=== block 1 ===
Block 1, signal wires by layer:
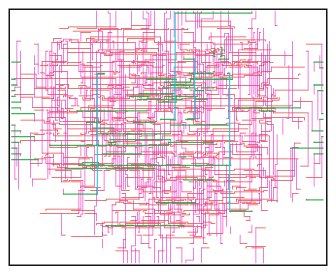

$ cat config.mk
export PLATFORM = sky130hd
export DESIGN_NAME = pc_stack_ctrl
export DESIGN_NICKNAME = d
export VERILOG_FILES = /design/src/rtl/pc_stack_ctrl.sv
export SDC_FILE = /design/constraint.sdc
export NUM_CORES = 1
export LEC_CHECK = 0
export ABC_AREA = 1
export CAP_MARGIN = 10
export CORE_ASPECT_RATIO = 0.8
export CORE_MARGIN = 1
export CORE_UTILIZATION = 51
export CTS_CLUSTER_SIZE = 14
export DETAILED_ROUTE_END_ITERATION = 8
export PLACE_DENSITY = 0.95
export SYNTH_ARGS = -nofsm -noshare
export SYNTH_HDL_FRONTEND = slang
export SYNTH_SLANG_ARGS = --single-unit
$ cat constraint.sdc
create_clock -name clk_i -period 3.98 [get_ports clk_i]
set_input_delay 0.796 -clock clk_i [delete_from_list [all_inputs] [get_ports clk_i]]
set_output_delay 0.796 -clock clk_i [all_outputs]
set_load 0.1 [all_outputs]
$ cat src/rtl/pc_stack_ctrl.sv
// rtl/pc_stack_ctrl.sv - program-counter sequencer driving the return-address stack
module pc_stack_ctrl #(
  parameter int                ADDR_W       = 12,
  parameter int                DEPTH        = 8,
  parameter logic [ADDR_W-1:0] RESET_VECTOR = '0,
  localparam int               DEPTH_W      = $clog2(DEPTH + 1)
) (
  input  logic               clk_i,
  input  logic               rst_i,
  input  logic               enable_i,
  input  logic               is_call_i,
  input  logic               is_ret_i,
  input  logic               is_jump_i,
  input  logic [ADDR_W-1:0]  target_i,
  input  logic               stack_full_i,
  input  logic [ADDR_W-1:0]  pop_data_i,
  input  logic               clear_fault_i,
  output logic               push_enbl_o,
  output logic               pop_enbl_o,
  output logic [ADDR_W-1:0]  push_data_o,
  output logic [ADDR_W-1:0]  pc_o,
  output logic               busy_o,
  output logic               overflow_o,
  output logic               underflow_o,
  output logic [DEPTH_W-1:0] depth_o
);

  localparam logic [DEPTH_W-1:0] DEPTH_MAX = DEPTH_W'(DEPTH);
  localparam logic [DEPTH_W-1:0] DEPTH_ONE = DEPTH_W'(1);
  localparam logic [ADDR_W-1:0]  PC_ONE    = ADDR_W'(1);

  // PUSH and POP each last one cycle; LOAD is where the popped return address lands in PC.
  typedef enum logic [2:0] {
    ST_RUN   = 3'd0,
    ST_PUSH  = 3'd1,
    ST_POP   = 3'd2,
    ST_LOAD  = 3'd3,
    ST_FAULT = 3'd4
  } state_t;

  state_t              state_q, state_d;
  logic [ADDR_W-1:0]   pc_q, pc_d;
  logic [ADDR_W-1:0]   push_data_q, push_data_d;
  logic [DEPTH_W-1:0]  depth_q, depth_d;
  logic                push_enbl_q, push_enbl_d;
  logic                pop_enbl_q, pop_enbl_d;
  logic                busy_q, busy_d;
  logic                overflow_q, overflow_d;
  logic                underflow_q, underflow_d;

  logic                stack_empty;
  logic                stack_no_room;
  logic [ADDR_W-1:0]   pc_next_seq;

  assign stack_empty   = (depth_q == '0);
  assign stack_no_room = (depth_q == DEPTH_MAX) || stack_full_i;
  assign pc_next_seq   = pc_q + PC_ONE;

  // State and output registers; reset aborts any sequence in flight.
  always_ff @(posedge clk_i or posedge rst_i) begin
    if (rst_i) begin
      state_q     <= ST_RUN;
      pc_q        <= RESET_VECTOR;
      push_data_q <= '0;
      depth_q     <= '0;
      push_enbl_q <= 1'b0;
      pop_enbl_q  <= 1'b0;
      busy_q      <= 1'b0;
      overflow_q  <= 1'b0;
      underflow_q <= 1'b0;
    end else begin
      state_q     <= state_d;
      pc_q        <= pc_d;
      push_data_q <= push_data_d;
      depth_q     <= depth_d;
      push_enbl_q <= push_enbl_d;
      pop_enbl_q  <= pop_enbl_d;
      busy_q      <= busy_d;
      overflow_q  <= overflow_d;
      underflow_q <= underflow_d;
    end
  end

  // Next-state decode: RET beats CALL beats JUMP beats sequential; decode is only seen in RUN.
  always_comb begin
    state_d     = state_q;
    pc_d        = pc_q;
    push_data_d = push_data_q;
    depth_d     = depth_q;
    push_enbl_d = 1'b0;
    pop_enbl_d  = 1'b0;
    busy_d      = 1'b0;
    overflow_d  = overflow_q;
    underflow_d = underflow_q;

    case (state_q)
      ST_RUN: begin
        if (enable_i) begin
          if (is_ret_i) begin
            if (stack_empty) begin
              underflow_d = 1'b1;
              state_d     = ST_FAULT;
            end else begin
              pop_enbl_d = 1'b1;
              busy_d     = 1'b1;
              depth_d    = depth_q - DEPTH_ONE;
              state_d    = ST_POP;
            end
          end else if (is_call_i) begin
            if (stack_no_room) begin
              overflow_d = 1'b1;
              state_d    = ST_FAULT;
            end else begin
              push_enbl_d = 1'b1;
              push_data_d = pc_next_seq;
              pc_d        = target_i;
              busy_d      = 1'b1;
              depth_d     = depth_q + DEPTH_ONE;
              state_d     = ST_PUSH;
            end
          end else if (is_jump_i) begin
            pc_d = target_i;
          end else begin
            pc_d = pc_next_seq;
          end
        end
      end

      ST_PUSH: begin
        state_d = ST_RUN;
      end

      // Stack presents the popped word during LOAD, so keep the decoder held one more cycle.
      ST_POP: begin
        busy_d  = 1'b1;
        state_d = ST_LOAD;
      end

      ST_LOAD: begin
        pc_d    = pop_data_i;
        state_d = ST_RUN;
      end

      ST_FAULT: begin
        if (clear_fault_i) begin
          overflow_d  = 1'b0;
          underflow_d = 1'b0;
          state_d     = ST_RUN;
        end
      end

      default: begin
        state_d = ST_RUN;
      end
    endcase
  end

  assign push_enbl_o = push_enbl_q;
  assign pop_enbl_o  = pop_enbl_q;
  assign push_data_o = push_data_q;
  assign pc_o        = pc_q;
  assign busy_o      = busy_q;
  assign overflow_o  = overflow_q;
  assign underflow_o = underflow_q;
  assign depth_o     = depth_q;

endmodule

=== block 2 ===
## src/rtl/jtag_tap_sampler.sv

```systemverilog
// Oversampling JTAG TAP slave clocked by the fabric clock.
// Provides IDCODE, BYPASS and GPIO_OUT/GPIO_IN data registers.
module jtag_tap_sampler #(
    parameter logic [31:0] pIDCODE = 32'h0C0D_E001,
    parameter int          pGPIO_W = 8
) (
    input  logic               iCLK,
    input  logic               iRESETn,
    input  logic               iTCK,
    input  logic               iTMS,
    input  logic               iTDI,
    output logic               oTDO,
    output logic               oTDO_EN,
    input  logic [pGPIO_W-1:0] iGPIO_IN,
    output logic [pGPIO_W-1:0] oGPIO_OUT,
    output logic               oGPIO_STB,
    output logic [3:0]         oTAP_STATE
);

    typedef enum logic [3:0] {
        TLR    = 4'hF,
        RTI    = 4'hC,
        SEL_DR = 4'h7,
        CAP_DR = 4'h6,
        SH_DR  = 4'h2,
        EX1_DR = 4'h1,
        PAU_DR = 4'h3,
        EX2_DR = 4'h0,
        UPD_DR = 4'h5,
        SEL_IR = 4'h4,
        CAP_IR = 4'hE,
        SH_IR  = 4'hA,
        EX1_IR = 4'h9,
        PAU_IR = 4'hB,
        EX2_IR = 4'h8,
        UPD_IR = 4'hD
    } tap_e;

    localparam logic [3:0] IR_IDCODE = 4'h1;
    localparam logic [3:0] IR_GOUT   = 4'h2;
    localparam logic [3:0] IR_GIN    = 4'h3;

    logic [2:0]         tck_q;
    logic [1:0]         tms_q;
    logic [1:0]         tdi_q;
    logic [pGPIO_W-1:0] gin1_q;
    logic [pGPIO_W-1:0] gin2_q;
    tap_e               state_q;
    tap_e               state_d;
    logic [3:0]         ir_q;
    logic [3:0]         irsr_q;
    logic [31:0]        dr_q;
    logic [31:0]        dr_cap_d;
    logic [31:0]        dr_sh_d;
    logic [pGPIO_W-1:0] gpio_q;
    logic               stb_q;
    logic               tdo_q;
    logic               rise;
    logic               fall;
    logic               tms;
    logic               tdi;

    assign rise = tck_q[1] & ~tck_q[2];
    assign fall = ~tck_q[1] & tck_q[2];
    assign tms  = tms_q[1];
    assign tdi  = tdi_q[1];

    always_comb begin
        state_d = state_q;
        unique case (state_q)
            TLR:     state_d = tms ? TLR    : RTI;
            RTI:     state_d = tms ? SEL_DR : RTI;
            SEL_DR:  state_d = tms ? SEL_IR : CAP_DR;
            CAP_DR:  state_d = tms ? EX1_DR : SH_DR;
            SH_DR:   state_d = tms ? EX1_DR : SH_DR;
            EX1_DR:  state_d = tms ? UPD_DR : PAU_DR;
            PAU_DR:  state_d = tms ? EX2_DR : PAU_DR;
            EX2_DR:  state_d = tms ? UPD_DR : SH_DR;
            UPD_DR:  state_d = tms ? SEL_DR : RTI;
            SEL_IR:  state_d = tms ? TLR    : CAP_IR;
            CAP_IR:  state_d = tms ? EX1_IR : SH_IR;
            SH_IR:   state_d = tms ? EX1_IR : SH_IR;
            EX1_IR:  state_d = tms ? UPD_IR : PAU_IR;
            PAU_IR:  state_d = tms ? EX2_IR : PAU_IR;
            EX2_IR:  state_d = tms ? UPD_IR : SH_IR;
            UPD_IR:  state_d = tms ? SEL_DR : RTI;
            default: state_d = TLR;
        endcase
    end

    // Unknown codes fall through to the 1-bit bypass register
    always_comb begin
        dr_cap_d = '0;
        dr_sh_d  = {31'b0, tdi};
        unique case (ir_q)
            IR_IDCODE: begin
                dr_cap_d = pIDCODE;
                dr_sh_d  = {tdi, dr_q[31:1]};
            end
            IR_GOUT: begin
                dr_cap_d = 32'(gpio_q);
                dr_sh_d  = 32'({tdi, dr_q[pGPIO_W-1:1]});
            end
            IR_GIN: begin
                dr_cap_d = 32'(gin2_q);
                dr_sh_d  = 32'({tdi, dr_q[pGPIO_W-1:1]});
            end
            default: ;
        endcase
    end

    always_ff @(posedge iCLK) begin
        if (!iRESETn) begin
            tck_q   <= '0;
            tms_q   <= '0;
            tdi_q   <= '0;
            gin1_q  <= '0;
            gin2_q  <= '0;
            state_q <= TLR;
            ir_q    <= IR_IDCODE;
            irsr_q  <= '0;
            dr_q    <= '0;
            gpio_q  <= '0;
            stb_q   <= 1'b0;
            tdo_q   <= 1'b0;
        end else begin
            tck_q  <= {tck_q[1:0], iTCK};
            tms_q  <= {tms_q[0], iTMS};
            tdi_q  <= {tdi_q[0], iTDI};
            gin1_q <= iGPIO_IN;
            gin2_q <= gin1_q;
            stb_q  <= 1'b0;
            if (rise) begin
                state_q <= state_d;
                unique case (state_q)
                    CAP_IR:  irsr_q <= 4'b0001;
                    SH_IR:   irsr_q <= {tdi, irsr_q[3:1]};
                    CAP_DR:  dr_q   <= dr_cap_d;
                    SH_DR:   dr_q   <= dr_sh_d;
                    default: ;
                endcase
                if (state_d == UPD_IR) ir_q <= irsr_q;
                if (state_d == UPD_DR && ir_q == IR_GOUT) begin
                    gpio_q <= dr_q[pGPIO_W-1:0];
                    stb_q  <= 1'b1;
                end
            end
            if (fall) tdo_q <= (state_q == SH_IR) ? irsr_q[0] : dr_q[0];
            if (state_q == TLR) ir_q <= IR_IDCODE;
        end
    end

    assign oTDO_EN    = (state_q == SH_IR) || (state_q == SH_DR);
    assign oTDO       = tdo_q & oTDO_EN;
    assign oGPIO_OUT  = gpio_q;
    assign oGPIO_STB  = stb_q;
    assign oTAP_STATE = state_q;

endmodule

```

## config.mk

```make
export PLATFORM = sky130hd
export DESIGN_NAME = jtag_tap_sampler
export DESIGN_NICKNAME = d
export VERILOG_FILES = /design/src/rtl/jtag_tap_sampler.sv
export SDC_FILE = /design/constraint.sdc
export NUM_CORES = 1
export LEC_CHECK = 0
export ABC_AREA = 1
export CORE_ASPECT_RATIO = 1.1
export CORE_MARGIN = 2
export CORE_UTILIZATION = 51
export DETAILED_ROUTE_END_ITERATION = 10
export PLACE_DENSITY = 0.79
export SYNTH_ARGS = -nofsm -noshare
export SYNTH_HDL_FRONTEND = slang
export SYNTH_SLANG_ARGS = --single-unit
```

## constraint.sdc

```tcl
create_clock -name iCLK -period 1.35 [get_ports iCLK]
set_input_delay 0.27 -clock iCLK [delete_from_list [all_inputs] [get_ports iCLK]]
set_output_delay 0.27 -clock iCLK [all_outputs]
set_load 0.02 [all_outputs]
```

=== block 3 ===
[config.mk]
export PLATFORM = sky130hd
export DESIGN_NAME = stream_rr_arbiter_flat
export DESIGN_NICKNAME = d
export VERILOG_FILES = /design/src/rtl/stream_rr_arbiter_pkg.sv /design/src/rtl/stream_rr_arbiter_if.sv /design/src/rtl/stream_rr_arbiter_select.sv /design/src/rtl/stream_rr_arbiter.sv /design/src/flat_wrapper.sv
export SDC_FILE = /design/constraint.sdc
export NUM_CORES = 1
export LEC_CHECK = 0
export CORE_MARGIN = 4
export CORE_UTILIZATION = 31
export DETAILED_ROUTE_END_ITERATION = 6
export PLACE_DENSITY = 0.95
export SKIP_CTS_REPAIR_TIMING = 1
export SYNTH_ARGS = -nofsm -noshare
export SYNTH_HDL_FRONTEND = slang
export SYNTH_SLANG_ARGS = --single-unit
[constraint.sdc]
create_clock -name clk -period 5.56 [get_ports clk]
set_input_delay 1.112 -clock clk [delete_from_list [all_inputs] [get_ports clk]]
set_output_delay 1.112 -clock clk [all_outputs]
set_load 0.05 [all_outputs]
[src/rtl/stream_rr_arbiter_pkg.sv]
// Shared types and sizing helpers for the round-robin stream arbiter.
package stream_pkg;

    typedef enum logic [0:0] {
        ARB    = 1'b0,
        LOCKED = 1'b1
    } arb_state_e;

    // Index width; a single requester still gets a 1-bit index.
    function automatic int idx_w(input int n);
        return (n <= 1) ? 1 : $clog2(n);
    endfunction

endpackage

[src/rtl/stream_rr_arbiter_if.sv]
// Bundle of the N producer streams and the single merged output stream.
interface stream_rr_arbiter_if #(
    parameter int num_inputs = 4,
    parameter int data_size  = 32
);
    import stream_pkg::*;

    localparam int IDX_W = idx_w(num_inputs);

    logic [num_inputs*data_size-1:0] in_data;
    logic [num_inputs-1:0]           in_last;
    logic [num_inputs-1:0]           in_valid;
    logic [num_inputs-1:0]           in_ready;
    logic [data_size-1:0]            out_data;
    logic                            out_last;
    logic [IDX_W-1:0]                out_index;
    logic                            out_valid;
    logic                            out_ready;

    modport slave (
        input  in_data, in_last, in_valid, out_ready,
        output in_ready, out_data, out_last, out_index, out_valid
    );

    modport master (
        output in_data, in_last, in_valid, out_ready,
        input  in_ready, out_data, out_last, out_index, out_valid
    );

endinterface

[src/rtl/stream_rr_arbiter_select.sv]
// Combinational round-robin pick: first requester at or after prio, wrapping.
module rr_priority_select #(
    parameter int num_inputs = 4,
    parameter int IDX_W      = 2
) (
    input  logic [num_inputs-1:0] req,
    input  logic [IDX_W-1:0]      prio,
    output logic [IDX_W-1:0]      grant,
    output logic                  any_req
);

    logic [2*num_inputs-1:0] dbl_s;
    logic [2*num_inputs-1:0] masked_s;

    // Mask the doubled vector below prio, then take the lowest surviving bit.
    always_comb begin
        dbl_s    = {req, req};
        masked_s = '0;
        grant    = '0;
        for (int j = 0; j < 2*num_inputs; j++) begin
            masked_s[j] = dbl_s[j] & (j >= int'(prio));
        end
        for (int j = 2*num_inputs-1; j >= 0; j--) begin
            grant = masked_s[j] ? ((j >= num_inputs) ? IDX_W'(j - num_inputs) : IDX_W'(j))
                                : grant;
        end
    end

    assign any_req = |req;

endmodule

[src/rtl/stream_rr_arbiter.sv]
// N-to-1 round-robin stream arbiter with grant hold under backpressure and
// optional packet lock; zero-latency forward path into a fifo enq port.
module stream_rr_arbiter
    import stream_pkg::*;
#(
    parameter int num_inputs     = 4,
    parameter int data_size      = 32,
    parameter int lock_on_packet = 1
) (
    input  logic                clk,
    input  logic                rst,
    input  logic                flush,
    stream_rr_arbiter_if.slave  bus
);

    localparam int               IDX_W    = idx_w(num_inputs);
    localparam logic [IDX_W-1:0] LAST_IDX = IDX_W'(num_inputs - 1);

    if (num_inputs < 1) begin : g_param_check
        $fatal(1, "stream_rr_arbiter: num_inputs must be >= 1");
    end

    function automatic logic [IDX_W-1:0] next_idx(input logic [IDX_W-1:0] i);
        return (i == LAST_IDX) ? IDX_W'(0) : i + IDX_W'(1);
    endfunction

    arb_state_e       state_r, state_n_s;
    logic [IDX_W-1:0] prio_r, prio_n_s;
    logic [IDX_W-1:0] grant_q_r, grant_q_n_s;
    logic             pending_r, pending_n_s;

    logic [IDX_W-1:0] rr_grant_s;
    logic             rr_any_s;
    logic             use_q_s;
    logic [IDX_W-1:0] grant_s;
    logic             out_valid_s;
    logic             out_last_s;
    logic             hs_s;

    rr_priority_select #(
        .num_inputs (num_inputs),
        .IDX_W      (IDX_W)
    ) u_select (
        .req     (bus.in_valid),
        .prio    (prio_r),
        .grant   (rr_grant_s),
        .any_req (rr_any_s)
    );

    // Grant source: held/locked index, otherwise a fresh round-robin pick.
    always_comb begin
        use_q_s     = (state_r == LOCKED) || pending_r;
        grant_s     = use_q_s ? grant_q_r : rr_grant_s;
        out_valid_s = ~flush & (use_q_s ? bus.in_valid[grant_s] : rr_any_s);
        out_last_s  = out_valid_s & bus.in_last[grant_s];
        hs_s        = out_valid_s & bus.out_ready;
    end

    // Output mux; everything reads as zero while nothing is offered.
    always_comb begin
        bus.out_valid = out_valid_s;
        bus.out_last  = out_last_s;
        bus.out_index = out_valid_s ? grant_s : IDX_W'(0);
        bus.out_data  = out_valid_s ? bus.in_data[int'(grant_s)*data_size +: data_size]
                                    : {data_size{1'b0}};
        for (int i = 0; i < num_inputs; i++) begin
            bus.in_ready[i] = hs_s & (grant_s == IDX_W'(i));
        end
    end

    // Next-state: flush abort, grant hold while stalled, lock/rotate on transfer.
    always_comb begin
        state_n_s   = state_r;
        prio_n_s    = prio_r;
        grant_q_n_s = grant_q_r;
        pending_n_s = pending_r;
        if (flush) begin
            state_n_s   = ARB;
            prio_n_s    = IDX_W'(0);
            grant_q_n_s = IDX_W'(0);
            pending_n_s = 1'b0;
        end else if (out_valid_s && !bus.out_ready) begin
            pending_n_s = 1'b1;
            grant_q_n_s = grant_s;
        end else if (hs_s) begin
            pending_n_s = 1'b0;
            case (state_r)
                ARB: begin
                    if ((lock_on_packet != 0) && !out_last_s) begin
                        state_n_s   = LOCKED;
                        grant_q_n_s = grant_s;
                    end else begin
                        prio_n_s = next_idx(grant_s);
                    end
                end
                LOCKED: begin
                    if (out_last_s) begin
                        state_n_s = ARB;
                        prio_n_s  = next_idx(grant_q_r);
                    end else begin
                        state_n_s = LOCKED;
                    end
                end
                default: state_n_s = ARB;
            endcase
        end else begin
            pending_n_s = pending_r;
        end
    end

    // State registers with synchronous reset.
    always_ff @(posedge clk) begin
        if (rst) begin
            state_r   <= ARB;
            prio_r    <= IDX_W'(0);
            grant_q_r <= IDX_W'(0);
            pending_r <= 1'b0;
        end else begin
            state_r   <= state_n_s;
            prio_r    <= prio_n_s;
            grant_q_r <= grant_q_n_s;
            pending_r <= pending_n_s;
        end
    end

endmodule
[src/flat_wrapper.sv]
// flat-port wrapper written by rule: the top's interface ports become plain ports
module stream_rr_arbiter_flat import stream_pkg::*;
#(
    parameter int num_inputs     = 4,
    parameter int data_size      = 32,
    parameter int lock_on_packet = 1
)
  (clk, rst, flush, bus_in_data, bus_in_last, bus_in_valid, bus_out_ready, bus_in_ready, bus_out_data, bus_out_last, bus_out_index, bus_out_valid);
  stream_rr_arbiter_if #(.num_inputs(num_inputs), .data_size(data_size)) bus_i ();
  input  logic clk;
  input  logic rst;
  input  logic flush;
  input wire logic [$bits(bus_i.in_data)-1:0] bus_in_data;
  input wire logic [$bits(bus_i.in_last)-1:0] bus_in_last;
  input wire logic [$bits(bus_i.in_valid)-1:0] bus_in_valid;
  input wire logic [$bits(bus_i.out_ready)-1:0] bus_out_ready;
  output wire logic [$bits(bus_i.in_ready)-1:0] bus_in_ready;
  output wire logic [$bits(bus_i.out_data)-1:0] bus_out_data;
  output wire logic [$bits(bus_i.out_last)-1:0] bus_out_last;
  output wire logic [$bits(bus_i.out_index)-1:0] bus_out_index;
  output wire logic [$bits(bus_i.out_valid)-1:0] bus_out_valid;
  assign bus_i.in_data = bus_in_data;
  assign bus_i.in_last = bus_in_last;
  assign bus_i.in_valid = bus_in_valid;
  assign bus_i.out_ready = bus_out_ready;
  assign bus_in_ready = bus_i.in_ready;
  assign bus_out_data = bus_i.out_data;
  assign bus_out_last = bus_i.out_last;
  assign bus_out_index = bus_i.out_index;
  assign bus_out_valid = bus_i.out_valid;
  stream_rr_arbiter #(.num_inputs(num_inputs), .data_size(data_size), .lock_on_packet(lock_on_packet)) u_core (.clk(clk), .rst(rst), .flush(flush), .bus(bus_i));
endmodule
Block 2, pin placement:
Pins as bars across the die edge, other pins in gray.
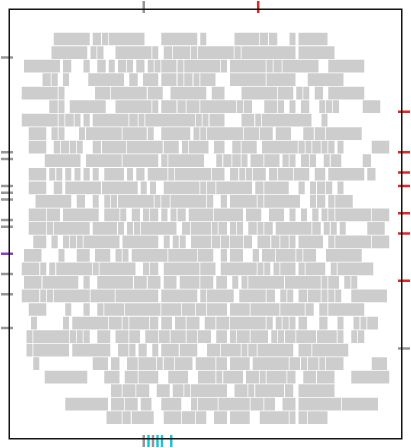
`iTDI`: in purple, pins 1, direction input, edge left. `oGPIO_OUT`: in red, pins 8, direction output, edge 7 right, 1 top. `oTAP_STATE`: in cyan, pins 4, direction output, edge bottom.
All pins by edge: 12 left, 8 right, 6 bottom, 2 top.
vertical die dimension: 86.07 um
input/output buffers: 27

==> flow_metrics.tcl, block 2 <==
# yosys + openroad results
set metrics [dict create \
    place.detailed.instances 559 \
    violations "negative setup slack" \
    ys_cells 430 \
    routabilityCongestion 0.8577 \
    num-nonclk-buffers 80 \
    aoi_share_pct 13.50 \
    dominant_register_cell_in_the_synthesized_netlist "sky130_fd_sc_hd__dfxtp_1" \
    max_flop_register "dr_q" \
    post_synth_and_or_nand_nor_area_fraction_pct 27.92 \
    layout_setup_ws_ns -0.2526 \
    tally_of_max_capacitance_violations 0 \
    startpoint_of_the_most_critical_hold_path "tms_q[0]" \
    seq_cells 77 \
    die_width_um 78.61 \
    largest_register_ff_count 32 \
    last_element_of_the_critical_path "oGPIO_OUT[4]" \
    reg2reg_slack_ns -0.25 \
    route.layer.met1.wl_um 3540 \
    pre_cts_ws_ns -0.2212 \
    reg2regPathDepth 10 \
    antenna_violating_nets_post_route 0 \
    cts_tree "yes" \
    run_status "finished, violations left" \
    worstHoldEndpoint "tms_q[1]" \
    clkSlewWorstSetupHoldPaths_ns 0.08 \
    antennaDiodeCount 0 \
    post_drt_wl_per_cell_um 13.62 \
    finish.cell_count_without_fillers 588 \
    num-clock-buffers 9 \
    floorplan.initialDensity_pct 53.46 \
    post_synth_instance_area_sq_um 3123 \
    setup_viol 54 \
    finalHoldWorstSlack_ns 0.4113 \
    synth.cellmix.adderShare_pct 0 \
    critical_path.reg2reg.startpoint "oTAP_STATE[3]" \
    number_of_synthesized_flops_with_an_enable_pin 0 \
    sequential_share_of_cell_area_pct 34.31 \
    htreeDepth 3 \
]
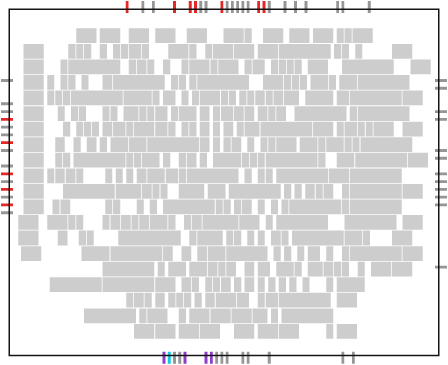
Block 1: pin placement
Pins as bars across the die edge, other pins in gray.
`depth_o`: in purple, pins 4, direction output, edge bottom. `overflow_o`: in cyan, pins 1, direction output, edge bottom. `target_i`: in red, pins 12, direction input, edge 7 top, 5 left.
DIE WIDTH: 74.82 um
input/output buffers: 64

About 'signal wires by layer' of block 1:
M2: in magenta, wire length 2760 um. M3: in green, wire length 433 um. M1: in red, wire length 2520 um. M4: in cyan, wire length 101 um.
post-detailed-routing wire length: 5812 um
GRT Resource Usage Total: 29.01%
post-DR wirelength/cell: 13.97 um

==> flow_metrics.tcl, block 1 <==
# yosys + openroad results
set metrics [dict create \
    layout.filler_cells 312 \
    synth_flop_count 36 \
    run_status "finished clean" \
    critical_path_capture_point_type "output pin" \
    first_pass_iters 5 \
    start_kind "register" \
    most-common-layout-cells "sky130_fd_sc_hd__nand2_1 (96), sky130_fd_sc_hd__clkdlybuf4s50_1 (64), sky130_fd_sc_hd__nor2_1 (38)" \
    post_synth_and_or_nand_nor_area_fraction_pct 33.14 \
    final-clk-cell-share_pct 3.802 \
    remaining_global_route_overflow 0 \
    core_area_sq_um 3929 \
    netlist_instances 295 \
    multi_input_comb_cells 217 \
    last_element_of_the_critical_path "pc_o[9]" \
    postCtsHoldBufs 0 \
    multiInputGateArea_sq_um 1065 \
    final_cell_area_sq_um 2929 \
    final.signal_inverter_count 34 \
    gr-usage-met1_pct 38.14 \
    first_iter_violations 194 \
    synth_seq_share_pct 41.64 \
    critical_path.reg2reg.startpoint "state_q[1]" \
    top_cell_area_share_pct 41.64 \
    grt-busiest-layer "met2" \
    sequential_share_of_cell_area_pct 30.76 \
    route.detailed.vias_per_inst 5.286 \
    startpoint_of_the_most_critical_hold_path "push_data_o[6]" \
    std_cell_rows 20 \
    max_transition_margin_pct 33.99 \
    num-nonclk-buffers 66 \
    timing.critical_path.max_delay_family "buffers and inverters" \
    sequential_cell_area_sq_um 900.9 \
    worst_path_max_delay_cell "sky130_fd_sc_hd__clkdlybuf4s50_1" \
]
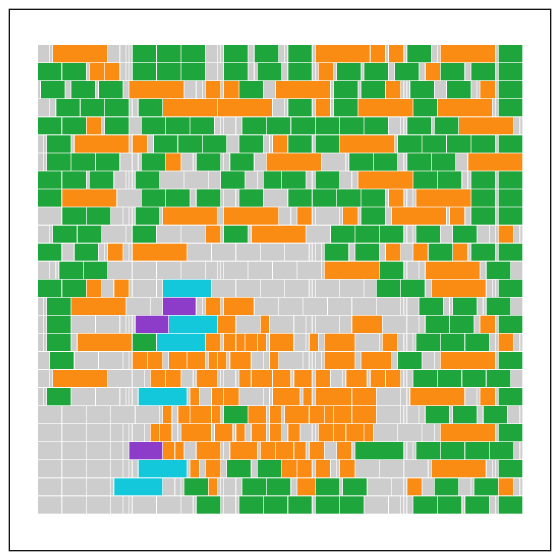
Block 3: cells colored by class
Fill, decap, tap and diode cells in gray.
remaining buffers and delay cells: in green, cells 181, share of their area 53%. remaining logic cells: in orange, cells 146, share of their area 43%. registers: in cyan, cells 6, share of their area 3.5%. clock-net drivers: in purple, cells 3, share of their area 1.2%.
utilization after layout: 68.51%
Site Rows: 26

==> flow_metrics.tcl, block 3 <==
# yosys + openroad results
set metrics [dict create \
    run_status "finished clean" \
    biggestCellCategory "buffers" \
    post_synth_most_frequent_cells "sky130_fd_sc_hd__and2_1 (38), sky130_fd_sc_hd__mux4_2 (32), sky130_fd_sc_hd__nor2_1 (8)" \
    met2_wirelength_um 4292 \
    grt_use_total_pct 21.87 \
    max_transition_margin_pct 47.18 \
    routed-wl-met3_um 935 \
    routed_wl_um 8148 \
    min_path_cells 2 \
    synthArstFlopShare_pct 0 \
    netlist_instances 164 \
    cts_made_buffers 3 \
    reg2regPathDepth 10 \
    tally_of_max_capacitance_violations 0 \
    worst_clock_skew_ns 0.0009055 \
    start_kind "input port" \
    dominant_register_cell_in_the_synthesized_netlist "sky130_fd_sc_hd__dfxtp_1" \
    remaining_global_route_overflow 0 \
    cts-root-to-sink-buffers 2 \
    finalMaxSlewViolations 0 \
    layout.nonclk_buf_share_pct 51.34 \
]

==> layout pictures side by side <==
Clock wires, drivers and flops.
The bar under the picture is 20 um long.
(a)
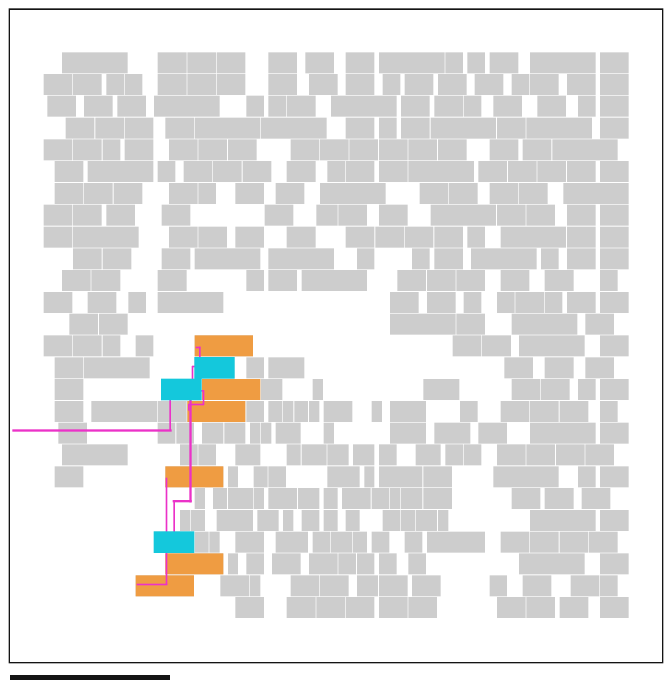
(b)
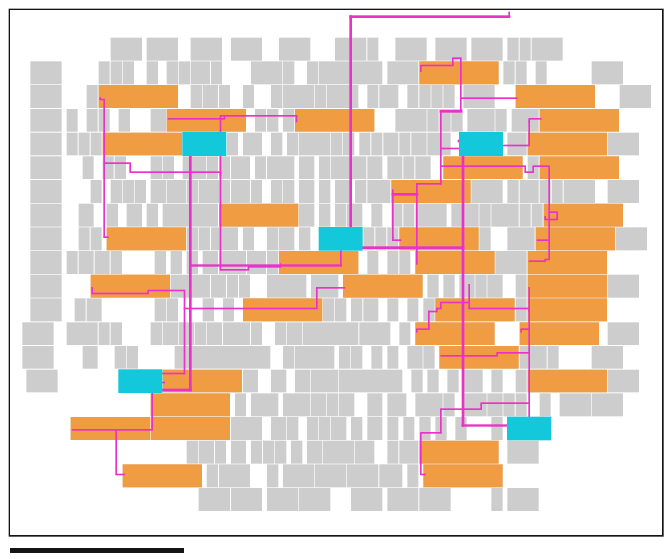
(c)
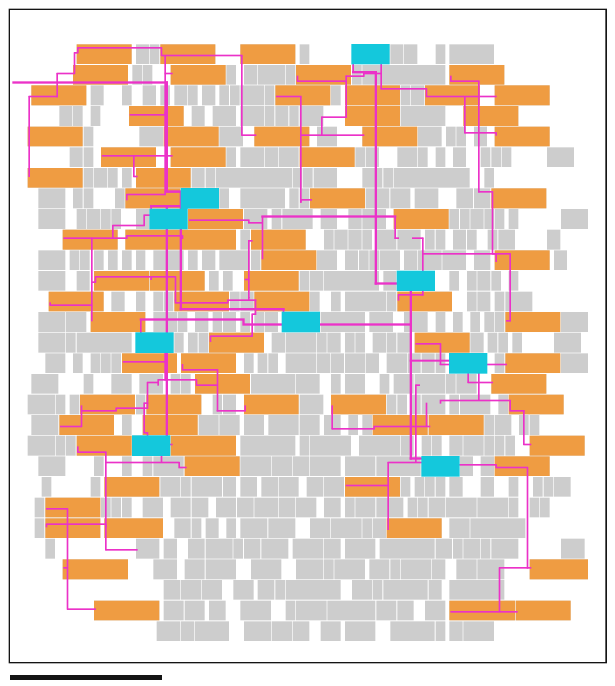
- smallest die: (b)
(b) -> block 1
(c) -> block 2
(a) -> block 3


=== block 4 ===
Block 4, cell outlines without signal wires:
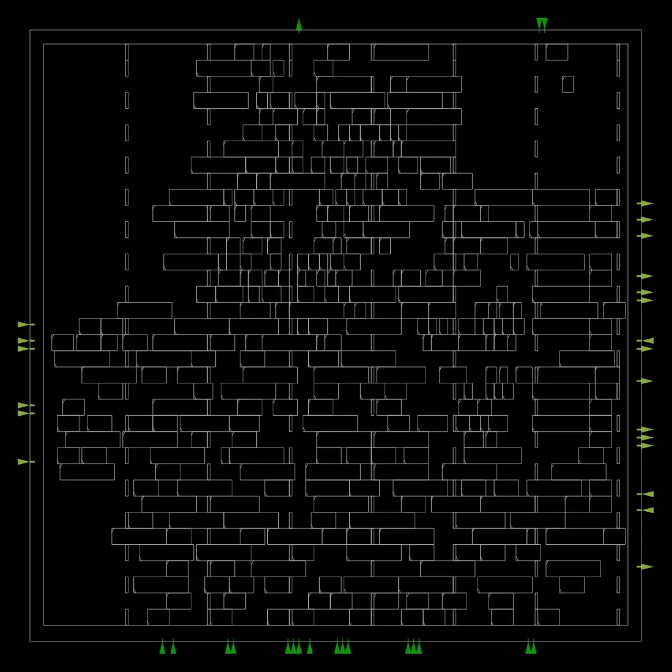

==> src/rtl/ssd_pkg.sv <==
// rtl/ssd_pkg.sv - shared constants and phase type for the seven-segment scan controller
package ssd_pkg;

    localparam int SEG_A  = 0;
    localparam int SEG_B  = 1;
    localparam int SEG_C  = 2;
    localparam int SEG_D  = 3;
    localparam int SEG_E  = 4;
    localparam int SEG_F  = 5;
    localparam int SEG_G  = 6;
    localparam int SEG_DP = 7;

    localparam logic [7:0] SSD_OFF = 8'hFF;
    localparam logic [3:0] AN_OFF  = 4'hF;

    typedef enum logic {
        BLANK,
        SHOW
    } phase_e;

endpackage

==> src/rtl/hex_to_seg.sv <==
// rtl/hex_to_seg.sv - hex nibble to active-high A..G segment decoder
module hex_to_seg (
    input  logic [3:0] hex_i,
    output logic [6:0] seg_o
);

    always_comb begin
        seg_o = 7'h00;
        case (hex_i)
            4'h0: seg_o = 7'h3F;
            4'h1: seg_o = 7'h06;
            4'h2: seg_o = 7'h5B;
            4'h3: seg_o = 7'h4F;
            4'h4: seg_o = 7'h66;
            4'h5: seg_o = 7'h6D;
            4'h6: seg_o = 7'h7D;
            4'h7: seg_o = 7'h07;
            4'h8: seg_o = 7'h7F;
            4'h9: seg_o = 7'h6F;
            4'hA: seg_o = 7'h77;
            4'hB: seg_o = 7'h7C;
            4'hC: seg_o = 7'h39;
            4'hD: seg_o = 7'h5E;
            4'hE: seg_o = 7'h79;
            4'hF: seg_o = 7'h71;
            default: seg_o = 7'h00;
        endcase
    end

endmodule

==> src/rtl/ssd_scan_ctrl.sv <==
// rtl/ssd_scan_ctrl.sv - four-digit multiplexed seven-segment scanner with frame-aligned shadow loads
module ssd_scan_ctrl
    import ssd_pkg::*;
#(
    parameter int REFRESH_DIV = 100000,
    parameter int BLANK_CYC   = 1000
) (
    input  logic        clk_i,
    input  logic        rst_i,
    input  logic [15:0] value_i,
    input  logic [3:0]  dp_i,
    input  logic [3:0]  digit_en_i,
    input  logic        load_i,
    output logic [7:0]  ssd_o,
    output logic [3:0]  an_o,
    output logic        frame_done_o
);

    localparam int CW = (REFRESH_DIV > 2) ? $clog2(REFRESH_DIV) : 1;
    localparam logic [CW-1:0] CNT_LAST  = CW'(REFRESH_DIV - 1);
    localparam logic [CW-1:0] BLANK_END = CW'(BLANK_CYC);

    generate
        if (REFRESH_DIV < 2 || BLANK_CYC < 0 || BLANK_CYC >= REFRESH_DIV) begin : g_bad_params
            $fatal(1, "ssd_scan_ctrl: illegal REFRESH_DIV/BLANK_CYC combination");
        end
    endgenerate

    logic [CW-1:0] cnt_q, cnt_d;
    logic [1:0]    dig_q, dig_d;
    phase_e        phase_q, phase_d;
    logic          pend_q, pend_d;
    logic [15:0]   stg_value_q, stg_value_d, sh_value_q, sh_value_d;
    logic [3:0]    stg_dp_q, stg_dp_d, sh_dp_q, sh_dp_d;
    logic [3:0]    stg_en_q, stg_en_d, sh_en_q, sh_en_d;
    logic [7:0]    ssd_q, ssd_d;
    logic [3:0]    an_q, an_d;
    logic          fd_q, fd_d;

    logic          last_slot;
    logic          boundary;
    logic          lit;
    logic [3:0]    nibble;
    logic [6:0]    seg;

    hex_to_seg u_hex_to_seg (
        .hex_i (nibble),
        .seg_o (seg)
    );

    always_ff @(posedge clk_i or posedge rst_i) begin
        if (rst_i) begin
            cnt_q       <= '0;
            dig_q       <= 2'd0;
            phase_q     <= BLANK;
            pend_q      <= 1'b0;
            stg_value_q <= 16'h0000;
            stg_dp_q    <= 4'h0;
            stg_en_q    <= 4'h0;
            sh_value_q  <= 16'h0000;
            sh_dp_q     <= 4'h0;
            sh_en_q     <= 4'h0;
            ssd_q       <= SSD_OFF;
            an_q        <= AN_OFF;
            fd_q        <= 1'b0;
        end else begin
            cnt_q       <= cnt_d;
            dig_q       <= dig_d;
            phase_q     <= phase_d;
            pend_q      <= pend_d;
            stg_value_q <= stg_value_d;
            stg_dp_q    <= stg_dp_d;
            stg_en_q    <= stg_en_d;
            sh_value_q  <= sh_value_d;
            sh_dp_q     <= sh_dp_d;
            sh_en_q     <= sh_en_d;
            ssd_q       <= ssd_d;
            an_q        <= an_d;
            fd_q        <= fd_d;
        end
    end

    always_comb begin
        last_slot = (cnt_q == CNT_LAST);
        boundary  = last_slot && (dig_q == 2'd3);

        cnt_d   = last_slot ? '0 : cnt_q + CW'(1);
        dig_d   = last_slot ? dig_q + 2'd1 : dig_q;
        phase_d = (cnt_d < BLANK_END) ? BLANK : SHOW;

        stg_value_d = load_i ? value_i    : stg_value_q;
        stg_dp_d    = load_i ? dp_i       : stg_dp_q;
        stg_en_d    = load_i ? digit_en_i : stg_en_q;
        pend_d      = boundary ? 1'b0 : (pend_q | load_i);

        sh_value_d = sh_value_q;
        sh_dp_d    = sh_dp_q;
        sh_en_d    = sh_en_q;
        // A load in the boundary cycle bypasses staging so it is not lost for a frame.
        if (boundary && load_i) begin
            sh_value_d = value_i;
            sh_dp_d    = dp_i;
            sh_en_d    = digit_en_i;
        end else if (boundary && pend_q) begin
            sh_value_d = stg_value_q;
            sh_dp_d    = stg_dp_q;
            sh_en_d    = stg_en_q;
        end

        nibble = sh_value_q[{dig_q, 2'b00} +: 4];
        lit    = (phase_q == SHOW) && sh_en_q[dig_q];
        an_d   = lit ? ~(4'b0001 << dig_q) : AN_OFF;
        ssd_d  = SSD_OFF;
        if (lit) begin
            ssd_d         = ~{1'b0, seg};
            ssd_d[SEG_DP] = ~sh_dp_q[dig_q];
        end

        // Look ahead one cycle so the registered pulse lines up with the boundary cycle.
        fd_d = (cnt_d == CNT_LAST) && (dig_d == 2'd3);
    end

    assign ssd_o        = ssd_q;
    assign an_o         = an_q;
    assign frame_done_o = fd_q;

endmodule
==> config.mk <==
export PLATFORM = sky130hd
export DESIGN_NAME = ssd_scan_ctrl
export DESIGN_NICKNAME = d
export VERILOG_FILES = /design/src/rtl/ssd_pkg.sv /design/src/rtl/hex_to_seg.sv /design/src/rtl/ssd_scan_ctrl.sv
export SDC_FILE = /design/constraint.sdc
export NUM_CORES = 1
export LEC_CHECK = 0
export CAP_MARGIN = 20
export CORE_MARGIN = 2
export CORE_UTILIZATION = 40
export CTS_CLUSTER_DIAMETER = 120
export DETAILED_ROUTE_END_ITERATION = 6
export MAX_ROUTING_LAYER = met4
export SLEW_MARGIN = 25
export SYNTH_ARGS = -nofsm -noshare
export SYNTH_HDL_FRONTEND = slang
export SYNTH_SLANG_ARGS = --single-unit
==> constraint.sdc <==
create_clock -name clk_i -period 2.7 [get_ports clk_i]
set_clock_uncertainty 0.05 [all_clocks]
set_input_delay 0.405 -clock clk_i [delete_from_list [all_inputs] [get_ports clk_i]]
set_output_delay 0.405 -clock clk_i [all_outputs]
set_load 0.005 [all_outputs]
=== block 5 ===
[src/rtl/slot_tracker_pkg.sv]
// Shared constants and helpers for the slot tracker.
// The index width reserves its all-ones pattern as the "no slot" marker.
package slot_tracker_pkg;

    localparam logic [31:0] NO_SLOT_ALL = '1;

    function automatic int idx_width(input int size);
        return $clog2(size) + 1;
    endfunction

endpackage

[src/rtl/dual_zero_find.sv]
// Finds the lowest and second-lowest clear bit of an occupancy vector.
// Walks the vector LSB-first; missing results read as all-ones.
module dual_zero_find
    import slot_tracker_pkg::*;
#(
    parameter int SIZE = 16,
    parameter int IDXW = idx_width(SIZE)
) (
    input  logic [SIZE-1:0] busy,
    output logic [IDXW-1:0] idx0,
    output logic [IDXW-1:0] idx1
);

    localparam logic [IDXW-1:0] NO_SLOT = NO_SLOT_ALL[IDXW-1:0];

    logic found0;
    logic found1;

    always_comb begin
        idx0   = NO_SLOT;
        idx1   = NO_SLOT;
        found0 = 1'b0;
        found1 = 1'b0;
        for (int i = 0; i < SIZE; i++) begin
            if (!busy[i]) begin
                if (!found0) begin
                    idx0   = IDXW'(i);
                    found0 = 1'b1;
                end else if (!found1) begin
                    idx1   = IDXW'(i);
                    found1 = 1'b1;
                end
            end
        end
    end

endmodule

[src/rtl/slot_tracker.sv]
// Two-wide slot allocator/releaser with registered occupancy and free count.
// Optional protocol checking on releases is enabled with SLOT_TRACKER_CHECK_EN.
module slot_tracker
    import slot_tracker_pkg::*;
#(
    parameter int SIZE = 16,
    parameter int IDXW = idx_width(SIZE)
) (
    input  logic            clk,
    input  logic            rst,
    input  logic            flush,
    input  logic [1:0]      alloc_num,
    output logic [1:0]      alloc_gnt,
    output logic [IDXW-1:0] alloc_idx0,
    output logic [IDXW-1:0] alloc_idx1,
    input  logic [1:0]      rel_valid,
    input  logic [IDXW-1:0] rel_idx0,
    input  logic [IDXW-1:0] rel_idx1,
    output logic [SIZE-1:0] busy,
    output logic [IDXW-1:0] free_count,
    output logic            full,
    output logic            empty,
    output logic            err
);

    localparam logic [IDXW-1:0] NO_SLOT  = NO_SLOT_ALL[IDXW-1:0];
    localparam logic [SIZE-1:0] ONE      = SIZE'(1);
    localparam logic [IDXW-1:0] SIZE_CNT = IDXW'(SIZE);

    logic [SIZE-1:0] rel_mask0;
    logic [SIZE-1:0] rel_mask1;
    logic [SIZE-1:0] rel_eff;
    logic [SIZE-1:0] gnt_mask;
    logic [SIZE-1:0] busy_nxt;
    logic            rel_hit0;
    logic            rel_hit1;
    logic [IDXW-1:0] free_nxt;

    // Candidates come from registered busy only, so a release never feeds an alloc in the same cycle.
    dual_zero_find #(
        .SIZE (SIZE),
        .IDXW (IDXW)
    ) u_find (
        .busy (busy),
        .idx0 (alloc_idx0),
        .idx1 (alloc_idx1)
    );

    assign alloc_gnt[0] = (alloc_num != 2'd0) && (alloc_idx0 != NO_SLOT);
    assign alloc_gnt[1] = alloc_num[1] && (alloc_idx1 != NO_SLOT);

    // Out-of-range indices shift the one-hot off the end and yield an empty mask.
    always_comb begin
        rel_mask0 = rel_valid[0] ? (ONE << rel_idx0) : '0;
        rel_mask1 = rel_valid[1] ? (ONE << rel_idx1) : '0;
        rel_eff   = (rel_mask0 | rel_mask1) & busy;
        rel_hit0  = |(rel_mask0 & busy);
        rel_hit1  = |(rel_mask1 & busy & ~rel_mask0);
        gnt_mask  = (alloc_gnt[0] ? (ONE << alloc_idx0) : '0)
                  | (alloc_gnt[1] ? (ONE << alloc_idx1) : '0);
        busy_nxt  = (busy & ~rel_eff) | gnt_mask;
        free_nxt  = free_count + IDXW'(rel_hit0) + IDXW'(rel_hit1)
                  - IDXW'(alloc_gnt[0]) - IDXW'(alloc_gnt[1]);
    end

    always_ff @(posedge clk or posedge rst) begin
        if (rst) begin
            busy       <= '0;
            free_count <= SIZE_CNT;
        end else if (flush) begin
            busy       <= '0;
            free_count <= SIZE_CNT;
        end else begin
            busy       <= busy_nxt;
            free_count <= free_nxt;
        end
    end

    assign full  = (free_count == '0);
    assign empty = (free_count == SIZE_CNT);

`ifdef SLOT_TRACKER_CHECK_EN
    logic bad0;
    logic bad1;
    logic dup;

    assign bad0 = rel_valid[0] && !(|(rel_mask0 & busy));
    assign bad1 = rel_valid[1] && !(|(rel_mask1 & busy));
    assign dup  = (&rel_valid) && (rel_idx0 == rel_idx1);

    always_ff @(posedge clk or posedge rst) begin
        if (rst) begin
            err <= 1'b0;
        end else if (bad0 || bad1 || dup) begin
            err <= 1'b1;
        end
    end
`else
    assign err = 1'b0;
`endif

endmodule

[config.mk]
export PLATFORM = sky130hd
export DESIGN_NAME = slot_tracker
export DESIGN_NICKNAME = d
export VERILOG_FILES = /design/src/rtl/slot_tracker_pkg.sv /design/src/rtl/dual_zero_find.sv /design/src/rtl/slot_tracker.sv
export SDC_FILE = /design/constraint.sdc
export NUM_CORES = 1
export LEC_CHECK = 0
export CORE_MARGIN = 1.5
export CORE_UTILIZATION = 44
export CTS_CLUSTER_DIAMETER = 150
export DETAILED_ROUTE_END_ITERATION = 10
export PLACE_DENSITY = 0.68
export SKIP_CTS_REPAIR_TIMING = 1
export SLEW_MARGIN = 20
export SYNTH_ARGS = -nofsm -noshare
export SYNTH_HDL_FRONTEND = slang
export SYNTH_SLANG_ARGS = --single-unit
[constraint.sdc]
create_clock -name clk -period 14.8 [get_ports clk]
set_input_delay 1.48 -clock clk [delete_from_list [all_inputs] [get_ports clk]]
set_output_delay 1.48 -clock clk [all_outputs]
set_load 0.02 [all_outputs]
=== block 6 ===
$ cat config.mk
export PLATFORM = sky130hd
export DESIGN_NAME = window_scan_sequencer
export DESIGN_NICKNAME = d
export VERILOG_FILES = /design/src/rtl/win_scan_pkg.sv /design/src/rtl/win_scan_counter.sv /design/src/rtl/window_scan_sequencer.sv
export SDC_FILE = /design/constraint.sdc
export NUM_CORES = 1
export LEC_CHECK = 0
export CAP_MARGIN = 25
export CORE_MARGIN = 5
export CORE_UTILIZATION = 40
export CTS_CLUSTER_DIAMETER = 120
export DETAILED_ROUTE_END_ITERATION = 10
export PLACE_DENSITY_LB_ADDON = 0.08
export SYNTH_ARGS = -nofsm -noshare
export SYNTH_HDL_FRONTEND = slang
export SYNTH_SLANG_ARGS = --single-unit
$ cat constraint.sdc
create_clock -name clk -period 5.5 [get_ports clk]
set_input_delay 0.55 -clock clk [delete_from_list [all_inputs] [get_ports clk]]
set_output_delay 0.55 -clock clk [all_outputs]
set_load 0.01 [all_outputs]
$ cat src/rtl/win_scan_pkg.sv
// rtl/win_scan_pkg.sv - shared state encodings and helpers for the window scan sequencer
package win_scan_pkg;

    typedef enum logic [2:0] {
        ST_IDLE  = 3'd0,
        ST_FILL  = 3'd1,
        ST_RUN   = 3'd2,
        ST_FLUSH = 3'd3,
        ST_DONE  = 3'd4
    } state_t;

    localparam int WIN_DEFAULT = 17;
    localparam int WIN_HALF    = (WIN_DEFAULT - 1) / 2;

    // Never returns less than 1 so a degenerate dimension still yields a legal vector width.
    function automatic int clog2(input int value);
        int result;
        result = 0;
        while ((1 << result) < value) begin
            result = result + 1;
        end
        if (result == 0) begin
            result = 1;
        end
        return result;
    endfunction

endpackage

$ cat src/rtl/win_scan_counter.sv
// rtl/win_scan_counter.sv - raster row/column counter pair with position flags
module win_scan_counter
    import win_scan_pkg::*;
#(
    parameter int IMG_W = 640,
    parameter int IMG_H = 480,
    parameter int WIN   = 17,
    parameter int CW    = clog2(IMG_W),
    parameter int RW    = clog2(IMG_H)
) (
    input  logic          clk,
    input  logic          rst,
    input  logic          clr,
    input  logic          en,
    output logic [RW-1:0] row,
    output logic [CW-1:0] col,
    output logic          row_eq_max,
    output logic          col_eq_max,
    output logic          col_ge_threshold
);

    assign row_eq_max       = (row == RW'(IMG_H - 1));
    assign col_eq_max       = (col == CW'(IMG_W - 1));
    assign col_ge_threshold = (col >= CW'(WIN - 1));

    // The row saturates on the last line so the final wrap leaves it at IMG_H-1.
    always_ff @(posedge clk) begin
        if (rst || clr) begin
            row <= '0;
            col <= '0;
        end else if (en) begin
            if (col_eq_max) begin
                col <= '0;
                if (!row_eq_max) begin
                    row <= row + 1'b1;
                end
            end else begin
                col <= col + 1'b1;
            end
        end
    end

endmodule

$ cat src/rtl/window_scan_sequencer.sv
// rtl/window_scan_sequencer.sv - raster scan FSM for a sliding window; WIN_SCAN_STALL_CNT_EN adds stall_cnt
module window_scan_sequencer
    import win_scan_pkg::*;
#(
    parameter int IMG_W = 640,
    parameter int IMG_H = 480,
    parameter int WIN   = 17,
    parameter int CW    = clog2(IMG_W),
    parameter int RW    = clog2(IMG_H)
) (
    input  logic          clk,
    input  logic          rst,
    input  logic          start,
    input  logic          abort,
    input  logic          in_valid,
    output logic          in_ready,
    input  logic          out_ready,
    output logic          shift_en,
    output logic          win_valid,
    output logic [RW-1:0] win_row,
    output logic [CW-1:0] win_col,
    output logic          row_eq_max,
    output logic          col_eq_max,
    output logic          col_ge_threshold,
    output logic          busy,
    output logic          frame_done
`ifdef WIN_SCAN_STALL_CNT_EN
    ,
    output logic [31:0]   stall_cnt
`endif
);

    state_t        state;
    logic [RW-1:0] row;
    logic [CW-1:0] col;
    logic          beat;
    logic          scanning;
    logic          start_ok;

    assign scanning = (state == ST_FILL) || (state == ST_RUN);
    assign start_ok = (state == ST_IDLE) && start && !abort;
    // abort gates in_ready so an abandoned frame never takes a final pixel.
    assign in_ready = scanning && out_ready && !abort;
    assign beat     = in_valid && in_ready;
    assign shift_en = beat;
    assign busy     = (state != ST_IDLE);

    win_scan_counter #(
        .IMG_W(IMG_W),
        .IMG_H(IMG_H),
        .WIN  (WIN),
        .CW   (CW),
        .RW   (RW)
    ) u_counter (
        .clk             (clk),
        .rst             (rst),
        .clr             (abort || start_ok),
        .en              (beat),
        .row             (row),
        .col             (col),
        .row_eq_max      (row_eq_max),
        .col_eq_max      (col_eq_max),
        .col_ge_threshold(col_ge_threshold)
    );

    always_ff @(posedge clk) begin
        if (rst) begin
            state      <= ST_IDLE;
            win_valid  <= 1'b0;
            win_row    <= '0;
            win_col    <= '0;
            frame_done <= 1'b0;
        end else begin
            win_valid  <= 1'b0;
            frame_done <= 1'b0;
            if (abort) begin
                state <= ST_IDLE;
            end else begin
                case (state)
                    ST_IDLE: begin
                        if (start) begin
                            state <= ST_FILL;
                        end
                    end
                    ST_FILL: begin
                        if (beat && row == RW'(WIN - 2) && col_eq_max) begin
                            state <= ST_RUN;
                        end
                    end
                    ST_RUN: begin
                        if (beat) begin
                            if (col_ge_threshold) begin
                                win_valid <= 1'b1;
                                win_row   <= row - RW'(WIN - 1);
                                win_col   <= col - CW'(WIN - 1);
                            end
                            if (row_eq_max && col_eq_max) begin
                                state <= ST_FLUSH;
                            end
                        end
                    end
                    ST_FLUSH: begin
                        frame_done <= 1'b1;
                        state      <= ST_DONE;
                    end
                    ST_DONE: begin
                        state <= ST_IDLE;
                    end
                    default: begin
                        state <= ST_IDLE;
                    end
                endcase
            end
        end
    end

`ifdef WIN_SCAN_STALL_CNT_EN
    always_ff @(posedge clk) begin
        if (rst || start_ok) begin
            stall_cnt <= '0;
        end else if (scanning && in_valid && !out_ready && stall_cnt != 32'hFFFF_FFFF) begin
            stall_cnt <= stall_cnt + 32'd1;
        end
    end
`endif

endmodule

=== block 7 ===
### config.mk
export PLATFORM = sky130hd
export DESIGN_NAME = irq_pending_reg
export DESIGN_NICKNAME = d
export VERILOG_FILES = /design/src/rtl/irq_pkg.sv /design/src/rtl/irq_edge_detect.sv /design/src/rtl/irq_pending_reg.sv
export SDC_FILE = /design/constraint.sdc
export NUM_CORES = 1
export LEC_CHECK = 0
export CAP_MARGIN = 20
export CORE_MARGIN = 3
export CORE_UTILIZATION = 30
export DETAILED_ROUTE_END_ITERATION = 10
export GPL_TIMING_DRIVEN = 0
export PLACE_DENSITY = 0.63
export SKIP_CTS_REPAIR_TIMING = 1
export SYNTH_ARGS = -nofsm -noshare
export SYNTH_HDL_FRONTEND = slang
export SYNTH_SLANG_ARGS = --single-unit
export TNS_END_PERCENT = 50
### constraint.sdc
create_clock -name clk -period 5.1 [get_ports clk]
set_input_delay 1.53 -clock clk [delete_from_list [all_inputs] [get_ports clk]]
set_output_delay 1.53 -clock clk [all_outputs]
set_load 0.01 [all_outputs]
### src/rtl/irq_pkg.sv
// Shared constants and helpers for the interrupt request path.
// Used by the pending register and the encoder-side consumer.
package irq_pkg;

  localparam int N_IRQ = 8;
  localparam int IDX_W = 3;

  typedef logic [N_IRQ-1:0] irq_vec_t;
  typedef logic [IDX_W-1:0] irq_idx_t;

  localparam irq_vec_t PENDING_RST = '0;
  localparam irq_vec_t MASK_RST    = '0;
  localparam irq_vec_t PREV_RST    = '1;
  localparam irq_vec_t OVF_RST     = '0;

  function automatic irq_vec_t idx2vec(input logic en, input irq_idx_t idx);
    irq_vec_t v;
    v = '0;
    if (en) v[idx] = 1'b1;
    return v;
  endfunction

endpackage

### src/rtl/irq_edge_detect.sv
// Per-line previous-value register and rising-edge vector.
// Reset to all ones so lines high at reset release do not fire.
module irq_edge_detect
  import irq_pkg::*;
#(
  parameter int N = N_IRQ
) (
  input  logic         clk,
  input  logic         rst,
  input  logic [N-1:0] irq_i,
  output logic [N-1:0] rise_o
);

  logic [N-1:0] prev_q;
  logic [N-1:0] prev_d;

  assign prev_d = irq_i;

  always_ff @(posedge clk) begin
    if (rst) begin
      prev_q <= PREV_RST;
    end else begin
      prev_q <= prev_d;
    end
  end

  assign rise_o = irq_i & ~prev_q;

endmodule

### src/rtl/irq_pending_reg.sv
// Sticky pending/mask/overflow registers feeding the priority encoder.
// y and irq_out depend on registers only.
module irq_pending_reg
  import irq_pkg::*;
#(
  parameter int N    = N_IRQ,
  parameter bit EDGE = 1'b1
) (
  input  logic             clk,
  input  logic             rst,
  input  logic [N-1:0]     irq_in,
  input  logic             mask_wr,
  input  logic [N-1:0]     mask_wdata,
  input  logic             ack,
  input  logic [IDX_W-1:0] ack_idx,
  input  logic [N-1:0]     ovf_clr,
  output logic [N-1:0]     y,
  output logic             irq_out,
  output logic [N-1:0]     pending,
  output logic [N-1:0]     mask,
  output logic [N-1:0]     overflow,
  output logic             ack_err
);

  logic [N-1:0] rise;
  logic [N-1:0] set_v;
  logic [N-1:0] clr_v;

  logic [N-1:0] pending_q;
  logic [N-1:0] pending_d;
  logic [N-1:0] mask_q;
  logic [N-1:0] mask_d;
  logic [N-1:0] ovf_q;
  logic [N-1:0] ovf_d;
  logic         ack_err_q;
  logic         ack_err_d;

  irq_edge_detect #(
    .N (N)
  ) u_edge (
    .clk    (clk),
    .rst    (rst),
    .irq_i  (irq_in),
    .rise_o (rise)
  );

  assign set_v = EDGE ? rise : irq_in;
  assign clr_v = idx2vec(ack, ack_idx);

  always_comb begin
    pending_d = (pending_q & ~clr_v) | set_v;
    mask_d    = mask_wr ? mask_wdata : mask_q;
    ack_err_d = ack & ~pending_q[ack_idx];
    ovf_d     = '0;
    // a lost edge beats a same-cycle software clear
    if (EDGE) begin
      ovf_d = (ovf_q & ~ovf_clr) | (rise & pending_q & ~clr_v);
    end
  end

  always_ff @(posedge clk) begin
    if (rst) begin
      pending_q <= PENDING_RST;
      mask_q    <= MASK_RST;
      ovf_q     <= OVF_RST;
      ack_err_q <= 1'b0;
    end else begin
      pending_q <= pending_d;
      mask_q    <= mask_d;
      ovf_q     <= ovf_d;
      ack_err_q <= ack_err_d;
    end
  end

  assign pending  = pending_q;
  assign mask     = mask_q;
  assign overflow = ovf_q;
  assign ack_err  = ack_err_q;
  assign y        = pending_q & mask_q;
  assign irq_out  = |y;

endmodule
Block 5, signal wires by layer:
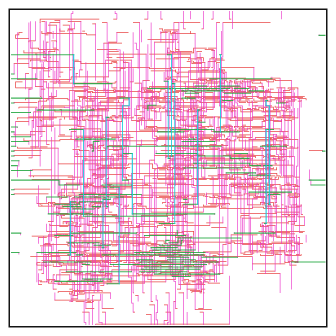
M4: in cyan, wire length 350 um. M1: in red, wire length 4540 um. M2: in magenta, wire length 5100 um. M3: in green, wire length 972 um.

==> flow_metrics.tcl, block 5 <==
# yosys + openroad results
set metrics [dict create \
    run_status "finished clean" \
    hpwlAfterDp_um 8482 \
    netlist_logic_family_top "AND-OR/OR-AND gates" \
    place.detailed.instances 586 \
    finish.utilization_pct 52.24 \
    critical_path_depth 14 \
    num-clock-buffers 3 \
    met2_wirelength_um 5096 \
    post_synth_and_or_nand_nor_area_fraction_pct 29.73 \
    multi_input_comb_cells 388 \
    min_path_cells 3 \
    yosysChipArea_sq_um 3262 \
    reg2regPathDepth 20 \
    multiInputGateArea_sq_um 2460 \
    use_met2_pct 45.32 \
    start_kind "register" \
]
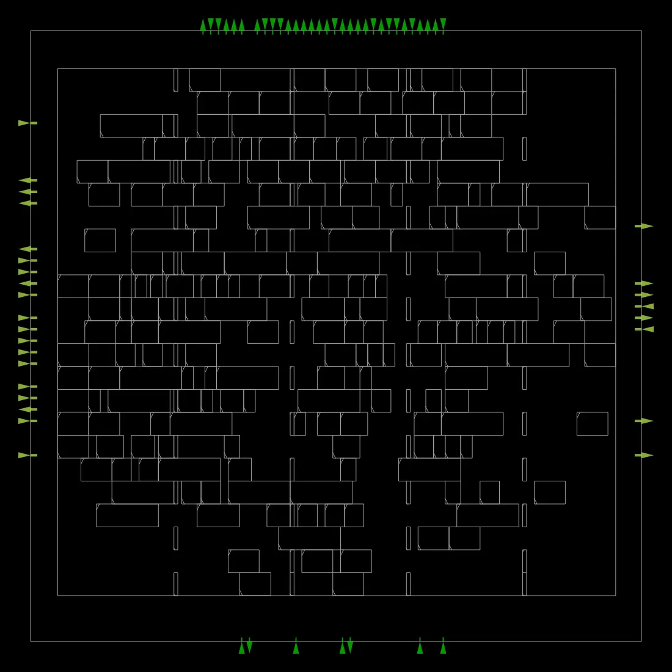
Block 7: cell outlines without signal wires
Filler Cell Count: 395
Site Rows: 23
Tap Cells: 50
Core Area: 4144 sq um
utilization after layout: 50.36%

==> flow_metrics.tcl, block 7 <==
# yosys + openroad results
set metrics [dict create \
    fmax_mhz 262.2 \
    p_leak_nw 0.8179 \
    num-clock-buffers 5 \
    start_kind "register" \
    setup_viol 0 \
    ys_sh_xor_pct 0 \
    grt-busiest-layer "met2" \
    worst-slew-pin-transition_ns 0.6033 \
    final-clk-cell-share_pct 4.137 \
    p_sw_share_pct 24.64 \
    max_layer_used "met4" \
    critical-path-top-cell-by-count "sky130_fd_sc_hd__or4_1" \
    htreeDepth 2 \
    routed-wl-met3_um 224 \
    finalMaxSlewViolations 0 \
    finish.cell_count_without_fillers 260 \
    seq_cells 33 \
    routabilityCongestion 0.7628 \
    post_drt_wl_per_cell_um 13.85 \
    grt_use_total_pct 14.35 \
    run_status "finished clean" \
    areaGrowthSynthToFinish_pct 57.21 \
    aoi_share_pct 13.85 \
    layout.nonclk_buf_share_pct 30.40 \
    biggestCellCategory "sequential cells" \
    pg_seq_mw 0.278 \
    synthArstFlopShare_pct 0 \
    cts-root-to-sink-buffers 2 \
]
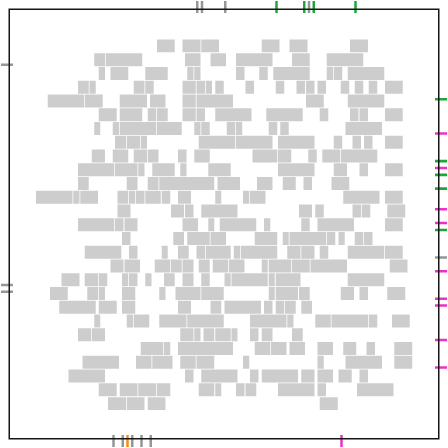
Block 6: pin placement
Pins as bars across the die edge, other pins in gray.
`abort`: in orange, pins 1, direction input, edge bottom. `win_row`: in green, pins 9, direction output, edge 5 right, 4 top. `win_col`: in magenta, pins 10, direction output, edge 9 right, 1 bottom.
All pins by edge: 15 right, 8 top, 7 bottom, 3 left.
vertical die dimension: 84.62 um
DIE WIDTH: 84.62 um
input/output buffers: 32

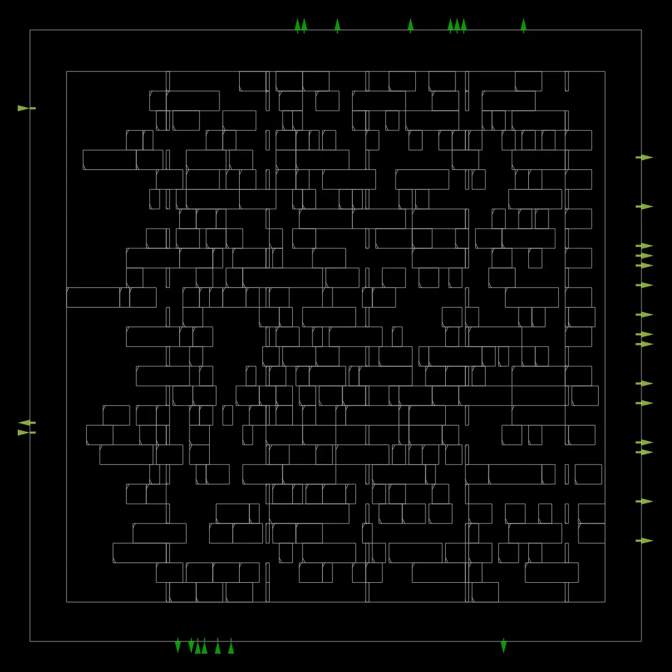
Block 6: cell outlines without signal wires
utilization after layout: 49.45%
final instance count without filler cells: 355
Tap Cells: 72
number of sequential storage elements: 43
sequential share of cell area: 31.81%

==> flow_metrics.tcl, block 6 <==
# yosys + openroad results
set metrics [dict create \
    post_synth_most_frequent_cells "sky130_fd_sc_hd__dfxtp_1 (43), sky130_fd_sc_hd__a21oi_1 (26), sky130_fd_sc_hd__nand3_1 (17)" \
    combinationalPower_mw 0.0210 \
    post_synth.cell_area_avg_sq_um 8.632 \
    cts_setup_buffers 0 \
    netlist_instances 258 \
    dominant_register_cell_in_the_synthesized_netlist "sky130_fd_sc_hd__dfxtp_1" \
    layout.filler_cells 555 \
    postSynthNetCount 274 \
    synth.cellmix.adderShare_pct 5.618 \
    final_cell_area_sq_um 2706 \
    max_layer_used "met4" \
    crit_path_cell_trace "ha_1 > nor4bb_1 > nor4_1 > buf_4 > inv_1 > clkdlybuf4s50_1" \
    rsz0062_at_grt "no" \
    last_element_of_the_critical_path "col_ge_threshold" \
    cts_tree "yes" \
    initial_antenna_violation_count 0 \
    run_status "finished clean" \
    std_cell_rows 27 \
    num-nonclk-buffers 34 \
]
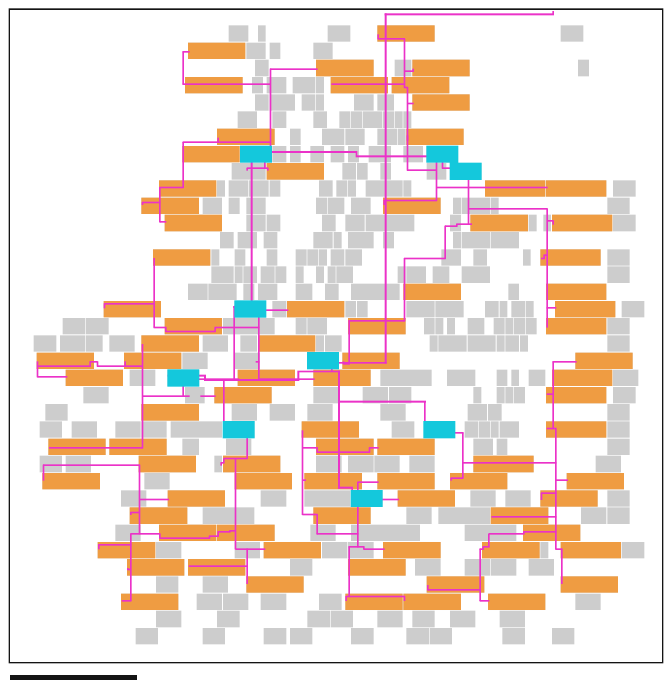
Block 4: clock wires, drivers and flops
The bar under the picture is 20 um long.
flip-flops: in orange, count 82. clock wires: in magenta, length 951 um. clock-net drivers: in cyan, count 9.
Position of the flops: all over the die.

## Picture notes: 'cell outlines without signal wires' of block 4
Tap Cells: 133
Core Area: 9639 sq um
number of sequential storage elements: 82
sequential share of cell area: 44.87%

==> flow_metrics.tcl, block 4 <==
# yosys + openroad results
set metrics [dict create \
    run_status "finished clean" \
    rsz0062_at_grt "no" \
    p_sw_share_pct 22.56 \
    dieHeight_um 103.0 \
    biggestCellCategory "sequential cells" \
    reg2reg_slack_ns 0.26 \
    routabilityCongestion 0.8966 \
    post_synth_most_frequent_cells "sky130_fd_sc_hd__dfrtp_1 (70), sky130_fd_sc_hd__mux2_2 (49), sky130_fd_sc_hd__nand2_1 (20)" \
    most_numerous_logic_cell_after_layout "sky130_fd_sc_hd__dfrtp_1" \
    first_pass_iters 4 \
    route.detailed.vias_per_inst 4.996 \
    post_synth.cell_area_avg_sq_um 12.86 \
    post-route-drc-count 0 \
    slowest_delay_ns 0.52 \
    route.layer.met1.wl_um 3449 \
    dominant_register_cell_in_the_synthesized_netlist "sky130_fd_sc_hd__dfrtp_1" \
    die_width_um 103.0 \
    ys_sh_xor_pct 3.350 \
    clock_power_share_pct 39.1 \
    setup_crit_path_kind "reg2reg" \
    critical_path_capture_point_type "register" \
    tool_warnings 33 \
    worst_setup_path_startpoint "cnt_q[0]" \
    critical_path_depth 6 \
    synthArstFlopShare_pct 100.0 \
    multi_input_comb_cells 198 \
    pg_seq_mw 1.27 \
    max_layer_used "met4" \
    synthesis.yosys.warnings 0 \
    multiInputGateArea_sq_um 1664 \
    cts_tree "yes" \
    max_flop_register "cnt_q" \
    yosys.cell_count.top_type "sky130_fd_sc_hd__dfrtp_1" \
    grt-busiest-layer "met2" \
    first_global_vias 2398 \
    post_route_cells_drive_above_1_share_pct 28.33 \
    cp_data_arrival_time_ns 2.61 \
    finalHoldWorstSlack_ns 0.4194 \
]

==> gallery <==
Cells colored by class.
Fill, decap, tap and diode cells in gray.
shot_01.png
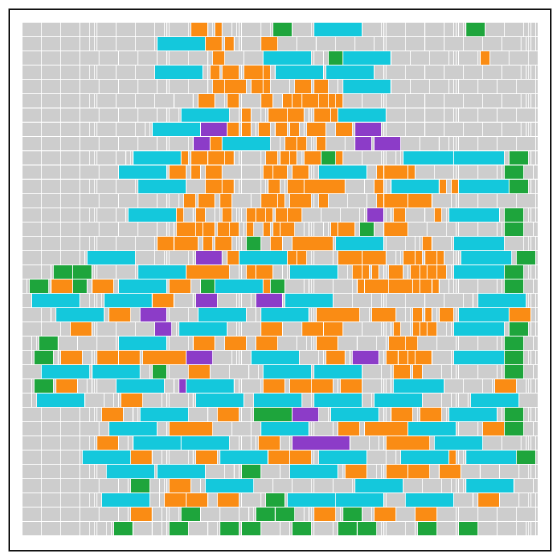
shot_02.png
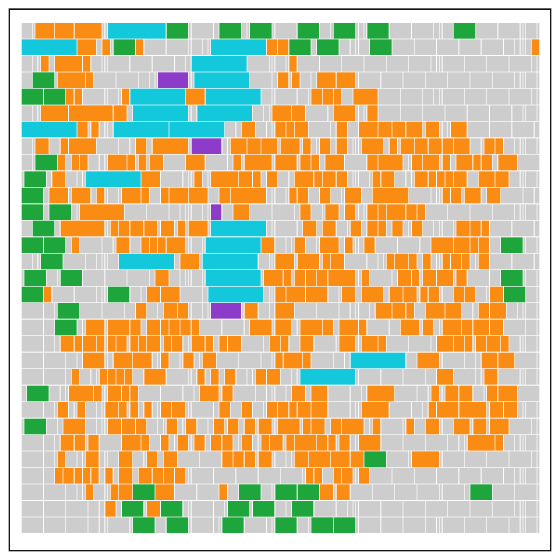
shot_03.png
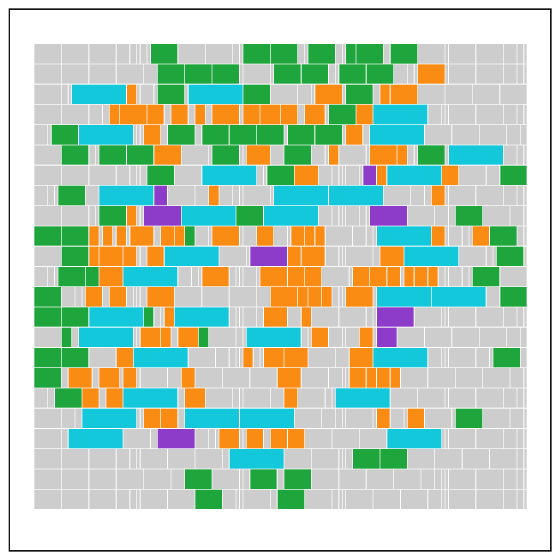
shot_04.png
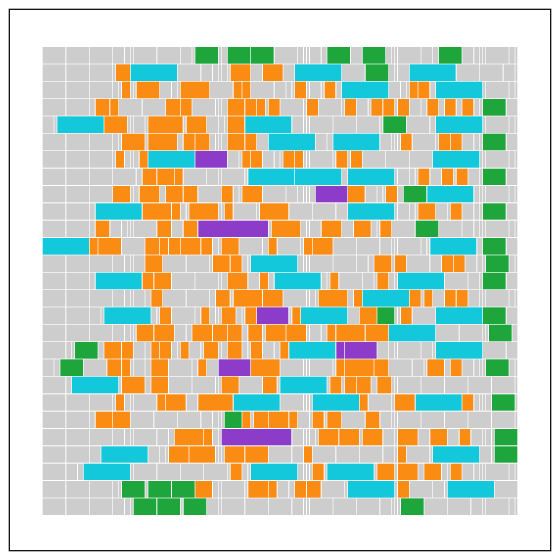
shot_04.png comes from block 6.
shot_02.png comes from block 5.
shot_01.png comes from block 4.
shot_03.png comes from block 7.
The one with the fewest sequential cells is shot_02.png.
The one with the fewest cells is shot_03.png.

Key to shot_01.png:
clock drivers and dummy loads: in purple, cells 16, share of their area 4.6%. remaining logic cells: in orange, cells 207, share of their area 38%. remaining buffers and delay cells: in green, cells 48, share of their area 11%. registers: in cyan, cells 82, share of their area 47%.


=== block 8 ===
Block 8, pin placement:
Pins as bars across the die edge, other pins in gray.
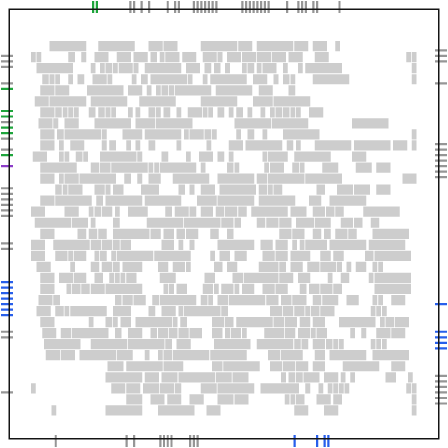

<file path="config.mk">
export PLATFORM = sky130hd
export DESIGN_NAME = imem_loader
export DESIGN_NICKNAME = d
export VERILOG_FILES = /design/src/rtl/imem_loader_pkg.sv /design/src/rtl/imem_loader_word_packer.sv /design/src/rtl/imem_loader.sv
export SDC_FILE = /design/constraint.sdc
export NUM_CORES = 1
export LEC_CHECK = 0
export CAP_MARGIN = 5
export CORE_MARGIN = 5
export CORE_UTILIZATION = 50
export CTS_CLUSTER_SIZE = 14
export DETAILED_ROUTE_END_ITERATION = 10
export PLACE_DENSITY_LB_ADDON = 0.2
export SLEW_MARGIN = 15
export SYNTH_ARGS = -nofsm -noshare
export SYNTH_HDL_FRONTEND = slang
export SYNTH_SLANG_ARGS = --single-unit
</file>
<file path="constraint.sdc">
create_clock -name clk -period 3.5 [get_ports clk]
set_input_delay 0.7 -clock clk [delete_from_list [all_inputs] [get_ports clk]]
set_output_delay 0.7 -clock clk [all_outputs]
set_load 0.03 [all_outputs]
</file>
<file path="src/rtl/imem_loader_pkg.sv">
// -----------------------------------------------------------------------------
// imem_loader_pkg
// Shared types and constants for the boot-time instruction memory loader.
//   state_t        : loader FSM states (CHECK exists only when the optional
//                    trailer checksum is built in)
//   BYTES_PER_WORD : bytes packed into one instruction word
//   WORD_W         : instruction word width
//   ADDR_SHIFT     : word index -> byte address shift
// Optional feature macro: IMEM_LOADER_CHECKSUM_EN
// -----------------------------------------------------------------------------
package imem_loader_pkg;

   localparam int unsigned BYTES_PER_WORD = 4;
   localparam int unsigned WORD_W         = 32;
   localparam int unsigned ADDR_SHIFT     = 2;
   localparam int unsigned LANE_W         = 2;

`ifdef IMEM_LOADER_CHECKSUM_EN
   typedef enum logic [2:0] {
      IDLE  = 3'd0,
      RECV  = 3'd1,
      WRITE = 3'd2,
      CHECK = 3'd3,
      DONE  = 3'd4,
      ERR   = 3'd5
   } state_t;
`else
   typedef enum logic [2:0] {
      IDLE  = 3'd0,
      RECV  = 3'd1,
      WRITE = 3'd2,
      DONE  = 3'd4,
      ERR   = 3'd5
   } state_t;
`endif

   // Modulo-256 running sum used for the program trailer byte.
   function automatic logic [7:0] sum8(input logic [7:0] acc, input logic [7:0] b);
      return acc + b;
   endfunction

endpackage

</file>
<file path="src/rtl/imem_loader_word_packer.sv">
// -----------------------------------------------------------------------------
// imem_loader_word_packer
// Packs accepted bytes little-endian into one instruction word.
//   clk, rst_n : clock, asynchronous active-low reset
//   clear      : synchronous clear of count, word and full flag (wins over accept)
//   accept     : a byte handshake happens this cycle
//   data       : byte payload
//   word       : packed word (registered); first byte ends up in [7:0]
//   word_full  : registered, high the cycle after the 4th byte was accepted
//   last_lane  : the next accepted byte completes the word
// -----------------------------------------------------------------------------
module imem_loader_word_packer
   import imem_loader_pkg::*;
(
   input  logic              clk,
   input  logic              rst_n,
   input  logic              clear,
   input  logic              accept,
   input  logic [7:0]        data,
   output logic [WORD_W-1:0] word,
   output logic              word_full,
   output logic              last_lane
);

   localparam logic [LANE_W-1:0] LAST_LANE = LANE_W'(BYTES_PER_WORD - 1);

   logic [LANE_W-1:0] byte_cnt_r;
   logic [WORD_W-1:0] word_r;
   logic              full_r;

   // Byte counter, lane shift register and word-complete flag.
   // Shifting in from the top places byte0 in [7:0] once four bytes are in.
   always_ff @(posedge clk or negedge rst_n) begin
      if (!rst_n) begin
         byte_cnt_r <= {LANE_W{1'b0}};
         word_r     <= {WORD_W{1'b0}};
         full_r     <= 1'b0;
      end else if (clear) begin
         byte_cnt_r <= {LANE_W{1'b0}};
         word_r     <= {WORD_W{1'b0}};
         full_r     <= 1'b0;
      end else if (accept) begin
         word_r     <= {data, word_r[WORD_W-1:8]};
         byte_cnt_r <= byte_cnt_r + LANE_W'(1);
         full_r     <= (byte_cnt_r == LAST_LANE);
      end else begin
         byte_cnt_r <= byte_cnt_r;
         word_r     <= word_r;
         full_r     <= full_r;
      end
   end

   assign word      = word_r;
   assign word_full = full_r;
   assign last_lane = (byte_cnt_r == LAST_LANE);

endmodule

</file>
<file path="src/rtl/imem_loader.sv">
// -----------------------------------------------------------------------------
// imem_loader
// Boot-time program loader: receives a byte stream over valid/ready, packs it
// into 32-bit instructions, writes them to sequential word addresses of the
// instruction memory and holds the CPU in reset until the program is loaded.
//   clk, rst_n   : clock, asynchronous active-low reset
//   start, abort : one-cycle control pulses (abort wins over start)
//   num_words    : program length in words, sampled on an accepted start
//   in_valid/in_ready/in_data : byte stream handshake
//   wr_en/wr_addr/wr_data     : instruction memory write port
//   busy, done, error         : load status (error sticky until accepted start)
//   cpu_rst_n                 : active-low CPU reset, released only on success
// Optional feature macro: IMEM_LOADER_CHECKSUM_EN -- adds a CHECK state that
// accepts one trailer byte which must equal the modulo-256 sum of the payload.
// -----------------------------------------------------------------------------
module imem_loader
   import imem_loader_pkg::*;
#(
   parameter int unsigned MEM_DEPTH = 256,
   parameter int unsigned CNT_W     = 16
)(
   input  logic              clk,
   input  logic              rst_n,
   input  logic              start,
   input  logic              abort,
   input  logic [CNT_W-1:0]  num_words,
   input  logic              in_valid,
   input  logic [7:0]        in_data,
   output logic              in_ready,
   output logic              wr_en,
   output logic [31:0]       wr_addr,
   output logic [WORD_W-1:0] wr_data,
   output logic              busy,
   output logic              done,
   output logic              error,
   output logic              cpu_rst_n
);

   localparam logic [CNT_W:0]   DEPTH_LIM = (CNT_W + 1)'(MEM_DEPTH);
   localparam logic [CNT_W-1:0] ONE       = {{(CNT_W - 1){1'b0}}, 1'b1};
   localparam int unsigned      PAD_W     = 32 - CNT_W - ADDR_SHIFT;

   state_t           state_r, state_next;
   logic [CNT_W-1:0] num_words_r, num_words_next;
   logic [CNT_W-1:0] word_idx_r, word_idx_next;
   logic [31:0]      wr_addr_r, wr_addr_next;
   logic             busy_r, busy_next;
   logic             done_r, done_next;
   logic             error_r, error_next;
   logic             cpu_rst_n_r, cpu_rst_n_next;
   logic             pack_clear, pack_accept;
   logic             pack_full, pack_last;
   logic [WORD_W-1:0] pack_word;
   logic             start_bad;
`ifdef IMEM_LOADER_CHECKSUM_EN
   logic [7:0]       sum_r, sum_next;
`endif

   assign start_bad = (num_words == {CNT_W{1'b0}}) || ({1'b0, num_words} > DEPTH_LIM);

   imem_loader_word_packer u_packer (
      .clk       (clk),
      .rst_n     (rst_n),
      .clear     (pack_clear),
      .accept    (pack_accept),
      .data      (in_data),
      .word      (pack_word),
      .word_full (pack_full),
      .last_lane (pack_last)
   );

   // FSM state register.
   always_ff @(posedge clk or negedge rst_n) begin
      if (!rst_n) begin
         state_r <= IDLE;
      end else begin
         state_r <= state_next;
      end
   end

   // Next-state, next status values and packer control.
   always_comb begin
      state_next     = state_r;
      num_words_next = num_words_r;
      word_idx_next  = word_idx_r;
      wr_addr_next   = wr_addr_r;
      busy_next      = busy_r;
      done_next      = done_r;
      error_next     = error_r;
      cpu_rst_n_next = cpu_rst_n_r;
      pack_clear     = 1'b0;
      pack_accept    = 1'b0;
`ifdef IMEM_LOADER_CHECKSUM_EN
      sum_next       = sum_r;
`endif
      case (state_r)
         IDLE, DONE, ERR: begin
            if (start && start_bad) begin
               state_next     = ERR;
               busy_next      = 1'b0;
               done_next      = 1'b0;
               error_next     = 1'b1;
               cpu_rst_n_next = 1'b0;
            end else if (start) begin
               state_next     = RECV;
               num_words_next = num_words;
               word_idx_next  = {CNT_W{1'b0}};
               busy_next      = 1'b1;
               done_next      = 1'b0;
               error_next     = 1'b0;
               cpu_rst_n_next = 1'b0;
               pack_clear     = 1'b1;
`ifdef IMEM_LOADER_CHECKSUM_EN
               sum_next       = 8'h00;
`endif
            end else begin
               state_next = state_r;
            end
         end
         RECV: begin
            if (abort) begin
               state_next = IDLE;
               busy_next  = 1'b0;
               pack_clear = 1'b1;
            end else if (in_valid) begin
               pack_accept = 1'b1;
`ifdef IMEM_LOADER_CHECKSUM_EN
               sum_next    = sum8(sum_r, in_data);
`endif
               if (pack_last) begin
                  // Address is captured together with the last byte so the
                  // write port is fully registered in the WRITE cycle.
                  state_next   = WRITE;
                  wr_addr_next = {{PAD_W{1'b0}}, word_idx_r, {ADDR_SHIFT{1'b0}}};
               end else begin
                  state_next = RECV;
               end
            end else begin
               state_next = RECV;
            end
         end
         WRITE: begin
            // The packer's full flag is the write strobe; clearing here keeps
            // it a single-cycle pulse.
            pack_clear = 1'b1;
            if (abort) begin
               state_next = IDLE;
               busy_next  = 1'b0;
            end else if (word_idx_r == (num_words_r - ONE)) begin
`ifdef IMEM_LOADER_CHECKSUM_EN
               state_next     = CHECK;
`else
               state_next     = DONE;
               busy_next      = 1'b0;
               done_next      = 1'b1;
               cpu_rst_n_next = 1'b1;
`endif
            end else begin
               state_next    = RECV;
               word_idx_next = word_idx_r + ONE;
            end
         end
`ifdef IMEM_LOADER_CHECKSUM_EN
         CHECK: begin
            if (abort) begin
               state_next = IDLE;
               busy_next  = 1'b0;
            end else if (in_valid && (in_data == sum_r)) begin
               state_next     = DONE;
               busy_next      = 1'b0;
               done_next      = 1'b1;
               cpu_rst_n_next = 1'b1;
            end else if (in_valid) begin
               state_next     = ERR;
               busy_next      = 1'b0;
               error_next     = 1'b1;
               cpu_rst_n_next = 1'b0;
            end else begin
               state_next = CHECK;
            end
         end
`endif
         default: begin
            state_next     = IDLE;
            busy_next      = 1'b0;
            cpu_rst_n_next = 1'b0;
            pack_clear     = 1'b1;
         end
      endcase
   end

   // Registered status, word counter and write address.
   always_ff @(posedge clk or negedge rst_n) begin
      if (!rst_n) begin
         num_words_r <= {CNT_W{1'b0}};
         word_idx_r  <= {CNT_W{1'b0}};
         wr_addr_r   <= 32'h0000_0000;
         busy_r      <= 1'b0;
         done_r      <= 1'b0;
         error_r     <= 1'b0;
         cpu_rst_n_r <= 1'b0;
      end else begin
         num_words_r <= num_words_next;
         word_idx_r  <= word_idx_next;
         wr_addr_r   <= wr_addr_next;
         busy_r      <= busy_next;
         done_r      <= done_next;
         error_r     <= error_next;
         cpu_rst_n_r <= cpu_rst_n_next;
      end
   end

`ifdef IMEM_LOADER_CHECKSUM_EN
   // Running payload checksum.
   always_ff @(posedge clk or negedge rst_n) begin
      if (!rst_n) begin
         sum_r <= 8'h00;
      end else begin
         sum_r <= sum_next;
      end
   end

   assign in_ready = (state_r == RECV) || (state_r == CHECK);
`else
   assign in_ready = (state_r == RECV);
`endif

   assign wr_en     = pack_full;
   assign wr_data   = pack_word;
   assign wr_addr   = wr_addr_r;
   assign busy      = busy_r;
   assign done      = done_r;
   assign error     = error_r;
   assign cpu_rst_n = cpu_rst_n_r;

endmodule

</file>
=== block 9 ===
## src/rtl/fixed_to_fp_pkg.sv

```systemverilog
// Shared single-precision float field constants.
// Reused by the fixed/float converter blocks.
package fixed_to_fp_pkg;

    localparam int EXP_BIAS    = 127;
    localparam int EXP_WIDTH   = 8;
    localparam int MANT_WIDTH  = 23;
    localparam int FLOAT_WIDTH = 32;

    function automatic logic [FLOAT_WIDTH-1:0] fp_pack(
        input logic                  sign,
        input logic [EXP_WIDTH-1:0]  exp,
        input logic [MANT_WIDTH-1:0] mant
    );
        return {sign, exp, mant};
    endfunction

endpackage

```

## src/rtl/fixed_to_fp.sv

```systemverilog
// Fixed-point (s1.f) to IEEE-754 single conversion.
// Normalises by shifting one bit per cycle.
module fixed_to_fp
    import fixed_to_fp_pkg::*;
#(
    parameter int WORD_LENGTH = 21
) (
    input  logic                   clk,
    input  logic                   reset,
    input  logic [WORD_LENGTH-1:0] in_data,
    input  logic                   in_valid,
    output logic                   in_ready,
    output logic [FLOAT_WIDTH-1:0] out_data,
    output logic                   out_valid,
    input  logic                   out_ready
);

    localparam int MSB = WORD_LENGTH - 1;
    localparam int SW  = $clog2(WORD_LENGTH);
    localparam int MSH = MANT_WIDTH - WORD_LENGTH + 1;

    typedef enum logic [1:0] {
        IDLE = 2'd0,
        NORM = 2'd1,
        DONE = 2'd2
    } state_t;

    state_t                 r_state;
    state_t                 w_state_nxt;
    logic                   r_sign;
    logic [WORD_LENGTH-1:0] r_mag;
    logic [SW-1:0]          r_s;
    logic [FLOAT_WIDTH-1:0] r_out_data;
    logic                   r_out_valid;

    logic [WORD_LENGTH-1:0] w_abs;
    logic                   w_accept;
    logic                   w_zero;
    logic [EXP_WIDTH-1:0]   w_exp;
    logic [MANT_WIDTH-1:0]  w_mant;

    // Two's-complement magnitude; most negative maps to 2^(W-1).
    assign w_abs    = in_data[MSB] ? (-in_data) : in_data;
    assign w_zero   = (w_abs == '0);
    assign in_ready = (r_state == IDLE) && !reset;
    assign w_accept = in_valid && in_ready;

    // Leading one sits at 2^(1-s), so biased exponent is 128-s.
    assign w_exp  = EXP_WIDTH'(EXP_BIAS + 1 - int'(r_s));
    assign w_mant = MANT_WIDTH'(r_mag[MSB-1:0]) << MSH;

    assign out_data  = r_out_data;
    assign out_valid = r_out_valid;

    // State register.
    always_ff @(posedge clk) begin
        if (reset) begin
            r_state <= IDLE;
        end else begin
            r_state <= w_state_nxt;
        end
    end

    // Next-state logic.
    always_comb begin
        w_state_nxt = r_state;
        unique case (r_state)
            IDLE: begin
                if (w_accept) begin
                    w_state_nxt = w_zero ? DONE : NORM;
                end
            end
            NORM: begin
                if (r_mag[MSB]) begin
                    w_state_nxt = DONE;
                end
            end
            DONE: begin
                if (out_ready) begin
                    w_state_nxt = IDLE;
                end
            end
            default: w_state_nxt = IDLE;
        endcase
    end

    // Operand capture, normalisation shift and result register.
    always_ff @(posedge clk) begin
        if (reset) begin
            r_sign      <= 1'b0;
            r_mag       <= '0;
            r_s         <= '0;
            r_out_data  <= '0;
            r_out_valid <= 1'b0;
        end else begin
            r_out_valid <= (w_state_nxt == DONE);
            unique case (r_state)
                IDLE: begin
                    if (w_accept) begin
                        r_sign <= w_zero ? 1'b0 : in_data[MSB];
                        r_mag  <= w_abs;
                        r_s    <= '0;
                        if (w_zero) begin
                            r_out_data <= '0;
                        end
                    end
                end
                NORM: begin
                    if (!r_mag[MSB]) begin
                        r_mag <= r_mag << 1;
                        r_s   <= r_s + 1'b1;
                    end else begin
                        r_out_data <= fp_pack(r_sign, w_exp, w_mant);
                    end
                end
                default: begin
                end
            endcase
        end
    end

endmodule

```

## config.mk

```make
export PLATFORM = sky130hd
export DESIGN_NAME = fixed_to_fp
export DESIGN_NICKNAME = d
export VERILOG_FILES = /design/src/rtl/fixed_to_fp_pkg.sv /design/src/rtl/fixed_to_fp.sv
export SDC_FILE = /design/constraint.sdc
export NUM_CORES = 1
export LEC_CHECK = 0
export ABC_AREA = 1
export CAP_MARGIN = 20
export CORE_ASPECT_RATIO = 1.2
export CORE_UTILIZATION = 50
export CTS_BUF_LIST = sky130_fd_sc_hd__clkbuf_8
export DETAILED_ROUTE_END_ITERATION = 12
export GPL_ROUTABILITY_DRIVEN = 0
export PLACE_DENSITY = 0.79
export RECOVER_POWER = 25
export SYNTH_ARGS = -nofsm -noshare
export SYNTH_HDL_FRONTEND = slang
export SYNTH_SLANG_ARGS = --single-unit
```

## constraint.sdc

```tcl
create_clock -name clk -period 2.1 [get_ports clk]
set_input_delay 0.315 -clock clk [delete_from_list [all_inputs] [get_ports clk]]
set_output_delay 0.315 -clock clk [all_outputs]
set_load 0.02 [all_outputs]
```

=== block 10 ===
## src/rtl/prm_edge_scan_seq.sv

```systemverilog
// rtl/prm_edge_scan_seq.sv - edge-code scan sequencer feeding the PRM obstacle checkers, packing edge_mask results into words
// Optional blocked-edge statistics counter is enabled by defining PRM_SCAN_STATS_EN.
module prm_edge_scan_seq #(
  parameter int WORD_W = 32,
  parameter int CNT_W  = 16
) (
  input  logic              clk,
  input  logic              rst,
  input  logic              start,
  input  logic [14:0]       base_code,
  input  logic [CNT_W-1:0]  count,
  output logic [14:0]       chk_code,
  input  logic              chk_mask,
  output logic [WORD_W-1:0] res_word,
  output logic              res_valid,
  input  logic              res_ready,
  output logic              res_last,
  output logic              busy,
  output logic              done,
  output logic [CNT_W-1:0]  blocked_cnt
);

  localparam int IDX_W = $clog2(WORD_W);

  typedef enum logic [1:0] {
    ST_IDLE,
    ST_SCAN,
    ST_DRAIN,
    ST_DONE
  } state_t;

  state_t            state;
  state_t            state_nxt;
  logic [CNT_W-1:0]  remaining;
  logic [IDX_W-1:0]  bit_idx;
  logic [WORD_W-1:0] pack;

  logic ev;
  logic eval_en;
  logic handshake;
  logic last_code;
  logic word_done;
  logic start_go;
  logic start_any;

  // A code is evaluated only when its word has somewhere to go.
  always_comb begin
    ev        = !res_valid || res_ready;
    handshake = res_valid && res_ready;
    eval_en   = (state == ST_SCAN) && ev;
    last_code = (remaining == CNT_W'(1));
    word_done = eval_en && ((bit_idx == IDX_W'(WORD_W - 1)) || last_code);
    start_any = (state == ST_IDLE) && start;
    start_go  = start_any && (count != '0);
  end

  always_ff @(posedge clk or posedge rst) begin
    if (rst) begin
      state <= ST_IDLE;
    end else begin
      state <= state_nxt;
    end
  end

  always_comb begin
    state_nxt = state;
    busy      = (state != ST_IDLE);
    done      = (state == ST_DONE);
    case (state)
      ST_IDLE:  if (start) state_nxt = (count == '0) ? ST_DONE : ST_SCAN;
      ST_SCAN:  if (word_done && last_code) state_nxt = ST_DRAIN;
      ST_DRAIN: if (handshake) state_nxt = ST_DONE;
      ST_DONE:  state_nxt = ST_IDLE;
      default:  state_nxt = ST_IDLE;
    endcase
  end

  always_ff @(posedge clk or posedge rst) begin
    if (rst) begin
      chk_code  <= '0;
      remaining <= '0;
      bit_idx   <= '0;
      pack      <= '0;
      res_word  <= '0;
      res_valid <= 1'b0;
      res_last  <= 1'b0;
    end else begin
      if (start_go) begin
        chk_code  <= base_code;
        remaining <= count;
        bit_idx   <= '0;
        pack      <= '0;
      end else if (eval_en) begin
        chk_code  <= chk_code + 15'd1;
        remaining <= remaining - CNT_W'(1);
        if (word_done) begin
          bit_idx <= '0;
          pack    <= '0;
        end else begin
          bit_idx       <= bit_idx + IDX_W'(1);
          pack[bit_idx] <= chk_mask;
        end
      end

      // A word loading on the same edge as a handshake keeps res_valid high.
      if (word_done) begin
        res_word  <= pack | ({{(WORD_W-1){1'b0}}, chk_mask} << bit_idx);
        res_valid <= 1'b1;
        res_last  <= last_code;
      end else if (handshake) begin
        res_valid <= 1'b0;
        res_last  <= 1'b0;
      end
    end
  end

`ifdef PRM_SCAN_STATS_EN
  always_ff @(posedge clk or posedge rst) begin
    if (rst) begin
      blocked_cnt <= '0;
    end else if (start_any) begin
      blocked_cnt <= '0;
    end else if (eval_en && chk_mask && (blocked_cnt != '1)) begin
      blocked_cnt <= blocked_cnt + CNT_W'(1);
    end
  end
`else
  assign blocked_cnt = '0;
`endif

endmodule
```

## config.mk

```make
export PLATFORM = sky130hd
export DESIGN_NAME = prm_edge_scan_seq
export DESIGN_NICKNAME = d
export VERILOG_FILES = /design/src/rtl/prm_edge_scan_seq.sv
export SDC_FILE = /design/constraint.sdc
export NUM_CORES = 1
export LEC_CHECK = 0
export CELL_PAD_IN_SITES_DETAIL_PLACEMENT = 1
export CELL_PAD_IN_SITES_GLOBAL_PLACEMENT = 1
export CORE_ASPECT_RATIO = 0.9
export CORE_MARGIN = 8
export CORE_UTILIZATION = 45
export DETAILED_ROUTE_END_ITERATION = 12
export PLACE_DENSITY_LB_ADDON = 0.1
export SYNTH_ARGS = -nofsm -noshare
export SYNTH_HDL_FRONTEND = slang
export SYNTH_SLANG_ARGS = --single-unit
```

## constraint.sdc

```tcl
create_clock -name clk -period 6.87 [get_ports clk]
set_clock_uncertainty 0.05 [all_clocks]
set_input_delay 1.7175 -clock clk [delete_from_list [all_inputs] [get_ports clk]]
set_output_delay 1.7175 -clock clk [all_outputs]
set_load 0.01 [all_outputs]
```

Block 10, cell outlines without signal wires:
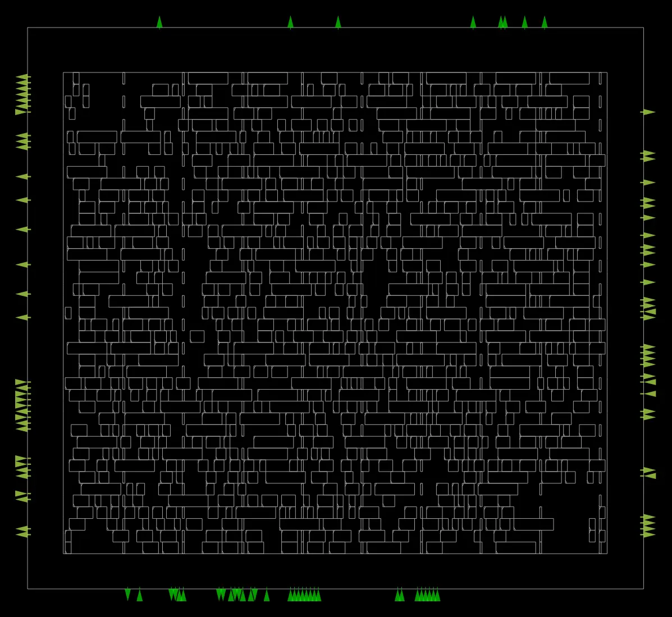
final instance count without filler cells: 943
number of sequential storage elements: 104

==> flow_metrics.tcl, block 10 <==
# yosys + openroad results
set metrics [dict create \
    grt-busiest-layer "met2" \
    layout_setup_ws_ns 2.464 \
    comb_power_share_pct 39.6 \
    min_path_cells 2 \
    cts-root-to-sink-buffers 2 \
    initial_antenna_violation_count 0 \
    htreeDepth 3 \
    first_iter_violations 384 \
    met2_wirelength_um 9441 \
    final_cell_area_sq_um 7641 \
    critical_path_capture_point_type "register" \
    place.detailed.instances 927 \
    layout.nonclk_buf_share_pct 12.35 \
    first_pass_iters 5 \
    use_met2_pct 37.00 \
    post_synth_main_area_contributors "sky130_fd_sc_hd__dfrtp_1 (40%), sky130_fd_sc_hd__mux2i_1 (5.4%), sky130_fd_sc_hd__o211ai_1 (4.8%)" \
    postCtsHoldBufs 0 \
    post_synth.cell_area_avg_sq_um 9.259 \
    multiInputGateArea_sq_um 3363 \
    run_status "finished clean" \
    clock_power_share_pct 23.6 \
    dieHeight_um 130.1 \
    fmax_mhz 227.0 \
    synthArstFlopShare_pct 100.0 \
    reg2reg_slack_ns 3.57 \
    post_synth_most_frequent_cells "sky130_fd_sc_hd__dfrtp_1 (104), sky130_fd_sc_hd__nand2_1 (62), sky130_fd_sc_hd__nand4_1 (50)" \
    cts_root_buffer "sky130_fd_sc_hd__clkbuf_16" \
    power.ir.vdd_worst_mv 0.2041 \
    num_io_pins 103 \
    route.layer.met1.wl_um 9161 \
    sequential_share_of_cell_area_pct 34.06 \
    final.signal_inverter_count 44 \
    timing.setup.tns_ns 0 \
]
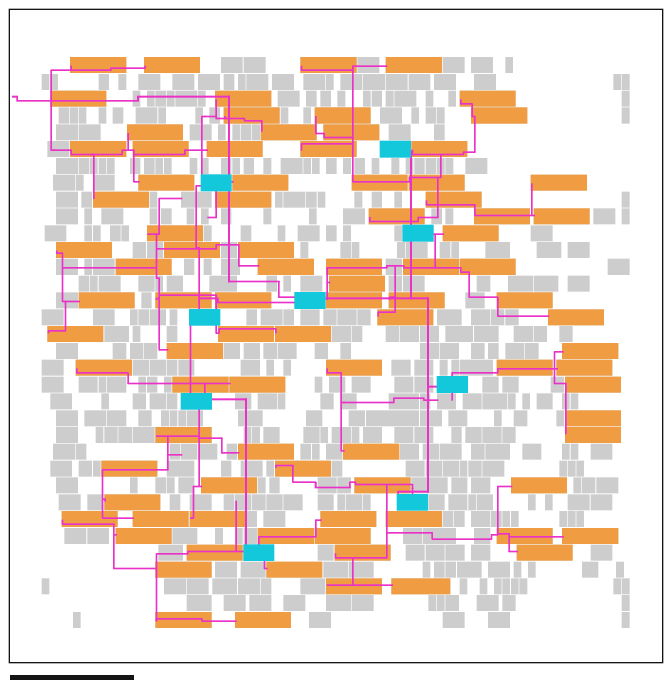
Block 8: clock wires, drivers and flops
The bar under the picture is 20 um long.
flip-flops: in orange, count 90. clock wires: in magenta, length 1070 um. clock-net drivers: in cyan, count 9.
There are 10 routed clock nets. Position of the flops: all over the die.
Layout Skew: 0.01355 ns
share of total power in the clock network: 26.7%
clock network power consumption: 0.655 mW
clk latency late pin: 0.36 ns

Notes on 'pin placement' of block 8 above:
`wr_en`: in purple, pins 1, direction output, edge left. `in_data`: in green, pins 8, direction input, edge 6 left, 2 top. `num_words`: in blue, pins 16, direction input, edge 7 left, 5 right, 4 bottom.
All pins by edge: 32 left, 31 top, 22 right, 14 bottom.
DIE WIDTH: 105.5 um
input/output buffers: 82
vertical die dimension: 105.5 um

==> flow_metrics.tcl, block 8 <==
# yosys + openroad results
set metrics [dict create \
    top_cell_area_share_pct 49.42 \
    netlist_logic_family_top "simple AND/OR/NAND/NOR gates" \
    largest_area_cell "sky130_fd_sc_hd__dfrtp_1" \
    p_leak_nw 2.424 \
    cts-root-to-sink-buffers 2 \
    totalPowerFinal_mw 2.456 \
    antennaDiodeCount 0 \
    post_synth_main_area_contributors "sky130_fd_sc_hd__dfrtp_1 (49%), sky130_fd_sc_hd__nand2_1 (9.4%), sky130_fd_sc_hd__a21oi_1 (4.0%)" \
    critical_path_rt_ns 3.79 \
    most-common-layout-cells "sky130_fd_sc_hd__nand2_1 (114), sky130_fd_sc_hd__dfrtp_1 (89), sky130_fd_sc_hd__clkdlybuf4s50_1 (81)" \
    largest_register_ff_count 32 \
    run_status "finished clean" \
    synth.area.mux_share_pct 4.585 \
    tally_of_max_capacitance_violations 0 \
    critical_path_buf_inv_count 2 \
    final_cell_area_sq_um 5593 \
    slowest_delay_ns 0.66 \
    max_layer_used "met4" \
    finalMaxSlewViolations 0 \
    comb_power_share_pct 24.0 \
    power.share.sequential_pct 49.4 \
    grtUsageMet3_pct 4.218 \
    layout.filler_cells 746 \
    last_element_of_the_critical_path "word_idx_r[8]" \
    distinct_cell_type_count_after_synthesis 63 \
    pin_count_of_the_biggest_net_entering_global_routing 37 \
    switchingPower_mw 0.8155 \
    floorplan.initialDensity_pct 51.75 \
    cts_made_buffers 9 \
    post_synth.cell_area_avg_sq_um 9.573 \
    cts_root_buffer "sky130_fd_sc_hd__clkbuf_8" \
    rsz0062_at_grt "no" \
    sequential_cell_area_sq_um 2253 \
    pg_seq_mw 1.21 \
    finalHoldWorstSlack_ns 0.2800 \
    finalHoldViolations 0 \
    synth_seq_share_pct 49.42 \
    p_sw_share_pct 33.20 \
    power-per-cell-area_nw_per_um2 439.2 \
    ys_sh_xor_pct 4.421 \
    setup_crit_path_kind "reg2reg" \
]
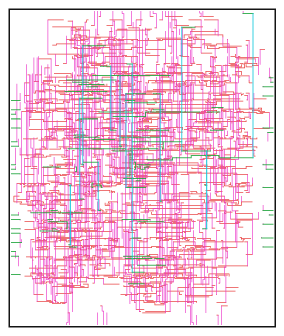
Block 9: signal wires by layer
M3: in green, wire length 510 um. M2: in magenta, wire length 5150 um. M4: in cyan, wire length 362 um. M1: in red, wire length 4030 um.

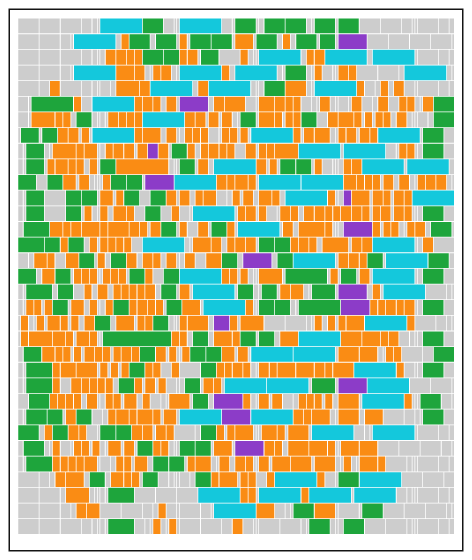
Block 9: cells colored by class
Fill, decap, tap and diode cells in gray.
remaining logic cells: in orange, cells 451, share of their area 47%. remaining buffers and delay cells: in green, cells 132, share of their area 25%. registers: in cyan, cells 59, share of their area 24%. clock drivers and dummy loads: in purple, cells 14, share of their area 3.5%.
Core Area: 6813 sq um
Site Rows: 33

==> flow_metrics.tcl, block 9 <==
# yosys + openroad results
set metrics [dict create \
    run_status "finished clean" \
    post_synth.cell_area_avg_sq_um 6.564 \
    post_synth_main_area_contributors "sky130_fd_sc_hd__dfxtp_1 (34%), sky130_fd_sc_hd__nand2_1 (15%), sky130_fd_sc_hd__nand3_1 (7.3%)" \
    reg2regPathDepth 11 \
    die-area_sq_um 7377 \
    post_synth_instance_area_sq_um 3518 \
    antennaDiodeCount 0 \
    critical_path_buf_inv_count 3 \
    floorplan.tapcells 87 \
    finalHoldWorstSlack_ns 0.4296 \
    top_power_group "registers" \
    crit_path_cell_trace "dlygate4sd2_1 > inv_2 > ha_4 > nand2_2 > nand2_2 > xor2_1 > nand3_1 > nor2_1 > nand2_1 > nor2_1 > nand3_2 > nand2_4 > buf_4 > nand3_2 > a21oi_2" \
    yosysChipArea_sq_um 3518 \
    first_pass_grt_wire_length_um 16220 \
    comb_power_share_pct 25.3 \
    timing.critical_path.fanout_max 10 \
    switchingPower_mw 0.8872 \
    use_met2_pct 49.20 \
    yosys.cell_count.top_type "sky130_fd_sc_hd__nand2_1" \
    post-route-drc-count 0 \
    post_synth_and_or_nand_nor_area_fraction_pct 37.80 \
    pg_seq_mw 1.22 \
    final_cell_area_sq_um 4941 \
    clkSlewWorstSetupHoldPaths_ns 0.06 \
    synthArstFlopShare_pct 0 \
    dominant_register_cell_in_the_synthesized_netlist "sky130_fd_sc_hd__dfxtp_1" \
]

=== block 11 ===
Block 11, signal wires by layer:
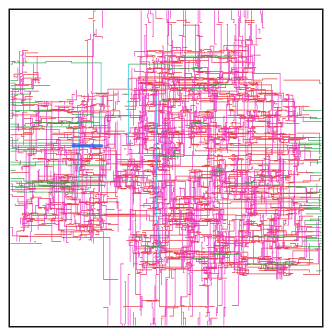

--- src/rtl/poly_voice_mixer.sv ---
// poly_voice_mixer: allocates incoming notes to NUM_VOICES external note
// players and tracks each voice's remaining duration in beats. It also mixes
// the samples of the active voices into one output sample that is normalised
// by the number of active voices.
// Optional feature macro: POLY_VOICE_STEAL_EN. When it is defined and every
// voice is busy, the voice with the least remaining time is stolen, and the
// voice_stolen port is present.
module poly_voice_mixer #(
    parameter int NUM_VOICES = 4,
    parameter int SAMPLE_W   = 16,
    parameter int NOTE_W     = 6,
    parameter int DUR_W      = 6
) (
    input  logic                           clk,
    input  logic                           reset,
    input  logic                           play,
    input  logic                           beat,
    input  logic [NOTE_W-1:0]              note_in,
    input  logic [DUR_W-1:0]               dur_in,
    input  logic                           note_valid,
    output logic                           note_ready,
    output logic [NUM_VOICES-1:0]          voice_load,
    output logic [NOTE_W-1:0]              voice_note,
    output logic [DUR_W-1:0]               voice_dur,
    output logic [NUM_VOICES-1:0]          voice_active,
    output logic [3:0]                     active_count,
    input  logic [NUM_VOICES*SAMPLE_W-1:0] voice_samples,
    input  logic                           samples_valid,
    output logic [SAMPLE_W-1:0]            sample_out,
    output logic                           sample_valid,
`ifdef POLY_VOICE_STEAL_EN
    output logic                           voice_stolen,
`endif
    output logic                           all_idle
);

    localparam int IDX_W = (NUM_VOICES > 1) ? $clog2(NUM_VOICES) : 1;
    // Three guard bits hold the sum of up to eight full-scale voices.
    localparam int SUM_W = SAMPLE_W + 3;

    // Count of set bits in the voice mask.
    function automatic logic [3:0] popcount(input logic [NUM_VOICES-1:0] v);
        logic [3:0] c;
        c = 4'd0;
        for (int k = 0; k < NUM_VOICES; k++) begin
            c = c + {3'b000, v[k]};
        end
        return c;
    endfunction

    // Normalising shift for a given active-voice count.
    function automatic logic [1:0] mix_shift(input logic [3:0] cnt);
        logic [1:0] s;
        case (cnt)
            4'd0, 4'd1: s = 2'd0;
            4'd2:       s = 2'd1;
            4'd3, 4'd4: s = 2'd2;
            default:    s = 2'd3;
        endcase
        return s;
    endfunction

    logic [NUM_VOICES-1:0]            active_q, active_d;
    logic [NUM_VOICES-1:0][DUR_W-1:0] cnt_q, cnt_d;
    logic [NUM_VOICES-1:0]            load_q, load_d;
    logic [NOTE_W-1:0]                note_q, note_d;
    logic [DUR_W-1:0]                 dur_q, dur_d;
    logic [3:0]                       count_q, count_d;
    logic                             idle_q, idle_d;
    logic [SAMPLE_W-1:0]              sample_q, sample_d;
    logic                             svalid_q, svalid_d;
`ifdef POLY_VOICE_STEAL_EN
    logic                             stolen_q, stolen_d;
    logic [IDX_W-1:0]                 victim_idx_s;
    logic [DUR_W-1:0]                 victim_min_s;
`endif

    logic                             free_found_s;
    logic [IDX_W-1:0]                 free_idx_s;
    logic [IDX_W-1:0]                 alloc_idx_s;
    logic                             accept_s;
    logic                             load_en_s;
    logic [SUM_W-1:0]                 sum_s;
    logic signed [SUM_W-1:0]          shifted_s;
    logic [SAMPLE_W-1:0]              mix_s;
    logic [SAMPLE_W-1:0]              smp_s;

    // Find the lowest-index free voice. The loop walks downwards so that the
    // lowest index is the last one written.
    always_comb begin
        free_found_s = 1'b0;
        free_idx_s   = '0;
        for (int i = NUM_VOICES - 1; i >= 0; i--) begin
            if (!active_q[i]) begin
                free_found_s = 1'b1;
                free_idx_s   = i[IDX_W-1:0];
            end else begin
                free_found_s = free_found_s;
            end
        end
    end

`ifdef POLY_VOICE_STEAL_EN
    // Choose the steal victim: smallest remaining count, ties to lowest index.
    always_comb begin
        victim_idx_s = '0;
        victim_min_s = cnt_q[0];
        for (int i = 1; i < NUM_VOICES; i++) begin
            if (cnt_q[i] < victim_min_s) begin
                victim_min_s = cnt_q[i];
                victim_idx_s = i[IDX_W-1:0];
            end else begin
                victim_min_s = victim_min_s;
            end
        end
    end

    assign note_ready  = 1'b1;
    assign alloc_idx_s = free_found_s ? free_idx_s : victim_idx_s;
`else
    assign note_ready  = free_found_s;
    assign alloc_idx_s = free_idx_s;
`endif

    assign accept_s  = note_valid & note_ready;
    // A zero-length request is accepted but never occupies a voice.
    assign load_en_s = accept_s & (dur_in != {DUR_W{1'b0}});

    // Voice state next-state: beat countdown first, then a new load overrides
    // the chosen voice so that it keeps dur_in without a decrement.
    always_comb begin
        active_d = active_q;
        cnt_d    = cnt_q;
        load_d   = '0;
        note_d   = note_q;
        dur_d    = dur_q;
`ifdef POLY_VOICE_STEAL_EN
        stolen_d = 1'b0;
`endif
        for (int i = 0; i < NUM_VOICES; i++) begin
            if (beat && play && active_q[i]) begin
                cnt_d[i] = cnt_q[i] - DUR_W'(1);
                if (cnt_q[i] == DUR_W'(1)) begin
                    active_d[i] = 1'b0;
                end else begin
                    active_d[i] = active_q[i];
                end
            end else begin
                cnt_d[i] = cnt_q[i];
            end
        end
        if (load_en_s) begin
            cnt_d[alloc_idx_s]    = dur_in;
            active_d[alloc_idx_s] = 1'b1;
            load_d[alloc_idx_s]   = 1'b1;
            note_d                = note_in;
            dur_d                 = dur_in;
`ifdef POLY_VOICE_STEAL_EN
            stolen_d              = ~free_found_s;
`endif
        end else begin
            note_d = note_q;
        end
        count_d = popcount(active_d);
        idle_d  = (active_d == '0) && (load_d == '0);
    end

    // Mixer: sign-extended sum of the active voices, then an arithmetic shift
    // by the count-dependent amount. The mask is the registered voice state.
    always_comb begin
        sum_s = '0;
        smp_s = '0;
        for (int i = 0; i < NUM_VOICES; i++) begin
            smp_s = voice_samples[i*SAMPLE_W +: SAMPLE_W];
            if (active_q[i]) begin
                sum_s = sum_s + {{3{smp_s[SAMPLE_W-1]}}, smp_s};
            end else begin
                sum_s = sum_s;
            end
        end
        shifted_s = $signed(sum_s) >>> mix_shift(count_q);
        mix_s     = shifted_s[SAMPLE_W-1:0];
        if (samples_valid) begin
            sample_d = mix_s;
        end else begin
            sample_d = sample_q;
        end
        svalid_d = samples_valid;
    end

    // State and output registers. Reset frees every voice and cancels any
    // load pulse that is in flight.
    always_ff @(posedge clk or negedge reset) begin
        if (!reset) begin
            active_q <= '0;
            cnt_q    <= '0;
            load_q   <= '0;
            note_q   <= '0;
            dur_q    <= '0;
            count_q  <= 4'd0;
            idle_q   <= 1'b1;
            sample_q <= '0;
            svalid_q <= 1'b0;
`ifdef POLY_VOICE_STEAL_EN
            stolen_q <= 1'b0;
`endif
        end else begin
            active_q <= active_d;
            cnt_q    <= cnt_d;
            load_q   <= load_d;
            note_q   <= note_d;
            dur_q    <= dur_d;
            count_q  <= count_d;
            idle_q   <= idle_d;
            sample_q <= sample_d;
            svalid_q <= svalid_d;
`ifdef POLY_VOICE_STEAL_EN
            stolen_q <= stolen_d;
`endif
        end
    end

    assign voice_active = active_q;
    assign voice_load   = load_q;
    assign voice_note   = note_q;
    assign voice_dur    = dur_q;
    assign active_count = count_q;
    assign all_idle     = idle_q;
    assign sample_out   = sample_q;
    assign sample_valid = svalid_q;
`ifdef POLY_VOICE_STEAL_EN
    assign voice_stolen = stolen_q;
`endif

endmodule

--- config.mk ---
export PLATFORM = sky130hd
export DESIGN_NAME = poly_voice_mixer
export DESIGN_NICKNAME = d
export VERILOG_FILES = /design/src/rtl/poly_voice_mixer.sv
export SDC_FILE = /design/constraint.sdc
export NUM_CORES = 1
export LEC_CHECK = 0
export CORE_AREA = 2 2 154 156
export CTS_BUF_LIST = sky130_fd_sc_hd__clkbuf_2
export CTS_CLUSTER_SIZE = 12
export DETAILED_ROUTE_END_ITERATION = 8
export DIE_AREA = 0 0 156 158
export SLEW_MARGIN = 10
export SYNTH_ARGS = -nofsm -noshare
export SYNTH_HDL_FRONTEND = slang
export SYNTH_SLANG_ARGS = --single-unit
--- constraint.sdc ---
create_clock -name clk -period 7 [get_ports clk]
set_input_delay 1.4 -clock clk [delete_from_list [all_inputs] [get_ports clk]]
set_output_delay 1.4 -clock clk [all_outputs]
set_load 0.05 [all_outputs]
=== block 12 ===
<file path="src/rtl/adder_operand_sequencer_if.sv">
// adder_operand_sequencer_if
//   Bundles the operand byte stream, the adder connection and the result
//   outputs of adder_operand_sequencer.
//   slave  : the sequencer's view (byte stream and adder results in;
//            operands, READY and results out).
//   master : the environment's view (byte source plus the external adder).
//   OVERFLOW exists only when ADDER_SEQ_OVERFLOW_EN is defined.
interface adder_operand_sequencer_if;
  logic [7:0] DATA_IN;
  logic       DATA_VALID;
  logic       OP_SEL;
  logic [7:0] RESULT_IN;
  logic       CARRY_IN;
  logic       READY;
  logic [7:0] X;
  logic [7:0] Y;
  logic       SEL;
  logic [7:0] RESULT;
  logic       CARRY;
  logic       DONE;
  logic [7:0] OP_COUNT;
`ifdef ADDER_SEQ_OVERFLOW_EN
  logic       OVERFLOW;
`endif

  modport slave (
    input  DATA_IN, DATA_VALID, OP_SEL, RESULT_IN, CARRY_IN,
    output READY, X, Y, SEL, RESULT, CARRY, DONE, OP_COUNT
`ifdef ADDER_SEQ_OVERFLOW_EN
    , OVERFLOW
`endif
  );

  modport master (
    output DATA_IN, DATA_VALID, OP_SEL, RESULT_IN, CARRY_IN,
    input  READY, X, Y, SEL, RESULT, CARRY, DONE, OP_COUNT
`ifdef ADDER_SEQ_OVERFLOW_EN
    , OVERFLOW
`endif
  );
endinterface

</file>
<file path="src/rtl/adder_operand_sequencer.sv">
// adder_operand_sequencer
//   Collects two operand bytes (X then Y) from a valid/ready byte stream,
//   presents them with the add/subtract select to an external 8-bit adder,
//   waits one settle cycle, then captures the adder's sum and carry and
//   pulses DONE. One operation every 3 cycles at full throughput.
// Ports:
//   CLK  - rising-edge clock
//   RST  - synchronous active-high reset
//   bus  - adder_operand_sequencer_if.slave:
//          DATA_IN/DATA_VALID/READY : operand byte handshake
//          OP_SEL                   : 0 add, 1 subtract (taken with X)
//          X/Y/SEL                  : operands to the adder
//          RESULT_IN/CARRY_IN       : adder sum and carry-out
//          RESULT/CARRY/DONE        : captured result, DONE one-cycle pulse
//          OP_COUNT                 : completed operations, mod 256
// Configuration:
//   ADDER_SEQ_OVERFLOW_EN - adds registered signed-overflow flag OVERFLOW.
module adder_operand_sequencer (
  input  logic                      CLK,
  input  logic                      RST,
  adder_operand_sequencer_if.slave  bus
);

  typedef enum logic [1:0] {
    LOAD_X = 2'd0,
    LOAD_Y = 2'd1,
    EXEC   = 2'd2
  } state_t;

  state_t     r_state;
  logic       r_ready;
  logic [7:0] r_x;
  logic [7:0] r_y;
  logic       r_sel;
  logic [7:0] r_result;
  logic       r_carry;
  logic       r_done;
  logic [7:0] r_op_count;
  logic       w_xfer;

  // READY is registered alongside the state, so it is low exactly in EXEC.
  assign w_xfer = bus.DATA_VALID && r_ready;

`ifdef ADDER_SEQ_OVERFLOW_EN
  logic       r_overflow;
  logic [7:0] w_ye;
  logic       w_overflow;

  // Effective second adder operand: subtraction feeds ~Y with carry-in 1.
  assign w_ye       = r_sel ? ~r_y : r_y;
  assign w_overflow = (r_x[7] == w_ye[7]) && (bus.RESULT_IN[7] != r_x[7]);
  assign bus.OVERFLOW = r_overflow;
`endif

  always_ff @(posedge CLK) begin
    if (RST) begin
      r_state    <= LOAD_X;
      r_ready    <= 1'b1;
      r_x        <= '0;
      r_y        <= '0;
      r_sel      <= 1'b0;
      r_result   <= '0;
      r_carry    <= 1'b0;
      r_done     <= 1'b0;
      r_op_count <= '0;
`ifdef ADDER_SEQ_OVERFLOW_EN
      r_overflow <= 1'b0;
`endif
    end else begin
      r_done <= 1'b0;
      case (r_state)
        LOAD_X: begin
          if (w_xfer) begin
            r_x     <= bus.DATA_IN;
            r_sel   <= bus.OP_SEL;
            r_state <= LOAD_Y;
          end
        end
        LOAD_Y: begin
          if (w_xfer) begin
            r_y     <= bus.DATA_IN;
            r_state <= EXEC;
            r_ready <= 1'b0;
          end
        end
        EXEC: begin
          // Adder has settled for one full cycle; capture unmodified.
          r_result   <= bus.RESULT_IN;
          r_carry    <= bus.CARRY_IN;
          r_done     <= 1'b1;
          r_op_count <= r_op_count + 8'd1;
`ifdef ADDER_SEQ_OVERFLOW_EN
          r_overflow <= w_overflow;
`endif
          r_state    <= LOAD_X;
          r_ready    <= 1'b1;
        end
        default: begin
          r_state <= LOAD_X;
          r_ready <= 1'b1;
        end
      endcase
    end
  end

  assign bus.READY    = r_ready;
  assign bus.X        = r_x;
  assign bus.Y        = r_y;
  assign bus.SEL      = r_sel;
  assign bus.RESULT   = r_result;
  assign bus.CARRY    = r_carry;
  assign bus.DONE     = r_done;
  assign bus.OP_COUNT = r_op_count;

endmodule

</file>
<file path="src/flat_wrapper.sv">
// flat-port wrapper written by rule: the top's interface ports become plain ports
module adder_operand_sequencer_flat 
  (CLK, RST, bus_DATA_IN, bus_DATA_VALID, bus_OP_SEL, bus_RESULT_IN, bus_CARRY_IN, bus_READY, bus_X, bus_Y, bus_SEL, bus_RESULT, bus_CARRY, bus_DONE, bus_OP_COUNT);
  adder_operand_sequencer_if bus_i ();
  input  logic CLK;
  input  logic RST;
  input wire logic [$bits(bus_i.DATA_IN)-1:0] bus_DATA_IN;
  input wire logic [$bits(bus_i.DATA_VALID)-1:0] bus_DATA_VALID;
  input wire logic [$bits(bus_i.OP_SEL)-1:0] bus_OP_SEL;
  input wire logic [$bits(bus_i.RESULT_IN)-1:0] bus_RESULT_IN;
  input wire logic [$bits(bus_i.CARRY_IN)-1:0] bus_CARRY_IN;
  output wire logic [$bits(bus_i.READY)-1:0] bus_READY;
  output wire logic [$bits(bus_i.X)-1:0] bus_X;
  output wire logic [$bits(bus_i.Y)-1:0] bus_Y;
  output wire logic [$bits(bus_i.SEL)-1:0] bus_SEL;
  output wire logic [$bits(bus_i.RESULT)-1:0] bus_RESULT;
  output wire logic [$bits(bus_i.CARRY)-1:0] bus_CARRY;
  output wire logic [$bits(bus_i.DONE)-1:0] bus_DONE;
  output wire logic [$bits(bus_i.OP_COUNT)-1:0] bus_OP_COUNT;
  assign bus_i.DATA_IN = bus_DATA_IN;
  assign bus_i.DATA_VALID = bus_DATA_VALID;
  assign bus_i.OP_SEL = bus_OP_SEL;
  assign bus_i.RESULT_IN = bus_RESULT_IN;
  assign bus_i.CARRY_IN = bus_CARRY_IN;
  assign bus_READY = bus_i.READY;
  assign bus_X = bus_i.X;
  assign bus_Y = bus_i.Y;
  assign bus_SEL = bus_i.SEL;
  assign bus_RESULT = bus_i.RESULT;
  assign bus_CARRY = bus_i.CARRY;
  assign bus_DONE = bus_i.DONE;
  assign bus_OP_COUNT = bus_i.OP_COUNT;
  adder_operand_sequencer u_core (.CLK(CLK), .RST(RST), .bus(bus_i));
endmodule
</file>
<file path="config.mk">
export PLATFORM = sky130hd
export DESIGN_NAME = adder_operand_sequencer_flat
export DESIGN_NICKNAME = d
export VERILOG_FILES = /design/src/rtl/adder_operand_sequencer_if.sv /design/src/rtl/adder_operand_sequencer.sv /design/src/flat_wrapper.sv
export SDC_FILE = /design/constraint.sdc
export NUM_CORES = 1
export LEC_CHECK = 0
export CAP_MARGIN = 20
export CELL_PAD_IN_SITES_DETAIL_PLACEMENT = 1
export CELL_PAD_IN_SITES_GLOBAL_PLACEMENT = 1
export CORE_AREA = 2 2 70 72
export CTS_CLUSTER_SIZE = 8
export DETAILED_ROUTE_END_ITERATION = 8
export DIE_AREA = 0 0 72 74
export HOLD_SLACK_MARGIN = 0.08
export PLACE_DENSITY_LB_ADDON = 0.3
export SETUP_SLACK_MARGIN = 0.5
export SYNTH_ARGS = -nofsm -noshare
export SYNTH_HDL_FRONTEND = slang
export SYNTH_SLANG_ARGS = --single-unit
</file>
<file path="constraint.sdc">
create_clock -name CLK -period 2.8 [get_ports CLK]
set_clock_uncertainty 0.2 [all_clocks]
set_input_delay 0.42 -clock CLK [delete_from_list [all_inputs] [get_ports CLK]]
set_output_delay 0.42 -clock CLK [all_outputs]
set_load 0.01 [all_outputs]
</file>
Block 11, pin placement:
Pins as bars across the die edge, other pins in gray.
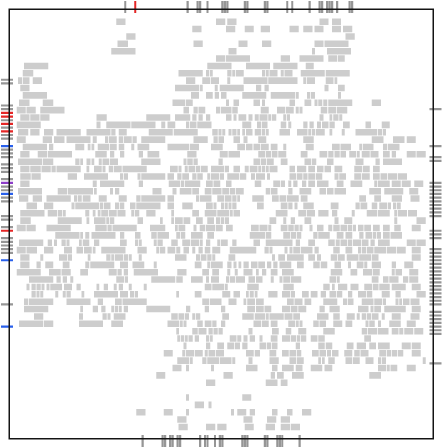
`voice_load`: in blue, pins 4, direction output, edge left. `all_idle`: in purple, pins 1, direction output, edge left. `voice_note`: in red, pins 6, direction output, edge 5 left, 1 top.
All pins by edge: 41 right, 38 left, 24 top, 22 bottom.

About 'signal wires by layer' of block 11:
M1: in red, wire length 9480 um. M2: in magenta, wire length 10400 um. M4: in cyan, wire length 289 um. M5: in blue, wire length 13.8 um. M3: in green, wire length 1340 um.
post-detailed-routing wire length: 21520 um
via count of the routed design: 7181
GRT Resource Usage Total: 17.70%
post-DR wirelength/cell: 15.80 um

==> flow_metrics.tcl, block 11 <==
# yosys + openroad results
set metrics [dict create \
    run_status "finished clean" \
    largest_register_ff_count 24 \
    tool_warnings 31 \
    route.layer.met1.wl_um 9477 \
    cts_root_buffer "sky130_fd_sc_hd__clkbuf_2" \
    cts-resized-gates 1 \
    last_element_of_the_critical_path "sample_out[15]" \
    core_area_sq_um 23050 \
    num-nonclk-buffers 241 \
    fmax_mhz 148.5 \
    finalHoldViolations 0 \
    critical_path.reg2reg.startpoint "voice_active[0]" \
    switchingPower_mw 2.431 \
    place.detailed.instances 1340 \
    synth.area.mux_share_pct 5.972 \
    pre_cts_ws_ns -0.6184 \
    grt-busiest-layer "met2" \
    sequential_share_of_cell_area_pct 17.26 \
    final-clk-cell-share_pct 1.326 \
    power.share.sequential_pct 13.9 \
    multi_input_comb_cells 703 \
    synthArstFlopShare_pct 100.0 \
]
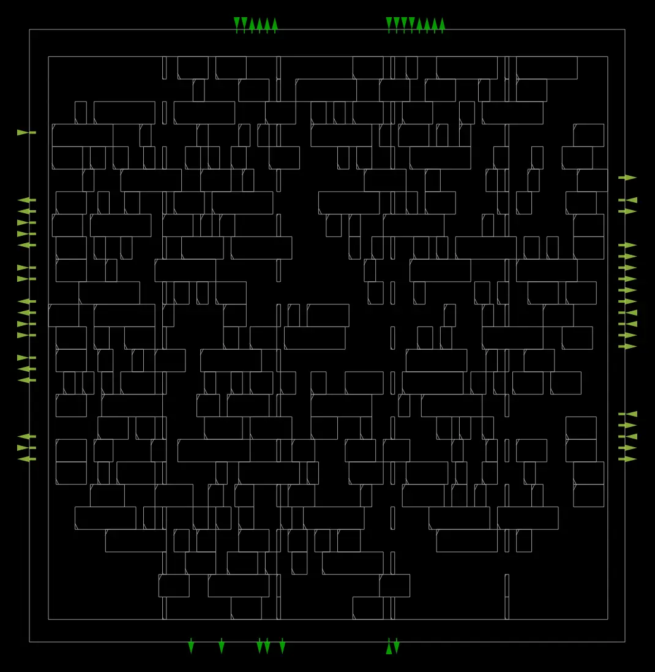
Block 12: cell outlines without signal wires
Filler Cell Count: 537
sequential share of cell area: 35.49%
Core Area: 4598 sq um
number of sequential storage elements: 38
Tap Cells: 54

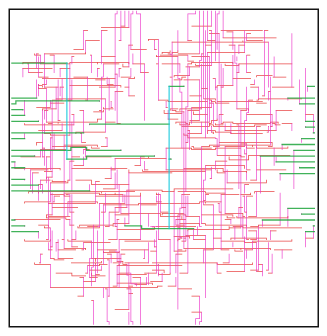
Block 12: signal wires by layer
M2: in magenta, wire length 1710 um. M1: in red, wire length 1670 um. M3: in green, wire length 293 um. M4: in cyan, wire length 55.8 um.
GRT Resource Usage Total: 15.20%
post-detailed-routing wire length: 3722 um

==> flow_metrics.tcl, block 12 <==
# yosys + openroad results
set metrics [dict create \
    clkSlewWorstSetupHoldPaths_ns 0.07 \
    num-clock-buffers 7 \
    max_transition_margin_pct 64.27 \
    post_synth_main_area_contributors "sky130_fd_sc_hd__dfxtp_1 (52%), sky130_fd_sc_hd__nand2_1 (14%), sky130_fd_sc_hd__a21oi_1 (10%)" \
    areaGrowthSynthToFinish_pct 45.66 \
    routabilityCongestion 0.6943 \
    clock_power_share_pct 33.7 \
    start_kind "register" \
    largest_area_cell "sky130_fd_sc_hd__dfxtp_1" \
    post-route-drc-count 0 \
    pg_seq_mw 0.588 \
    switchingPower_mw 0.2849 \
    startpoint_of_the_most_critical_hold_path "u_core.bus.Y[4]" \
    hold_path_class "reg2reg" \
    run_status "finished clean" \
    critical_path_capture_point_type "output pin" \
    crit_path_cell_trace "clkdlybuf4s50_1" \
    route.layer.met1.wl_um 1665 \
    critical_path_depth 1 \
    post_synth.cell_area_avg_sq_um 8.505 \
    routed-wl-met3_um 292 \
    ys_cells 173 \
    fmax_mhz 503.9 \
    antenna_violating_nets_post_route 0 \
    layout_setup_ws_ns 0.8155 \
    floorplan.initialDensity_pct 32.00 \
    post_synth_instance_area_sq_um 1471 \
    combAreaFraction_pct 29.71 \
    ys_sh_xor_pct 1.786 \
    worst_setup_path_startpoint "u_core.bus.OP_COUNT[0]" \
    use_met2_pct 25.21 \
    placed_area_sq_um 2052 \
    p_leak_nw 0.7772 \
    most-common-layout-cells "sky130_fd_sc_hd__nand2_1 (56), sky130_fd_sc_hd__clkdlybuf4s50_1 (56), sky130_fd_sc_hd__dfxtp_1 (38)" \
    timing.final.crit_share_pct 70.87 \
    grtUsageMet3_pct 5.691 \
    post_synth_and_or_nand_nor_area_fraction_pct 27.38 \
    worst_skew_pair.late_latency_ns 0.28 \
    reg2regPathDepth 3 \
    biggestCellCategory "sequential cells" \
    cts-resized-gates 0 \
    first_iter_violations 19 \
    power-per-cell-area_nw_per_um2 533.3 \
    max_layer_used "met4" \
]

=== block 13 ===
Block 13, cell outlines without signal wires:
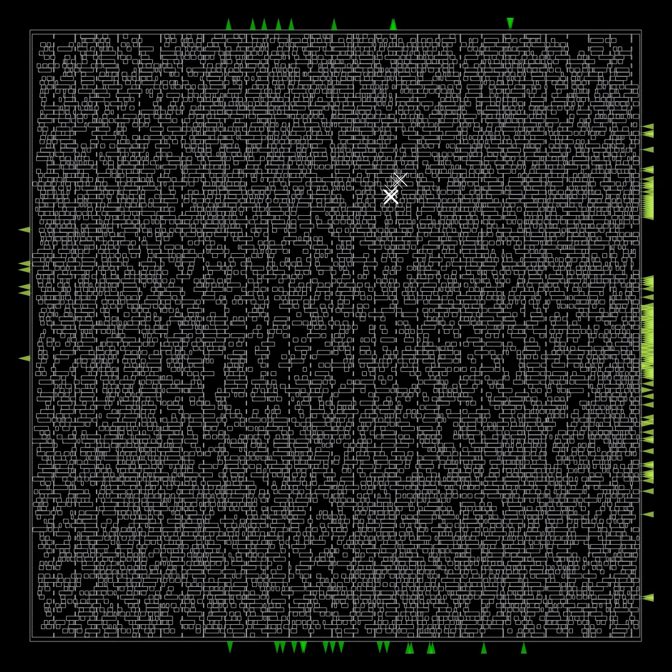

File: config.mk
export PLATFORM = sky130hd
export DESIGN_NAME = xoodoo_perm_nr
export DESIGN_NICKNAME = d
export VERILOG_FILES = /design/src/rtl/xoodoo_perm_nr.sv
export SDC_FILE = /design/constraint.sdc
export NUM_CORES = 2
export LEC_CHECK = 0
export CAP_MARGIN = 20
export CELL_PAD_IN_SITES_DETAIL_PLACEMENT = 1
export CELL_PAD_IN_SITES_GLOBAL_PLACEMENT = 2
export CORE_UTILIZATION = 35
export CTS_BUF_LIST = sky130_fd_sc_hd__clkbuf_4 sky130_fd_sc_hd__clkbuf_8
export DETAILED_ROUTE_END_ITERATION = 6
export PLACE_DENSITY = 0.8
export SYNTH_ARGS = -nofsm -noshare
export SYNTH_HDL_FRONTEND = slang
export SYNTH_SLANG_ARGS = --single-unit
File: constraint.sdc
create_clock -name clk_i -period 5.11 [get_ports clk_i]
set_clock_uncertainty 0.05 [all_clocks]
set_input_delay 0.7665 -clock clk_i [delete_from_list [all_inputs] [get_ports clk_i]]
set_output_delay 0.7665 -clock clk_i [all_outputs]
set_load 0.02 [all_outputs]
File: src/rtl/xoodoo_perm_nr.sv
// Xoodoo[nr] permutation core: 384-bit state with byte-masked absorb, domain injection,
// word readback, and RPC rounds per clock using the last nr round constants.
module xoodoo_perm_nr #(
    parameter int RPC = 2
) (
    input  logic        clk_i,
    input  logic        rst_i,
    input  logic        init_i,
    input  logic        start_i,
    input  logic [3:0]  nr_i,
    input  logic [3:0]  word_idx_i,
    input  logic        word_we_i,
    input  logic [3:0]  word_be_i,
    input  logic [31:0] word_i,
    input  logic        dom_we_i,
    input  logic [31:0] dom_i,
    output logic [31:0] word_o,
    output logic        busy_o,
    output logic        done_o,
    output logic        err_o
);

    typedef enum logic {IDLE, RUN} fsm_t;

    fsm_t               fsm_q, fsm_d;
    logic [11:0][31:0]  st_q, st_d, wr_st, perm_st;
    logic [3:0]         rc_q, rc_d, base, rc_nxt;
    logic               done_q, done_d, err_q, err_d, nr_ok;
    logic [31:0]        be_mask;

    function automatic logic [31:0] rotl(input logic [31:0] v, input int n);
        return (v << n) | (v >> (32 - n));
    endfunction

    function automatic logic [31:0] rc_of(input logic [4:0] idx);
        case (idx)
            5'd0:    return 32'h058;
            5'd1:    return 32'h038;
            5'd2:    return 32'h3C0;
            5'd3:    return 32'h0D0;
            5'd4:    return 32'h120;
            5'd5:    return 32'h014;
            5'd6:    return 32'h060;
            5'd7:    return 32'h02C;
            5'd8:    return 32'h380;
            5'd9:    return 32'h0F0;
            5'd10:   return 32'h1A0;
            5'd11:   return 32'h012;
            default: return 32'h000;
        endcase
    endfunction

    // Word i is plane i/4, lane i%4: theta, rho-west, iota, chi, rho-east
    function automatic logic [11:0][31:0] xoodoo_round(input logic [11:0][31:0] a,
                                                       input logic [31:0] rc);
        logic [3:0][31:0]  p, e;
        logic [11:0][31:0] t, c;
        for (int x = 0; x < 4; x++) p[x] = a[x] ^ a[x+4] ^ a[x+8];
        for (int x = 0; x < 4; x++) e[x] = rotl(p[(x+3)%4], 5) ^ rotl(p[(x+3)%4], 14);
        for (int i = 0; i < 12; i++) t[i] = a[i] ^ e[i%4];
        for (int x = 0; x < 4; x++) begin
            c[x]   = t[x];
            c[x+4] = t[4 + (x+3)%4];
            c[x+8] = rotl(t[x+8], 11);
        end
        c[0] = c[0] ^ rc;
        for (int x = 0; x < 4; x++) begin
            t[x]   = c[x]   ^ (~c[x+4] & c[x+8]);
            t[x+4] = c[x+4] ^ (~c[x+8] & c[x]);
            t[x+8] = c[x+8] ^ (~c[x]   & c[x+4]);
        end
        for (int x = 0; x < 4; x++) begin
            a[x]   = t[x];
            a[x+4] = rotl(t[x+4], 1);
            a[x+8] = rotl(t[8 + (x+2)%4], 8);
        end
        return a;
    endfunction

    // In IDLE the first rounds start at 12-nr so the start edge already does work
    always_comb begin
        base    = (fsm_q == RUN) ? rc_q : (4'd12 - nr_i);
        perm_st = st_q;
        for (int r = 0; r < RPC; r++)
            perm_st = xoodoo_round(perm_st, rc_of(5'(base) + 5'(r)));
        rc_nxt  = base + 4'(RPC);
    end

    assign be_mask = {{8{word_be_i[3]}}, {8{word_be_i[2]}}, {8{word_be_i[1]}}, {8{word_be_i[0]}}};
    assign nr_ok   = (nr_i != 4'd0) && (nr_i <= 4'd12) && ((int'(nr_i) % RPC) == 0);

    always_comb begin
        wr_st = st_q;
        for (int i = 0; i < 12; i++)
            if (word_we_i && (word_idx_i == 4'(i))) wr_st[i] = wr_st[i] ^ (word_i & be_mask);
        if (dom_we_i) wr_st[11] = wr_st[11] ^ dom_i;
    end

    always_comb begin
        fsm_d  = fsm_q;
        st_d   = st_q;
        rc_d   = rc_q;
        done_d = 1'b0;
        err_d  = 1'b0;
        case (fsm_q)
            IDLE: begin
                if (init_i) begin
                    st_d = '0;
                    rc_d = 4'd0;
                end else if (start_i) begin
                    if (nr_ok) begin
                        st_d = perm_st;
                        rc_d = rc_nxt;
                        if (rc_nxt == 4'd12) done_d = 1'b1;
                        else                 fsm_d  = RUN;
                    end else begin
                        err_d = 1'b1;
                        st_d  = wr_st;
                    end
                end else begin
                    st_d = wr_st;
                end
            end
            RUN: begin
                if (init_i) begin
                    st_d  = '0;
                    rc_d  = 4'd0;
                    fsm_d = IDLE;
                end else begin
                    st_d = perm_st;
                    rc_d = rc_nxt;
                    if (rc_nxt == 4'd12) begin
                        fsm_d  = IDLE;
                        done_d = 1'b1;
                    end
                end
            end
            default: fsm_d = IDLE;
        endcase
    end

    always_ff @(posedge clk_i or negedge rst_i) begin
        if (!rst_i) begin
            fsm_q  <= IDLE;
            st_q   <= '0;
            rc_q   <= 4'd0;
            done_q <= 1'b0;
            err_q  <= 1'b0;
        end else begin
            fsm_q  <= fsm_d;
            st_q   <= st_d;
            rc_q   <= rc_d;
            done_q <= done_d;
            err_q  <= err_d;
        end
    end

    always_comb begin
        word_o = 32'd0;
        for (int i = 0; i < 12; i++)
            if (word_idx_i == 4'(i)) word_o = st_q[i];
    end

    assign busy_o = (fsm_q == RUN);
    assign done_o = done_q;
    assign err_o  = err_q;

endmodule

=== block 14 ===
### src/rtl/uart_tx_arbiter_pkg.sv
// Shared types and width helpers for the UART transmit arbiter and its picker.
package uart_arb_pkg;

    // Byte sequencing state encodings.
    localparam logic [1:0] ST_IDLE_ENC      = 2'd0;
    localparam logic [1:0] ST_START_ENC     = 2'd1;
    localparam logic [1:0] ST_WAIT_BUSY_ENC = 2'd2;
    localparam logic [1:0] ST_WAIT_DONE_ENC = 2'd3;

    typedef enum logic [1:0] {
        ST_IDLE      = ST_IDLE_ENC,
        ST_START     = ST_START_ENC,
        ST_WAIT_BUSY = ST_WAIT_BUSY_ENC,
        ST_WAIT_DONE = ST_WAIT_DONE_ENC
    } arb_state_t;

    // Largest requester count the arbiter is built for, and its index width.
    localparam int MAX_REQ   = 8;
    localparam int MAX_IDX_W = $clog2(MAX_REQ);

    // Index width for n items; never narrower than one bit.
    function automatic int idx_w(input int n);
        return (n <= 1) ? 1 : $clog2(n);
    endfunction

endpackage

### src/rtl/uart_tx_arbiter_if.sv
// Requester-side handshake and uart_tx-side byte port, bundled for the arbiter.
interface uart_tx_arbiter_if #(
    parameter int NUM_REQ = 4
);
    logic [NUM_REQ-1:0]   req_valid;
    logic [8*NUM_REQ-1:0] req_data;
    logic [NUM_REQ-1:0]   req_last;
    logic [NUM_REQ-1:0]   req_ready;
    logic                 tx_start;
    logic [7:0]           tx_data;
    logic                 tx_busy;

    // Environment side: the byte producers plus the uart_tx busy flag.
    modport master (
        output req_valid, req_data, req_last, tx_busy,
        input  req_ready, tx_start, tx_data
    );

    // Arbiter side.
    modport slave (
        input  req_valid, req_data, req_last, tx_busy,
        output req_ready, tx_start, tx_data
    );
endinterface

### src/rtl/uart_tx_arbiter_rr_pick.sv
// Combinational round-robin picker: first set request strictly after ptr, wrapping.
module rr_pick
    import uart_arb_pkg::*;
#(
    parameter int N  = 4,
    parameter int IW = idx_w(N)
) (
    input  logic [N-1:0]  req,
    input  logic [IW-1:0] ptr,
    output logic [N-1:0]  grant,
    output logic [IW-1:0] idx,
    output logic          any
);

    logic [IW-1:0] cand;

    // Scan from ptr+1 around to ptr itself; the first hit wins.
    always_comb begin
        grant = '0;
        idx   = '0;
        any   = 1'b0;
        cand  = '0;
        for (int k = 1; k <= N; k++) begin
            cand = IW'((int'(ptr) + k) % N);
            if (!any && req[cand]) begin
                any         = 1'b1;
                grant[cand] = 1'b1;
                idx         = cand;
            end
        end
    end

endmodule

### src/rtl/uart_tx_arbiter.sv
// Shares one uart_tx between NUM_REQ byte producers with round-robin grant and a
// packet lock, sequencing each byte through start, busy-rise and busy-fall.
module uart_tx_arbiter
    import uart_arb_pkg::*;
#(
    parameter int NUM_REQ      = 4,
    parameter int BUSY_TIMEOUT = 16,
    parameter int LOCK_TIMEOUT = 1_000_000,
    parameter int IW           = idx_w(NUM_REQ)
) (
    input  logic              clk,
    input  logic              rst,
    uart_tx_arbiter_if.slave  bus,
    output logic [IW-1:0]     grant_id,
    output logic              locked,
    output logic              err_busy_to,
    output logic              err_lock_to
);

    localparam int BW = $clog2(BUSY_TIMEOUT + 1);
    localparam int LW = $clog2(LOCK_TIMEOUT + 1);

    arb_state_t          state;
    logic [IW-1:0]       rr_ptr;
    logic [BW-1:0]       busy_cnt;
    logic [LW-1:0]       lock_cnt;

    logic [NUM_REQ-1:0]  owner_mask;
    logic [NUM_REQ-1:0]  eligible;
    logic [NUM_REQ-1:0]  pick_oh;
    logic [IW-1:0]       pick_idx;
    logic                pick_any;
    logic [7:0]          pick_byte;
    logic                pick_last;
    logic                owner_valid;
    logic                accept;

    // While locked only the lock owner may compete; otherwise every valid requester does.
    always_comb begin
        owner_mask  = NUM_REQ'(1) << grant_id;
        owner_valid = |(bus.req_valid & owner_mask);
        eligible    = locked ? (bus.req_valid & owner_mask) : bus.req_valid;
    end

    rr_pick #(
        .N  (NUM_REQ),
        .IW (IW)
    ) u_pick (
        .req   (eligible),
        .ptr   (rr_ptr),
        .grant (pick_oh),
        .idx   (pick_idx),
        .any   (pick_any)
    );

    // Select the winning byte and its last flag from the one-hot grant.
    always_comb begin
        pick_byte = '0;
        for (int i = 0; i < NUM_REQ; i++) begin
            if (pick_oh[i]) pick_byte = bus.req_data[8*i +: 8];
        end
        pick_last = |(pick_oh & bus.req_last);
    end

    // Accept only in IDLE with the transmitter quiet; ready is held low during reset.
    always_comb begin
        accept        = !rst && (state == ST_IDLE) && !bus.tx_busy && pick_any;
        bus.req_ready = accept ? pick_oh : '0;
    end

    // Byte sequencer with lock and busy timeouts; all outputs registered.
    always_ff @(posedge clk) begin
        if (rst) begin
            state        <= ST_IDLE;
            bus.tx_start <= 1'b0;
            bus.tx_data  <= '0;
            grant_id     <= '0;
            locked       <= 1'b0;
            err_busy_to  <= 1'b0;
            err_lock_to  <= 1'b0;
            rr_ptr       <= IW'(NUM_REQ - 1);
            busy_cnt     <= '0;
            lock_cnt     <= '0;
        end else begin
            bus.tx_start <= 1'b0;
            err_busy_to  <= 1'b0;
            err_lock_to  <= 1'b0;
            case (state)
                ST_IDLE: begin
                    if (accept) begin
                        bus.tx_data  <= pick_byte;
                        grant_id     <= pick_idx;
                        rr_ptr       <= pick_idx;
                        locked       <= !pick_last;
                        lock_cnt     <= '0;
                        bus.tx_start <= 1'b1;
                        state        <= ST_START;
                    end else if (locked && !owner_valid) begin
                        // A byte from the owner in the expiry cycle is accepted above instead.
                        if (lock_cnt >= LW'(LOCK_TIMEOUT - 1)) begin
                            err_lock_to <= 1'b1;
                            locked      <= 1'b0;
                            lock_cnt    <= '0;
                        end else begin
                            lock_cnt <= lock_cnt + LW'(1);
                        end
                    end
                end
                ST_START: begin
                    // The start cycle counts as the first cycle of the busy wait.
                    busy_cnt <= BW'(1);
                    state    <= ST_WAIT_BUSY;
                end
                ST_WAIT_BUSY: begin
                    if (bus.tx_busy) begin
                        state <= ST_WAIT_DONE;
                    end else if (busy_cnt >= BW'(BUSY_TIMEOUT - 1)) begin
                        err_busy_to <= 1'b1;
                        state       <= ST_IDLE;
                    end else begin
                        busy_cnt <= busy_cnt + BW'(1);
                    end
                end
                ST_WAIT_DONE: begin
                    if (!bus.tx_busy) state <= ST_IDLE;
                end
                default: state <= ST_IDLE;
            endcase
        end
    end

endmodule
### src/flat_wrapper.sv
// flat-port wrapper written by rule: the top's interface ports become plain ports
module uart_tx_arbiter_flat import uart_arb_pkg::*;
#(
    parameter int NUM_REQ      = 4,
    parameter int BUSY_TIMEOUT = 16,
    parameter int LOCK_TIMEOUT = 1_000_000,
    parameter int IW           = idx_w(NUM_REQ)
)
  (clk, rst, grant_id, locked, err_busy_to, err_lock_to, bus_req_valid, bus_req_data, bus_req_last, bus_tx_busy, bus_req_ready, bus_tx_start, bus_tx_data);
  uart_tx_arbiter_if #(.NUM_REQ(NUM_REQ)) bus_i ();
  input  logic clk;
  input  logic rst;
  output logic [IW-1:0] grant_id;
  output logic locked;
  output logic err_busy_to;
  output logic err_lock_to;
  input wire logic [$bits(bus_i.req_valid)-1:0] bus_req_valid;
  input wire logic [$bits(bus_i.req_data)-1:0] bus_req_data;
  input wire logic [$bits(bus_i.req_last)-1:0] bus_req_last;
  input wire logic [$bits(bus_i.tx_busy)-1:0] bus_tx_busy;
  output wire logic [$bits(bus_i.req_ready)-1:0] bus_req_ready;
  output wire logic [$bits(bus_i.tx_start)-1:0] bus_tx_start;
  output wire logic [$bits(bus_i.tx_data)-1:0] bus_tx_data;
  assign bus_i.req_valid = bus_req_valid;
  assign bus_i.req_data = bus_req_data;
  assign bus_i.req_last = bus_req_last;
  assign bus_i.tx_busy = bus_tx_busy;
  assign bus_req_ready = bus_i.req_ready;
  assign bus_tx_start = bus_i.tx_start;
  assign bus_tx_data = bus_i.tx_data;
  uart_tx_arbiter #(.NUM_REQ(NUM_REQ), .BUSY_TIMEOUT(BUSY_TIMEOUT), .LOCK_TIMEOUT(LOCK_TIMEOUT), .IW(IW)) u_core (.clk(clk), .rst(rst), .bus(bus_i), .grant_id(grant_id), .locked(locked), .err_busy_to(err_busy_to), .err_lock_to(err_lock_to));
endmodule
### config.mk
export PLATFORM = sky130hd
export DESIGN_NAME = uart_tx_arbiter_flat
export DESIGN_NICKNAME = d
export VERILOG_FILES = /design/src/rtl/uart_tx_arbiter_pkg.sv /design/src/rtl/uart_tx_arbiter_if.sv /design/src/rtl/uart_tx_arbiter_rr_pick.sv /design/src/rtl/uart_tx_arbiter.sv /design/src/flat_wrapper.sv
export SDC_FILE = /design/constraint.sdc
export NUM_CORES = 1
export LEC_CHECK = 0
export CORE_UTILIZATION = 24
export CTS_BUF_LIST = sky130_fd_sc_hd__clkbuf_8
export DETAILED_ROUTE_END_ITERATION = 8
export PLACE_DENSITY_LB_ADDON = 0.3
export SETUP_SLACK_MARGIN = 0.5
export SKIP_LAST_GASP = 1
export SLEW_MARGIN = 25
export SYNTH_ARGS = -nofsm -noshare
export SYNTH_HDL_FRONTEND = slang
export SYNTH_SLANG_ARGS = --single-unit
### constraint.sdc
create_clock -name clk -period 4.7 [get_ports clk]
set_input_delay 1.175 -clock clk [delete_from_list [all_inputs] [get_ports clk]]
set_output_delay 1.175 -clock clk [all_outputs]
set_load 0.03 [all_outputs]
Block 13, signal wires by layer:
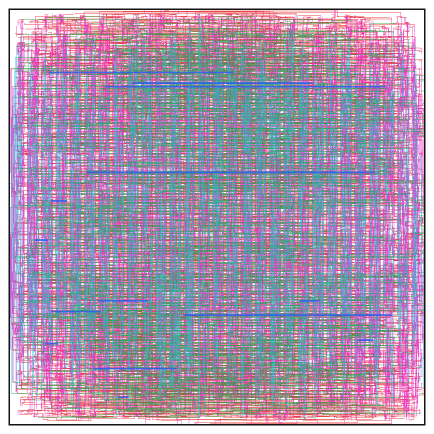
M5: in blue, wire length 1320 um. M4: in cyan, wire length 63.5 mm. M3: in green, wire length 84.8 mm. M2: in magenta, wire length 176 mm. M1: in red, wire length 165 mm.

Notes on 'cell outlines without signal wires' of block 13 above:
Site Rows: 143
number of sequential storage elements: 391
Core Area: 152400 sq um

==> flow_metrics.tcl, block 13 <==
# yosys + openroad results
set metrics [dict create \
    run_status "finished, violations left" \
    violations "design-rule violations, negative setup slack" \
    last_element_of_the_critical_path "st_q[166]" \
    layout_setup_ws_ns -0.3483 \
    postCtsHoldBufs 1 \
    first_global_vias 56910 \
    post-route-drc-count 42 \
    met2_wirelength_um 175900 \
    distinct_cell_type_count_after_synthesis 73 \
    top_cell_area_share_pct 23.19 \
    final_cell_area_sq_um 74980 \
    setup_viol 17 \
    grt_use_total_pct 61.44 \
    critical_path.reg2reg.startpoint "st_q[225]" \
]
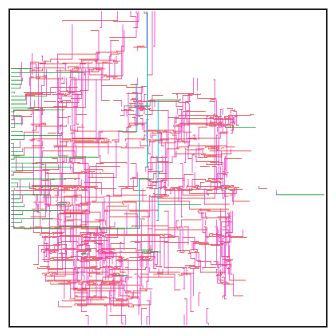
Block 14: signal wires by layer
M3: in green, wire length 465 um. M1: in red, wire length 3270 um. M2: in magenta, wire length 3200 um. M4: in cyan, wire length 128 um.
via count of the routed design: 2578
post-DR wirelength/cell: 13.37 um
GRT Resource Usage Total: 12.62%
post-detailed-routing wire length: 7057 um

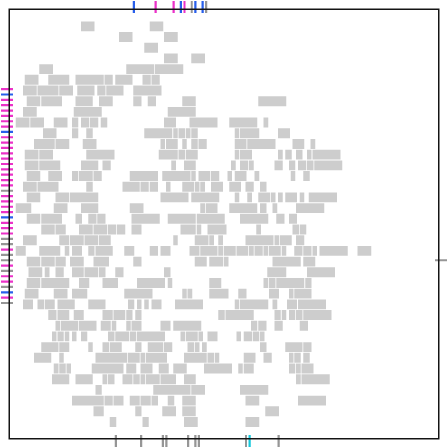
Block 14: pin placement
Pins as bars across the die edge, other pins in gray.
`bus_tx_data`: in blue, pins 8, direction output, edge 4 top, 4 left. `bus_req_data`: in magenta, pins 32, direction input, edge 29 left, 3 top. `bus_tx_busy`: in cyan, pins 1, direction input, edge bottom.
All pins by edge: 41 left, 10 bottom, 9 top, 1 right.

==> flow_metrics.tcl, block 14 <==
# yosys + openroad results
set metrics [dict create \
    remaining_global_route_overflow 0 \
    postSynthNetCount 372 \
    cts_made_buffers 5 \
    fin_crit_ns 4.010 \
    crit_path_cell_trace "clkbuf_2 > o21ai_1 > mux4_2 > a32o_2 > or2_2 > and2_1 > buf_6" \
    tool_warnings 33 \
    worst_path_max_delay_cell "sky130_fd_sc_hd__mux4_2" \
    seq_cells 43 \
    floorplan.tapcells 140 \
    post_synth.cell_area_avg_sq_um 8.621 \
    finish.utilization_pct 33.37 \
    layout.nonclk_buf_share_pct 18.95 \
    placement.io_buffers 60 \
    yosys.cell_count.top_type "sky130_fd_sc_hd__dfxtp_1" \
    finish.cell_count_without_fillers 528 \
    setup_viol 0 \
    num_io_pins 61 \
    largest_register_ff_count 20 \
    cts_tree "yes" \
    first_iter_violations 64 \
    number_of_synthesized_flops_with_an_enable_pin 0 \
    largest_area_cell "sky130_fd_sc_hd__dfxtp_1" \
    critical_path_depth 7 \
    post_synth_instance_area_sq_um 2741 \
    sequential_share_of_cell_area_pct 23.49 \
    worst-slew-pin-transition_ns 0.6572 \
    timing.critical_path.max_delay_family "multiplexers" \
    multi_input_comb_cells 251 \
    max_layer_used "met4" \
    run_status "finished clean" \
    post_synth_and_or_nand_nor_area_fraction_pct 21.77 \
    setup_crit_path_kind "in2out" \
    ys_cells 318 \
    cts_root_buffer "sky130_fd_sc_hd__clkbuf_8" \
]

==> layout pictures side by side <==
Clock wires, drivers and flops.
picture 1
The bar under the picture is 20 um long.
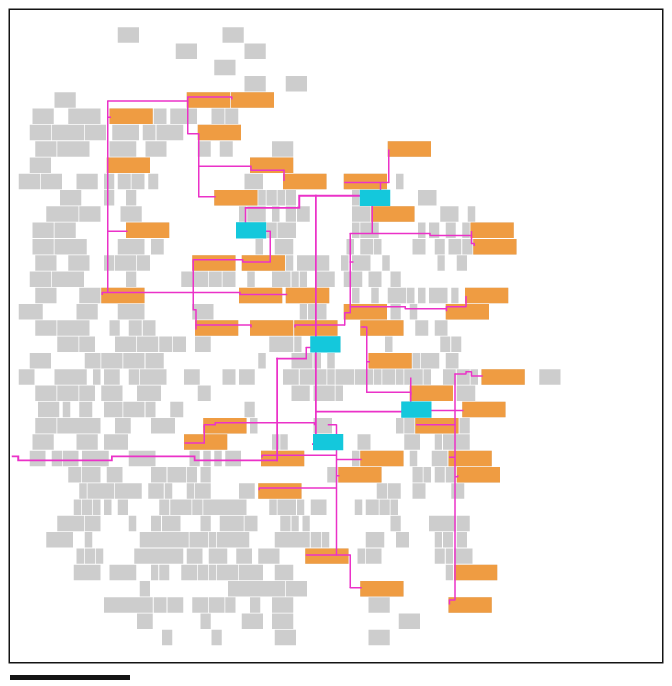
picture 2
The bar under the picture is 100 um long.
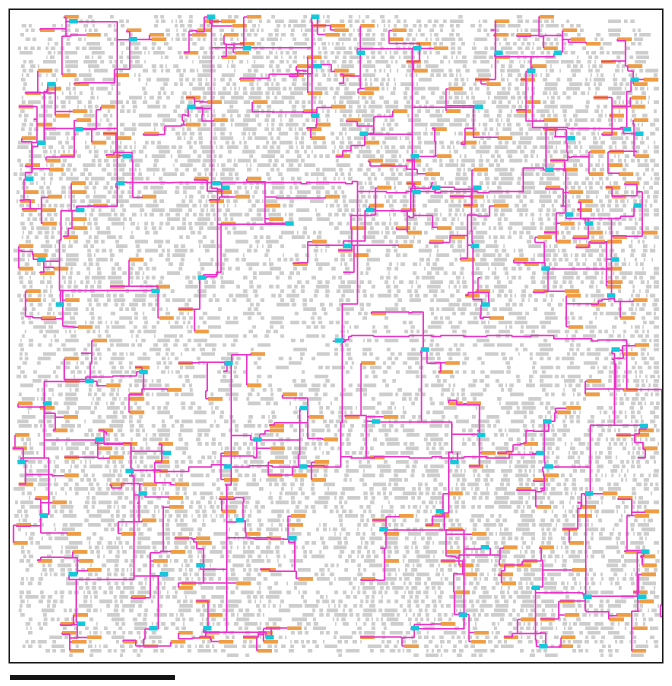
| from | picture |
|---|---|
| block 13 | picture 2 |
| block 14 | picture 1 |
- most sequential cells: picture 2
- largest die: picture 2


=== block 15 ===
Block 15, clock wires, drivers and flops:
The bar under the picture is 20 um long.
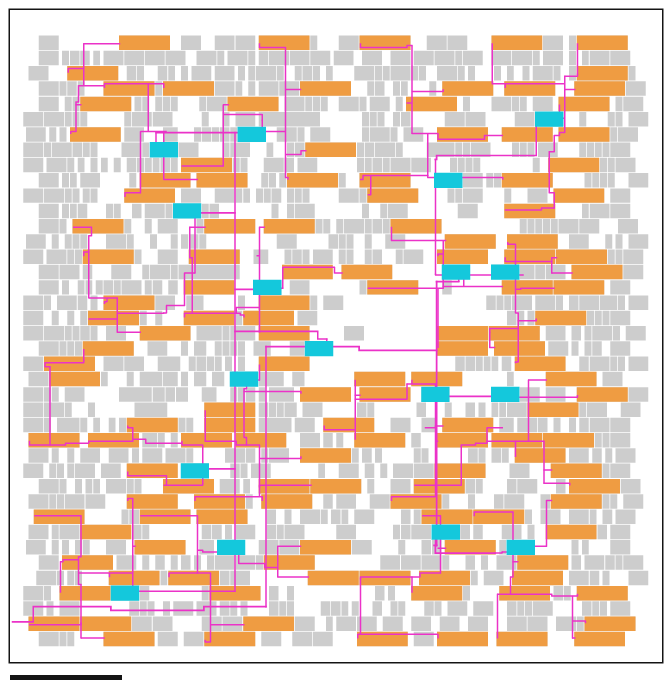

`src/rtl/mem_port_arbiter.sv`:
```
// Arbitrates the single data-memory port between instruction fetch and memory access,
// favouring data accesses but bounding how long a pending fetch can be passed over.
module mem_port_arbiter #(
  parameter int MAX_DATA_RUN = 4,
  localparam int CW = $clog2(MAX_DATA_RUN + 1)
) (
  input  logic          clk,
  input  logic          rst,
  input  logic          i_req,
  input  logic [31:0]   i_addr,
  output logic          i_ack,
  output logic [31:0]   i_rdata,
  input  logic          d_req,
  input  logic          d_wr,
  input  logic [31:0]   d_addr,
  input  logic [31:0]   d_wdata,
  output logic          d_ack,
  output logic [31:0]   d_rdata,
  output logic          m_req,
  output logic          m_wr,
  output logic [31:0]   m_addr,
  output logic [31:0]   m_wdata,
  input  logic [31:0]   m_rdata,
  input  logic          m_ready,
  output logic          stall_if,
  output logic          stall_mem,
  output logic [1:0]    o_dbg_state,
  output logic [CW-1:0] o_dbg_run_cnt
);

  // Handshake: a requester raises req with stable fields and holds it until it sees a
  // one-cycle ack; req still high in the ack cycle is stale and ignored for arbitration.
  typedef enum logic [1:0] {
    S_IDLE   = 2'd0,
    S_BUSY_I = 2'd1,
    S_BUSY_D = 2'd2
  } state_t;

  localparam logic [CW-1:0] RUN_MAX = CW'(MAX_DATA_RUN);

  state_t        r_state;
  state_t        w_next_state;
  logic [CW-1:0] r_run_cnt;
  logic          r_i_ack;
  logic          r_d_ack;
  logic [31:0]   r_i_rdata;
  logic [31:0]   r_d_rdata;
  logic          r_m_req;
  logic          r_m_wr;
  logic [31:0]   r_m_addr;
  logic [31:0]   r_m_wdata;

  logic w_i_req_v;
  logic w_d_req_v;
  logic w_grant_i;
  logic w_grant_d;
  logic w_done_i;
  logic w_done_d;

  assign w_i_req_v = i_req & ~r_i_ack;
  assign w_d_req_v = d_req & ~r_d_ack;

  always_ff @(posedge clk or posedge rst) begin
    if (rst) r_state <= S_IDLE;
    else     r_state <= w_next_state;
  end

  always_comb begin
    w_next_state = r_state;
    case (r_state)
      S_IDLE: begin
        if (w_grant_d)      w_next_state = S_BUSY_D;
        else if (w_grant_i) w_next_state = S_BUSY_I;
      end
      S_BUSY_I: if (m_ready) w_next_state = S_IDLE;
      S_BUSY_D: if (m_ready) w_next_state = S_IDLE;
      default:  w_next_state = S_IDLE;
    endcase
  end

  // Data wins a tie unless the run counter says the fetch has waited long enough.
  always_comb begin
    w_grant_d = 1'b0;
    w_grant_i = 1'b0;
    w_done_i  = 1'b0;
    w_done_d  = 1'b0;
    case (r_state)
      S_IDLE: begin
        w_grant_d = w_d_req_v & (~w_i_req_v | (r_run_cnt != RUN_MAX));
        w_grant_i = w_i_req_v & ~w_grant_d;
      end
      S_BUSY_I: w_done_i = m_ready;
      S_BUSY_D: w_done_d = m_ready;
      default: ;
    endcase
  end

  always_ff @(posedge clk or posedge rst) begin
    if (rst) begin
      r_run_cnt <= '0;
      r_i_ack   <= 1'b0;
      r_d_ack   <= 1'b0;
      r_i_rdata <= '0;
      r_d_rdata <= '0;
      r_m_req   <= 1'b0;
      r_m_wr    <= 1'b0;
      r_m_addr  <= '0;
      r_m_wdata <= '0;
    end else begin
      r_i_ack <= w_done_i;
      r_d_ack <= w_done_d;
      if (w_done_i) r_i_rdata <= m_rdata;
      if (w_done_d) r_d_rdata <= m_rdata;
      if (w_done_i | w_done_d) r_m_req <= 1'b0;
      if (w_grant_d) begin
        r_m_req   <= 1'b1;
        r_m_wr    <= d_wr;
        r_m_addr  <= d_addr;
        r_m_wdata <= d_wdata;
        // Raw i_req: a fetch in its own ack cycle still counts as waiting.
        if (!i_req)                    r_run_cnt <= '0;
        else if (r_run_cnt != RUN_MAX) r_run_cnt <= r_run_cnt + 1'b1;
      end else if (w_grant_i) begin
        r_m_req   <= 1'b1;
        r_m_wr    <= 1'b0;
        r_m_addr  <= i_addr;
        r_run_cnt <= '0;
      end
    end
  end

  assign i_ack         = r_i_ack;
  assign d_ack         = r_d_ack;
  assign i_rdata       = r_i_rdata;
  assign d_rdata       = r_d_rdata;
  assign m_req         = r_m_req;
  assign m_wr          = r_m_wr & r_m_req;
  assign m_addr        = r_m_addr;
  assign m_wdata       = r_m_wdata;
  assign stall_if      = i_req & ~r_i_ack;
  assign stall_mem     = d_req & ~r_d_ack;
  assign o_dbg_state   = r_state;
  assign o_dbg_run_cnt = r_run_cnt;

endmodule

```
`config.mk`:
```
export PLATFORM = sky130hd
export DESIGN_NAME = mem_port_arbiter
export DESIGN_NICKNAME = d
export VERILOG_FILES = /design/src/rtl/mem_port_arbiter.sv
export SDC_FILE = /design/constraint.sdc
export NUM_CORES = 1
export LEC_CHECK = 0
export ABC_AREA = 1
export CAP_MARGIN = 10
export CORE_MARGIN = 2
export CORE_UTILIZATION = 46
export CTS_BUF_LIST = sky130_fd_sc_hd__clkbuf_4 sky130_fd_sc_hd__clkbuf_8
export DETAILED_ROUTE_END_ITERATION = 8
export PLACE_DENSITY_LB_ADDON = 0.1
export SLEW_MARGIN = 10
export SYNTH_ARGS = -nofsm -noshare
export SYNTH_HDL_FRONTEND = slang
export SYNTH_SLANG_ARGS = --single-unit
```
`constraint.sdc`:
```
create_clock -name clk -period 7.8 [get_ports clk]
set_input_delay 0.78 -clock clk [delete_from_list [all_inputs] [get_ports clk]]
set_output_delay 0.78 -clock clk [all_outputs]
set_load 0.1 [all_outputs]
```
=== block 16 ===
`src/rtl/fetch_queue.sv`:
```
// Fetch-to-decode decoupling queue. Holds {pc, instr} pairs in a small circular
// FIFO, presents the oldest entry to decode, and stalls the PC register when full.
// A flush (redirect) or reset empties the queue and discards the incoming fetch.
module fetch_queue #(
  parameter int unsigned    DEPTH = 2,
  parameter int unsigned    XLEN  = 32,
  parameter logic [XLEN-1:0] NOP  = XLEN'(32'h00000013)
) (
  input  logic                       clk,
  input  logic                       reset,
  input  logic                       valid_f,
  input  logic [XLEN-1:0]            pcf,
  input  logic [XLEN-1:0]            instr_f,
  output logic                       stall_f,
  input  logic                       stall_d,
  input  logic                       flush,
  output logic                       valid_d,
  output logic [XLEN-1:0]            instr_d,
  output logic [XLEN-1:0]            pc_d,
  output logic [XLEN-1:0]            pc_plus4_d,
  output logic [$clog2(DEPTH):0]     count
);

  localparam int unsigned PtrW = $clog2(DEPTH);
  localparam int unsigned CntW = PtrW + 1;

  // Entry storage; deliberately not reset, occupancy alone defines validity.
  logic [XLEN-1:0] pc_mem_q    [DEPTH];
  logic [XLEN-1:0] instr_mem_q [DEPTH];

  logic [PtrW-1:0] wr_ptr_q, wr_ptr_d;
  logic [PtrW-1:0] rd_ptr_q, rd_ptr_d;
  logic [CntW-1:0] count_q,  count_d;

  logic full;
  logic empty;
  logic push;
  logic pop;

  // Occupancy flags and handshake qualification.
  always_comb begin
    full  = (count_q == CntW'(DEPTH));
    empty = (count_q == '0);
    // A full queue never accepts, even if it drains this cycle: no pass-through.
    push  = valid_f & ~full  & ~flush;
    pop   = ~empty  & ~stall_d & ~flush;
  end

  // Next-state pointers and occupancy; reset takes priority over flush.
  always_comb begin
    wr_ptr_d = wr_ptr_q;
    rd_ptr_d = rd_ptr_q;
    count_d  = count_q;
    if (!reset || flush) begin
      wr_ptr_d = '0;
      rd_ptr_d = '0;
      count_d  = '0;
    end else begin
      // Pointer widths equal log2(DEPTH), so natural overflow is the mod-DEPTH wrap.
      if (push) wr_ptr_d = wr_ptr_q + PtrW'(1);
      if (pop)  rd_ptr_d = rd_ptr_q + PtrW'(1);
      unique case ({push, pop})
        2'b10:   count_d = count_q + CntW'(1);
        2'b01:   count_d = count_q - CntW'(1);
        default: count_d = count_q;
      endcase
    end
  end

  // Control state register with synchronous active-low reset folded into next-state.
  always_ff @(posedge clk) begin
    wr_ptr_q <= wr_ptr_d;
    rd_ptr_q <= rd_ptr_d;
    count_q  <= count_d;
  end

  // Entry write on accepted fetch.
  always_ff @(posedge clk) begin
    if (reset && push) begin
      pc_mem_q[wr_ptr_q]    <= pcf;
      instr_mem_q[wr_ptr_q] <= instr_f;
    end
  end

  // Decode-side view of the head entry, with NOP/zero substitutes when empty.
  always_comb begin
    valid_d    = ~empty;
    stall_f    = full;
    count      = count_q;
    pc_d       = '0;
    instr_d    = NOP;
    if (!empty) begin
      pc_d    = pc_mem_q[rd_ptr_q];
      instr_d = instr_mem_q[rd_ptr_q];
    end
    pc_plus4_d = pc_d + XLEN'(4);
  end

endmodule
```
`config.mk`:
```
export PLATFORM = sky130hd
export DESIGN_NAME = fetch_queue
export DESIGN_NICKNAME = d
export VERILOG_FILES = /design/src/rtl/fetch_queue.sv
export SDC_FILE = /design/constraint.sdc
export NUM_CORES = 1
export LEC_CHECK = 0
export CORE_AREA = 2 2 101 142
export DETAILED_ROUTE_END_ITERATION = 6
export DIE_AREA = 0 0 103 144
export DONT_BUFFER_PORTS = 1
export PLACE_DENSITY = 0.59
export SLEW_MARGIN = 5
export SYNTH_ARGS = -nofsm -noshare
export SYNTH_HDL_FRONTEND = slang
export SYNTH_SLANG_ARGS = --single-unit
```
`constraint.sdc`:
```
create_clock -name clk -period 9.35 [get_ports clk]
set_clock_uncertainty 0.1 [all_clocks]
set_input_delay 1.87 -clock clk [delete_from_list [all_inputs] [get_ports clk]]
set_output_delay 1.87 -clock clk [all_outputs]
set_load 0.01 [all_outputs]
```
Block 16, pin placement:
Pins as bars across the die edge, other pins in gray.
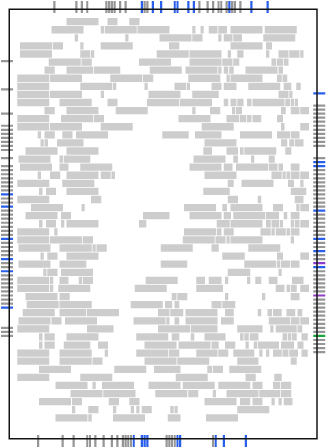
`count`: in purple, pins 2, direction output, edge right. `valid_f`: in green, pins 1, direction input, edge right. `pcf`: in blue, pins 32, direction input, edge 10 top, 9 bottom, 7 right, 6 left.
All pins by edge: 61 right, 50 left, 31 top, 27 bottom.
DIE WIDTH: 103 um
input/output buffers: 0

==> flow_metrics.tcl, block 16 <==
# yosys + openroad results
set metrics [dict create \
    worst-slew-pin-transition_ns 1.045 \
    post_synth_instance_area_sq_um 5973 \
    htreeDepth 4 \
    floorplan.initialDensity_pct 43.74 \
    hpwlAfterDp_um 8000 \
    layout.filler_cells 1188 \
    top_cell_area_share_pct 64.35 \
    critical_path_buf_inv_count 2 \
    fin_crit_ns 6.108 \
    largest_area_cell "sky130_fd_sc_hd__edfxtp_1" \
    layout.nonclk_buf_share_pct 0.4404 \
    finalMaxSlewViolations 0 \
    distinct_cell_type_count_after_synthesis 46 \
    biggestCellCategory "sequential cells" \
    finalHoldViolations 0 \
    seq_cells 133 \
    finalHoldWorstSlack_ns 0.4207 \
    critical_path.reg2reg.startpoint "count[0]" \
    worstReg2RegEnd "count[1]" \
    critical_path_rt_ns 7.38 \
    floorplan.tapcells 185 \
    final-clk-cell-share_pct 10.39 \
    first_pass_iters 6 \
    cts-root-to-sink-buffers 2 \
    cts_root_buffer "sky130_fd_sc_hd__clkbuf_16" \
    tool_warnings 26 \
    cts_tree "yes" \
    first_global_vias 3401 \
    setup_crit_path_kind "reg2out" \
    last_element_of_the_critical_path "pc_plus4_d[26]" \
    met2_wirelength_um 6262 \
    cts_setup_buffers 0 \
    ys_sh_xor_pct 4.692 \
    gr-usage-met1_pct 16.58 \
    die-area_sq_um 14830 \
    run_status "finished clean" \
    clkSlewWorstSetupHoldPaths_ns 0.06 \
    most-common-layout-cells "sky130_fd_sc_hd__edfxtp_1 (128), sky130_fd_sc_hd__nor2_1 (63), sky130_fd_sc_hd__mux2i_1 (59)" \
    yosys.cell_count.top_type "sky130_fd_sc_hd__edfxtp_1" \
    crit_path_cell_trace "buf_4 > mux2_2 > nand2_1 > inv_1 > ha_1 > nand4b_1 > a211oi_2 > nand4_4 > nor4_1 > xor2_1" \
    routed-wl-met3_um 1198 \
]
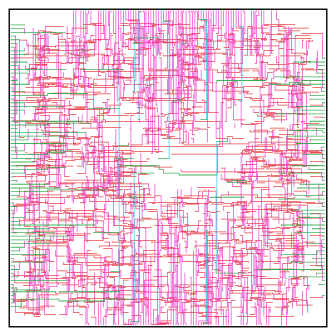
Block 15: signal wires by layer
M2: in magenta, wire length 7930 um. M4: in cyan, wire length 435 um. M3: in green, wire length 1380 um. M1: in red, wire length 6210 um.

## Picture notes: 'clock wires, drivers and flops' of block 15
clock-net drivers: in cyan, count 17. flip-flops: in orange, count 137. clock wires: in magenta, length 1630 um.
Position of the flops: all over the die.

==> flow_metrics.tcl, block 15 <==
# yosys + openroad results
set metrics [dict create \
    ys_sh_xor_pct 0.1518 \
    run_status "finished clean" \
    max_layer_used "met4" \
    num_io_pins 273 \
    hold_path_class "reg2reg" \
    seq_cells 137 \
    aoi_share_pct 9.067 \
    postCtsHoldBufs 0 \
    rsz0062_at_grt "no" \
    finalHoldWorstSlack_ns 0.4828 \
    post_synth_main_area_contributors "sky130_fd_sc_hd__dfrtp_1 (59%), sky130_fd_sc_hd__nand2_1 (18%), sky130_fd_sc_hd__o21ai_0 (5.7%)" \
    finalMaxSlewViolations 0 \
    netlist_logic_family_top "simple AND/OR/NAND/NOR gates" \
    timing.critical_path.fanout_max 5 \
    final_cell_area_sq_um 8889 \
]

=== block 17 ===
<file path="src/rtl/instr_fetch_if.sv">
// rtl/instr_fetch_if.sv - fetch-side bus: program memory read port, execute-stage handshake, status
//
// Purpose: bundles every non-clock signal of instr_fetch.
//   master : the fetch sequencer (drives memory enable/address, decoded instruction, status)
//   slave  : the surroundings (program memory, execute stage, run control)
// Signals:
//   start                 run control, sampled only when the sequencer is idle or done
//   mem_en, mem_addr      memory read request
//   mem_data              memory read data, one cycle after the request edge
//   instr_valid/ready     instruction handshake toward the execute stage
//   a_in,b_in,c_in,op_code decoded instruction fields
//   pc                    address of the instruction being fetched or presented
//   busy, done            status
interface instr_fetch_if #(
  parameter int ADDR_W  = 3,
  parameter int FRAME_W = 13
);
  logic               start;
  logic               mem_en;
  logic [ADDR_W-1:0]  mem_addr;
  logic [FRAME_W-1:0] mem_data;
  logic               instr_valid;
  logic               instr_ready;
  logic [3:0]         a_in;
  logic [3:0]         b_in;
  logic               c_in;
  logic [3:0]         op_code;
  logic [ADDR_W-1:0]  pc;
  logic               busy;
  logic               done;

  modport master (
    input  start, mem_data, instr_ready,
    output mem_en, mem_addr, instr_valid, a_in, b_in, c_in, op_code, pc, busy, done
  );

  modport slave (
    output start, mem_data, instr_ready,
    input  mem_en, mem_addr, instr_valid, a_in, b_in, c_in, op_code, pc, busy, done
  );
endinterface

</file>
<file path="src/rtl/instr_fetch.sv">
// rtl/instr_fetch.sv - instruction fetch sequencer for the 4-bit ALU CPU
//
// Purpose: walks program memory from address 0, issues one read per instruction,
// captures the frame one cycle later, splits it into a_in/b_in/c_in/op_code and
// holds it under a valid/ready handshake until the execute stage accepts it.
// Per-instruction sequence: ISSUE -> CAPTURE -> HOLD (3 cycles with ready held high).
// Ports:
//   clk    rising-edge clock
//   rst_n  asynchronous active-low reset
//   bus    instr_fetch_if.master (memory read port, instruction handshake, status)
// Build option:
//   FETCH_LOOP_EN  defined: after the last entry, pc wraps to 0 and fetching
//                  continues forever (DONE unreachable); undefined: stop in DONE.
module instr_fetch #(
  parameter int ADDR_W   = 3,
  parameter int FRAME_W  = 13,
  parameter int PROG_LEN = 6
) (
  input logic            clk,
  input logic            rst_n,
  instr_fetch_if.master  bus
);

  typedef enum logic [2:0] {
    S_IDLE,
    S_ISSUE,
    S_CAPTURE,
    S_HOLD,
    S_DONE
  } state_t;

  localparam logic [ADDR_W-1:0] LAST_PC = ADDR_W'(PROG_LEN - 1);

  state_t             r_state;
  logic               r_mem_en;
  logic [ADDR_W-1:0]  r_mem_addr;
  logic               r_instr_valid;
  logic [3:0]         r_a_in;
  logic [3:0]         r_b_in;
  logic               r_c_in;
  logic [3:0]         r_op_code;
  logic [ADDR_W-1:0]  r_pc;
  logic               r_busy;
  logic               r_done;

  logic [ADDR_W-1:0]  w_pc_next;

  assign w_pc_next = r_pc + ADDR_W'(1);

  // Every output is a register updated on state transitions, so nothing on the
  // bus depends combinationally on start, instr_ready or mem_data.
  always_ff @(posedge clk or negedge rst_n) begin
    if (!rst_n) begin
      r_state       <= S_IDLE;
      r_mem_en      <= 1'b0;
      r_mem_addr    <= '0;
      r_instr_valid <= 1'b0;
      r_a_in        <= '0;
      r_b_in        <= '0;
      r_c_in        <= 1'b0;
      r_op_code     <= '0;
      r_pc          <= '0;
      r_busy        <= 1'b0;
      r_done        <= 1'b0;
    end else begin
      case (r_state)
        S_IDLE, S_DONE: begin
          if (bus.start) begin
            r_pc       <= '0;
            r_mem_en   <= 1'b1;
            r_mem_addr <= '0;
            r_busy     <= 1'b1;
            r_done     <= 1'b0;
            r_state    <= S_ISSUE;
          end
        end

        S_ISSUE: begin
          // The read request lives for exactly one cycle.
          r_mem_en <= 1'b0;
          r_state  <= S_CAPTURE;
        end

        S_CAPTURE: begin
          r_a_in        <= bus.mem_data[FRAME_W-1 -: 4];
          r_b_in        <= bus.mem_data[FRAME_W-5 -: 4];
          r_c_in        <= bus.mem_data[4];
          r_op_code     <= bus.mem_data[3:0];
          r_instr_valid <= 1'b1;
          r_state       <= S_HOLD;
        end

        S_HOLD: begin
          // No read is issued until the held instruction is accepted, so
          // backpressure can never overwrite or skip an entry.
          if (bus.instr_ready) begin
            r_instr_valid <= 1'b0;
            if (r_pc == LAST_PC) begin
`ifdef FETCH_LOOP_EN
              r_pc       <= '0;
              r_mem_en   <= 1'b1;
              r_mem_addr <= '0;
              r_state    <= S_ISSUE;
`else
              r_busy     <= 1'b0;
              r_done     <= 1'b1;
              r_state    <= S_DONE;
`endif
            end else begin
              r_pc       <= w_pc_next;
              r_mem_en   <= 1'b1;
              r_mem_addr <= w_pc_next;
              r_state    <= S_ISSUE;
            end
          end
        end

        default: begin
          r_state <= S_IDLE;
        end
      endcase
    end
  end

  assign bus.mem_en      = r_mem_en;
  assign bus.mem_addr    = r_mem_addr;
  assign bus.instr_valid = r_instr_valid;
  assign bus.a_in        = r_a_in;
  assign bus.b_in        = r_b_in;
  assign bus.c_in        = r_c_in;
  assign bus.op_code     = r_op_code;
  assign bus.pc          = r_pc;
  assign bus.busy        = r_busy;
  assign bus.done        = r_done;

endmodule

</file>
<file path="src/flat_wrapper.sv">
// flat-port wrapper written by rule: the top's interface ports become plain ports
module instr_fetch_flat 
#(
  parameter int ADDR_W   = 3,
  parameter int FRAME_W  = 13,
  parameter int PROG_LEN = 6
)
  (clk, rst_n, bus_start, bus_mem_data, bus_instr_ready, bus_mem_en, bus_mem_addr, bus_instr_valid, bus_a_in, bus_b_in, bus_c_in, bus_op_code, bus_pc, bus_busy, bus_done);
  instr_fetch_if #(.ADDR_W(ADDR_W), .FRAME_W(FRAME_W)) bus_i ();
  input logic clk;
  input logic rst_n;
  input wire logic [$bits(bus_i.start)-1:0] bus_start;
  input wire logic [$bits(bus_i.mem_data)-1:0] bus_mem_data;
  input wire logic [$bits(bus_i.instr_ready)-1:0] bus_instr_ready;
  output wire logic [$bits(bus_i.mem_en)-1:0] bus_mem_en;
  output wire logic [$bits(bus_i.mem_addr)-1:0] bus_mem_addr;
  output wire logic [$bits(bus_i.instr_valid)-1:0] bus_instr_valid;
  output wire logic [$bits(bus_i.a_in)-1:0] bus_a_in;
  output wire logic [$bits(bus_i.b_in)-1:0] bus_b_in;
  output wire logic [$bits(bus_i.c_in)-1:0] bus_c_in;
  output wire logic [$bits(bus_i.op_code)-1:0] bus_op_code;
  output wire logic [$bits(bus_i.pc)-1:0] bus_pc;
  output wire logic [$bits(bus_i.busy)-1:0] bus_busy;
  output wire logic [$bits(bus_i.done)-1:0] bus_done;
  assign bus_i.start = bus_start;
  assign bus_i.mem_data = bus_mem_data;
  assign bus_i.instr_ready = bus_instr_ready;
  assign bus_mem_en = bus_i.mem_en;
  assign bus_mem_addr = bus_i.mem_addr;
  assign bus_instr_valid = bus_i.instr_valid;
  assign bus_a_in = bus_i.a_in;
  assign bus_b_in = bus_i.b_in;
  assign bus_c_in = bus_i.c_in;
  assign bus_op_code = bus_i.op_code;
  assign bus_pc = bus_i.pc;
  assign bus_busy = bus_i.busy;
  assign bus_done = bus_i.done;
  instr_fetch #(.ADDR_W(ADDR_W), .FRAME_W(FRAME_W), .PROG_LEN(PROG_LEN)) u_core (.clk(clk), .rst_n(rst_n), .bus(bus_i));
endmodule
</file>
<file path="config.mk">
export PLATFORM = sky130hd
export DESIGN_NAME = instr_fetch_flat
export DESIGN_NICKNAME = d
export VERILOG_FILES = /design/src/rtl/instr_fetch_if.sv /design/src/rtl/instr_fetch.sv /design/src/flat_wrapper.sv
export SDC_FILE = /design/constraint.sdc
export NUM_CORES = 1
export LEC_CHECK = 0
export ABC_CLOCK_PERIOD_IN_PS = 2009
export CORE_MARGIN = 3
export CORE_UTILIZATION = 46
export DETAILED_ROUTE_END_ITERATION = 8
export PLACE_DENSITY = 0.86
export SYNTH_ARGS = -nofsm -noshare
export SYNTH_HDL_FRONTEND = slang
export SYNTH_SLANG_ARGS = --single-unit
</file>
<file path="constraint.sdc">
create_clock -name clk -period 2.01 [get_ports clk]
set_input_delay 0.201 -clock clk [delete_from_list [all_inputs] [get_ports clk]]
set_output_delay 0.201 -clock clk [all_outputs]
set_load 0.01 [all_outputs]
</file>
=== block 18 ===
[config.mk]
export PLATFORM = sky130hd
export DESIGN_NAME = mem_access_unit_flat
export DESIGN_NICKNAME = d
export VERILOG_FILES = /design/src/rtl/mem_access_unit_pkg.sv /design/src/rtl/mem_access_unit_if.sv /design/src/rtl/mem_op_decode.sv /design/src/rtl/mem_access_unit.sv /design/src/flat_wrapper.sv
export SDC_FILE = /design/constraint.sdc
export NUM_CORES = 1
export LEC_CHECK = 0
export CAP_MARGIN = 20
export CELL_PAD_IN_SITES_DETAIL_PLACEMENT = 1
export CELL_PAD_IN_SITES_GLOBAL_PLACEMENT = 1
export CORE_MARGIN = 4
export CORE_UTILIZATION = 28
export CTS_BUF_LIST = sky130_fd_sc_hd__clkbuf_4
export CTS_CLUSTER_DIAMETER = 30
export DETAILED_ROUTE_END_ITERATION = 7
export GPL_TIMING_DRIVEN = 1
export HOLD_SLACK_MARGIN = 0.15
export MAX_ROUTING_LAYER = met4
export PLACE_DENSITY_LB_ADDON = 0.1
export SYNTH_ARGS = -nofsm -noshare
export SYNTH_HDL_FRONTEND = slang
export SYNTH_HIERARCHICAL = 1
export SYNTH_SLANG_ARGS = --single-unit
[constraint.sdc]
create_clock -name clk -period 1.6 [get_ports clk]
set_input_delay 0.32 -clock clk [delete_from_list [all_inputs] [get_ports clk]]
set_output_delay 0.32 -clock clk [all_outputs]
set_load 0.05 [all_outputs]
[src/rtl/mem_access_unit_pkg.sv]
// mips_mem_pkg: opcodes, fault codes and enums shared by the MEM-stage load/store unit
package mips_mem_pkg;
    localparam logic [5:0] OP_LB  = 6'h20;
    localparam logic [5:0] OP_LH  = 6'h21;
    localparam logic [5:0] OP_LW  = 6'h23;
    localparam logic [5:0] OP_LBU = 6'h24;
    localparam logic [5:0] OP_LHU = 6'h25;
    localparam logic [5:0] OP_SB  = 6'h28;
    localparam logic [5:0] OP_SH  = 6'h29;
    localparam logic [5:0] OP_SW  = 6'h2B;
    localparam logic [1:0] FC_NONE     = 2'd0;
    localparam logic [1:0] FC_MISALIGN = 2'd1;
    localparam logic [1:0] FC_TIMEOUT  = 2'd2;
    typedef enum logic [1:0] {S_IDLE, S_REQ, S_DONE} state_t;
    typedef enum logic [1:0] {SZ_BYTE, SZ_HALF, SZ_WORD} size_t;
endpackage

[src/rtl/mem_access_unit_if.sv]
// mem_access_unit_if: req/ack data-memory bus between the load/store unit and memory
interface mem_access_unit_if #(parameter int ADDR_WIDTH = 32);
    logic                  mem_req;
    logic                  mem_we;
    logic [ADDR_WIDTH-1:0] mem_addr;
    logic [3:0]            mem_be;
    logic [31:0]           mem_wdata;
    logic                  mem_ack;
    logic [31:0]           mem_rdata;
    modport master (output mem_req, mem_we, mem_addr, mem_be, mem_wdata, input mem_ack, mem_rdata);
    modport slave  (input mem_req, mem_we, mem_addr, mem_be, mem_wdata, output mem_ack, mem_rdata);
endinterface

[src/rtl/mem_op_decode.sv]
// mem_op_decode: classifies a MIPS primary opcode into load/store, access size and extension
module mem_op_decode
    import mips_mem_pkg::*;
(
    input  logic [5:0] opcode,
    output logic       is_load,
    output logic       is_store,
    output logic       is_mem,
    output size_t      size,
    output logic       sign_ext
);
    always_comb begin
        is_load  = opcode inside {OP_LB, OP_LH, OP_LW, OP_LBU, OP_LHU};
        is_store = opcode inside {OP_SB, OP_SH, OP_SW};
        is_mem   = is_load | is_store;
        size     = (opcode inside {OP_LB, OP_LBU, OP_SB}) ? SZ_BYTE :
                   (opcode inside {OP_LH, OP_LHU, OP_SH}) ? SZ_HALF : SZ_WORD;
        sign_ext = opcode inside {OP_LB, OP_LH};
    end
endmodule

[src/rtl/mem_access_unit.sv]
// mem_access_unit: MEM-stage load/store controller with alignment check, wait states and timeout
module mem_access_unit
    import mips_mem_pkg::*;
#(
    parameter int ADDR_WIDTH     = 32,
    parameter int TIMEOUT_CYCLES = 15,
    parameter bit BIG_ENDIAN     = 1'b0
) (
    input  logic                  clk,
    input  logic                  rst,
    input  logic                  op_valid,
    input  logic [5:0]            opcode,
    input  logic [ADDR_WIDTH-1:0] addr,
    input  logic [31:0]           wdata,
    output logic                  is_load,
    output logic                  is_store,
    output logic                  is_mem,
    output logic                  stall,
    output logic                  done,
    output logic [31:0]           rdata,
    output logic                  fault,
    output logic [1:0]            fault_code,
    mem_access_unit_if.master     bus
);
    localparam int CW = TIMEOUT_CYCLES > 1 ? $clog2(TIMEOUT_CYCLES) : 1;

    size_t                 size, size_q, size_d;
    logic                  sign_ext, sext_q, sext_d;
    state_t                state_q, state_d;
    logic [CW-1:0]         cnt_q, cnt_d;
    logic [ADDR_WIDTH-1:0] addr_q, addr_d;
    logic                  we_q, we_d;
    logic [3:0]            be_q, be_d;
    logic [31:0]           wdata_q, wdata_d;
    logic [1:0]            lane_q, lane_d;
    logic [31:0]           rdata_q, rdata_d;
    logic                  fault_q, fault_d;
    logic [1:0]            code_q, code_d;
    logic [1:0]            lane;
    logic                  misaligned, timeout;
    logic [31:0]           byte_sh, half_sh, ext;

    mem_op_decode u_dec (
        .opcode  (opcode),
        .is_load (is_load),
        .is_store(is_store),
        .is_mem  (is_mem),
        .size    (size),
        .sign_ext(sign_ext)
    );

    assign done          = state_q == S_DONE;
    assign stall         = op_valid & is_mem & ~done;
    assign rdata         = rdata_q;
    assign fault         = fault_q;
    assign fault_code    = code_q;
    assign bus.mem_req   = state_q == S_REQ;
    assign bus.mem_we    = we_q;
    assign bus.mem_addr  = addr_q;
    assign bus.mem_be    = be_q;
    assign bus.mem_wdata = wdata_q;

    always_comb begin
        // In big-endian mode byte k of the word sits in lane 3-k, i.e. the inverted low address bits
        lane       = BIG_ENDIAN ? ~addr[1:0] : addr[1:0];
        misaligned = (size == SZ_HALF && addr[0]) || (size == SZ_WORD && addr[1:0] != 2'b00);
        timeout    = (TIMEOUT_CYCLES != 0) && (cnt_q == CW'(TIMEOUT_CYCLES - 1));
        byte_sh    = bus.mem_rdata >> {lane_q, 3'b000};
        half_sh    = bus.mem_rdata >> {lane_q[1], 4'b0000};
        ext        = size_q == SZ_BYTE ? {{24{sext_q & byte_sh[7]}}, byte_sh[7:0]} :
                     size_q == SZ_HALF ? {{16{sext_q & half_sh[15]}}, half_sh[15:0]} : bus.mem_rdata;
        state_d = state_q;
        cnt_d   = cnt_q;
        addr_d  = addr_q;
        we_d    = we_q;
        be_d    = be_q;
        wdata_d = wdata_q;
        lane_d  = lane_q;
        size_d  = size_q;
        sext_d  = sext_q;
        rdata_d = rdata_q;
        fault_d = fault_q;
        code_d  = code_q;
        case (state_q)
            S_IDLE: if (op_valid && is_mem) begin
                addr_d  = {addr[ADDR_WIDTH-1:2], 2'b00};
                we_d    = is_store;
                be_d    = is_load ? 4'hF : size == SZ_BYTE ? 4'b0001 << lane :
                          size == SZ_HALF ? (lane[1] ? 4'b1100 : 4'b0011) : 4'hF;
                wdata_d = size == SZ_BYTE ? {4{wdata[7:0]}} : size == SZ_HALF ? {2{wdata[15:0]}} : wdata;
                lane_d  = lane;
                size_d  = size;
                sext_d  = sign_ext;
                cnt_d   = '0;
                fault_d = misaligned;
                code_d  = misaligned ? FC_MISALIGN : FC_NONE;
                state_d = misaligned ? S_DONE : S_REQ;
            end
            S_REQ: if (bus.mem_ack) begin
                rdata_d = we_q ? rdata_q : ext;
                state_d = S_DONE;
            end else if (timeout) begin
                fault_d = 1'b1;
                code_d  = FC_TIMEOUT;
                state_d = S_DONE;
            end else begin
                cnt_d = cnt_q + CW'(1);
            end
            S_DONE:  state_d = S_IDLE;
            default: state_d = S_IDLE;
        endcase
    end

    always_ff @(posedge clk) begin
        if (rst) begin
            state_q <= S_IDLE;
            cnt_q   <= '0;
            addr_q  <= '0;
            we_q    <= 1'b0;
            be_q    <= 4'h0;
            wdata_q <= '0;
            lane_q  <= 2'b00;
            size_q  <= SZ_BYTE;
            sext_q  <= 1'b0;
            rdata_q <= '0;
            fault_q <= 1'b0;
            code_q  <= FC_NONE;
        end else begin
            state_q <= state_d;
            cnt_q   <= cnt_d;
            addr_q  <= addr_d;
            we_q    <= we_d;
            be_q    <= be_d;
            wdata_q <= wdata_d;
            lane_q  <= lane_d;
            size_q  <= size_d;
            sext_q  <= sext_d;
            rdata_q <= rdata_d;
            fault_q <= fault_d;
            code_q  <= code_d;
        end
    end
endmodule
[src/flat_wrapper.sv]
// flat-port wrapper written by rule: the top's interface ports become plain ports
module mem_access_unit_flat import mips_mem_pkg::*;
#(
    parameter int ADDR_WIDTH     = 32,
    parameter int TIMEOUT_CYCLES = 15,
    parameter bit BIG_ENDIAN     = 1'b0
)
  (clk, rst, op_valid, opcode, addr, wdata, is_load, is_store, is_mem, stall, done, rdata, fault, fault_code, bus_mem_req, bus_mem_we, bus_mem_addr, bus_mem_be, bus_mem_wdata, bus_mem_ack, bus_mem_rdata);
  mem_access_unit_if #(.ADDR_WIDTH(ADDR_WIDTH)) bus_i ();
  input  logic clk;
  input  logic rst;
  input  logic op_valid;
  input  logic [5:0] opcode;
  input  logic [ADDR_WIDTH-1:0] addr;
  input  logic [31:0] wdata;
  output logic is_load;
  output logic is_store;
  output logic is_mem;
  output logic stall;
  output logic done;
  output logic [31:0] rdata;
  output logic fault;
  output logic [1:0] fault_code;
  output wire logic [$bits(bus_i.mem_req)-1:0] bus_mem_req;
  output wire logic [$bits(bus_i.mem_we)-1:0] bus_mem_we;
  output wire logic [$bits(bus_i.mem_addr)-1:0] bus_mem_addr;
  output wire logic [$bits(bus_i.mem_be)-1:0] bus_mem_be;
  output wire logic [$bits(bus_i.mem_wdata)-1:0] bus_mem_wdata;
  input wire logic [$bits(bus_i.mem_ack)-1:0] bus_mem_ack;
  input wire logic [$bits(bus_i.mem_rdata)-1:0] bus_mem_rdata;
  assign bus_mem_req = bus_i.mem_req;
  assign bus_mem_we = bus_i.mem_we;
  assign bus_mem_addr = bus_i.mem_addr;
  assign bus_mem_be = bus_i.mem_be;
  assign bus_mem_wdata = bus_i.mem_wdata;
  assign bus_i.mem_ack = bus_mem_ack;
  assign bus_i.mem_rdata = bus_mem_rdata;
  mem_access_unit #(.ADDR_WIDTH(ADDR_WIDTH), .TIMEOUT_CYCLES(TIMEOUT_CYCLES), .BIG_ENDIAN(BIG_ENDIAN)) u_core (.clk(clk), .rst(rst), .op_valid(op_valid), .opcode(opcode), .addr(addr), .wdata(wdata), .is_load(is_load), .is_store(is_store), .is_mem(is_mem), .stall(stall), .done(done), .rdata(rdata), .fault(fault), .fault_code(fault_code), .bus(bus_i));
endmodule
=== block 19 ===
==> src/rtl/audio_frontend.sv <==
// Audio front end: serial sample receiver, triangle test tone, link watchdog
// and registered output mux feeding the FM modulator.
module audio_frontend #(
    parameter int unsigned A           = 8,
    parameter int unsigned SYNC_STAGES = 2,
    parameter int unsigned TIMEOUT     = 65536,
    parameter int unsigned TONE_DIV    = 1024
) (
    input  logic                clk,
    input  logic                rst_n,
    input  logic                sclk_pin,
    input  logic                sdata_pin,
    input  logic                cs_n_pin,
    input  logic                tone_en,
    output logic signed [A-1:0] audio,
    output logic                sample_strobe,
    output logic                link_ok
);

    localparam int unsigned CNT_W = $clog2(A + 1);
    localparam int unsigned WD_W  = $clog2(TIMEOUT + 1);
    localparam int unsigned PRE_W = $clog2(TONE_DIV);

    localparam logic signed [A-1:0] TRI_MAX = {1'b0, {(A-1){1'b1}}};
    localparam logic signed [A-1:0] TRI_MIN = {1'b1, {(A-2){1'b0}}, 1'b1};

    typedef enum logic [1:0] {
        IDLE     = 2'd0,
        SHIFT    = 2'd1,
        WAIT_END = 2'd2
    } rx_state_e;

    // Pin synchronisers and sclk history
    logic [SYNC_STAGES-1:0] sclk_sync_q, sdata_sync_q, cs_n_sync_q;
    logic                   sclk_hist_q;
    logic                   sclk_s, sdata_s, cs_n_s, sclk_rise_c;

    rx_state_e              state_q, state_d;
    logic [CNT_W-1:0]       bit_cnt_q, bit_cnt_d;
    logic [A-1:0]           shift_q, shift_d;
    logic [A-1:0]           rx_word_c;
    logic                   rx_done_c;

    logic [WD_W-1:0]        wd_q, wd_d;
    logic                   expire_c;

    logic [PRE_W-1:0]       pre_q, pre_d;
    logic signed [A-1:0]    tri_q, tri_d;
    logic                   up_q, up_d;
    logic                   tone_tick_c;

    logic signed [A-1:0]    audio_q, audio_d;
    logic                   strobe_q, strobe_d;
    logic                   link_ok_q, link_ok_d;

    assign sclk_s      = sclk_sync_q[SYNC_STAGES-1];
    assign sdata_s     = sdata_sync_q[SYNC_STAGES-1];
    assign cs_n_s      = cs_n_sync_q[SYNC_STAGES-1];
    assign sclk_rise_c = sclk_s & ~sclk_hist_q;
    assign rx_word_c   = {shift_q[A-2:0], sdata_s};

    // Synchronise the three asynchronous pins into the clk domain
    always_ff @(posedge clk or negedge rst_n) begin
        if (!rst_n) begin
            sclk_sync_q  <= '0;
            sdata_sync_q <= '0;
            cs_n_sync_q  <= '0;
            sclk_hist_q  <= 1'b0;
        end else begin
            sclk_sync_q  <= {sclk_sync_q[SYNC_STAGES-2:0], sclk_pin};
            sdata_sync_q <= {sdata_sync_q[SYNC_STAGES-2:0], sdata_pin};
            cs_n_sync_q  <= {cs_n_sync_q[SYNC_STAGES-2:0], cs_n_pin};
            sclk_hist_q  <= sclk_s;
        end
    end

    // Receiver state register
    always_ff @(posedge clk or negedge rst_n) begin
        if (!rst_n) begin
            state_q <= IDLE;
        end else begin
            state_q <= state_d;
        end
    end

    // Receiver next state: MSB-first shift, frame abort on early cs_n release
    always_comb begin
        state_d   = state_q;
        bit_cnt_d = bit_cnt_q;
        shift_d   = shift_q;
        rx_done_c = 1'b0;
        case (state_q)
            IDLE: begin
                if (!cs_n_s) begin
                    bit_cnt_d = '0;
                    state_d   = SHIFT;
                end
            end
            SHIFT: begin
                if (cs_n_s) begin
                    state_d = IDLE;
                end else if (sclk_rise_c) begin
                    shift_d   = rx_word_c;
                    bit_cnt_d = bit_cnt_q + CNT_W'(1);
                    if (bit_cnt_q == CNT_W'(A - 1)) begin
                        rx_done_c = 1'b1;
                        state_d   = WAIT_END;
                    end
                end
            end
            WAIT_END: begin
                if (cs_n_s) begin
                    state_d = IDLE;
                end
            end
            default: state_d = IDLE;
        endcase
    end

    // Watchdog, tone generator and output mux next-state
    always_comb begin
        wd_d      = wd_q;
        pre_d     = pre_q + PRE_W'(1);
        tri_d     = tri_q;
        up_d      = up_q;
        audio_d   = audio_q;
        strobe_d  = 1'b0;

        if (rx_done_c) begin
            wd_d = '0;
        end else if (wd_q != WD_W'(TIMEOUT)) begin
            wd_d = wd_q + WD_W'(1);
        end
        expire_c  = !rx_done_c && (wd_q == WD_W'(TIMEOUT - 1));
        link_ok_d = (wd_d < WD_W'(TIMEOUT));

        tone_tick_c = (pre_q == PRE_W'(TONE_DIV - 1));
        if (tone_tick_c) begin
            pre_d = '0;
            tri_d = up_q ? (tri_q + A'(1)) : (tri_q - A'(1));
            if (tri_d == TRI_MAX) begin
                up_d = 1'b0;
            end else if (tri_d == TRI_MIN) begin
                up_d = 1'b1;
            end
        end

        if (tone_en) begin
            if (tone_tick_c) begin
                audio_d  = tri_d;
                strobe_d = 1'b1;
            end
        end else if (rx_done_c) begin
            audio_d  = rx_word_c;
            strobe_d = 1'b1;
        end else if (expire_c) begin
            audio_d  = '0;
            strobe_d = 1'b1;
        end
    end

    // Datapath and output registers
    always_ff @(posedge clk or negedge rst_n) begin
        if (!rst_n) begin
            bit_cnt_q <= '0;
            shift_q   <= '0;
            wd_q      <= WD_W'(TIMEOUT);
            pre_q     <= '0;
            tri_q     <= '0;
            up_q      <= 1'b1;
            audio_q   <= '0;
            strobe_q  <= 1'b0;
            link_ok_q <= 1'b0;
        end else begin
            bit_cnt_q <= bit_cnt_d;
            shift_q   <= shift_d;
            wd_q      <= wd_d;
            pre_q     <= pre_d;
            tri_q     <= tri_d;
            up_q      <= up_d;
            audio_q   <= audio_d;
            strobe_q  <= strobe_d;
            link_ok_q <= link_ok_d;
        end
    end

    assign audio         = audio_q;
    assign sample_strobe = strobe_q;
    assign link_ok       = link_ok_q;

endmodule

==> config.mk <==
export PLATFORM = sky130hd
export DESIGN_NAME = audio_frontend
export DESIGN_NICKNAME = d
export VERILOG_FILES = /design/src/rtl/audio_frontend.sv
export SDC_FILE = /design/constraint.sdc
export NUM_CORES = 1
export LEC_CHECK = 0
export CAP_MARGIN = 5
export CORE_MARGIN = 5
export CORE_UTILIZATION = 55
export CTS_BUF_LIST = sky130_fd_sc_hd__clkbuf_16
export CTS_CLUSTER_DIAMETER = 50
export DETAILED_ROUTE_END_ITERATION = 6
export PLACE_DENSITY_LB_ADDON = 0.12
export SLEW_MARGIN = 20
export SYNTH_ARGS = -nofsm -noshare
export SYNTH_HDL_FRONTEND = slang
export SYNTH_SLANG_ARGS = --single-unit
==> constraint.sdc <==
create_clock -name clk -period 4.3 [get_ports clk]
set_input_delay 0.645 -clock clk [delete_from_list [all_inputs] [get_ports clk]]
set_output_delay 0.645 -clock clk [all_outputs]
set_load 0.05 [all_outputs]
=== block 20 ===
File: config.mk
export PLATFORM = sky130hd
export DESIGN_NAME = spi_sensor_emu
export DESIGN_NICKNAME = d
export VERILOG_FILES = /design/src/rtl/spi_sensor_emu.sv
export SDC_FILE = /design/constraint.sdc
export NUM_CORES = 1
export LEC_CHECK = 0
export CAP_MARGIN = 20
export CORE_MARGIN = 1
export CORE_UTILIZATION = 55
export DETAILED_ROUTE_END_ITERATION = 6
export HOLD_SLACK_MARGIN = 0.02
export PLACE_DENSITY = 0.76
export SYNTH_ARGS = -nofsm -noshare
export SYNTH_HDL_FRONTEND = slang
export SYNTH_SLANG_ARGS = --single-unit
File: constraint.sdc
create_clock -name sclk -period 2.7 [get_ports sclk]
set_input_delay 0.54 -clock sclk [delete_from_list [all_inputs] [get_ports sclk]]
set_output_delay 0.54 -clock sclk [all_outputs]
set_load 0.01 [all_outputs]
File: src/rtl/spi_sensor_emu.sv
// -----------------------------------------------------------------------------
// spi_sensor_emu
//   SPI slave (mode 1: CPOL=0, CPHA=1) that emulates a simple sensor. Every
//   32-bit frame carries a command: CONVERT, CLEAR, WRITE or READ. The response
//   to a command is returned two completed frames later, through a two-stage
//   response pipeline.
//
// Parameters
//   NREG    number of 16-bit config registers (addresses 0..NREG-1, NREG >= 2)
//   ID_VAL  read-only value returned by register NREG-1
//
// Ports
//   sclk         in   SPI clock, idles low; mosi sampled on falling edge,
//                     miso launched on rising edge
//   rst_n        in   asynchronous active-low reset
//   cs_n         in   chip select, active low; high clears the frame state
//   mosi         in   command bit, MSB first
//   miso         out  response bit, MSB first; forced low while cs_n is high
//   frame_count  out  number of completed frames (wraps at 16 bits)
//   last_cmd     out  most recent completed command word
// -----------------------------------------------------------------------------
module spi_sensor_emu #(
   parameter int          NREG   = 8,
   parameter logic [15:0] ID_VAL = 16'h2116
) (
   input  logic        sclk,
   input  logic        rst_n,
   input  logic        cs_n,
   input  logic        mosi,
   output logic        miso,
   output logic [15:0] frame_count,
   output logic [31:0] last_cmd
);

   localparam int AW = (NREG > 1) ? $clog2(NREG) : 1;

   localparam logic [1:0] OP_CONVERT = 2'b00;
   localparam logic [1:0] OP_CLEAR   = 2'b01;
   localparam logic [1:0] OP_WRITE   = 2'b10;
   localparam logic [1:0] OP_READ    = 2'b11;

   // Frame state is wiped by reset or by the master deselecting us.
   logic frame_clr_n;
   assign frame_clr_n = rst_n & ~cs_n;

   logic [5:0]    bit_cnt_q, bit_cnt_d;
   logic [30:0]   shift_q;
   logic [31:0]   cmd_d;
   logic          frame_done;

   logic [1:0]    opcode;
   logic [3:0]    chan;
   logic [AW-1:0] addr;
   logic [15:0]   data;
   logic [15:0]   rd_val;
   logic [31:0]   resp_d;

   logic [31:0]   stage1_q, stage2_q;
   logic [27:0]   sample_cnt_q;
   logic [15:0]   frame_count_q;
   logic [31:0]   last_cmd_q;
   logic [15:0]   regs_q [NREG-1];
   logic          miso_q;

   always_comb begin
      // Counter saturates at 32 so extra edges in one selection never start a
      // second frame.
      bit_cnt_d  = bit_cnt_q[5] ? bit_cnt_q : bit_cnt_q + 6'd1;
      // The word is complete once the bit arriving on this edge is appended.
      cmd_d      = {shift_q, mosi};
      frame_done = ~cs_n & (bit_cnt_q == 6'd31);

      opcode = cmd_d[31:30];
      chan   = cmd_d[19:16];
      addr   = cmd_d[16 +: AW];
      data   = cmd_d[15:0];

      rd_val = 16'h0000;
      if (addr == AW'(NREG - 1)) begin
         rd_val = ID_VAL;
      end else begin
         for (int i = 0; i < NREG - 1; i++) begin
            if (addr == AW'(i)) rd_val = regs_q[i];
         end
      end

      case (opcode)
         OP_CONVERT: resp_d = {chan, sample_cnt_q};
         OP_CLEAR:   resp_d = 32'h0000_0000;
         OP_WRITE:   resp_d = {16'h0000, data};
         default:    resp_d = {16'h0000, rd_val};
      endcase
   end

   // ---- stage: command shift-in (falling sclk) ----
   always_ff @(negedge sclk or negedge frame_clr_n) begin
      if (!frame_clr_n) begin
         bit_cnt_q <= 6'd0;
         shift_q   <= 31'd0;
      end else begin
         bit_cnt_q <= bit_cnt_d;
         if (!bit_cnt_q[5]) shift_q <= cmd_d[30:0];
      end
   end

   // ---- stage: decode, side effects and response pipeline (32nd falling edge) ----
   always_ff @(negedge sclk or negedge rst_n) begin
      if (!rst_n) begin
         stage1_q      <= 32'd0;
         stage2_q      <= 32'd0;
         sample_cnt_q  <= 28'd0;
         frame_count_q <= 16'd0;
         last_cmd_q    <= 32'd0;
         for (int i = 0; i < NREG - 1; i++) regs_q[i] <= 16'h0000;
      end else if (frame_done) begin
         stage2_q      <= stage1_q;
         stage1_q      <= resp_d;
         frame_count_q <= frame_count_q + 16'd1;
         last_cmd_q    <= cmd_d;
         case (opcode)
            OP_CONVERT: sample_cnt_q <= sample_cnt_q + 28'd1;
            OP_CLEAR:   sample_cnt_q <= 28'd0;
            OP_WRITE: begin
               // The top address is the ID register; it has no storage.
               for (int i = 0; i < NREG - 1; i++) begin
                  if (addr == AW'(i)) regs_q[i] <= data;
               end
            end
            default: ;
         endcase
      end
   end

   // ---- stage: response shift-out (rising sclk) ----
   always_ff @(posedge sclk or negedge rst_n) begin
      if (!rst_n) begin
         miso_q <= 1'b0;
      end else if (!cs_n) begin
         // Bit 31-n of the oldest response; ~n[4:0] equals 31-n for n < 32.
         miso_q <= bit_cnt_q[5] ? 1'b0 : stage2_q[~bit_cnt_q[4:0]];
      end
   end

   assign miso        = miso_q & ~cs_n;
   assign frame_count = frame_count_q;
   assign last_cmd    = last_cmd_q;

endmodule


==> gallery <==
Pin placement.
Pins as bars across the die edge, other pins in gray.
Plate I
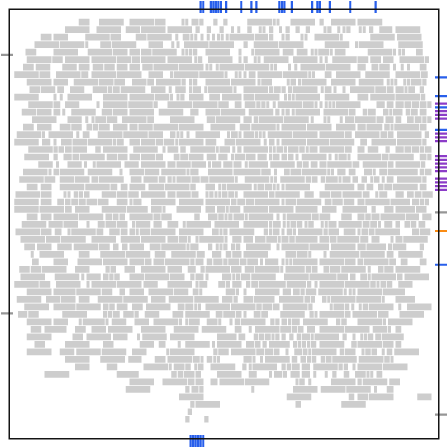
Plate II
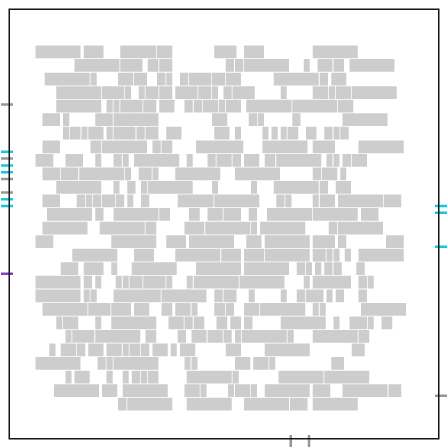
Plate III
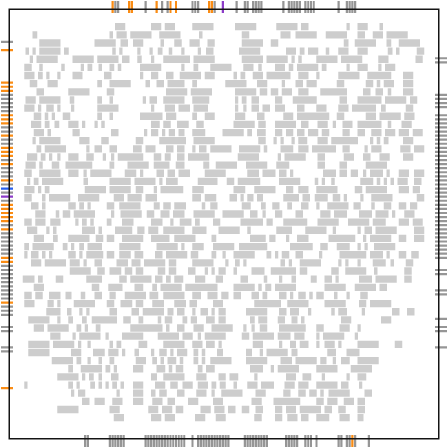
Plate IV
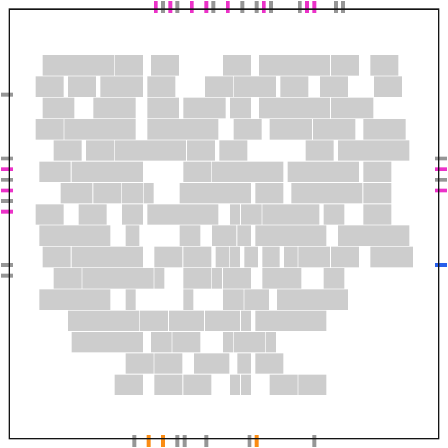
block 20 -> Plate I
block 17 -> Plate IV
block 19 -> Plate II
block 18 -> Plate III

Key to Plate I:
`last_cmd`: in blue, pins 32, direction output, edge 21 top, 6 bottom, 5 right. `cs_n`: in orange, pins 1, direction input, edge right. `frame_count`: in purple, pins 16, direction output, edge right.

Block 20, signal wires by layer:
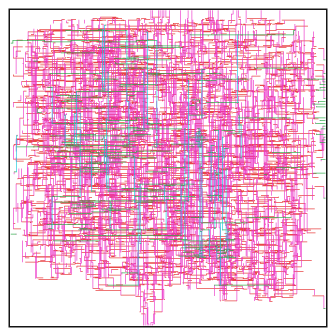
M4: in cyan, wire length 1220 um. M2: in magenta, wire length 17100 um. M3: in green, wire length 2090 um. M1: in red, wire length 14100 um.

==> flow_metrics.tcl, block 20 <==
# yosys + openroad results
set metrics [dict create \
    layout.nonclk_buf_share_pct 11.64 \
    violations "negative setup slack" \
    setup_viol 217 \
    floorplan.tapcells 313 \
    post_synth_and_or_nand_nor_area_fraction_pct 15.21 \
    first_iter_violations 755 \
    core_area_sq_um 22850 \
    combinationalPower_mw 0.430 \
    aoi_share_pct 4.855 \
    clock_power_share_pct 45.1 \
    max_transition_margin_pct 27.89 \
    post_synth.cell_area_avg_sq_um 11.17 \
    synth.area.mux_share_pct 17.76 \
    floorplan.initialDensity_pct 56.63 \
    num_io_pins 53 \
    areaGrowthSynthToFinish_pct 27.76 \
    reg2reg_slack_ns -0.34 \
    timing.setup.tns_ns -46.72 \
    synth_seq_share_pct 56.09 \
    multiInputGateArea_sq_um 5959 \
    std_cell_rows 55 \
    initial_antenna_violation_count 0 \
    hold_path_class "in2async" \
    die-area_sq_um 24140 \
    pg_seq_mw 4.55 \
    worst_path_max_delay_cell "sky130_fd_sc_hd__dfrtn_1" \
    reg2regPathDepth 5 \
    cts-root-to-sink-buffers 3 \
    run_status "finished, violations left" \
    layout_setup_ws_ns -0.3379 \
    synthesis.yosys.warnings 0 \
    sequential_share_of_cell_area_pct 43.91 \
    postSynthNetCount 1165 \
    first_global_vias 9905 \
    clkSinkCount 290 \
    max_layer_used "met4" \
    cts-resized-gates 276 \
    ys_sh_xor_pct 2.776 \
    dominant_register_cell_in_the_synthesized_netlist "sky130_fd_sc_hd__dfrtn_1" \
]
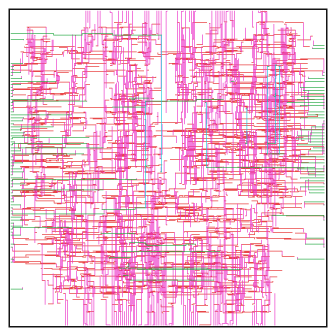
Block 18: signal wires by layer
M3: in green, wire length 1390 um. M1: in red, wire length 9320 um. M2: in magenta, wire length 10900 um. M4: in cyan, wire length 269 um.

==> flow_metrics.tcl, block 18 <==
# yosys + openroad results
set metrics [dict create \
    run_status "finished, violations left" \
    violations "negative setup slack" \
    largest_area_cell "sky130_fd_sc_hd__dfxtp_1" \
    synth_seq_share_pct 44.38 \
    place.detailed.instances 1086 \
    top_cell_area_share_pct 44.38 \
    num-nonclk-buffers 330 \
    aoi_share_pct 18.24 \
    first_iter_violations 277 \
    pg_seq_mw 2.92 \
    layout_setup_ws_ns -0.08809 \
    clkSinkCount 113 \
    finish.utilization_pct 51.67 \
    netlist_logic_family_top "simple AND/OR/NAND/NOR gates" \
    setup_viol 35 \
    power.ir.vdd_worst_mv 0.4012 \
    ys_cells 608 \
    setup_crit_path_kind "reg2out" \
    clkSlewWorstSetupHoldPaths_ns 0.11 \
    last_element_of_the_critical_path "stall" \
    worst-slew-pin-transition_ns 0.5187 \
    cts-root-to-sink-buffers 2 \
    dominant_register_cell_in_the_synthesized_netlist "sky130_fd_sc_hd__dfxtp_1" \
    core_area_sq_um 17960 \
    power.share.sequential_pct 44.4 \
    timing.critical_path.max_delay_family "flip-flops" \
    first_pass_iters 4 \
]
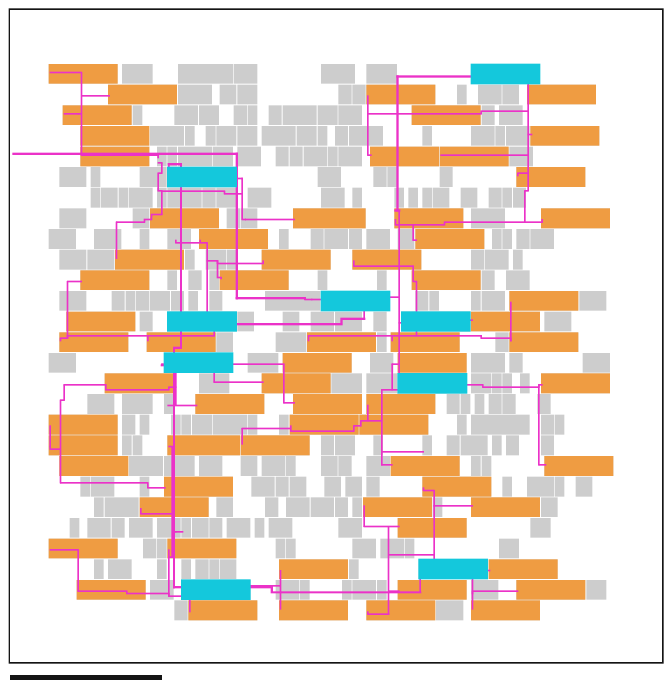
Block 19: clock wires, drivers and flops
The bar under the picture is 20 um long.
clock wires: in magenta, length 809 um. clock-net drivers: in cyan, count 9. flip-flops: in orange, count 66.
Position of the flops: all over the die. There are 10 routed clock nets.
clock network power consumption: 0.620 mW
clk latency late pin: 0.32 ns

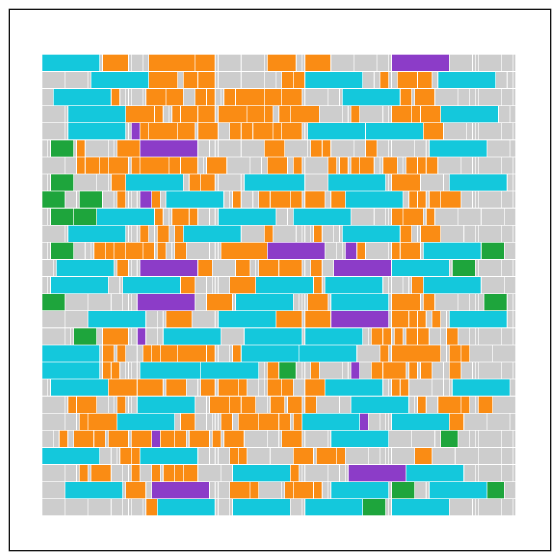
Block 19: cells colored by class
Fill, decap, tap and diode cells in gray.
clock drivers and dummy loads: in purple, cells 16, share of their area 7.1%. remaining logic cells: in orange, cells 229, share of their area 42%. registers: in cyan, cells 66, share of their area 46%. remaining buffers and delay cells: in green, cells 17, share of their area 4.6%.

==> flow_metrics.tcl, block 19 <==
# yosys + openroad results
set metrics [dict create \
    post_synth_and_or_nand_nor_area_fraction_pct 17.51 \
    cts_made_buffers 9 \
    aoi_share_pct 10.93 \
    largest_area_cell "sky130_fd_sc_hd__dfrtp_1" \
    largest_register_ff_count 17 \
    most-common-layout-cells "sky130_fd_sc_hd__dfrtp_1 (64), sky130_fd_sc_hd__nor2_1 (33), sky130_fd_sc_hd__nand2_1 (29)" \
    first_global_vias 2172 \
    run_status "finished clean" \
    layout.nets 343 \
    timing.critical_path.fanout_max 7 \
    synth_seq_share_pct 52.15 \
    finalHoldViolations 0 \
    finish.cell_count_without_fillers 400 \
    first_iter_violations 107 \
    worst_path_max_delay_cell "sky130_fd_sc_hd__dfstp_2" \
    timing.critical_path.max_delay_family "AND-OR/OR-AND gates" \
    postSynthNetCount 321 \
    critical_path_buf_inv_count 1 \
    htreeDepth 3 \
    seq_cells 66 \
]
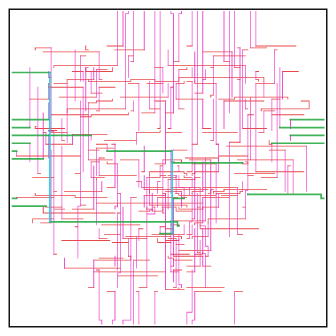
Block 17: signal wires by layer
M1: in red, wire length 830 um. M4: in cyan, wire length 40.1 um. M3: in green, wire length 137 um. M2: in magenta, wire length 1190 um.
post-DR wirelength/cell: 15.25 um
post-detailed-routing wire length: 2196 um
GRT Resource Usage Total: 17.58%
via count of the routed design: 734

==> flow_metrics.tcl, block 17 <==
# yosys + openroad results
set metrics [dict create \
    run_status "finished clean" \
    internal_power_mw 1.581 \
    combinationalPower_mw 1.30 \
    switchingPower_mw 0.8419 \
    critical_path_capture_point_type "output pin" \
    critical_path.reg2reg.startpoint "u_core.r_state[1]" \
    start_kind "register" \
    route.detailed.vias_per_inst 5.097 \
    finish.utilization_pct 70.89 \
    remaining_global_route_overflow 0 \
    cts_setup_buffers 0 \
    fin_crit_ns 1.563 \
    hpwlAfterDp_um 1737 \
    final-clk-cell-share_pct 2.015 \
    combAreaFraction_pct 29.14 \
    tool_warnings 27 \
    post_synth_main_area_contributors "sky130_fd_sc_hd__dfrtp_1 (53%), sky130_fd_sc_hd__mux2_4 (12%), sky130_fd_sc_hd__mux2_2 (5.2%)" \
    netlist_logic_family_top "multiplexers" \
    clkSlewWorstSetupHoldPaths_ns 0.13 \
    yosysChipArea_sq_um 1090 \
    postSynthNetCount 98 \
    most-common-layout-cells "sky130_fd_sc_hd__clkdlybuf4s50_1 (39), sky130_fd_sc_hd__dfrtp_1 (23), sky130_fd_sc_hd__mux2_4 (9)" \
    die-area_sq_um 2989 \
    biggestCellCategory "sequential cells" \
    antenna_violating_nets_post_route 0 \
]

=== block 21 ===
Block 21, pin placement:
Pins as bars across the die edge, other pins in gray.
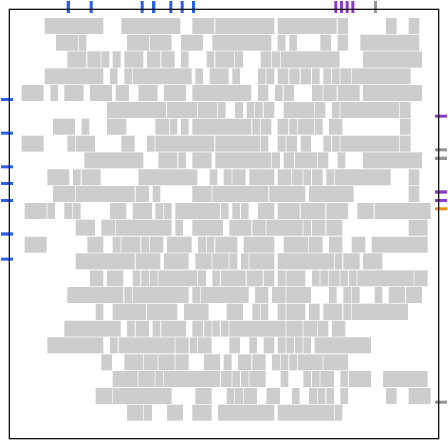

### config.mk
export PLATFORM = sky130hd
export DESIGN_NAME = ssd_scan_mux
export DESIGN_NICKNAME = d
export VERILOG_FILES = /design/src/rtl/ssd_scan_mux.sv
export SDC_FILE = /design/constraint.sdc
export NUM_CORES = 1
export LEC_CHECK = 0
export ABC_AREA = 1
export CORE_UTILIZATION = 50
export CTS_CLUSTER_DIAMETER = 40
export DETAILED_ROUTE_END_ITERATION = 16
export PLACE_DENSITY = 0.75
export SYNTH_ARGS = -nofsm -noshare
export SYNTH_HDL_FRONTEND = slang
export SYNTH_SLANG_ARGS = --single-unit
### constraint.sdc
create_clock -name clk -period 1.4 [get_ports clk]
set_clock_uncertainty 0.1 [all_clocks]
set_input_delay 0.28 -clock clk [delete_from_list [all_inputs] [get_ports clk]]
set_output_delay 0.28 -clock clk [all_outputs]
set_load 0.01 [all_outputs]
### src/rtl/ssd_scan_mux.sv
// -----------------------------------------------------------------------------
// ssd_scan_mux
//
// Time-multiplexed driver for a two-digit seven-segment display. It sits
// directly behind the counter/decoder stage, takes the 14-bit two-digit segment
// word and drives one shared 7-bit segment bus plus two digit enables.
//
// A frame is two slots of REFRESH_DIV cycles each. Every slot opens with
// BLANK_CYCLES cycles with all digits off (anti-ghosting gap) and then shows one
// digit for the rest of the slot:
//
//   BLANK0 -> SHOW0 -> BLANK1 -> SHOW1 -> BLANK0 ...
//
// The input word is copied into a shadow register once per frame, on the wrap
// into BLANK0, so both digits of one frame always come from the same count.
// The first frame after reset therefore shows the OFF pattern.
//
// Parameters
//   REFRESH_DIV    clk cycles per digit slot, blanking included (>= 2)
//   BLANK_CYCLES   blank cycles at the start of each slot (< REFRESH_DIV)
//   SEG_ACTIVE_LOW 1: seg/dig_en are active-low, 0: active-high
//
// Ports
//   clk         in   1   system clock
//   rst_n       in   1   asynchronous, active-low reset
//   num         in   14  [6:0] = digit 0 pattern, [13:7] = digit 1 pattern,
//                        already in the output polarity
//   dim         in   2   brightness step (only with SSD_DIM_EN)
//   seg         out  7   shared segment bus, registered
//   dig_en      out  2   digit enables, [0] = digit 0, [1] = digit 1, registered
//   frame_tick  out  1   one-cycle pulse on the first BLANK0 output cycle that
//                        follows a complete frame
//
// Optional feature
//   SSD_DIM_EN  when defined, adds the dim port. Within each SHOW phase of
//               S = REFRESH_DIV-BLANK_CYCLES cycles the digit is lit only for
//               the first S*(4-dim)/4 cycles (truncating). dim is sampled at
//               the start of each slot and held for that slot. When undefined,
//               the digit is lit for the whole SHOW phase.
// -----------------------------------------------------------------------------
module ssd_scan_mux #(
    parameter int REFRESH_DIV    = 50000,
    parameter int BLANK_CYCLES   = 500,
    parameter bit SEG_ACTIVE_LOW = 1'b1
) (
    input  logic        clk,
    input  logic        rst_n,
    input  logic [13:0] num,
`ifdef SSD_DIM_EN
    input  logic [1:0]  dim,
`endif
    output logic [6:0]  seg,
    output logic [1:0]  dig_en,
    output logic        frame_tick
);

    // ------------------------------------------------------------------
    // Constants
    // ------------------------------------------------------------------
    localparam int            CW          = (REFRESH_DIV > 2) ? $clog2(REFRESH_DIV) : 1;
    localparam logic [CW-1:0] CNT_LAST    = CW'(REFRESH_DIV - 1);
    localparam int            SHOW_CYCLES = REFRESH_DIV - BLANK_CYCLES;

    localparam logic [6:0]  SEG_OFF    = SEG_ACTIVE_LOW ? 7'h7F : 7'h00;
    localparam logic [1:0]  DIG_OFF    = SEG_ACTIVE_LOW ? 2'b11 : 2'b00;
    localparam logic [1:0]  DIG0_ON    = SEG_ACTIVE_LOW ? 2'b10 : 2'b01;
    localparam logic [1:0]  DIG1_ON    = SEG_ACTIVE_LOW ? 2'b01 : 2'b10;
    localparam logic [13:0] SHADOW_OFF = {SEG_OFF, SEG_OFF};

    // FSM encoding: {digit index, show phase}. The state is derived from the
    // digit index register and the blank-phase compare on the slot counter.
    localparam logic [1:0] ST_BLANK0 = 2'b00;
    localparam logic [1:0] ST_SHOW0  = 2'b01;
    localparam logic [1:0] ST_BLANK1 = 2'b10;
    localparam logic [1:0] ST_SHOW1  = 2'b11;

    // First counter value at which the digit goes dark again for a given
    // brightness step; dim=0 keeps it lit to the end of the slot.
    function automatic int lit_end(input logic [1:0] step);
        return BLANK_CYCLES + (SHOW_CYCLES * (4 - int'(step))) / 4;
    endfunction

    // ------------------------------------------------------------------
    // Internal state
    // ------------------------------------------------------------------
    logic [CW-1:0] cnt;        // position within the current slot
    logic [1:0]    dig_idx;    // slot index within the frame: 0 or 1
    logic [13:0]   shadow;     // frame snapshot of num
    logic          frame_end;  // set while the FSM sits in the first BLANK0
                               // cycle after a completed frame

    logic          wrap;
    logic          slot_start;
    logic          last_slot;
    logic [31:0]   cnt_ext;
    logic          blank_phase;
    logic          lit;
    int            lit_limit;
    logic [1:0]    state;
    logic [6:0]    seg_nxt;
    logic [1:0]    dig_nxt;

    assign wrap       = (cnt == CNT_LAST);
    assign slot_start = (cnt == '0);
    assign last_slot  = (dig_idx == 2'd1);
    assign cnt_ext    = 32'(cnt);

`ifdef SSD_DIM_EN
    logic [1:0] dim_hold;
    logic [1:0] dim_eff;

    // dim is latched on the first cycle of the slot; on that cycle itself
    // the live input is used so the whole slot sees one consistent value.
    assign dim_eff   = slot_start ? dim : dim_hold;
    assign lit_limit = lit_end(dim_eff);

    always_ff @(posedge clk or negedge rst_n) begin
        if (!rst_n) begin
            dim_hold <= 2'd0;
        end else if (slot_start) begin
            dim_hold <= dim;
        end
    end
`else
    assign lit_limit = lit_end(2'd0);
`endif

    assign blank_phase = (cnt_ext < 32'(BLANK_CYCLES));
    assign lit         = (cnt_ext < 32'(lit_limit));
    assign state       = {dig_idx[0], ~blank_phase};

    // ------------------------------------------------------------------
    // Slot counter and digit index
    // ------------------------------------------------------------------
    always_ff @(posedge clk or negedge rst_n) begin
        if (!rst_n) begin
            cnt     <= '0;
            dig_idx <= 2'd0;
        end else if (wrap) begin
            cnt     <= '0;
            dig_idx <= last_slot ? 2'd0 : dig_idx + 2'd1;
        end else begin
            cnt     <= cnt + CW'(1);
        end
    end

    // ------------------------------------------------------------------
    // Frame snapshot and end-of-frame marker
    // ------------------------------------------------------------------
    // The capture happens on the edge that moves the FSM from the last SHOW1
    // cycle into BLANK0, so the state right after reset (already BLANK0)
    // does not capture and the first frame shows the OFF pattern.
    always_ff @(posedge clk or negedge rst_n) begin
        if (!rst_n) begin
            shadow    <= SHADOW_OFF;
            frame_end <= 1'b0;
        end else begin
            frame_end <= wrap && last_slot;
            if (wrap && last_slot) begin
                shadow <= num;
            end
        end
    end

    // ------------------------------------------------------------------
    // Output decode
    // ------------------------------------------------------------------
    always_comb begin
        seg_nxt = SEG_OFF;
        dig_nxt = DIG_OFF;
        case (state)
            ST_SHOW0: begin
                if (lit) begin
                    seg_nxt = shadow[6:0];
                    dig_nxt = DIG0_ON;
                end
            end
            ST_SHOW1: begin
                if (lit) begin
                    seg_nxt = shadow[13:7];
                    dig_nxt = DIG1_ON;
                end
            end
            ST_BLANK0, ST_BLANK1: begin
                seg_nxt = SEG_OFF;
                dig_nxt = DIG_OFF;
            end
            default: begin
                seg_nxt = SEG_OFF;
                dig_nxt = DIG_OFF;
            end
        endcase
    end

    // ------------------------------------------------------------------
    // Output registers: one cycle behind the internal state. frame_end is
    // itself one cycle behind the wrap, so frame_tick lands on the same
    // cycle as the first BLANK0 output.
    // ------------------------------------------------------------------
    always_ff @(posedge clk or negedge rst_n) begin
        if (!rst_n) begin
            seg        <= SEG_OFF;
            dig_en     <= DIG_OFF;
            frame_tick <= 1'b0;
        end else begin
            seg        <= seg_nxt;
            dig_en     <= dig_nxt;
            frame_tick <= frame_end;
        end
    end

endmodule
=== block 22 ===
[src/rtl/dp_record_serializer_pkg.sv]
// Shared widths, frame constants and state encoding for the record serializer.
// Record layout is {MaxTime, MaxAmpl, ZeroOffset, CycleNumber}.
package dp_record_serializer_pkg;

    localparam int n      = 8;
    localparam int m      = 10;
    localparam int k      = 12;
    localparam logic [7:0] HDR = 8'hA5;
    localparam int RECW   = m + n + n + k;
    localparam int NBYTES = (RECW + 7) / 8;
    localparam int PAYW   = NBYTES * 8;
    localparam int CNTW   = $clog2(NBYTES);

    typedef enum logic [2:0] {
        IDLE,
        POP,
        LOAD,
        HEAD,
        DATA,
        CSUM
    } state_t;

    // Byte that brings the running payload sum to zero mod 256
    function automatic logic [7:0] csumOf(input logic [7:0] acc);
        return 8'(8'd0 - acc);
    endfunction

endpackage

[src/rtl/dp_record_serializer.sv]
// Drains result records from the FIFO and emits each as a framed byte stream:
// header, payload MSB-first, two's-complement checksum of the payload bytes.
module dp_record_serializer
    import dp_record_serializer_pkg::*;
(
    input  logic            Clock,
    input  logic            Reset,
    input  logic            Enable,
    input  logic            FifoEmpty,
    output logic            ReadEna,
    input  logic [RECW-1:0] ReadData,
    output logic [7:0]      TxData,
    output logic            TxValid,
    input  logic            TxReady,
    output logic [15:0]     FrameCount,
    output logic            Busy
);

    localparam logic [CNTW-1:0] LastByte = CNTW'(NBYTES - 1);

    state_t            state, stateNext;
    logic [PAYW-1:0]   payload, payloadNext;
    logic [7:0]        acc, accNext;
    logic [CNTW-1:0]   cnt, cntNext;
    logic [7:0]        txDataNext;
    logic              txValidNext;
    logic [15:0]       frameCountNext;
    logic              accept;

    assign accept  = TxValid && TxReady;
    assign ReadEna = (state == POP);
    assign Busy    = (state != IDLE);

    always_ff @(posedge Clock or posedge Reset) begin
        if (Reset) state <= IDLE;
        else       state <= stateNext;
    end

    // Next byte on the wire is registered together with the state move,
    // so TxValid/TxData never depend combinationally on TxReady.
    always_comb begin
        stateNext      = state;
        payloadNext    = payload;
        accNext        = acc;
        cntNext        = cnt;
        txDataNext     = TxData;
        txValidNext    = TxValid;
        frameCountNext = FrameCount;
        unique case (state)
            IDLE: begin
                if (Enable && !FifoEmpty) stateNext = POP;
            end
            POP: begin
                stateNext = LOAD;
            end
            LOAD: begin
                payloadNext = PAYW'(ReadData);
                accNext     = 8'd0;
                cntNext     = '0;
                txDataNext  = HDR;
                txValidNext = 1'b1;
                stateNext   = HEAD;
            end
            HEAD: begin
                if (accept) begin
                    txDataNext = payload[PAYW-1 -: 8];
                    stateNext  = DATA;
                end
            end
            DATA: begin
                if (accept) begin
                    accNext     = acc + TxData;
                    payloadNext = payload << 8;
                    cntNext     = cnt + 1'b1;
                    if (cnt == LastByte) begin
                        txDataNext = csumOf(accNext);
                        stateNext  = CSUM;
                    end else begin
                        txDataNext = payloadNext[PAYW-1 -: 8];
                    end
                end
            end
            CSUM: begin
                if (accept) begin
                    frameCountNext = FrameCount + 16'd1;
                    txValidNext    = 1'b0;
                    txDataNext     = 8'd0;
                    stateNext      = IDLE;
                end
            end
            default: begin
                stateNext = IDLE;
            end
        endcase
    end

    always_ff @(posedge Clock or posedge Reset) begin
        if (Reset) begin
            payload    <= '0;
            acc        <= 8'd0;
            cnt        <= '0;
            TxData     <= 8'd0;
            TxValid    <= 1'b0;
            FrameCount <= 16'd0;
        end else begin
            payload    <= payloadNext;
            acc        <= accNext;
            cnt        <= cntNext;
            TxData     <= txDataNext;
            TxValid    <= txValidNext;
            FrameCount <= frameCountNext;
        end
    end

endmodule

[config.mk]
export PLATFORM = sky130hd
export DESIGN_NAME = dp_record_serializer
export DESIGN_NICKNAME = d
export VERILOG_FILES = /design/src/rtl/dp_record_serializer_pkg.sv /design/src/rtl/dp_record_serializer.sv
export SDC_FILE = /design/constraint.sdc
export NUM_CORES = 1
export LEC_CHECK = 0
export CAP_MARGIN = 20
export CORE_UTILIZATION = 35
export CTS_CLUSTER_SIZE = 10
export DETAILED_ROUTE_END_ITERATION = 8
export SETUP_SLACK_MARGIN = 0.1
export SLEW_MARGIN = 20
export SYNTH_ARGS = -nofsm -noshare
export SYNTH_HDL_FRONTEND = slang
export SYNTH_SLANG_ARGS = --single-unit
[constraint.sdc]
create_clock -name Clock -period 7.45 [get_ports Clock]
set_clock_uncertainty 0.05 [all_clocks]
set_input_delay 0.745 -clock Clock [delete_from_list [all_inputs] [get_ports Clock]]
set_output_delay 0.745 -clock Clock [all_outputs]
set_load 0.01 [all_outputs]
=== block 23 ===
$ cat config.mk
export PLATFORM = sky130hd
export DESIGN_NAME = reg_wb_sched
export DESIGN_NICKNAME = d
export VERILOG_FILES = /design/src/rtl/reg_wb_sched.sv
export SDC_FILE = /design/constraint.sdc
export NUM_CORES = 1
export LEC_CHECK = 0
export ABC_CLOCK_PERIOD_IN_PS = 3350
export CAP_MARGIN = 10
export CORE_AREA = 2 2 106 108
export DETAILED_ROUTE_END_ITERATION = 8
export DIE_AREA = 0 0 108 110
export PLACE_DENSITY = 0.84
export REMOVE_ABC_BUFFERS = 1
export SYNTH_ARGS = -nofsm -noshare
export SYNTH_HDL_FRONTEND = slang
export SYNTH_SLANG_ARGS = --single-unit
export TNS_END_PERCENT = 50
$ cat constraint.sdc
create_clock -name clk -period 3.35 [get_ports clk]
set_input_delay 0.5025 -clock clk [delete_from_list [all_inputs] [get_ports clk]]
set_output_delay 0.5025 -clock clk [all_outputs]
set_load 0.01 [all_outputs]
$ cat src/rtl/reg_wb_sched.sv
// Writeback scheduler feeding the register file write port (we3/a3/wd3).
// Optional RAW scoreboard on pend_mask is enabled with `define WB_HAZARD_EN.
module reg_wb_sched #(
  parameter int XLEN  = 32,
  parameter int DEPTH = 2
) (
  input  logic            clk,
  input  logic            rst_n,
  input  logic            alu_valid,
  output logic            alu_ready,
  input  logic [4:0]      alu_rd,
  input  logic [XLEN-1:0] alu_wd,
  input  logic            ld_valid,
  output logic            ld_ready,
  input  logic [4:0]      ld_rd,
  input  logic [XLEN-1:0] ld_wd,
  input  logic            iss_valid,
  input  logic [4:0]      iss_rd,
  output logic            we3,
  output logic [4:0]      a3,
  output logic [XLEN-1:0] wd3,
  output logic [31:0]     pend_mask
);

  localparam int PW = (DEPTH > 1) ? $clog2(DEPTH) : 1;
  localparam int CW = PW + 1;
  localparam logic [CW-1:0] DEPTH_C = CW'(DEPTH);

  logic [PW-1:0]   wr_ptr_r;
  logic [PW-1:0]   rd_ptr_r;
  logic [CW-1:0]   count_r;
  logic [4:0]      rd_mem_r [DEPTH];
  logic [XLEN-1:0] wd_mem_r [DEPTH];

  logic            push_s;
  logic            pop_s;
  logic            sel_valid_s;
  logic [4:0]      sel_rd_s;
  logic [XLEN-1:0] sel_wd_s;
  logic            sel_we_s;

  logic            we3_r;
  logic [4:0]      a3_r;
  logic [XLEN-1:0] wd3_r;

  // Readies depend on registered occupancy only, never on this cycle's pop.
  assign ld_ready  = (count_r != DEPTH_C);
  assign alu_ready = (count_r == {CW{1'b0}});

  // Write selection: queued loads first, then the ALU result.
  always_comb begin
    push_s      = ld_valid & ld_ready;
    pop_s       = (count_r != {CW{1'b0}});
    sel_valid_s = 1'b0;
    sel_rd_s    = 5'd0;
    sel_wd_s    = {XLEN{1'b0}};
    if (pop_s) begin
      sel_valid_s = 1'b1;
      sel_rd_s    = rd_mem_r[rd_ptr_r];
      sel_wd_s    = wd_mem_r[rd_ptr_r];
    end else if (alu_valid) begin
      sel_valid_s = 1'b1;
      sel_rd_s    = alu_rd;
      sel_wd_s    = alu_wd;
    end else begin
      sel_valid_s = 1'b0;
    end
    // x0 is consumed but never written.
    sel_we_s = sel_valid_s & (sel_rd_s != 5'd0);
  end

  // Load FIFO storage; stale entries are harmless once pointers are reset.
  always_ff @(posedge clk) begin
    if (push_s) begin
      rd_mem_r[wr_ptr_r] <= ld_rd;
      wd_mem_r[wr_ptr_r] <= ld_wd;
    end
  end

  // FIFO pointers and occupancy.
  always_ff @(posedge clk) begin
    if (!rst_n) begin
      wr_ptr_r <= {PW{1'b0}};
      rd_ptr_r <= {PW{1'b0}};
      count_r  <= {CW{1'b0}};
    end else begin
      if (push_s) begin
        wr_ptr_r <= wr_ptr_r + PW'(1);
      end
      if (pop_s) begin
        rd_ptr_r <= rd_ptr_r + PW'(1);
      end
      case ({push_s, pop_s})
        2'b10:   count_r <= count_r + CW'(1);
        2'b01:   count_r <= count_r - CW'(1);
        default: count_r <= count_r;
      endcase
    end
  end

  // Registered write port.
  always_ff @(posedge clk) begin
    if (!rst_n) begin
      we3_r <= 1'b0;
      a3_r  <= 5'd0;
      wd3_r <= {XLEN{1'b0}};
    end else begin
      we3_r <= sel_we_s;
      if (sel_valid_s) begin
        a3_r  <= sel_rd_s;
        wd3_r <= sel_wd_s;
      end
    end
  end

  assign we3 = we3_r;
  assign a3  = a3_r;
  assign wd3 = wd3_r;

`ifdef WB_HAZARD_EN
  logic [31:0] pend_r;
  logic [31:0] set_s;
  logic [31:0] clr_s;
  logic [31:0] pend_nxt_s;

  // Scoreboard update; a new producer's set overrides a same-cycle clear.
  always_comb begin
    set_s = 32'h0;
    clr_s = 32'h0;
    if (iss_valid && (iss_rd != 5'd0)) begin
      set_s[iss_rd] = 1'b1;
    end else begin
      set_s = 32'h0;
    end
    if (sel_we_s) begin
      clr_s[sel_rd_s] = 1'b1;
    end else begin
      clr_s = 32'h0;
    end
    pend_nxt_s    = (pend_r & ~clr_s) | set_s;
    pend_nxt_s[0] = 1'b0;
  end

  // Scoreboard register.
  always_ff @(posedge clk) begin
    if (!rst_n) begin
      pend_r <= 32'h0;
    end else begin
      pend_r <= pend_nxt_s;
    end
  end

  assign pend_mask = pend_r;
`else
  logic unused_iss_s;
  assign unused_iss_s = ^{iss_valid, iss_rd};
  assign pend_mask    = 32'h0;
`endif

endmodule

=== block 24 ===
## src/rtl/decoder_seq.sv

```systemverilog
// Registered one-hot decoder with a static-pattern mode and a walking-one mode.
// The walking-one mode rotates at a programmable rate and pulses STEP on each rotation.
module decoder_seq #(
  parameter int                SEL_W   = 3,
  parameter int                OUT_W   = 2**SEL_W,
  parameter logic [OUT_W-1:0]  PATTERN = 8'b11001100,
  parameter int                DIV_W   = 4
) (
  input  logic              clk,
  input  logic              rst,
  input  logic              E,
  input  logic              A,
  input  logic              B,
  input  logic [SEL_W-1:0]  S,
  input  logic [DIV_W-1:0]  RATE,
  output logic [OUT_W-1:0]  D,
  output logic              VALID,
  output logic              STEP
);

  typedef enum logic [1:0] {
    MODE_OFF  = 2'b00,
    MODE_PAT  = 2'b01,
    MODE_DEC  = 2'b10,
    MODE_WALK = 2'b11
  } mode_e;

  typedef enum logic {
    ST_IDLE = 1'b0,
    ST_RUN  = 1'b1
  } state_e;

  state_e             r_state;
  state_e             w_state_nxt;
  logic [OUT_W-1:0]   r_d;
  logic [OUT_W-1:0]   w_d_nxt;
  logic [DIV_W-1:0]   r_cnt;
  logic [DIV_W-1:0]   w_cnt_nxt;
  logic               r_valid;
  logic               w_valid_nxt;
  logic               r_step;
  logic               w_step_nxt;
  mode_e              w_mode;

  // A disabled block behaves exactly like mode 00, whatever A and B say.
  assign w_mode = E ? mode_e'({A, B}) : MODE_OFF;

  // NOTE: sequential state uses non-blocking assignments so every register
  // samples the pre-edge values of the others, independent of statement order.
  always_ff @(posedge clk) begin
    if (rst) begin
      r_state <= ST_IDLE;
      r_d     <= '0;
      r_cnt   <= '0;
      r_valid <= 1'b0;
      r_step  <= 1'b0;
    end else begin
      r_state <= w_state_nxt;
      r_d     <= w_d_nxt;
      r_cnt   <= w_cnt_nxt;
      r_valid <= w_valid_nxt;
      r_step  <= w_step_nxt;
    end
  end

  always_comb begin
    w_state_nxt = (w_mode == MODE_WALK) ? ST_RUN : ST_IDLE;
  end

  // NOTE: every output of this block gets a default first, so no path
  // through the case can leave a value unassigned and infer a latch.
  always_comb begin
    w_d_nxt     = '0;
    w_cnt_nxt   = '0;
    w_valid_nxt = 1'b0;
    w_step_nxt  = 1'b0;
    unique case (w_mode)
      MODE_DEC: begin
        w_d_nxt     = OUT_W'(1) << S;
        w_valid_nxt = 1'b1;
      end
      MODE_PAT: begin
        w_d_nxt     = PATTERN;
        w_valid_nxt = 1'b1;
      end
      MODE_WALK: begin
        w_valid_nxt = 1'b1;
        if (r_state == ST_IDLE) begin
          // Entry: S is only consumed here, later S changes are ignored.
          w_d_nxt = OUT_W'(1) << S;
        end else if (r_cnt >= RATE) begin
          // >= rather than == so a RATE lowered below cnt rotates at once.
          w_d_nxt    = {r_d[OUT_W-2:0], r_d[OUT_W-1]};
          w_step_nxt = 1'b1;
        end else begin
          w_d_nxt   = r_d;
          w_cnt_nxt = r_cnt + DIV_W'(1);
        end
      end
      default: begin
        w_d_nxt = '0;
      end
    endcase
  end

  assign D     = r_d;
  assign VALID = r_valid;
  assign STEP  = r_step;

endmodule
```

## config.mk

```make
export PLATFORM = sky130hd
export DESIGN_NAME = decoder_seq
export DESIGN_NICKNAME = d
export VERILOG_FILES = /design/src/rtl/decoder_seq.sv
export SDC_FILE = /design/constraint.sdc
export NUM_CORES = 1
export LEC_CHECK = 0
export CORE_MARGIN = 2
export CORE_UTILIZATION = 53
export DETAILED_ROUTE_END_ITERATION = 12
export DONT_BUFFER_PORTS = 1
export HOLD_SLACK_MARGIN = 0.05
export PLACE_DENSITY = 0.71
export SLEW_MARGIN = 20
export SYNTH_ARGS = -nofsm -noshare
export SYNTH_HDL_FRONTEND = slang
export SYNTH_SLANG_ARGS = --single-unit
export TNS_END_PERCENT = 20
```

## constraint.sdc

```tcl
create_clock -name clk -period 2 [get_ports clk]
set_clock_uncertainty 0.15 [all_clocks]
set_input_delay 0.5 -clock clk [delete_from_list [all_inputs] [get_ports clk]]
set_output_delay 0.5 -clock clk [all_outputs]
set_load 0.05 [all_outputs]
```

Block 21, signal wires by layer:
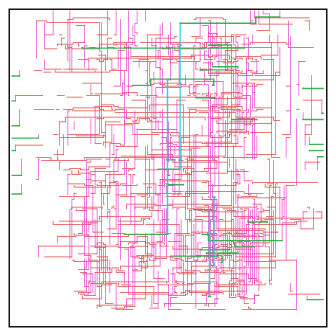
M1: in red, wire length 2170 um. M2: in magenta, wire length 2390 um. M4: in cyan, wire length 100 um. M3: in green, wire length 218 um.
post-detailed-routing wire length: 4876 um
GRT Resource Usage Total: 20.13%
post-DR wirelength/cell: 12.87 um
via count of the routed design: 1876

Notes on 'pin placement' of block 21 above:
`num`: in blue, pins 14, direction input, edge 7 top, 7 left. `seg`: in purple, pins 7, direction output, edge 4 top, 3 right. `frame_tick`: in orange, pins 1, direction output, edge right.
All pins by edge: 12 top, 7 right, 7 left.
input/output buffers: 25
vertical die dimension: 69.21 um
DIE WIDTH: 69.21 um

==> flow_metrics.tcl, block 21 <==
# yosys + openroad results
set metrics [dict create \
    run_status "finished, violations left" \
    violations "negative setup slack" \
    ys_cells 270 \
    top_cell_area_share_pct 26.76 \
    comb_power_share_pct 4.0 \
    power-per-cell-area_nw_per_um2 707.4 \
    cts_tree "yes" \
    pre_cts_ws_ns -0.1007 \
    synth.cellmix.adderShare_pct 0.5540 \
    post_synth_main_area_contributors "sky130_fd_sc_hd__dfstp_2 (27%), sky130_fd_sc_hd__dfrtp_1 (22%), sky130_fd_sc_hd__nand2_1 (9.8%)" \
    fmax_mhz 671.5 \
    num-clock-buffers 5 \
    setup_viol 22 \
    last_element_of_the_critical_path "shadow[4]" \
    critical_path_buf_inv_count 2 \
    finalMaxSlewViolations 0 \
    seq_cells 43 \
    most-common-layout-cells "sky130_fd_sc_hd__inv_1 (51), sky130_fd_sc_hd__nand2_1 (46), sky130_fd_sc_hd__nand3_1 (23), sky130_fd_sc_hd__dfstp_2 (23), sky130_fd_sc_hd__buf_4 (22)" \
    layout_setup_ws_ns -0.08913 \
    cts_setup_buffers 1 \
    post_route_cells_drive_above_1_share_pct 43.73 \
    tool_warnings 29 \
    timing.critical_path.fanout_max 28 \
    timing.final.crit_share_pct 106.4 \
    largest_area_cell "sky130_fd_sc_hd__dfstp_2" \
    finalHoldWorstSlack_ns 0.2552 \
    reg2reg_slack_ns -0.09 \
    sequential_share_of_cell_area_pct 36.91 \
    clockNetworkPower_mw 0.791 \
    critical_path_capture_point_type "register" \
    yosysChipArea_sq_um 2258 \
    layout.filler_cells 329 \
    reg2regPathDepth 8 \
    cts-root-to-sink-buffers 2 \
    most_numerous_logic_cell_after_layout "sky130_fd_sc_hd__inv_1" \
    use_met2_pct 31.39 \
    timing.critical_path.max_delay_family "simple AND/OR/NAND/NOR gates" \
    postCtsHoldBufs 1 \
]
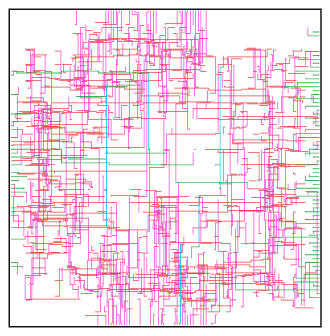
Block 23: signal wires by layer
M2: in magenta, wire length 4910 um. M1: in red, wire length 3610 um. M4: in cyan, wire length 163 um. M3: in green, wire length 616 um.

==> flow_metrics.tcl, block 23 <==
# yosys + openroad results
set metrics [dict create \
    combinationalPower_mw 1.56 \
    worst_path_max_delay_cell "sky130_fd_sc_hd__clkdlybuf4s50_1" \
    synth.area.mux_share_pct 15.30 \
    run_status "finished clean" \
    cts_tree "yes" \
    critical_path_buf_inv_count 2 \
    hold_path_class "reg2reg" \
    hpwlAfterDp_um 6247 \
    fin_crit_ns 2.499 \
    placed_area_sq_um 6007 \
    critical_path.reg2reg.startpoint "count_r[0]" \
    postCtsHoldBufs 0 \
    gr-usage-met1_pct 17.13 \
    cp_data_arrival_time_ns 2.00 \
    netlist_instances 376 \
    grtUsageMet3_pct 4.997 \
    dieHeight_um 110 \
    sequential_share_of_cell_area_pct 46.63 \
    cts_root_buffer "sky130_fd_sc_hd__clkbuf_8" \
    last_element_of_the_critical_path "alu_ready" \
    die-area_sq_um 11880 \
    cts-root-to-sink-buffers 2 \
    clock_power_share_pct 33.3 \
    reg2reg_slack_ns 1.20 \
    num_io_pins 156 \
    areaGrowthSynthToFinish_pct 36.84 \
    tool_warnings 31 \
    post_synth.cell_area_avg_sq_um 12.85 \
    antennaDiodeCount 1 \
    routabilityCongestion 0.7242 \
    finalHoldViolations 0 \
    synth.cellmix.adderShare_pct 0.2589 \
    fmax_mhz 400.2 \
    seq_cells 117 \
    post_synth_most_frequent_cells "sky130_fd_sc_hd__edfxtp_1 (74), sky130_fd_sc_hd__nand2_1 (73), sky130_fd_sc_hd__mux2i_1 (69)" \
    critical_path_rt_ns 2.85 \
]
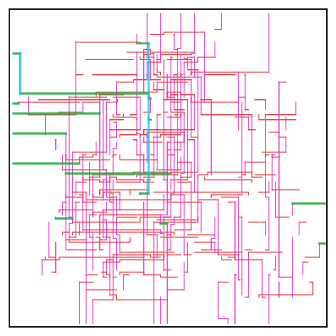
Block 24: signal wires by layer
M3: in green, wire length 73.5 um. M1: in red, wire length 679 um. M4: in cyan, wire length 25.8 um. M2: in magenta, wire length 842 um.

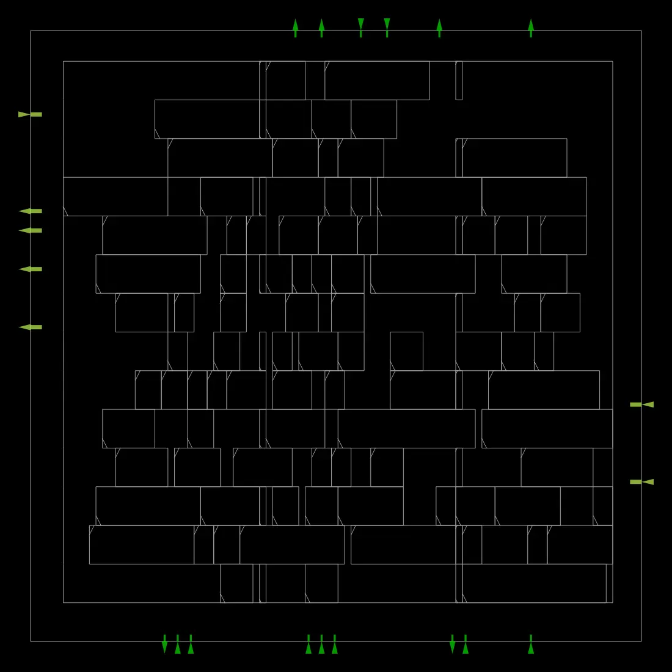
Block 24: cell outlines without signal wires
Core Area: 1471 sq um
number of sequential storage elements: 15
Site Rows: 14

==> flow_metrics.tcl, block 24 <==
# yosys + openroad results
set metrics [dict create \
    run_status "finished, violations left" \
    violations "negative setup slack" \
    first_pass_grt_wire_length_um 2773 \
    num-nonclk-buffers 3 \
    combAreaFraction_pct 54.30 \
    post_synth_most_frequent_cells "sky130_fd_sc_hd__dfxtp_1 (15), sky130_fd_sc_hd__nand2_1 (9), sky130_fd_sc_hd__inv_1 (7)" \
    critical_path_depth 6 \
    postSynthNetCount 105 \
    netlist_instances 88 \
    aoi_share_pct 25.04 \
    post_synth_main_area_contributors "sky130_fd_sc_hd__dfxtp_1 (37%), sky130_fd_sc_hd__ha_1 (7.8%), sky130_fd_sc_hd__o22a_1 (4.4%)" \
    fin_crit_ns 2.002 \
    layout_setup_ws_ns -0.001839 \
    switchingPower_mw 0.1440 \
    reg2regPathDepth 6 \
    worstHoldEndpoint "r_state" \
    setup_viol 1 \
    worst_path_max_delay_cell "sky130_fd_sc_hd__a2111oi_4" \
    finalHoldWorstSlack_ns 0.2082 \
    first_pass_iters 4 \
    hpwlAfterDp_um 1244 \
    critical_path_buf_inv_count 1 \
    yosysChipArea_sq_um 804.5 \
    synth_seq_share_pct 37.33 \
    multi_input_comb_cells 62 \
    gr-usage-met1_pct 22.16 \
    synth.cellmix.adderShare_pct 7.776 \
    clkSlewWorstSetupHoldPaths_ns 0.09 \
    totalPowerFinal_mw 0.5444 \
    cp_data_arrival_time_ns 2.03 \
    ys_sh_xor_pct 2.177 \
    num-clock-buffers 3 \
]
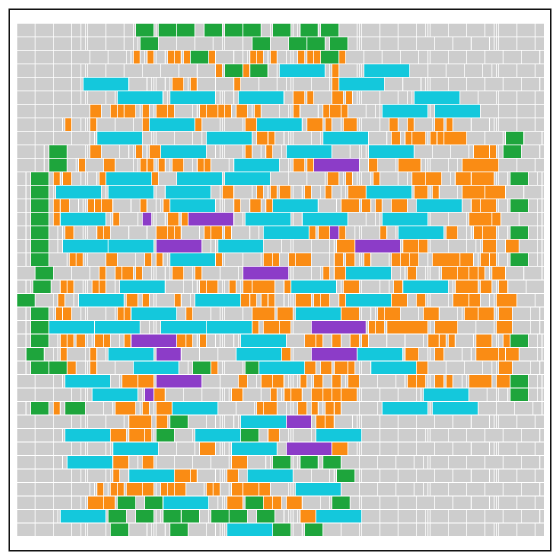
Block 22: cells colored by class
Fill, decap, tap and diode cells in gray.
registers: in cyan, cells 79, share of their area 40%. remaining logic cells: in orange, cells 341, share of their area 39%. clock drivers and dummy loads: in purple, cells 15, share of their area 6.1%. remaining buffers and delay cells: in green, cells 71, share of their area 14%.

==> flow_metrics.tcl, block 22 <==
# yosys + openroad results
set metrics [dict create \
    finalHoldViolations 0 \
    pre_cts_ws_ns 4.273 \
    sequential_cell_area_sq_um 1977 \
    grtUsageMet3_pct 2.271 \
    p_sw_share_pct 38.30 \
    timing.setup.tns_ns 0 \
    power.share.sequential_pct 37.1 \
    yosysChipArea_sq_um 3991 \
    postCtsHoldBufs 0 \
    cts_setup_buffers 0 \
    grt-busiest-layer "met2" \
    power.ir.vdd_worst_mv 0.1636 \
    layout.nets 557 \
    crit_path_cell_trace "nor2_1 > and2_1 > buf_4 > nand3_1 > nand2_2 > o21ai_0 > a22o_1" \
    clock_power_share_pct 23.3 \
    max_transition_margin_pct 32.59 \
    start_kind "register" \
    setup_viol 0 \
    run_status "finished clean" \
    place.detailed.instances 631 \
    most-common-layout-cells "sky130_fd_sc_hd__nand2_1 (102), sky130_fd_sc_hd__dfrtp_1 (79), sky130_fd_sc_hd__clkdlybuf4s50_1 (69)" \
    areaGrowthSynthToFinish_pct 27.62 \
    floorplan.initialDensity_pct 36.34 \
    routed-wl-met3_um 335 \
    reg_top3 "payload x40, FrameCount x16" \
    layout_setup_ws_ns 4.310 \
    ys_sh_xor_pct 5.611 \
    final-clk-cell-share_pct 5.846 \
    most_numerous_logic_cell_after_layout "sky130_fd_sc_hd__nand2_1" \
    first_pass_grt_wire_length_um 16010 \
    reg2regPathDepth 7 \
    post_synth_most_frequent_cells "sky130_fd_sc_hd__nand2_1 (104), sky130_fd_sc_hd__dfrtp_1 (79), sky130_fd_sc_hd__nor2_1 (45)" \
    worstHoldEndpoint "payload[39]" \
]

=== block 25 ===
Block 25, cell outlines without signal wires:
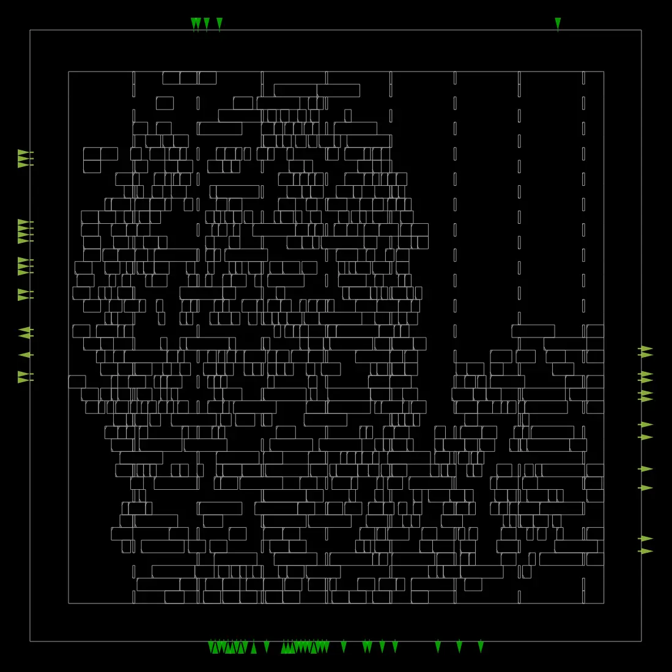
Block 25, pin placement:
Pins as bars across the die edge, other pins in gray.
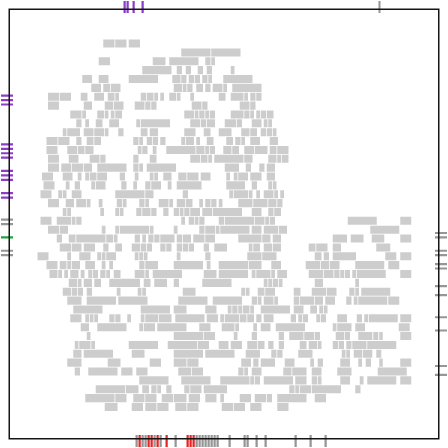
Block 25, signal wires by layer:
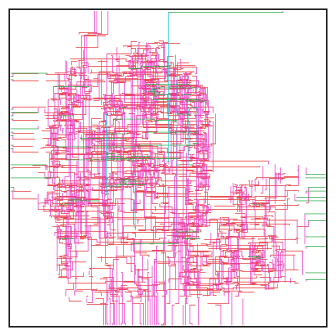
**config.mk**
```make
export PLATFORM = sky130hd
export DESIGN_NAME = step_sequencer
export DESIGN_NICKNAME = d
export VERILOG_FILES = /design/src/rtl/step_sequencer.sv
export SDC_FILE = /design/constraint.sdc
export NUM_CORES = 1
export LEC_CHECK = 0
export CAP_MARGIN = 5
export CORE_MARGIN = 8
export CORE_UTILIZATION = 35
export DETAILED_ROUTE_END_ITERATION = 10
export GPL_TIMING_DRIVEN = 0
export SETUP_SLACK_MARGIN = 0.2
export SLEW_MARGIN = 0
export SYNTH_ARGS = -nofsm -noshare
export SYNTH_HDL_FRONTEND = slang
export SYNTH_SLANG_ARGS = --single-unit
export TNS_END_PERCENT = 30
```
**constraint.sdc**
```tcl
create_clock -name clk -period 6.98 [get_ports clk]
set_input_delay 2.094 -clock clk [delete_from_list [all_inputs] [get_ports clk]]
set_output_delay 2.094 -clock clk [all_outputs]
set_load 0.1 [all_outputs]
```
**src/rtl/step_sequencer.sv**
```systemverilog
// Command stage ahead of PulseGen for one motor axis: sets dir, splits a signed step
// request into PulseGen-sized chunks, triggers one chunk at a time and tracks position.
module step_sequencer #(
    parameter int unsigned STEPS_BITS       = 16,
    parameter int unsigned PULSE_NUM_BITS   = 8,
    parameter int unsigned PULSE_WIDTH_BITS = 8,
    parameter int unsigned DIR_SETUP_CYCLES = 4
) (
    input  logic                        clk,
    input  logic                        reset,
    input  logic [STEPS_BITS-1:0]       steps,
    input  logic [PULSE_WIDTH_BITS-1:0] pulse_width_in,
    input  logic                        start,
    output logic                        ready,
    output logic                        done,
    output logic                        dir,
    output logic [STEPS_BITS-1:0]       pos,
    output logic [PULSE_NUM_BITS-1:0]   pg_pulse_num,
    output logic [PULSE_WIDTH_BITS-1:0] pg_pulse_width,
    output logic                        pg_trigger,
    input  logic                        pg_done
);

    localparam int unsigned CntBits =
        (DIR_SETUP_CYCLES > 0) ? $clog2(DIR_SETUP_CYCLES + 1) : 1;
    localparam logic [STEPS_BITS-1:0] MaxChunk = STEPS_BITS'((1 << PULSE_NUM_BITS) - 1);
    localparam logic [CntBits-1:0]    SetupLoad = CntBits'(DIR_SETUP_CYCLES);

    typedef enum logic [2:0] {
        StIdle,
        StDirSetup,
        StTrig,
        StWaitDone,
        StFinish
    } state_e;

    state_e                      state_q, state_d;
    logic                        dir_q, dir_d;
    logic [STEPS_BITS-1:0]       pos_q, pos_d;
    logic [STEPS_BITS-1:0]       rem_q, rem_d;
    logic [PULSE_NUM_BITS-1:0]   num_q, num_d;
    logic [PULSE_WIDTH_BITS-1:0] width_q, width_d;
    logic [CntBits-1:0]          cnt_q, cnt_d;

    logic [STEPS_BITS-1:0] mag;
    logic [STEPS_BITS-1:0] rem_after;
    logic [STEPS_BITS-1:0] chunk_ext;
    logic                  new_dir;

    function automatic logic [PULSE_NUM_BITS-1:0] chunk_of(input logic [STEPS_BITS-1:0] r);
        return (r > MaxChunk) ? PULSE_NUM_BITS'(MaxChunk) : PULSE_NUM_BITS'(r);
    endfunction

    // Unsigned magnitude: the most negative request maps to 2**(STEPS_BITS-1) without overflow.
    assign mag       = steps[STEPS_BITS-1] ? (~steps + STEPS_BITS'(1)) : steps;
    assign new_dir   = ~steps[STEPS_BITS-1];
    assign chunk_ext = STEPS_BITS'(num_q);
    assign rem_after = rem_q - chunk_ext;

    always_comb begin
        state_d = state_q;
        dir_d   = dir_q;
        pos_d   = pos_q;
        rem_d   = rem_q;
        num_d   = num_q;
        width_d = width_q;
        cnt_d   = cnt_q;
        unique case (state_q)
            StIdle: begin
                if (start) begin
                    rem_d   = mag;
                    width_d = (pulse_width_in == '0) ? PULSE_WIDTH_BITS'(1) : pulse_width_in;
                    if (steps == '0) begin
                        state_d = StFinish;
                    end else if (new_dir != dir_q && DIR_SETUP_CYCLES != 0) begin
                        dir_d   = new_dir;
                        cnt_d   = SetupLoad;
                        state_d = StDirSetup;
                    end else begin
                        dir_d   = new_dir;
                        num_d   = chunk_of(mag);
                        state_d = StTrig;
                    end
                end
            end
            StDirSetup: begin
                if (cnt_q <= CntBits'(1)) begin
                    num_d   = chunk_of(rem_q);
                    state_d = StTrig;
                end else begin
                    cnt_d = cnt_q - CntBits'(1);
                end
            end
            StTrig: begin
                // pg_done low means PulseGen has taken the chunk, whatever its enable cadence.
                if (!pg_done) begin
                    state_d = StWaitDone;
                end
            end
            StWaitDone: begin
                if (pg_done) begin
                    rem_d = rem_after;
                    pos_d = dir_q ? (pos_q + chunk_ext) : (pos_q - chunk_ext);
                    if (rem_after == '0) begin
                        state_d = StFinish;
                    end else begin
                        num_d   = chunk_of(rem_after);
                        state_d = StTrig;
                    end
                end
            end
            StFinish: begin
                state_d = StIdle;
            end
            default: begin
                state_d = StIdle;
            end
        endcase
    end

    always_ff @(posedge clk or posedge reset) begin
        if (reset) begin
            state_q <= StIdle;
            dir_q   <= 1'b1;
            pos_q   <= '0;
            rem_q   <= '0;
            num_q   <= '0;
            width_q <= '0;
            cnt_q   <= '0;
        end else begin
            state_q <= state_d;
            dir_q   <= dir_d;
            pos_q   <= pos_d;
            rem_q   <= rem_d;
            num_q   <= num_d;
            width_q <= width_d;
            cnt_q   <= cnt_d;
        end
    end

    assign ready          = (state_q == StIdle);
    assign done           = (state_q == StFinish);
    assign pg_trigger     = (state_q == StTrig);
    assign dir            = dir_q;
    assign pos            = pos_q;
    assign pg_pulse_num   = num_q;
    assign pg_pulse_width = width_q;

endmodule
```
==> flow_metrics.tcl <==
# yosys + openroad results
set metrics [dict create \
    post_route_cells_drive_above_1_share_pct 7.378 \
    dieHeight_um 131.3 \
    post_synth_and_or_nand_nor_area_fraction_pct 18.57 \
    synth_seq_share_pct 29.59 \
    most-common-layout-cells "sky130_fd_sc_hd__clkdlybuf4s50_1 (63), sky130_fd_sc_hd__nand2_1 (58), sky130_fd_sc_hd__o21ai_0 (56)" \
    first_pass_iters 5 \
    finish.utilization_pct 43.28 \
    yosys.cell_count.top_type "sky130_fd_sc_hd__nand2_1" \
    synth.area.mux_share_pct 5.671 \
    top_cell_area_share_pct 29.02 \
    critical_path.reg2reg.startpoint "dir" \
    number_of_synthesized_flops_with_an_enable_pin 0 \
    ys_cells 565 \
    synthArstFlopShare_pct 100.0 \
    run_status "finished clean" \
]
## Picture notes: 'cell outlines without signal wires' of block 25
Filler Cell Count: 1324
final instance count without filler cells: 813
sequential share of cell area: 24.23%
number of sequential storage elements: 55
Site Rows: 42

## Picture notes: 'pin placement' of block 25
`pulse_width_in`: in red, pins 8, direction input, edge bottom. `ready`: in green, pins 1, direction output, edge left. `steps`: in purple, pins 16, direction input, edge 12 left, 4 top.
All pins by edge: 30 bottom, 17 left, 12 right, 5 top.

## Picture notes: 'signal wires by layer' of block 25
M2: in magenta, wire length 6430 um. M4: in cyan, wire length 224 um. M3: in green, wire length 692 um. M1: in red, wire length 6130 um.



==> gallery <==
Cells colored by class.
Fill, decap, tap and diode cells in gray.
image #1
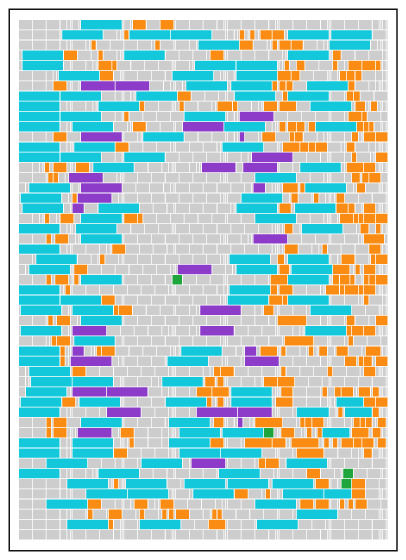
image #2
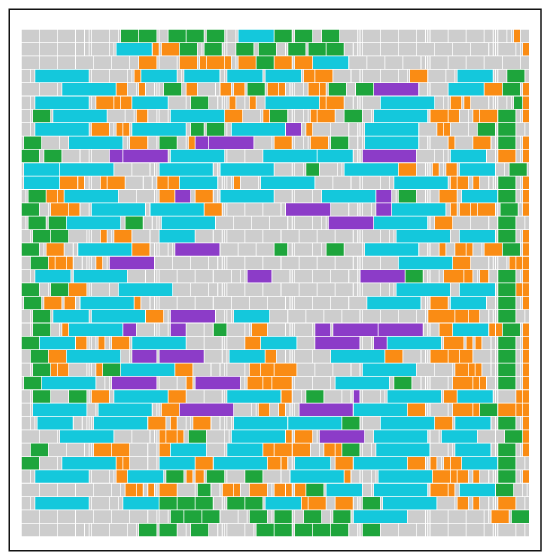
image #3
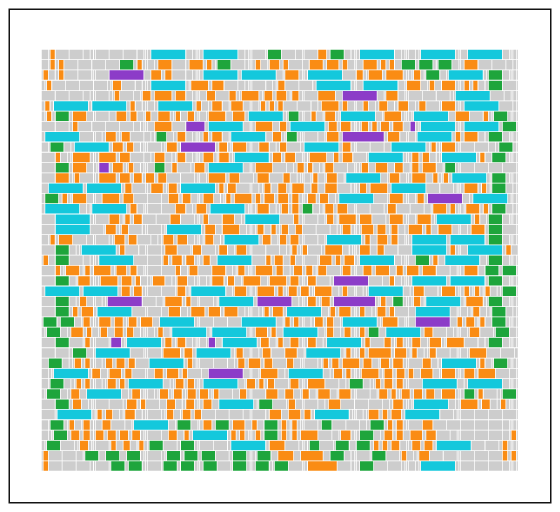
image #4
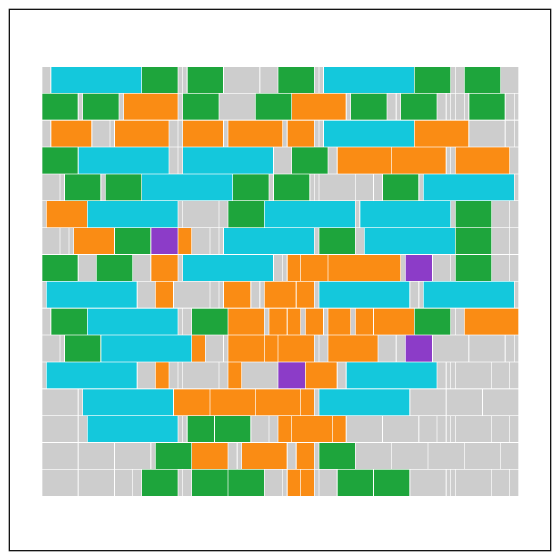
image #5
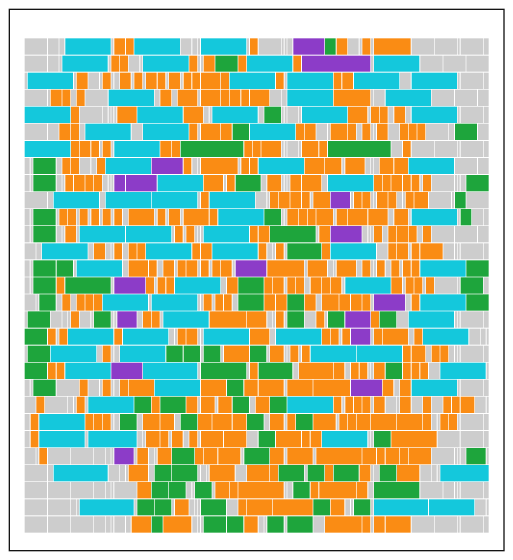
image #6
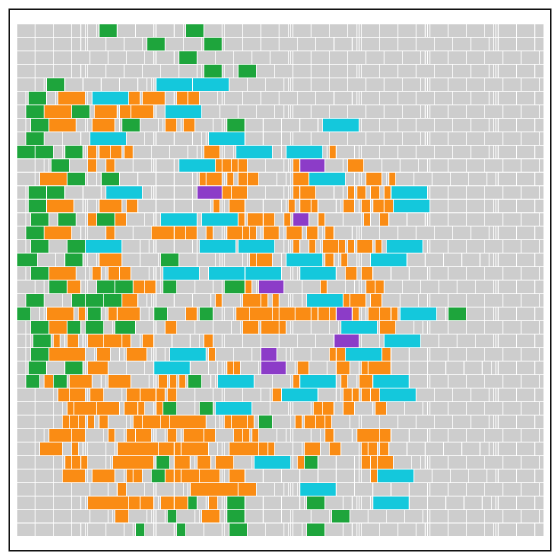
image #5: block 2
image #4: block 17
image #6: block 14
image #1: block 16
image #3: block 10
image #2: block 23

Key to image #2:
registers: in cyan, cells 117, share of their area 48%. remaining buffers and delay cells: in green, cells 123, share of their area 19%. clock drivers and dummy loads: in purple, cells 32, share of their area 9.4%. remaining logic cells: in orange, cells 238, share of their area 24%.


==> screenshots <==
Cells colored by class.
Fill, decap, tap and diode cells in gray.
panel A
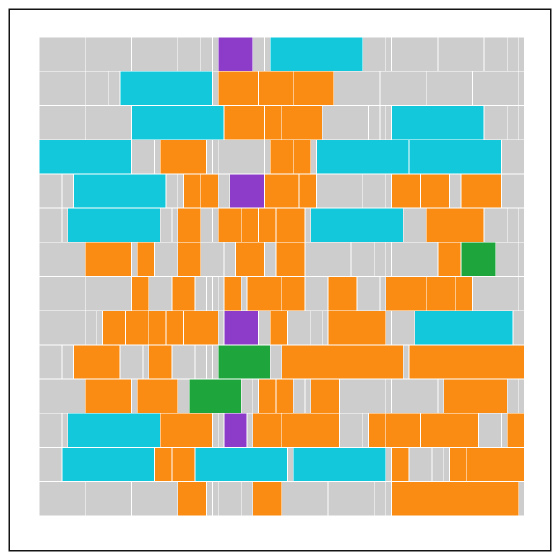
panel B
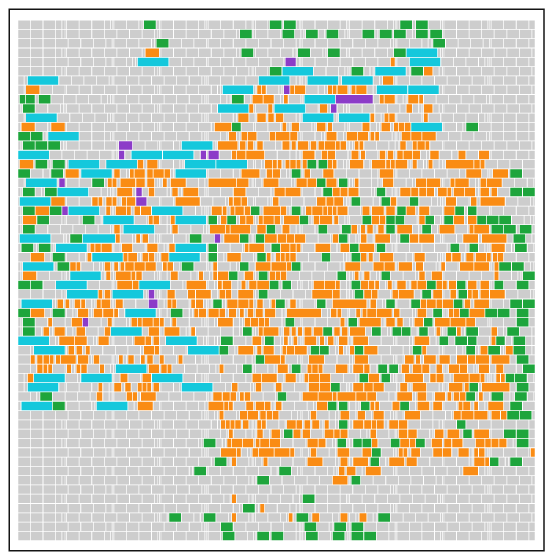
panel C
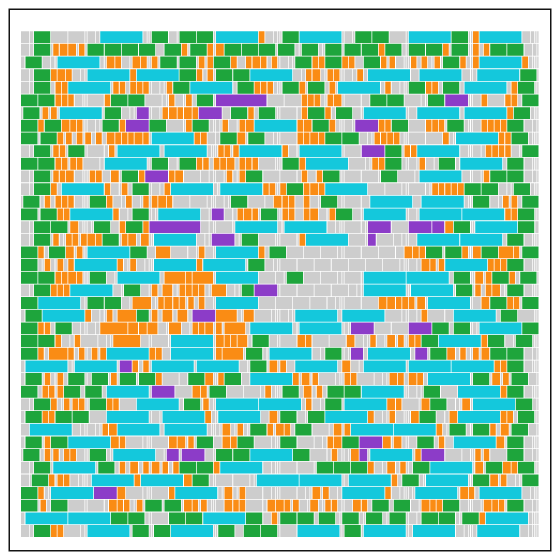
panel D
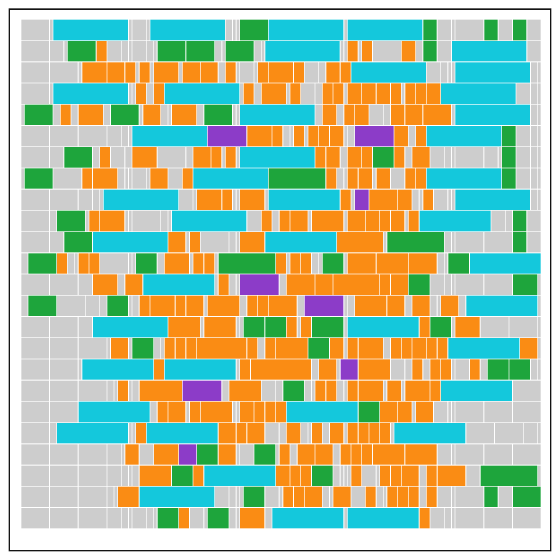
panel E
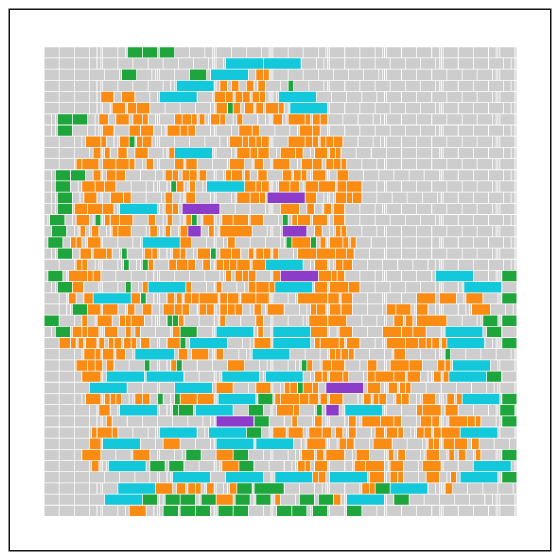
panel F
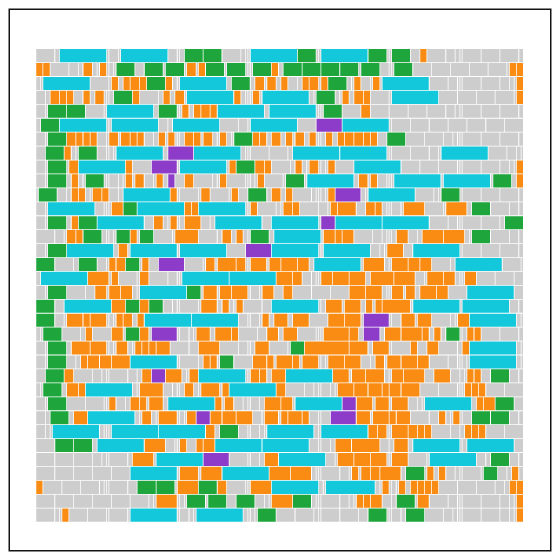
- fewest sequential cells: panel A
- panel A = block 24
- panel C = block 15
- panel F = block 8
- panel B = block 11
- panel D = block 21
- panel E = block 25

Key to panel E:
registers: in cyan, cells 55, share of their area 25%. clock drivers and dummy loads: in purple, cells 8, share of their area 2.9%. remaining logic cells: in orange, cells 481, share of their area 58%. remaining buffers and delay cells: in green, cells 93, share of their area 14%.

Power and IR drop assume default switching activity.
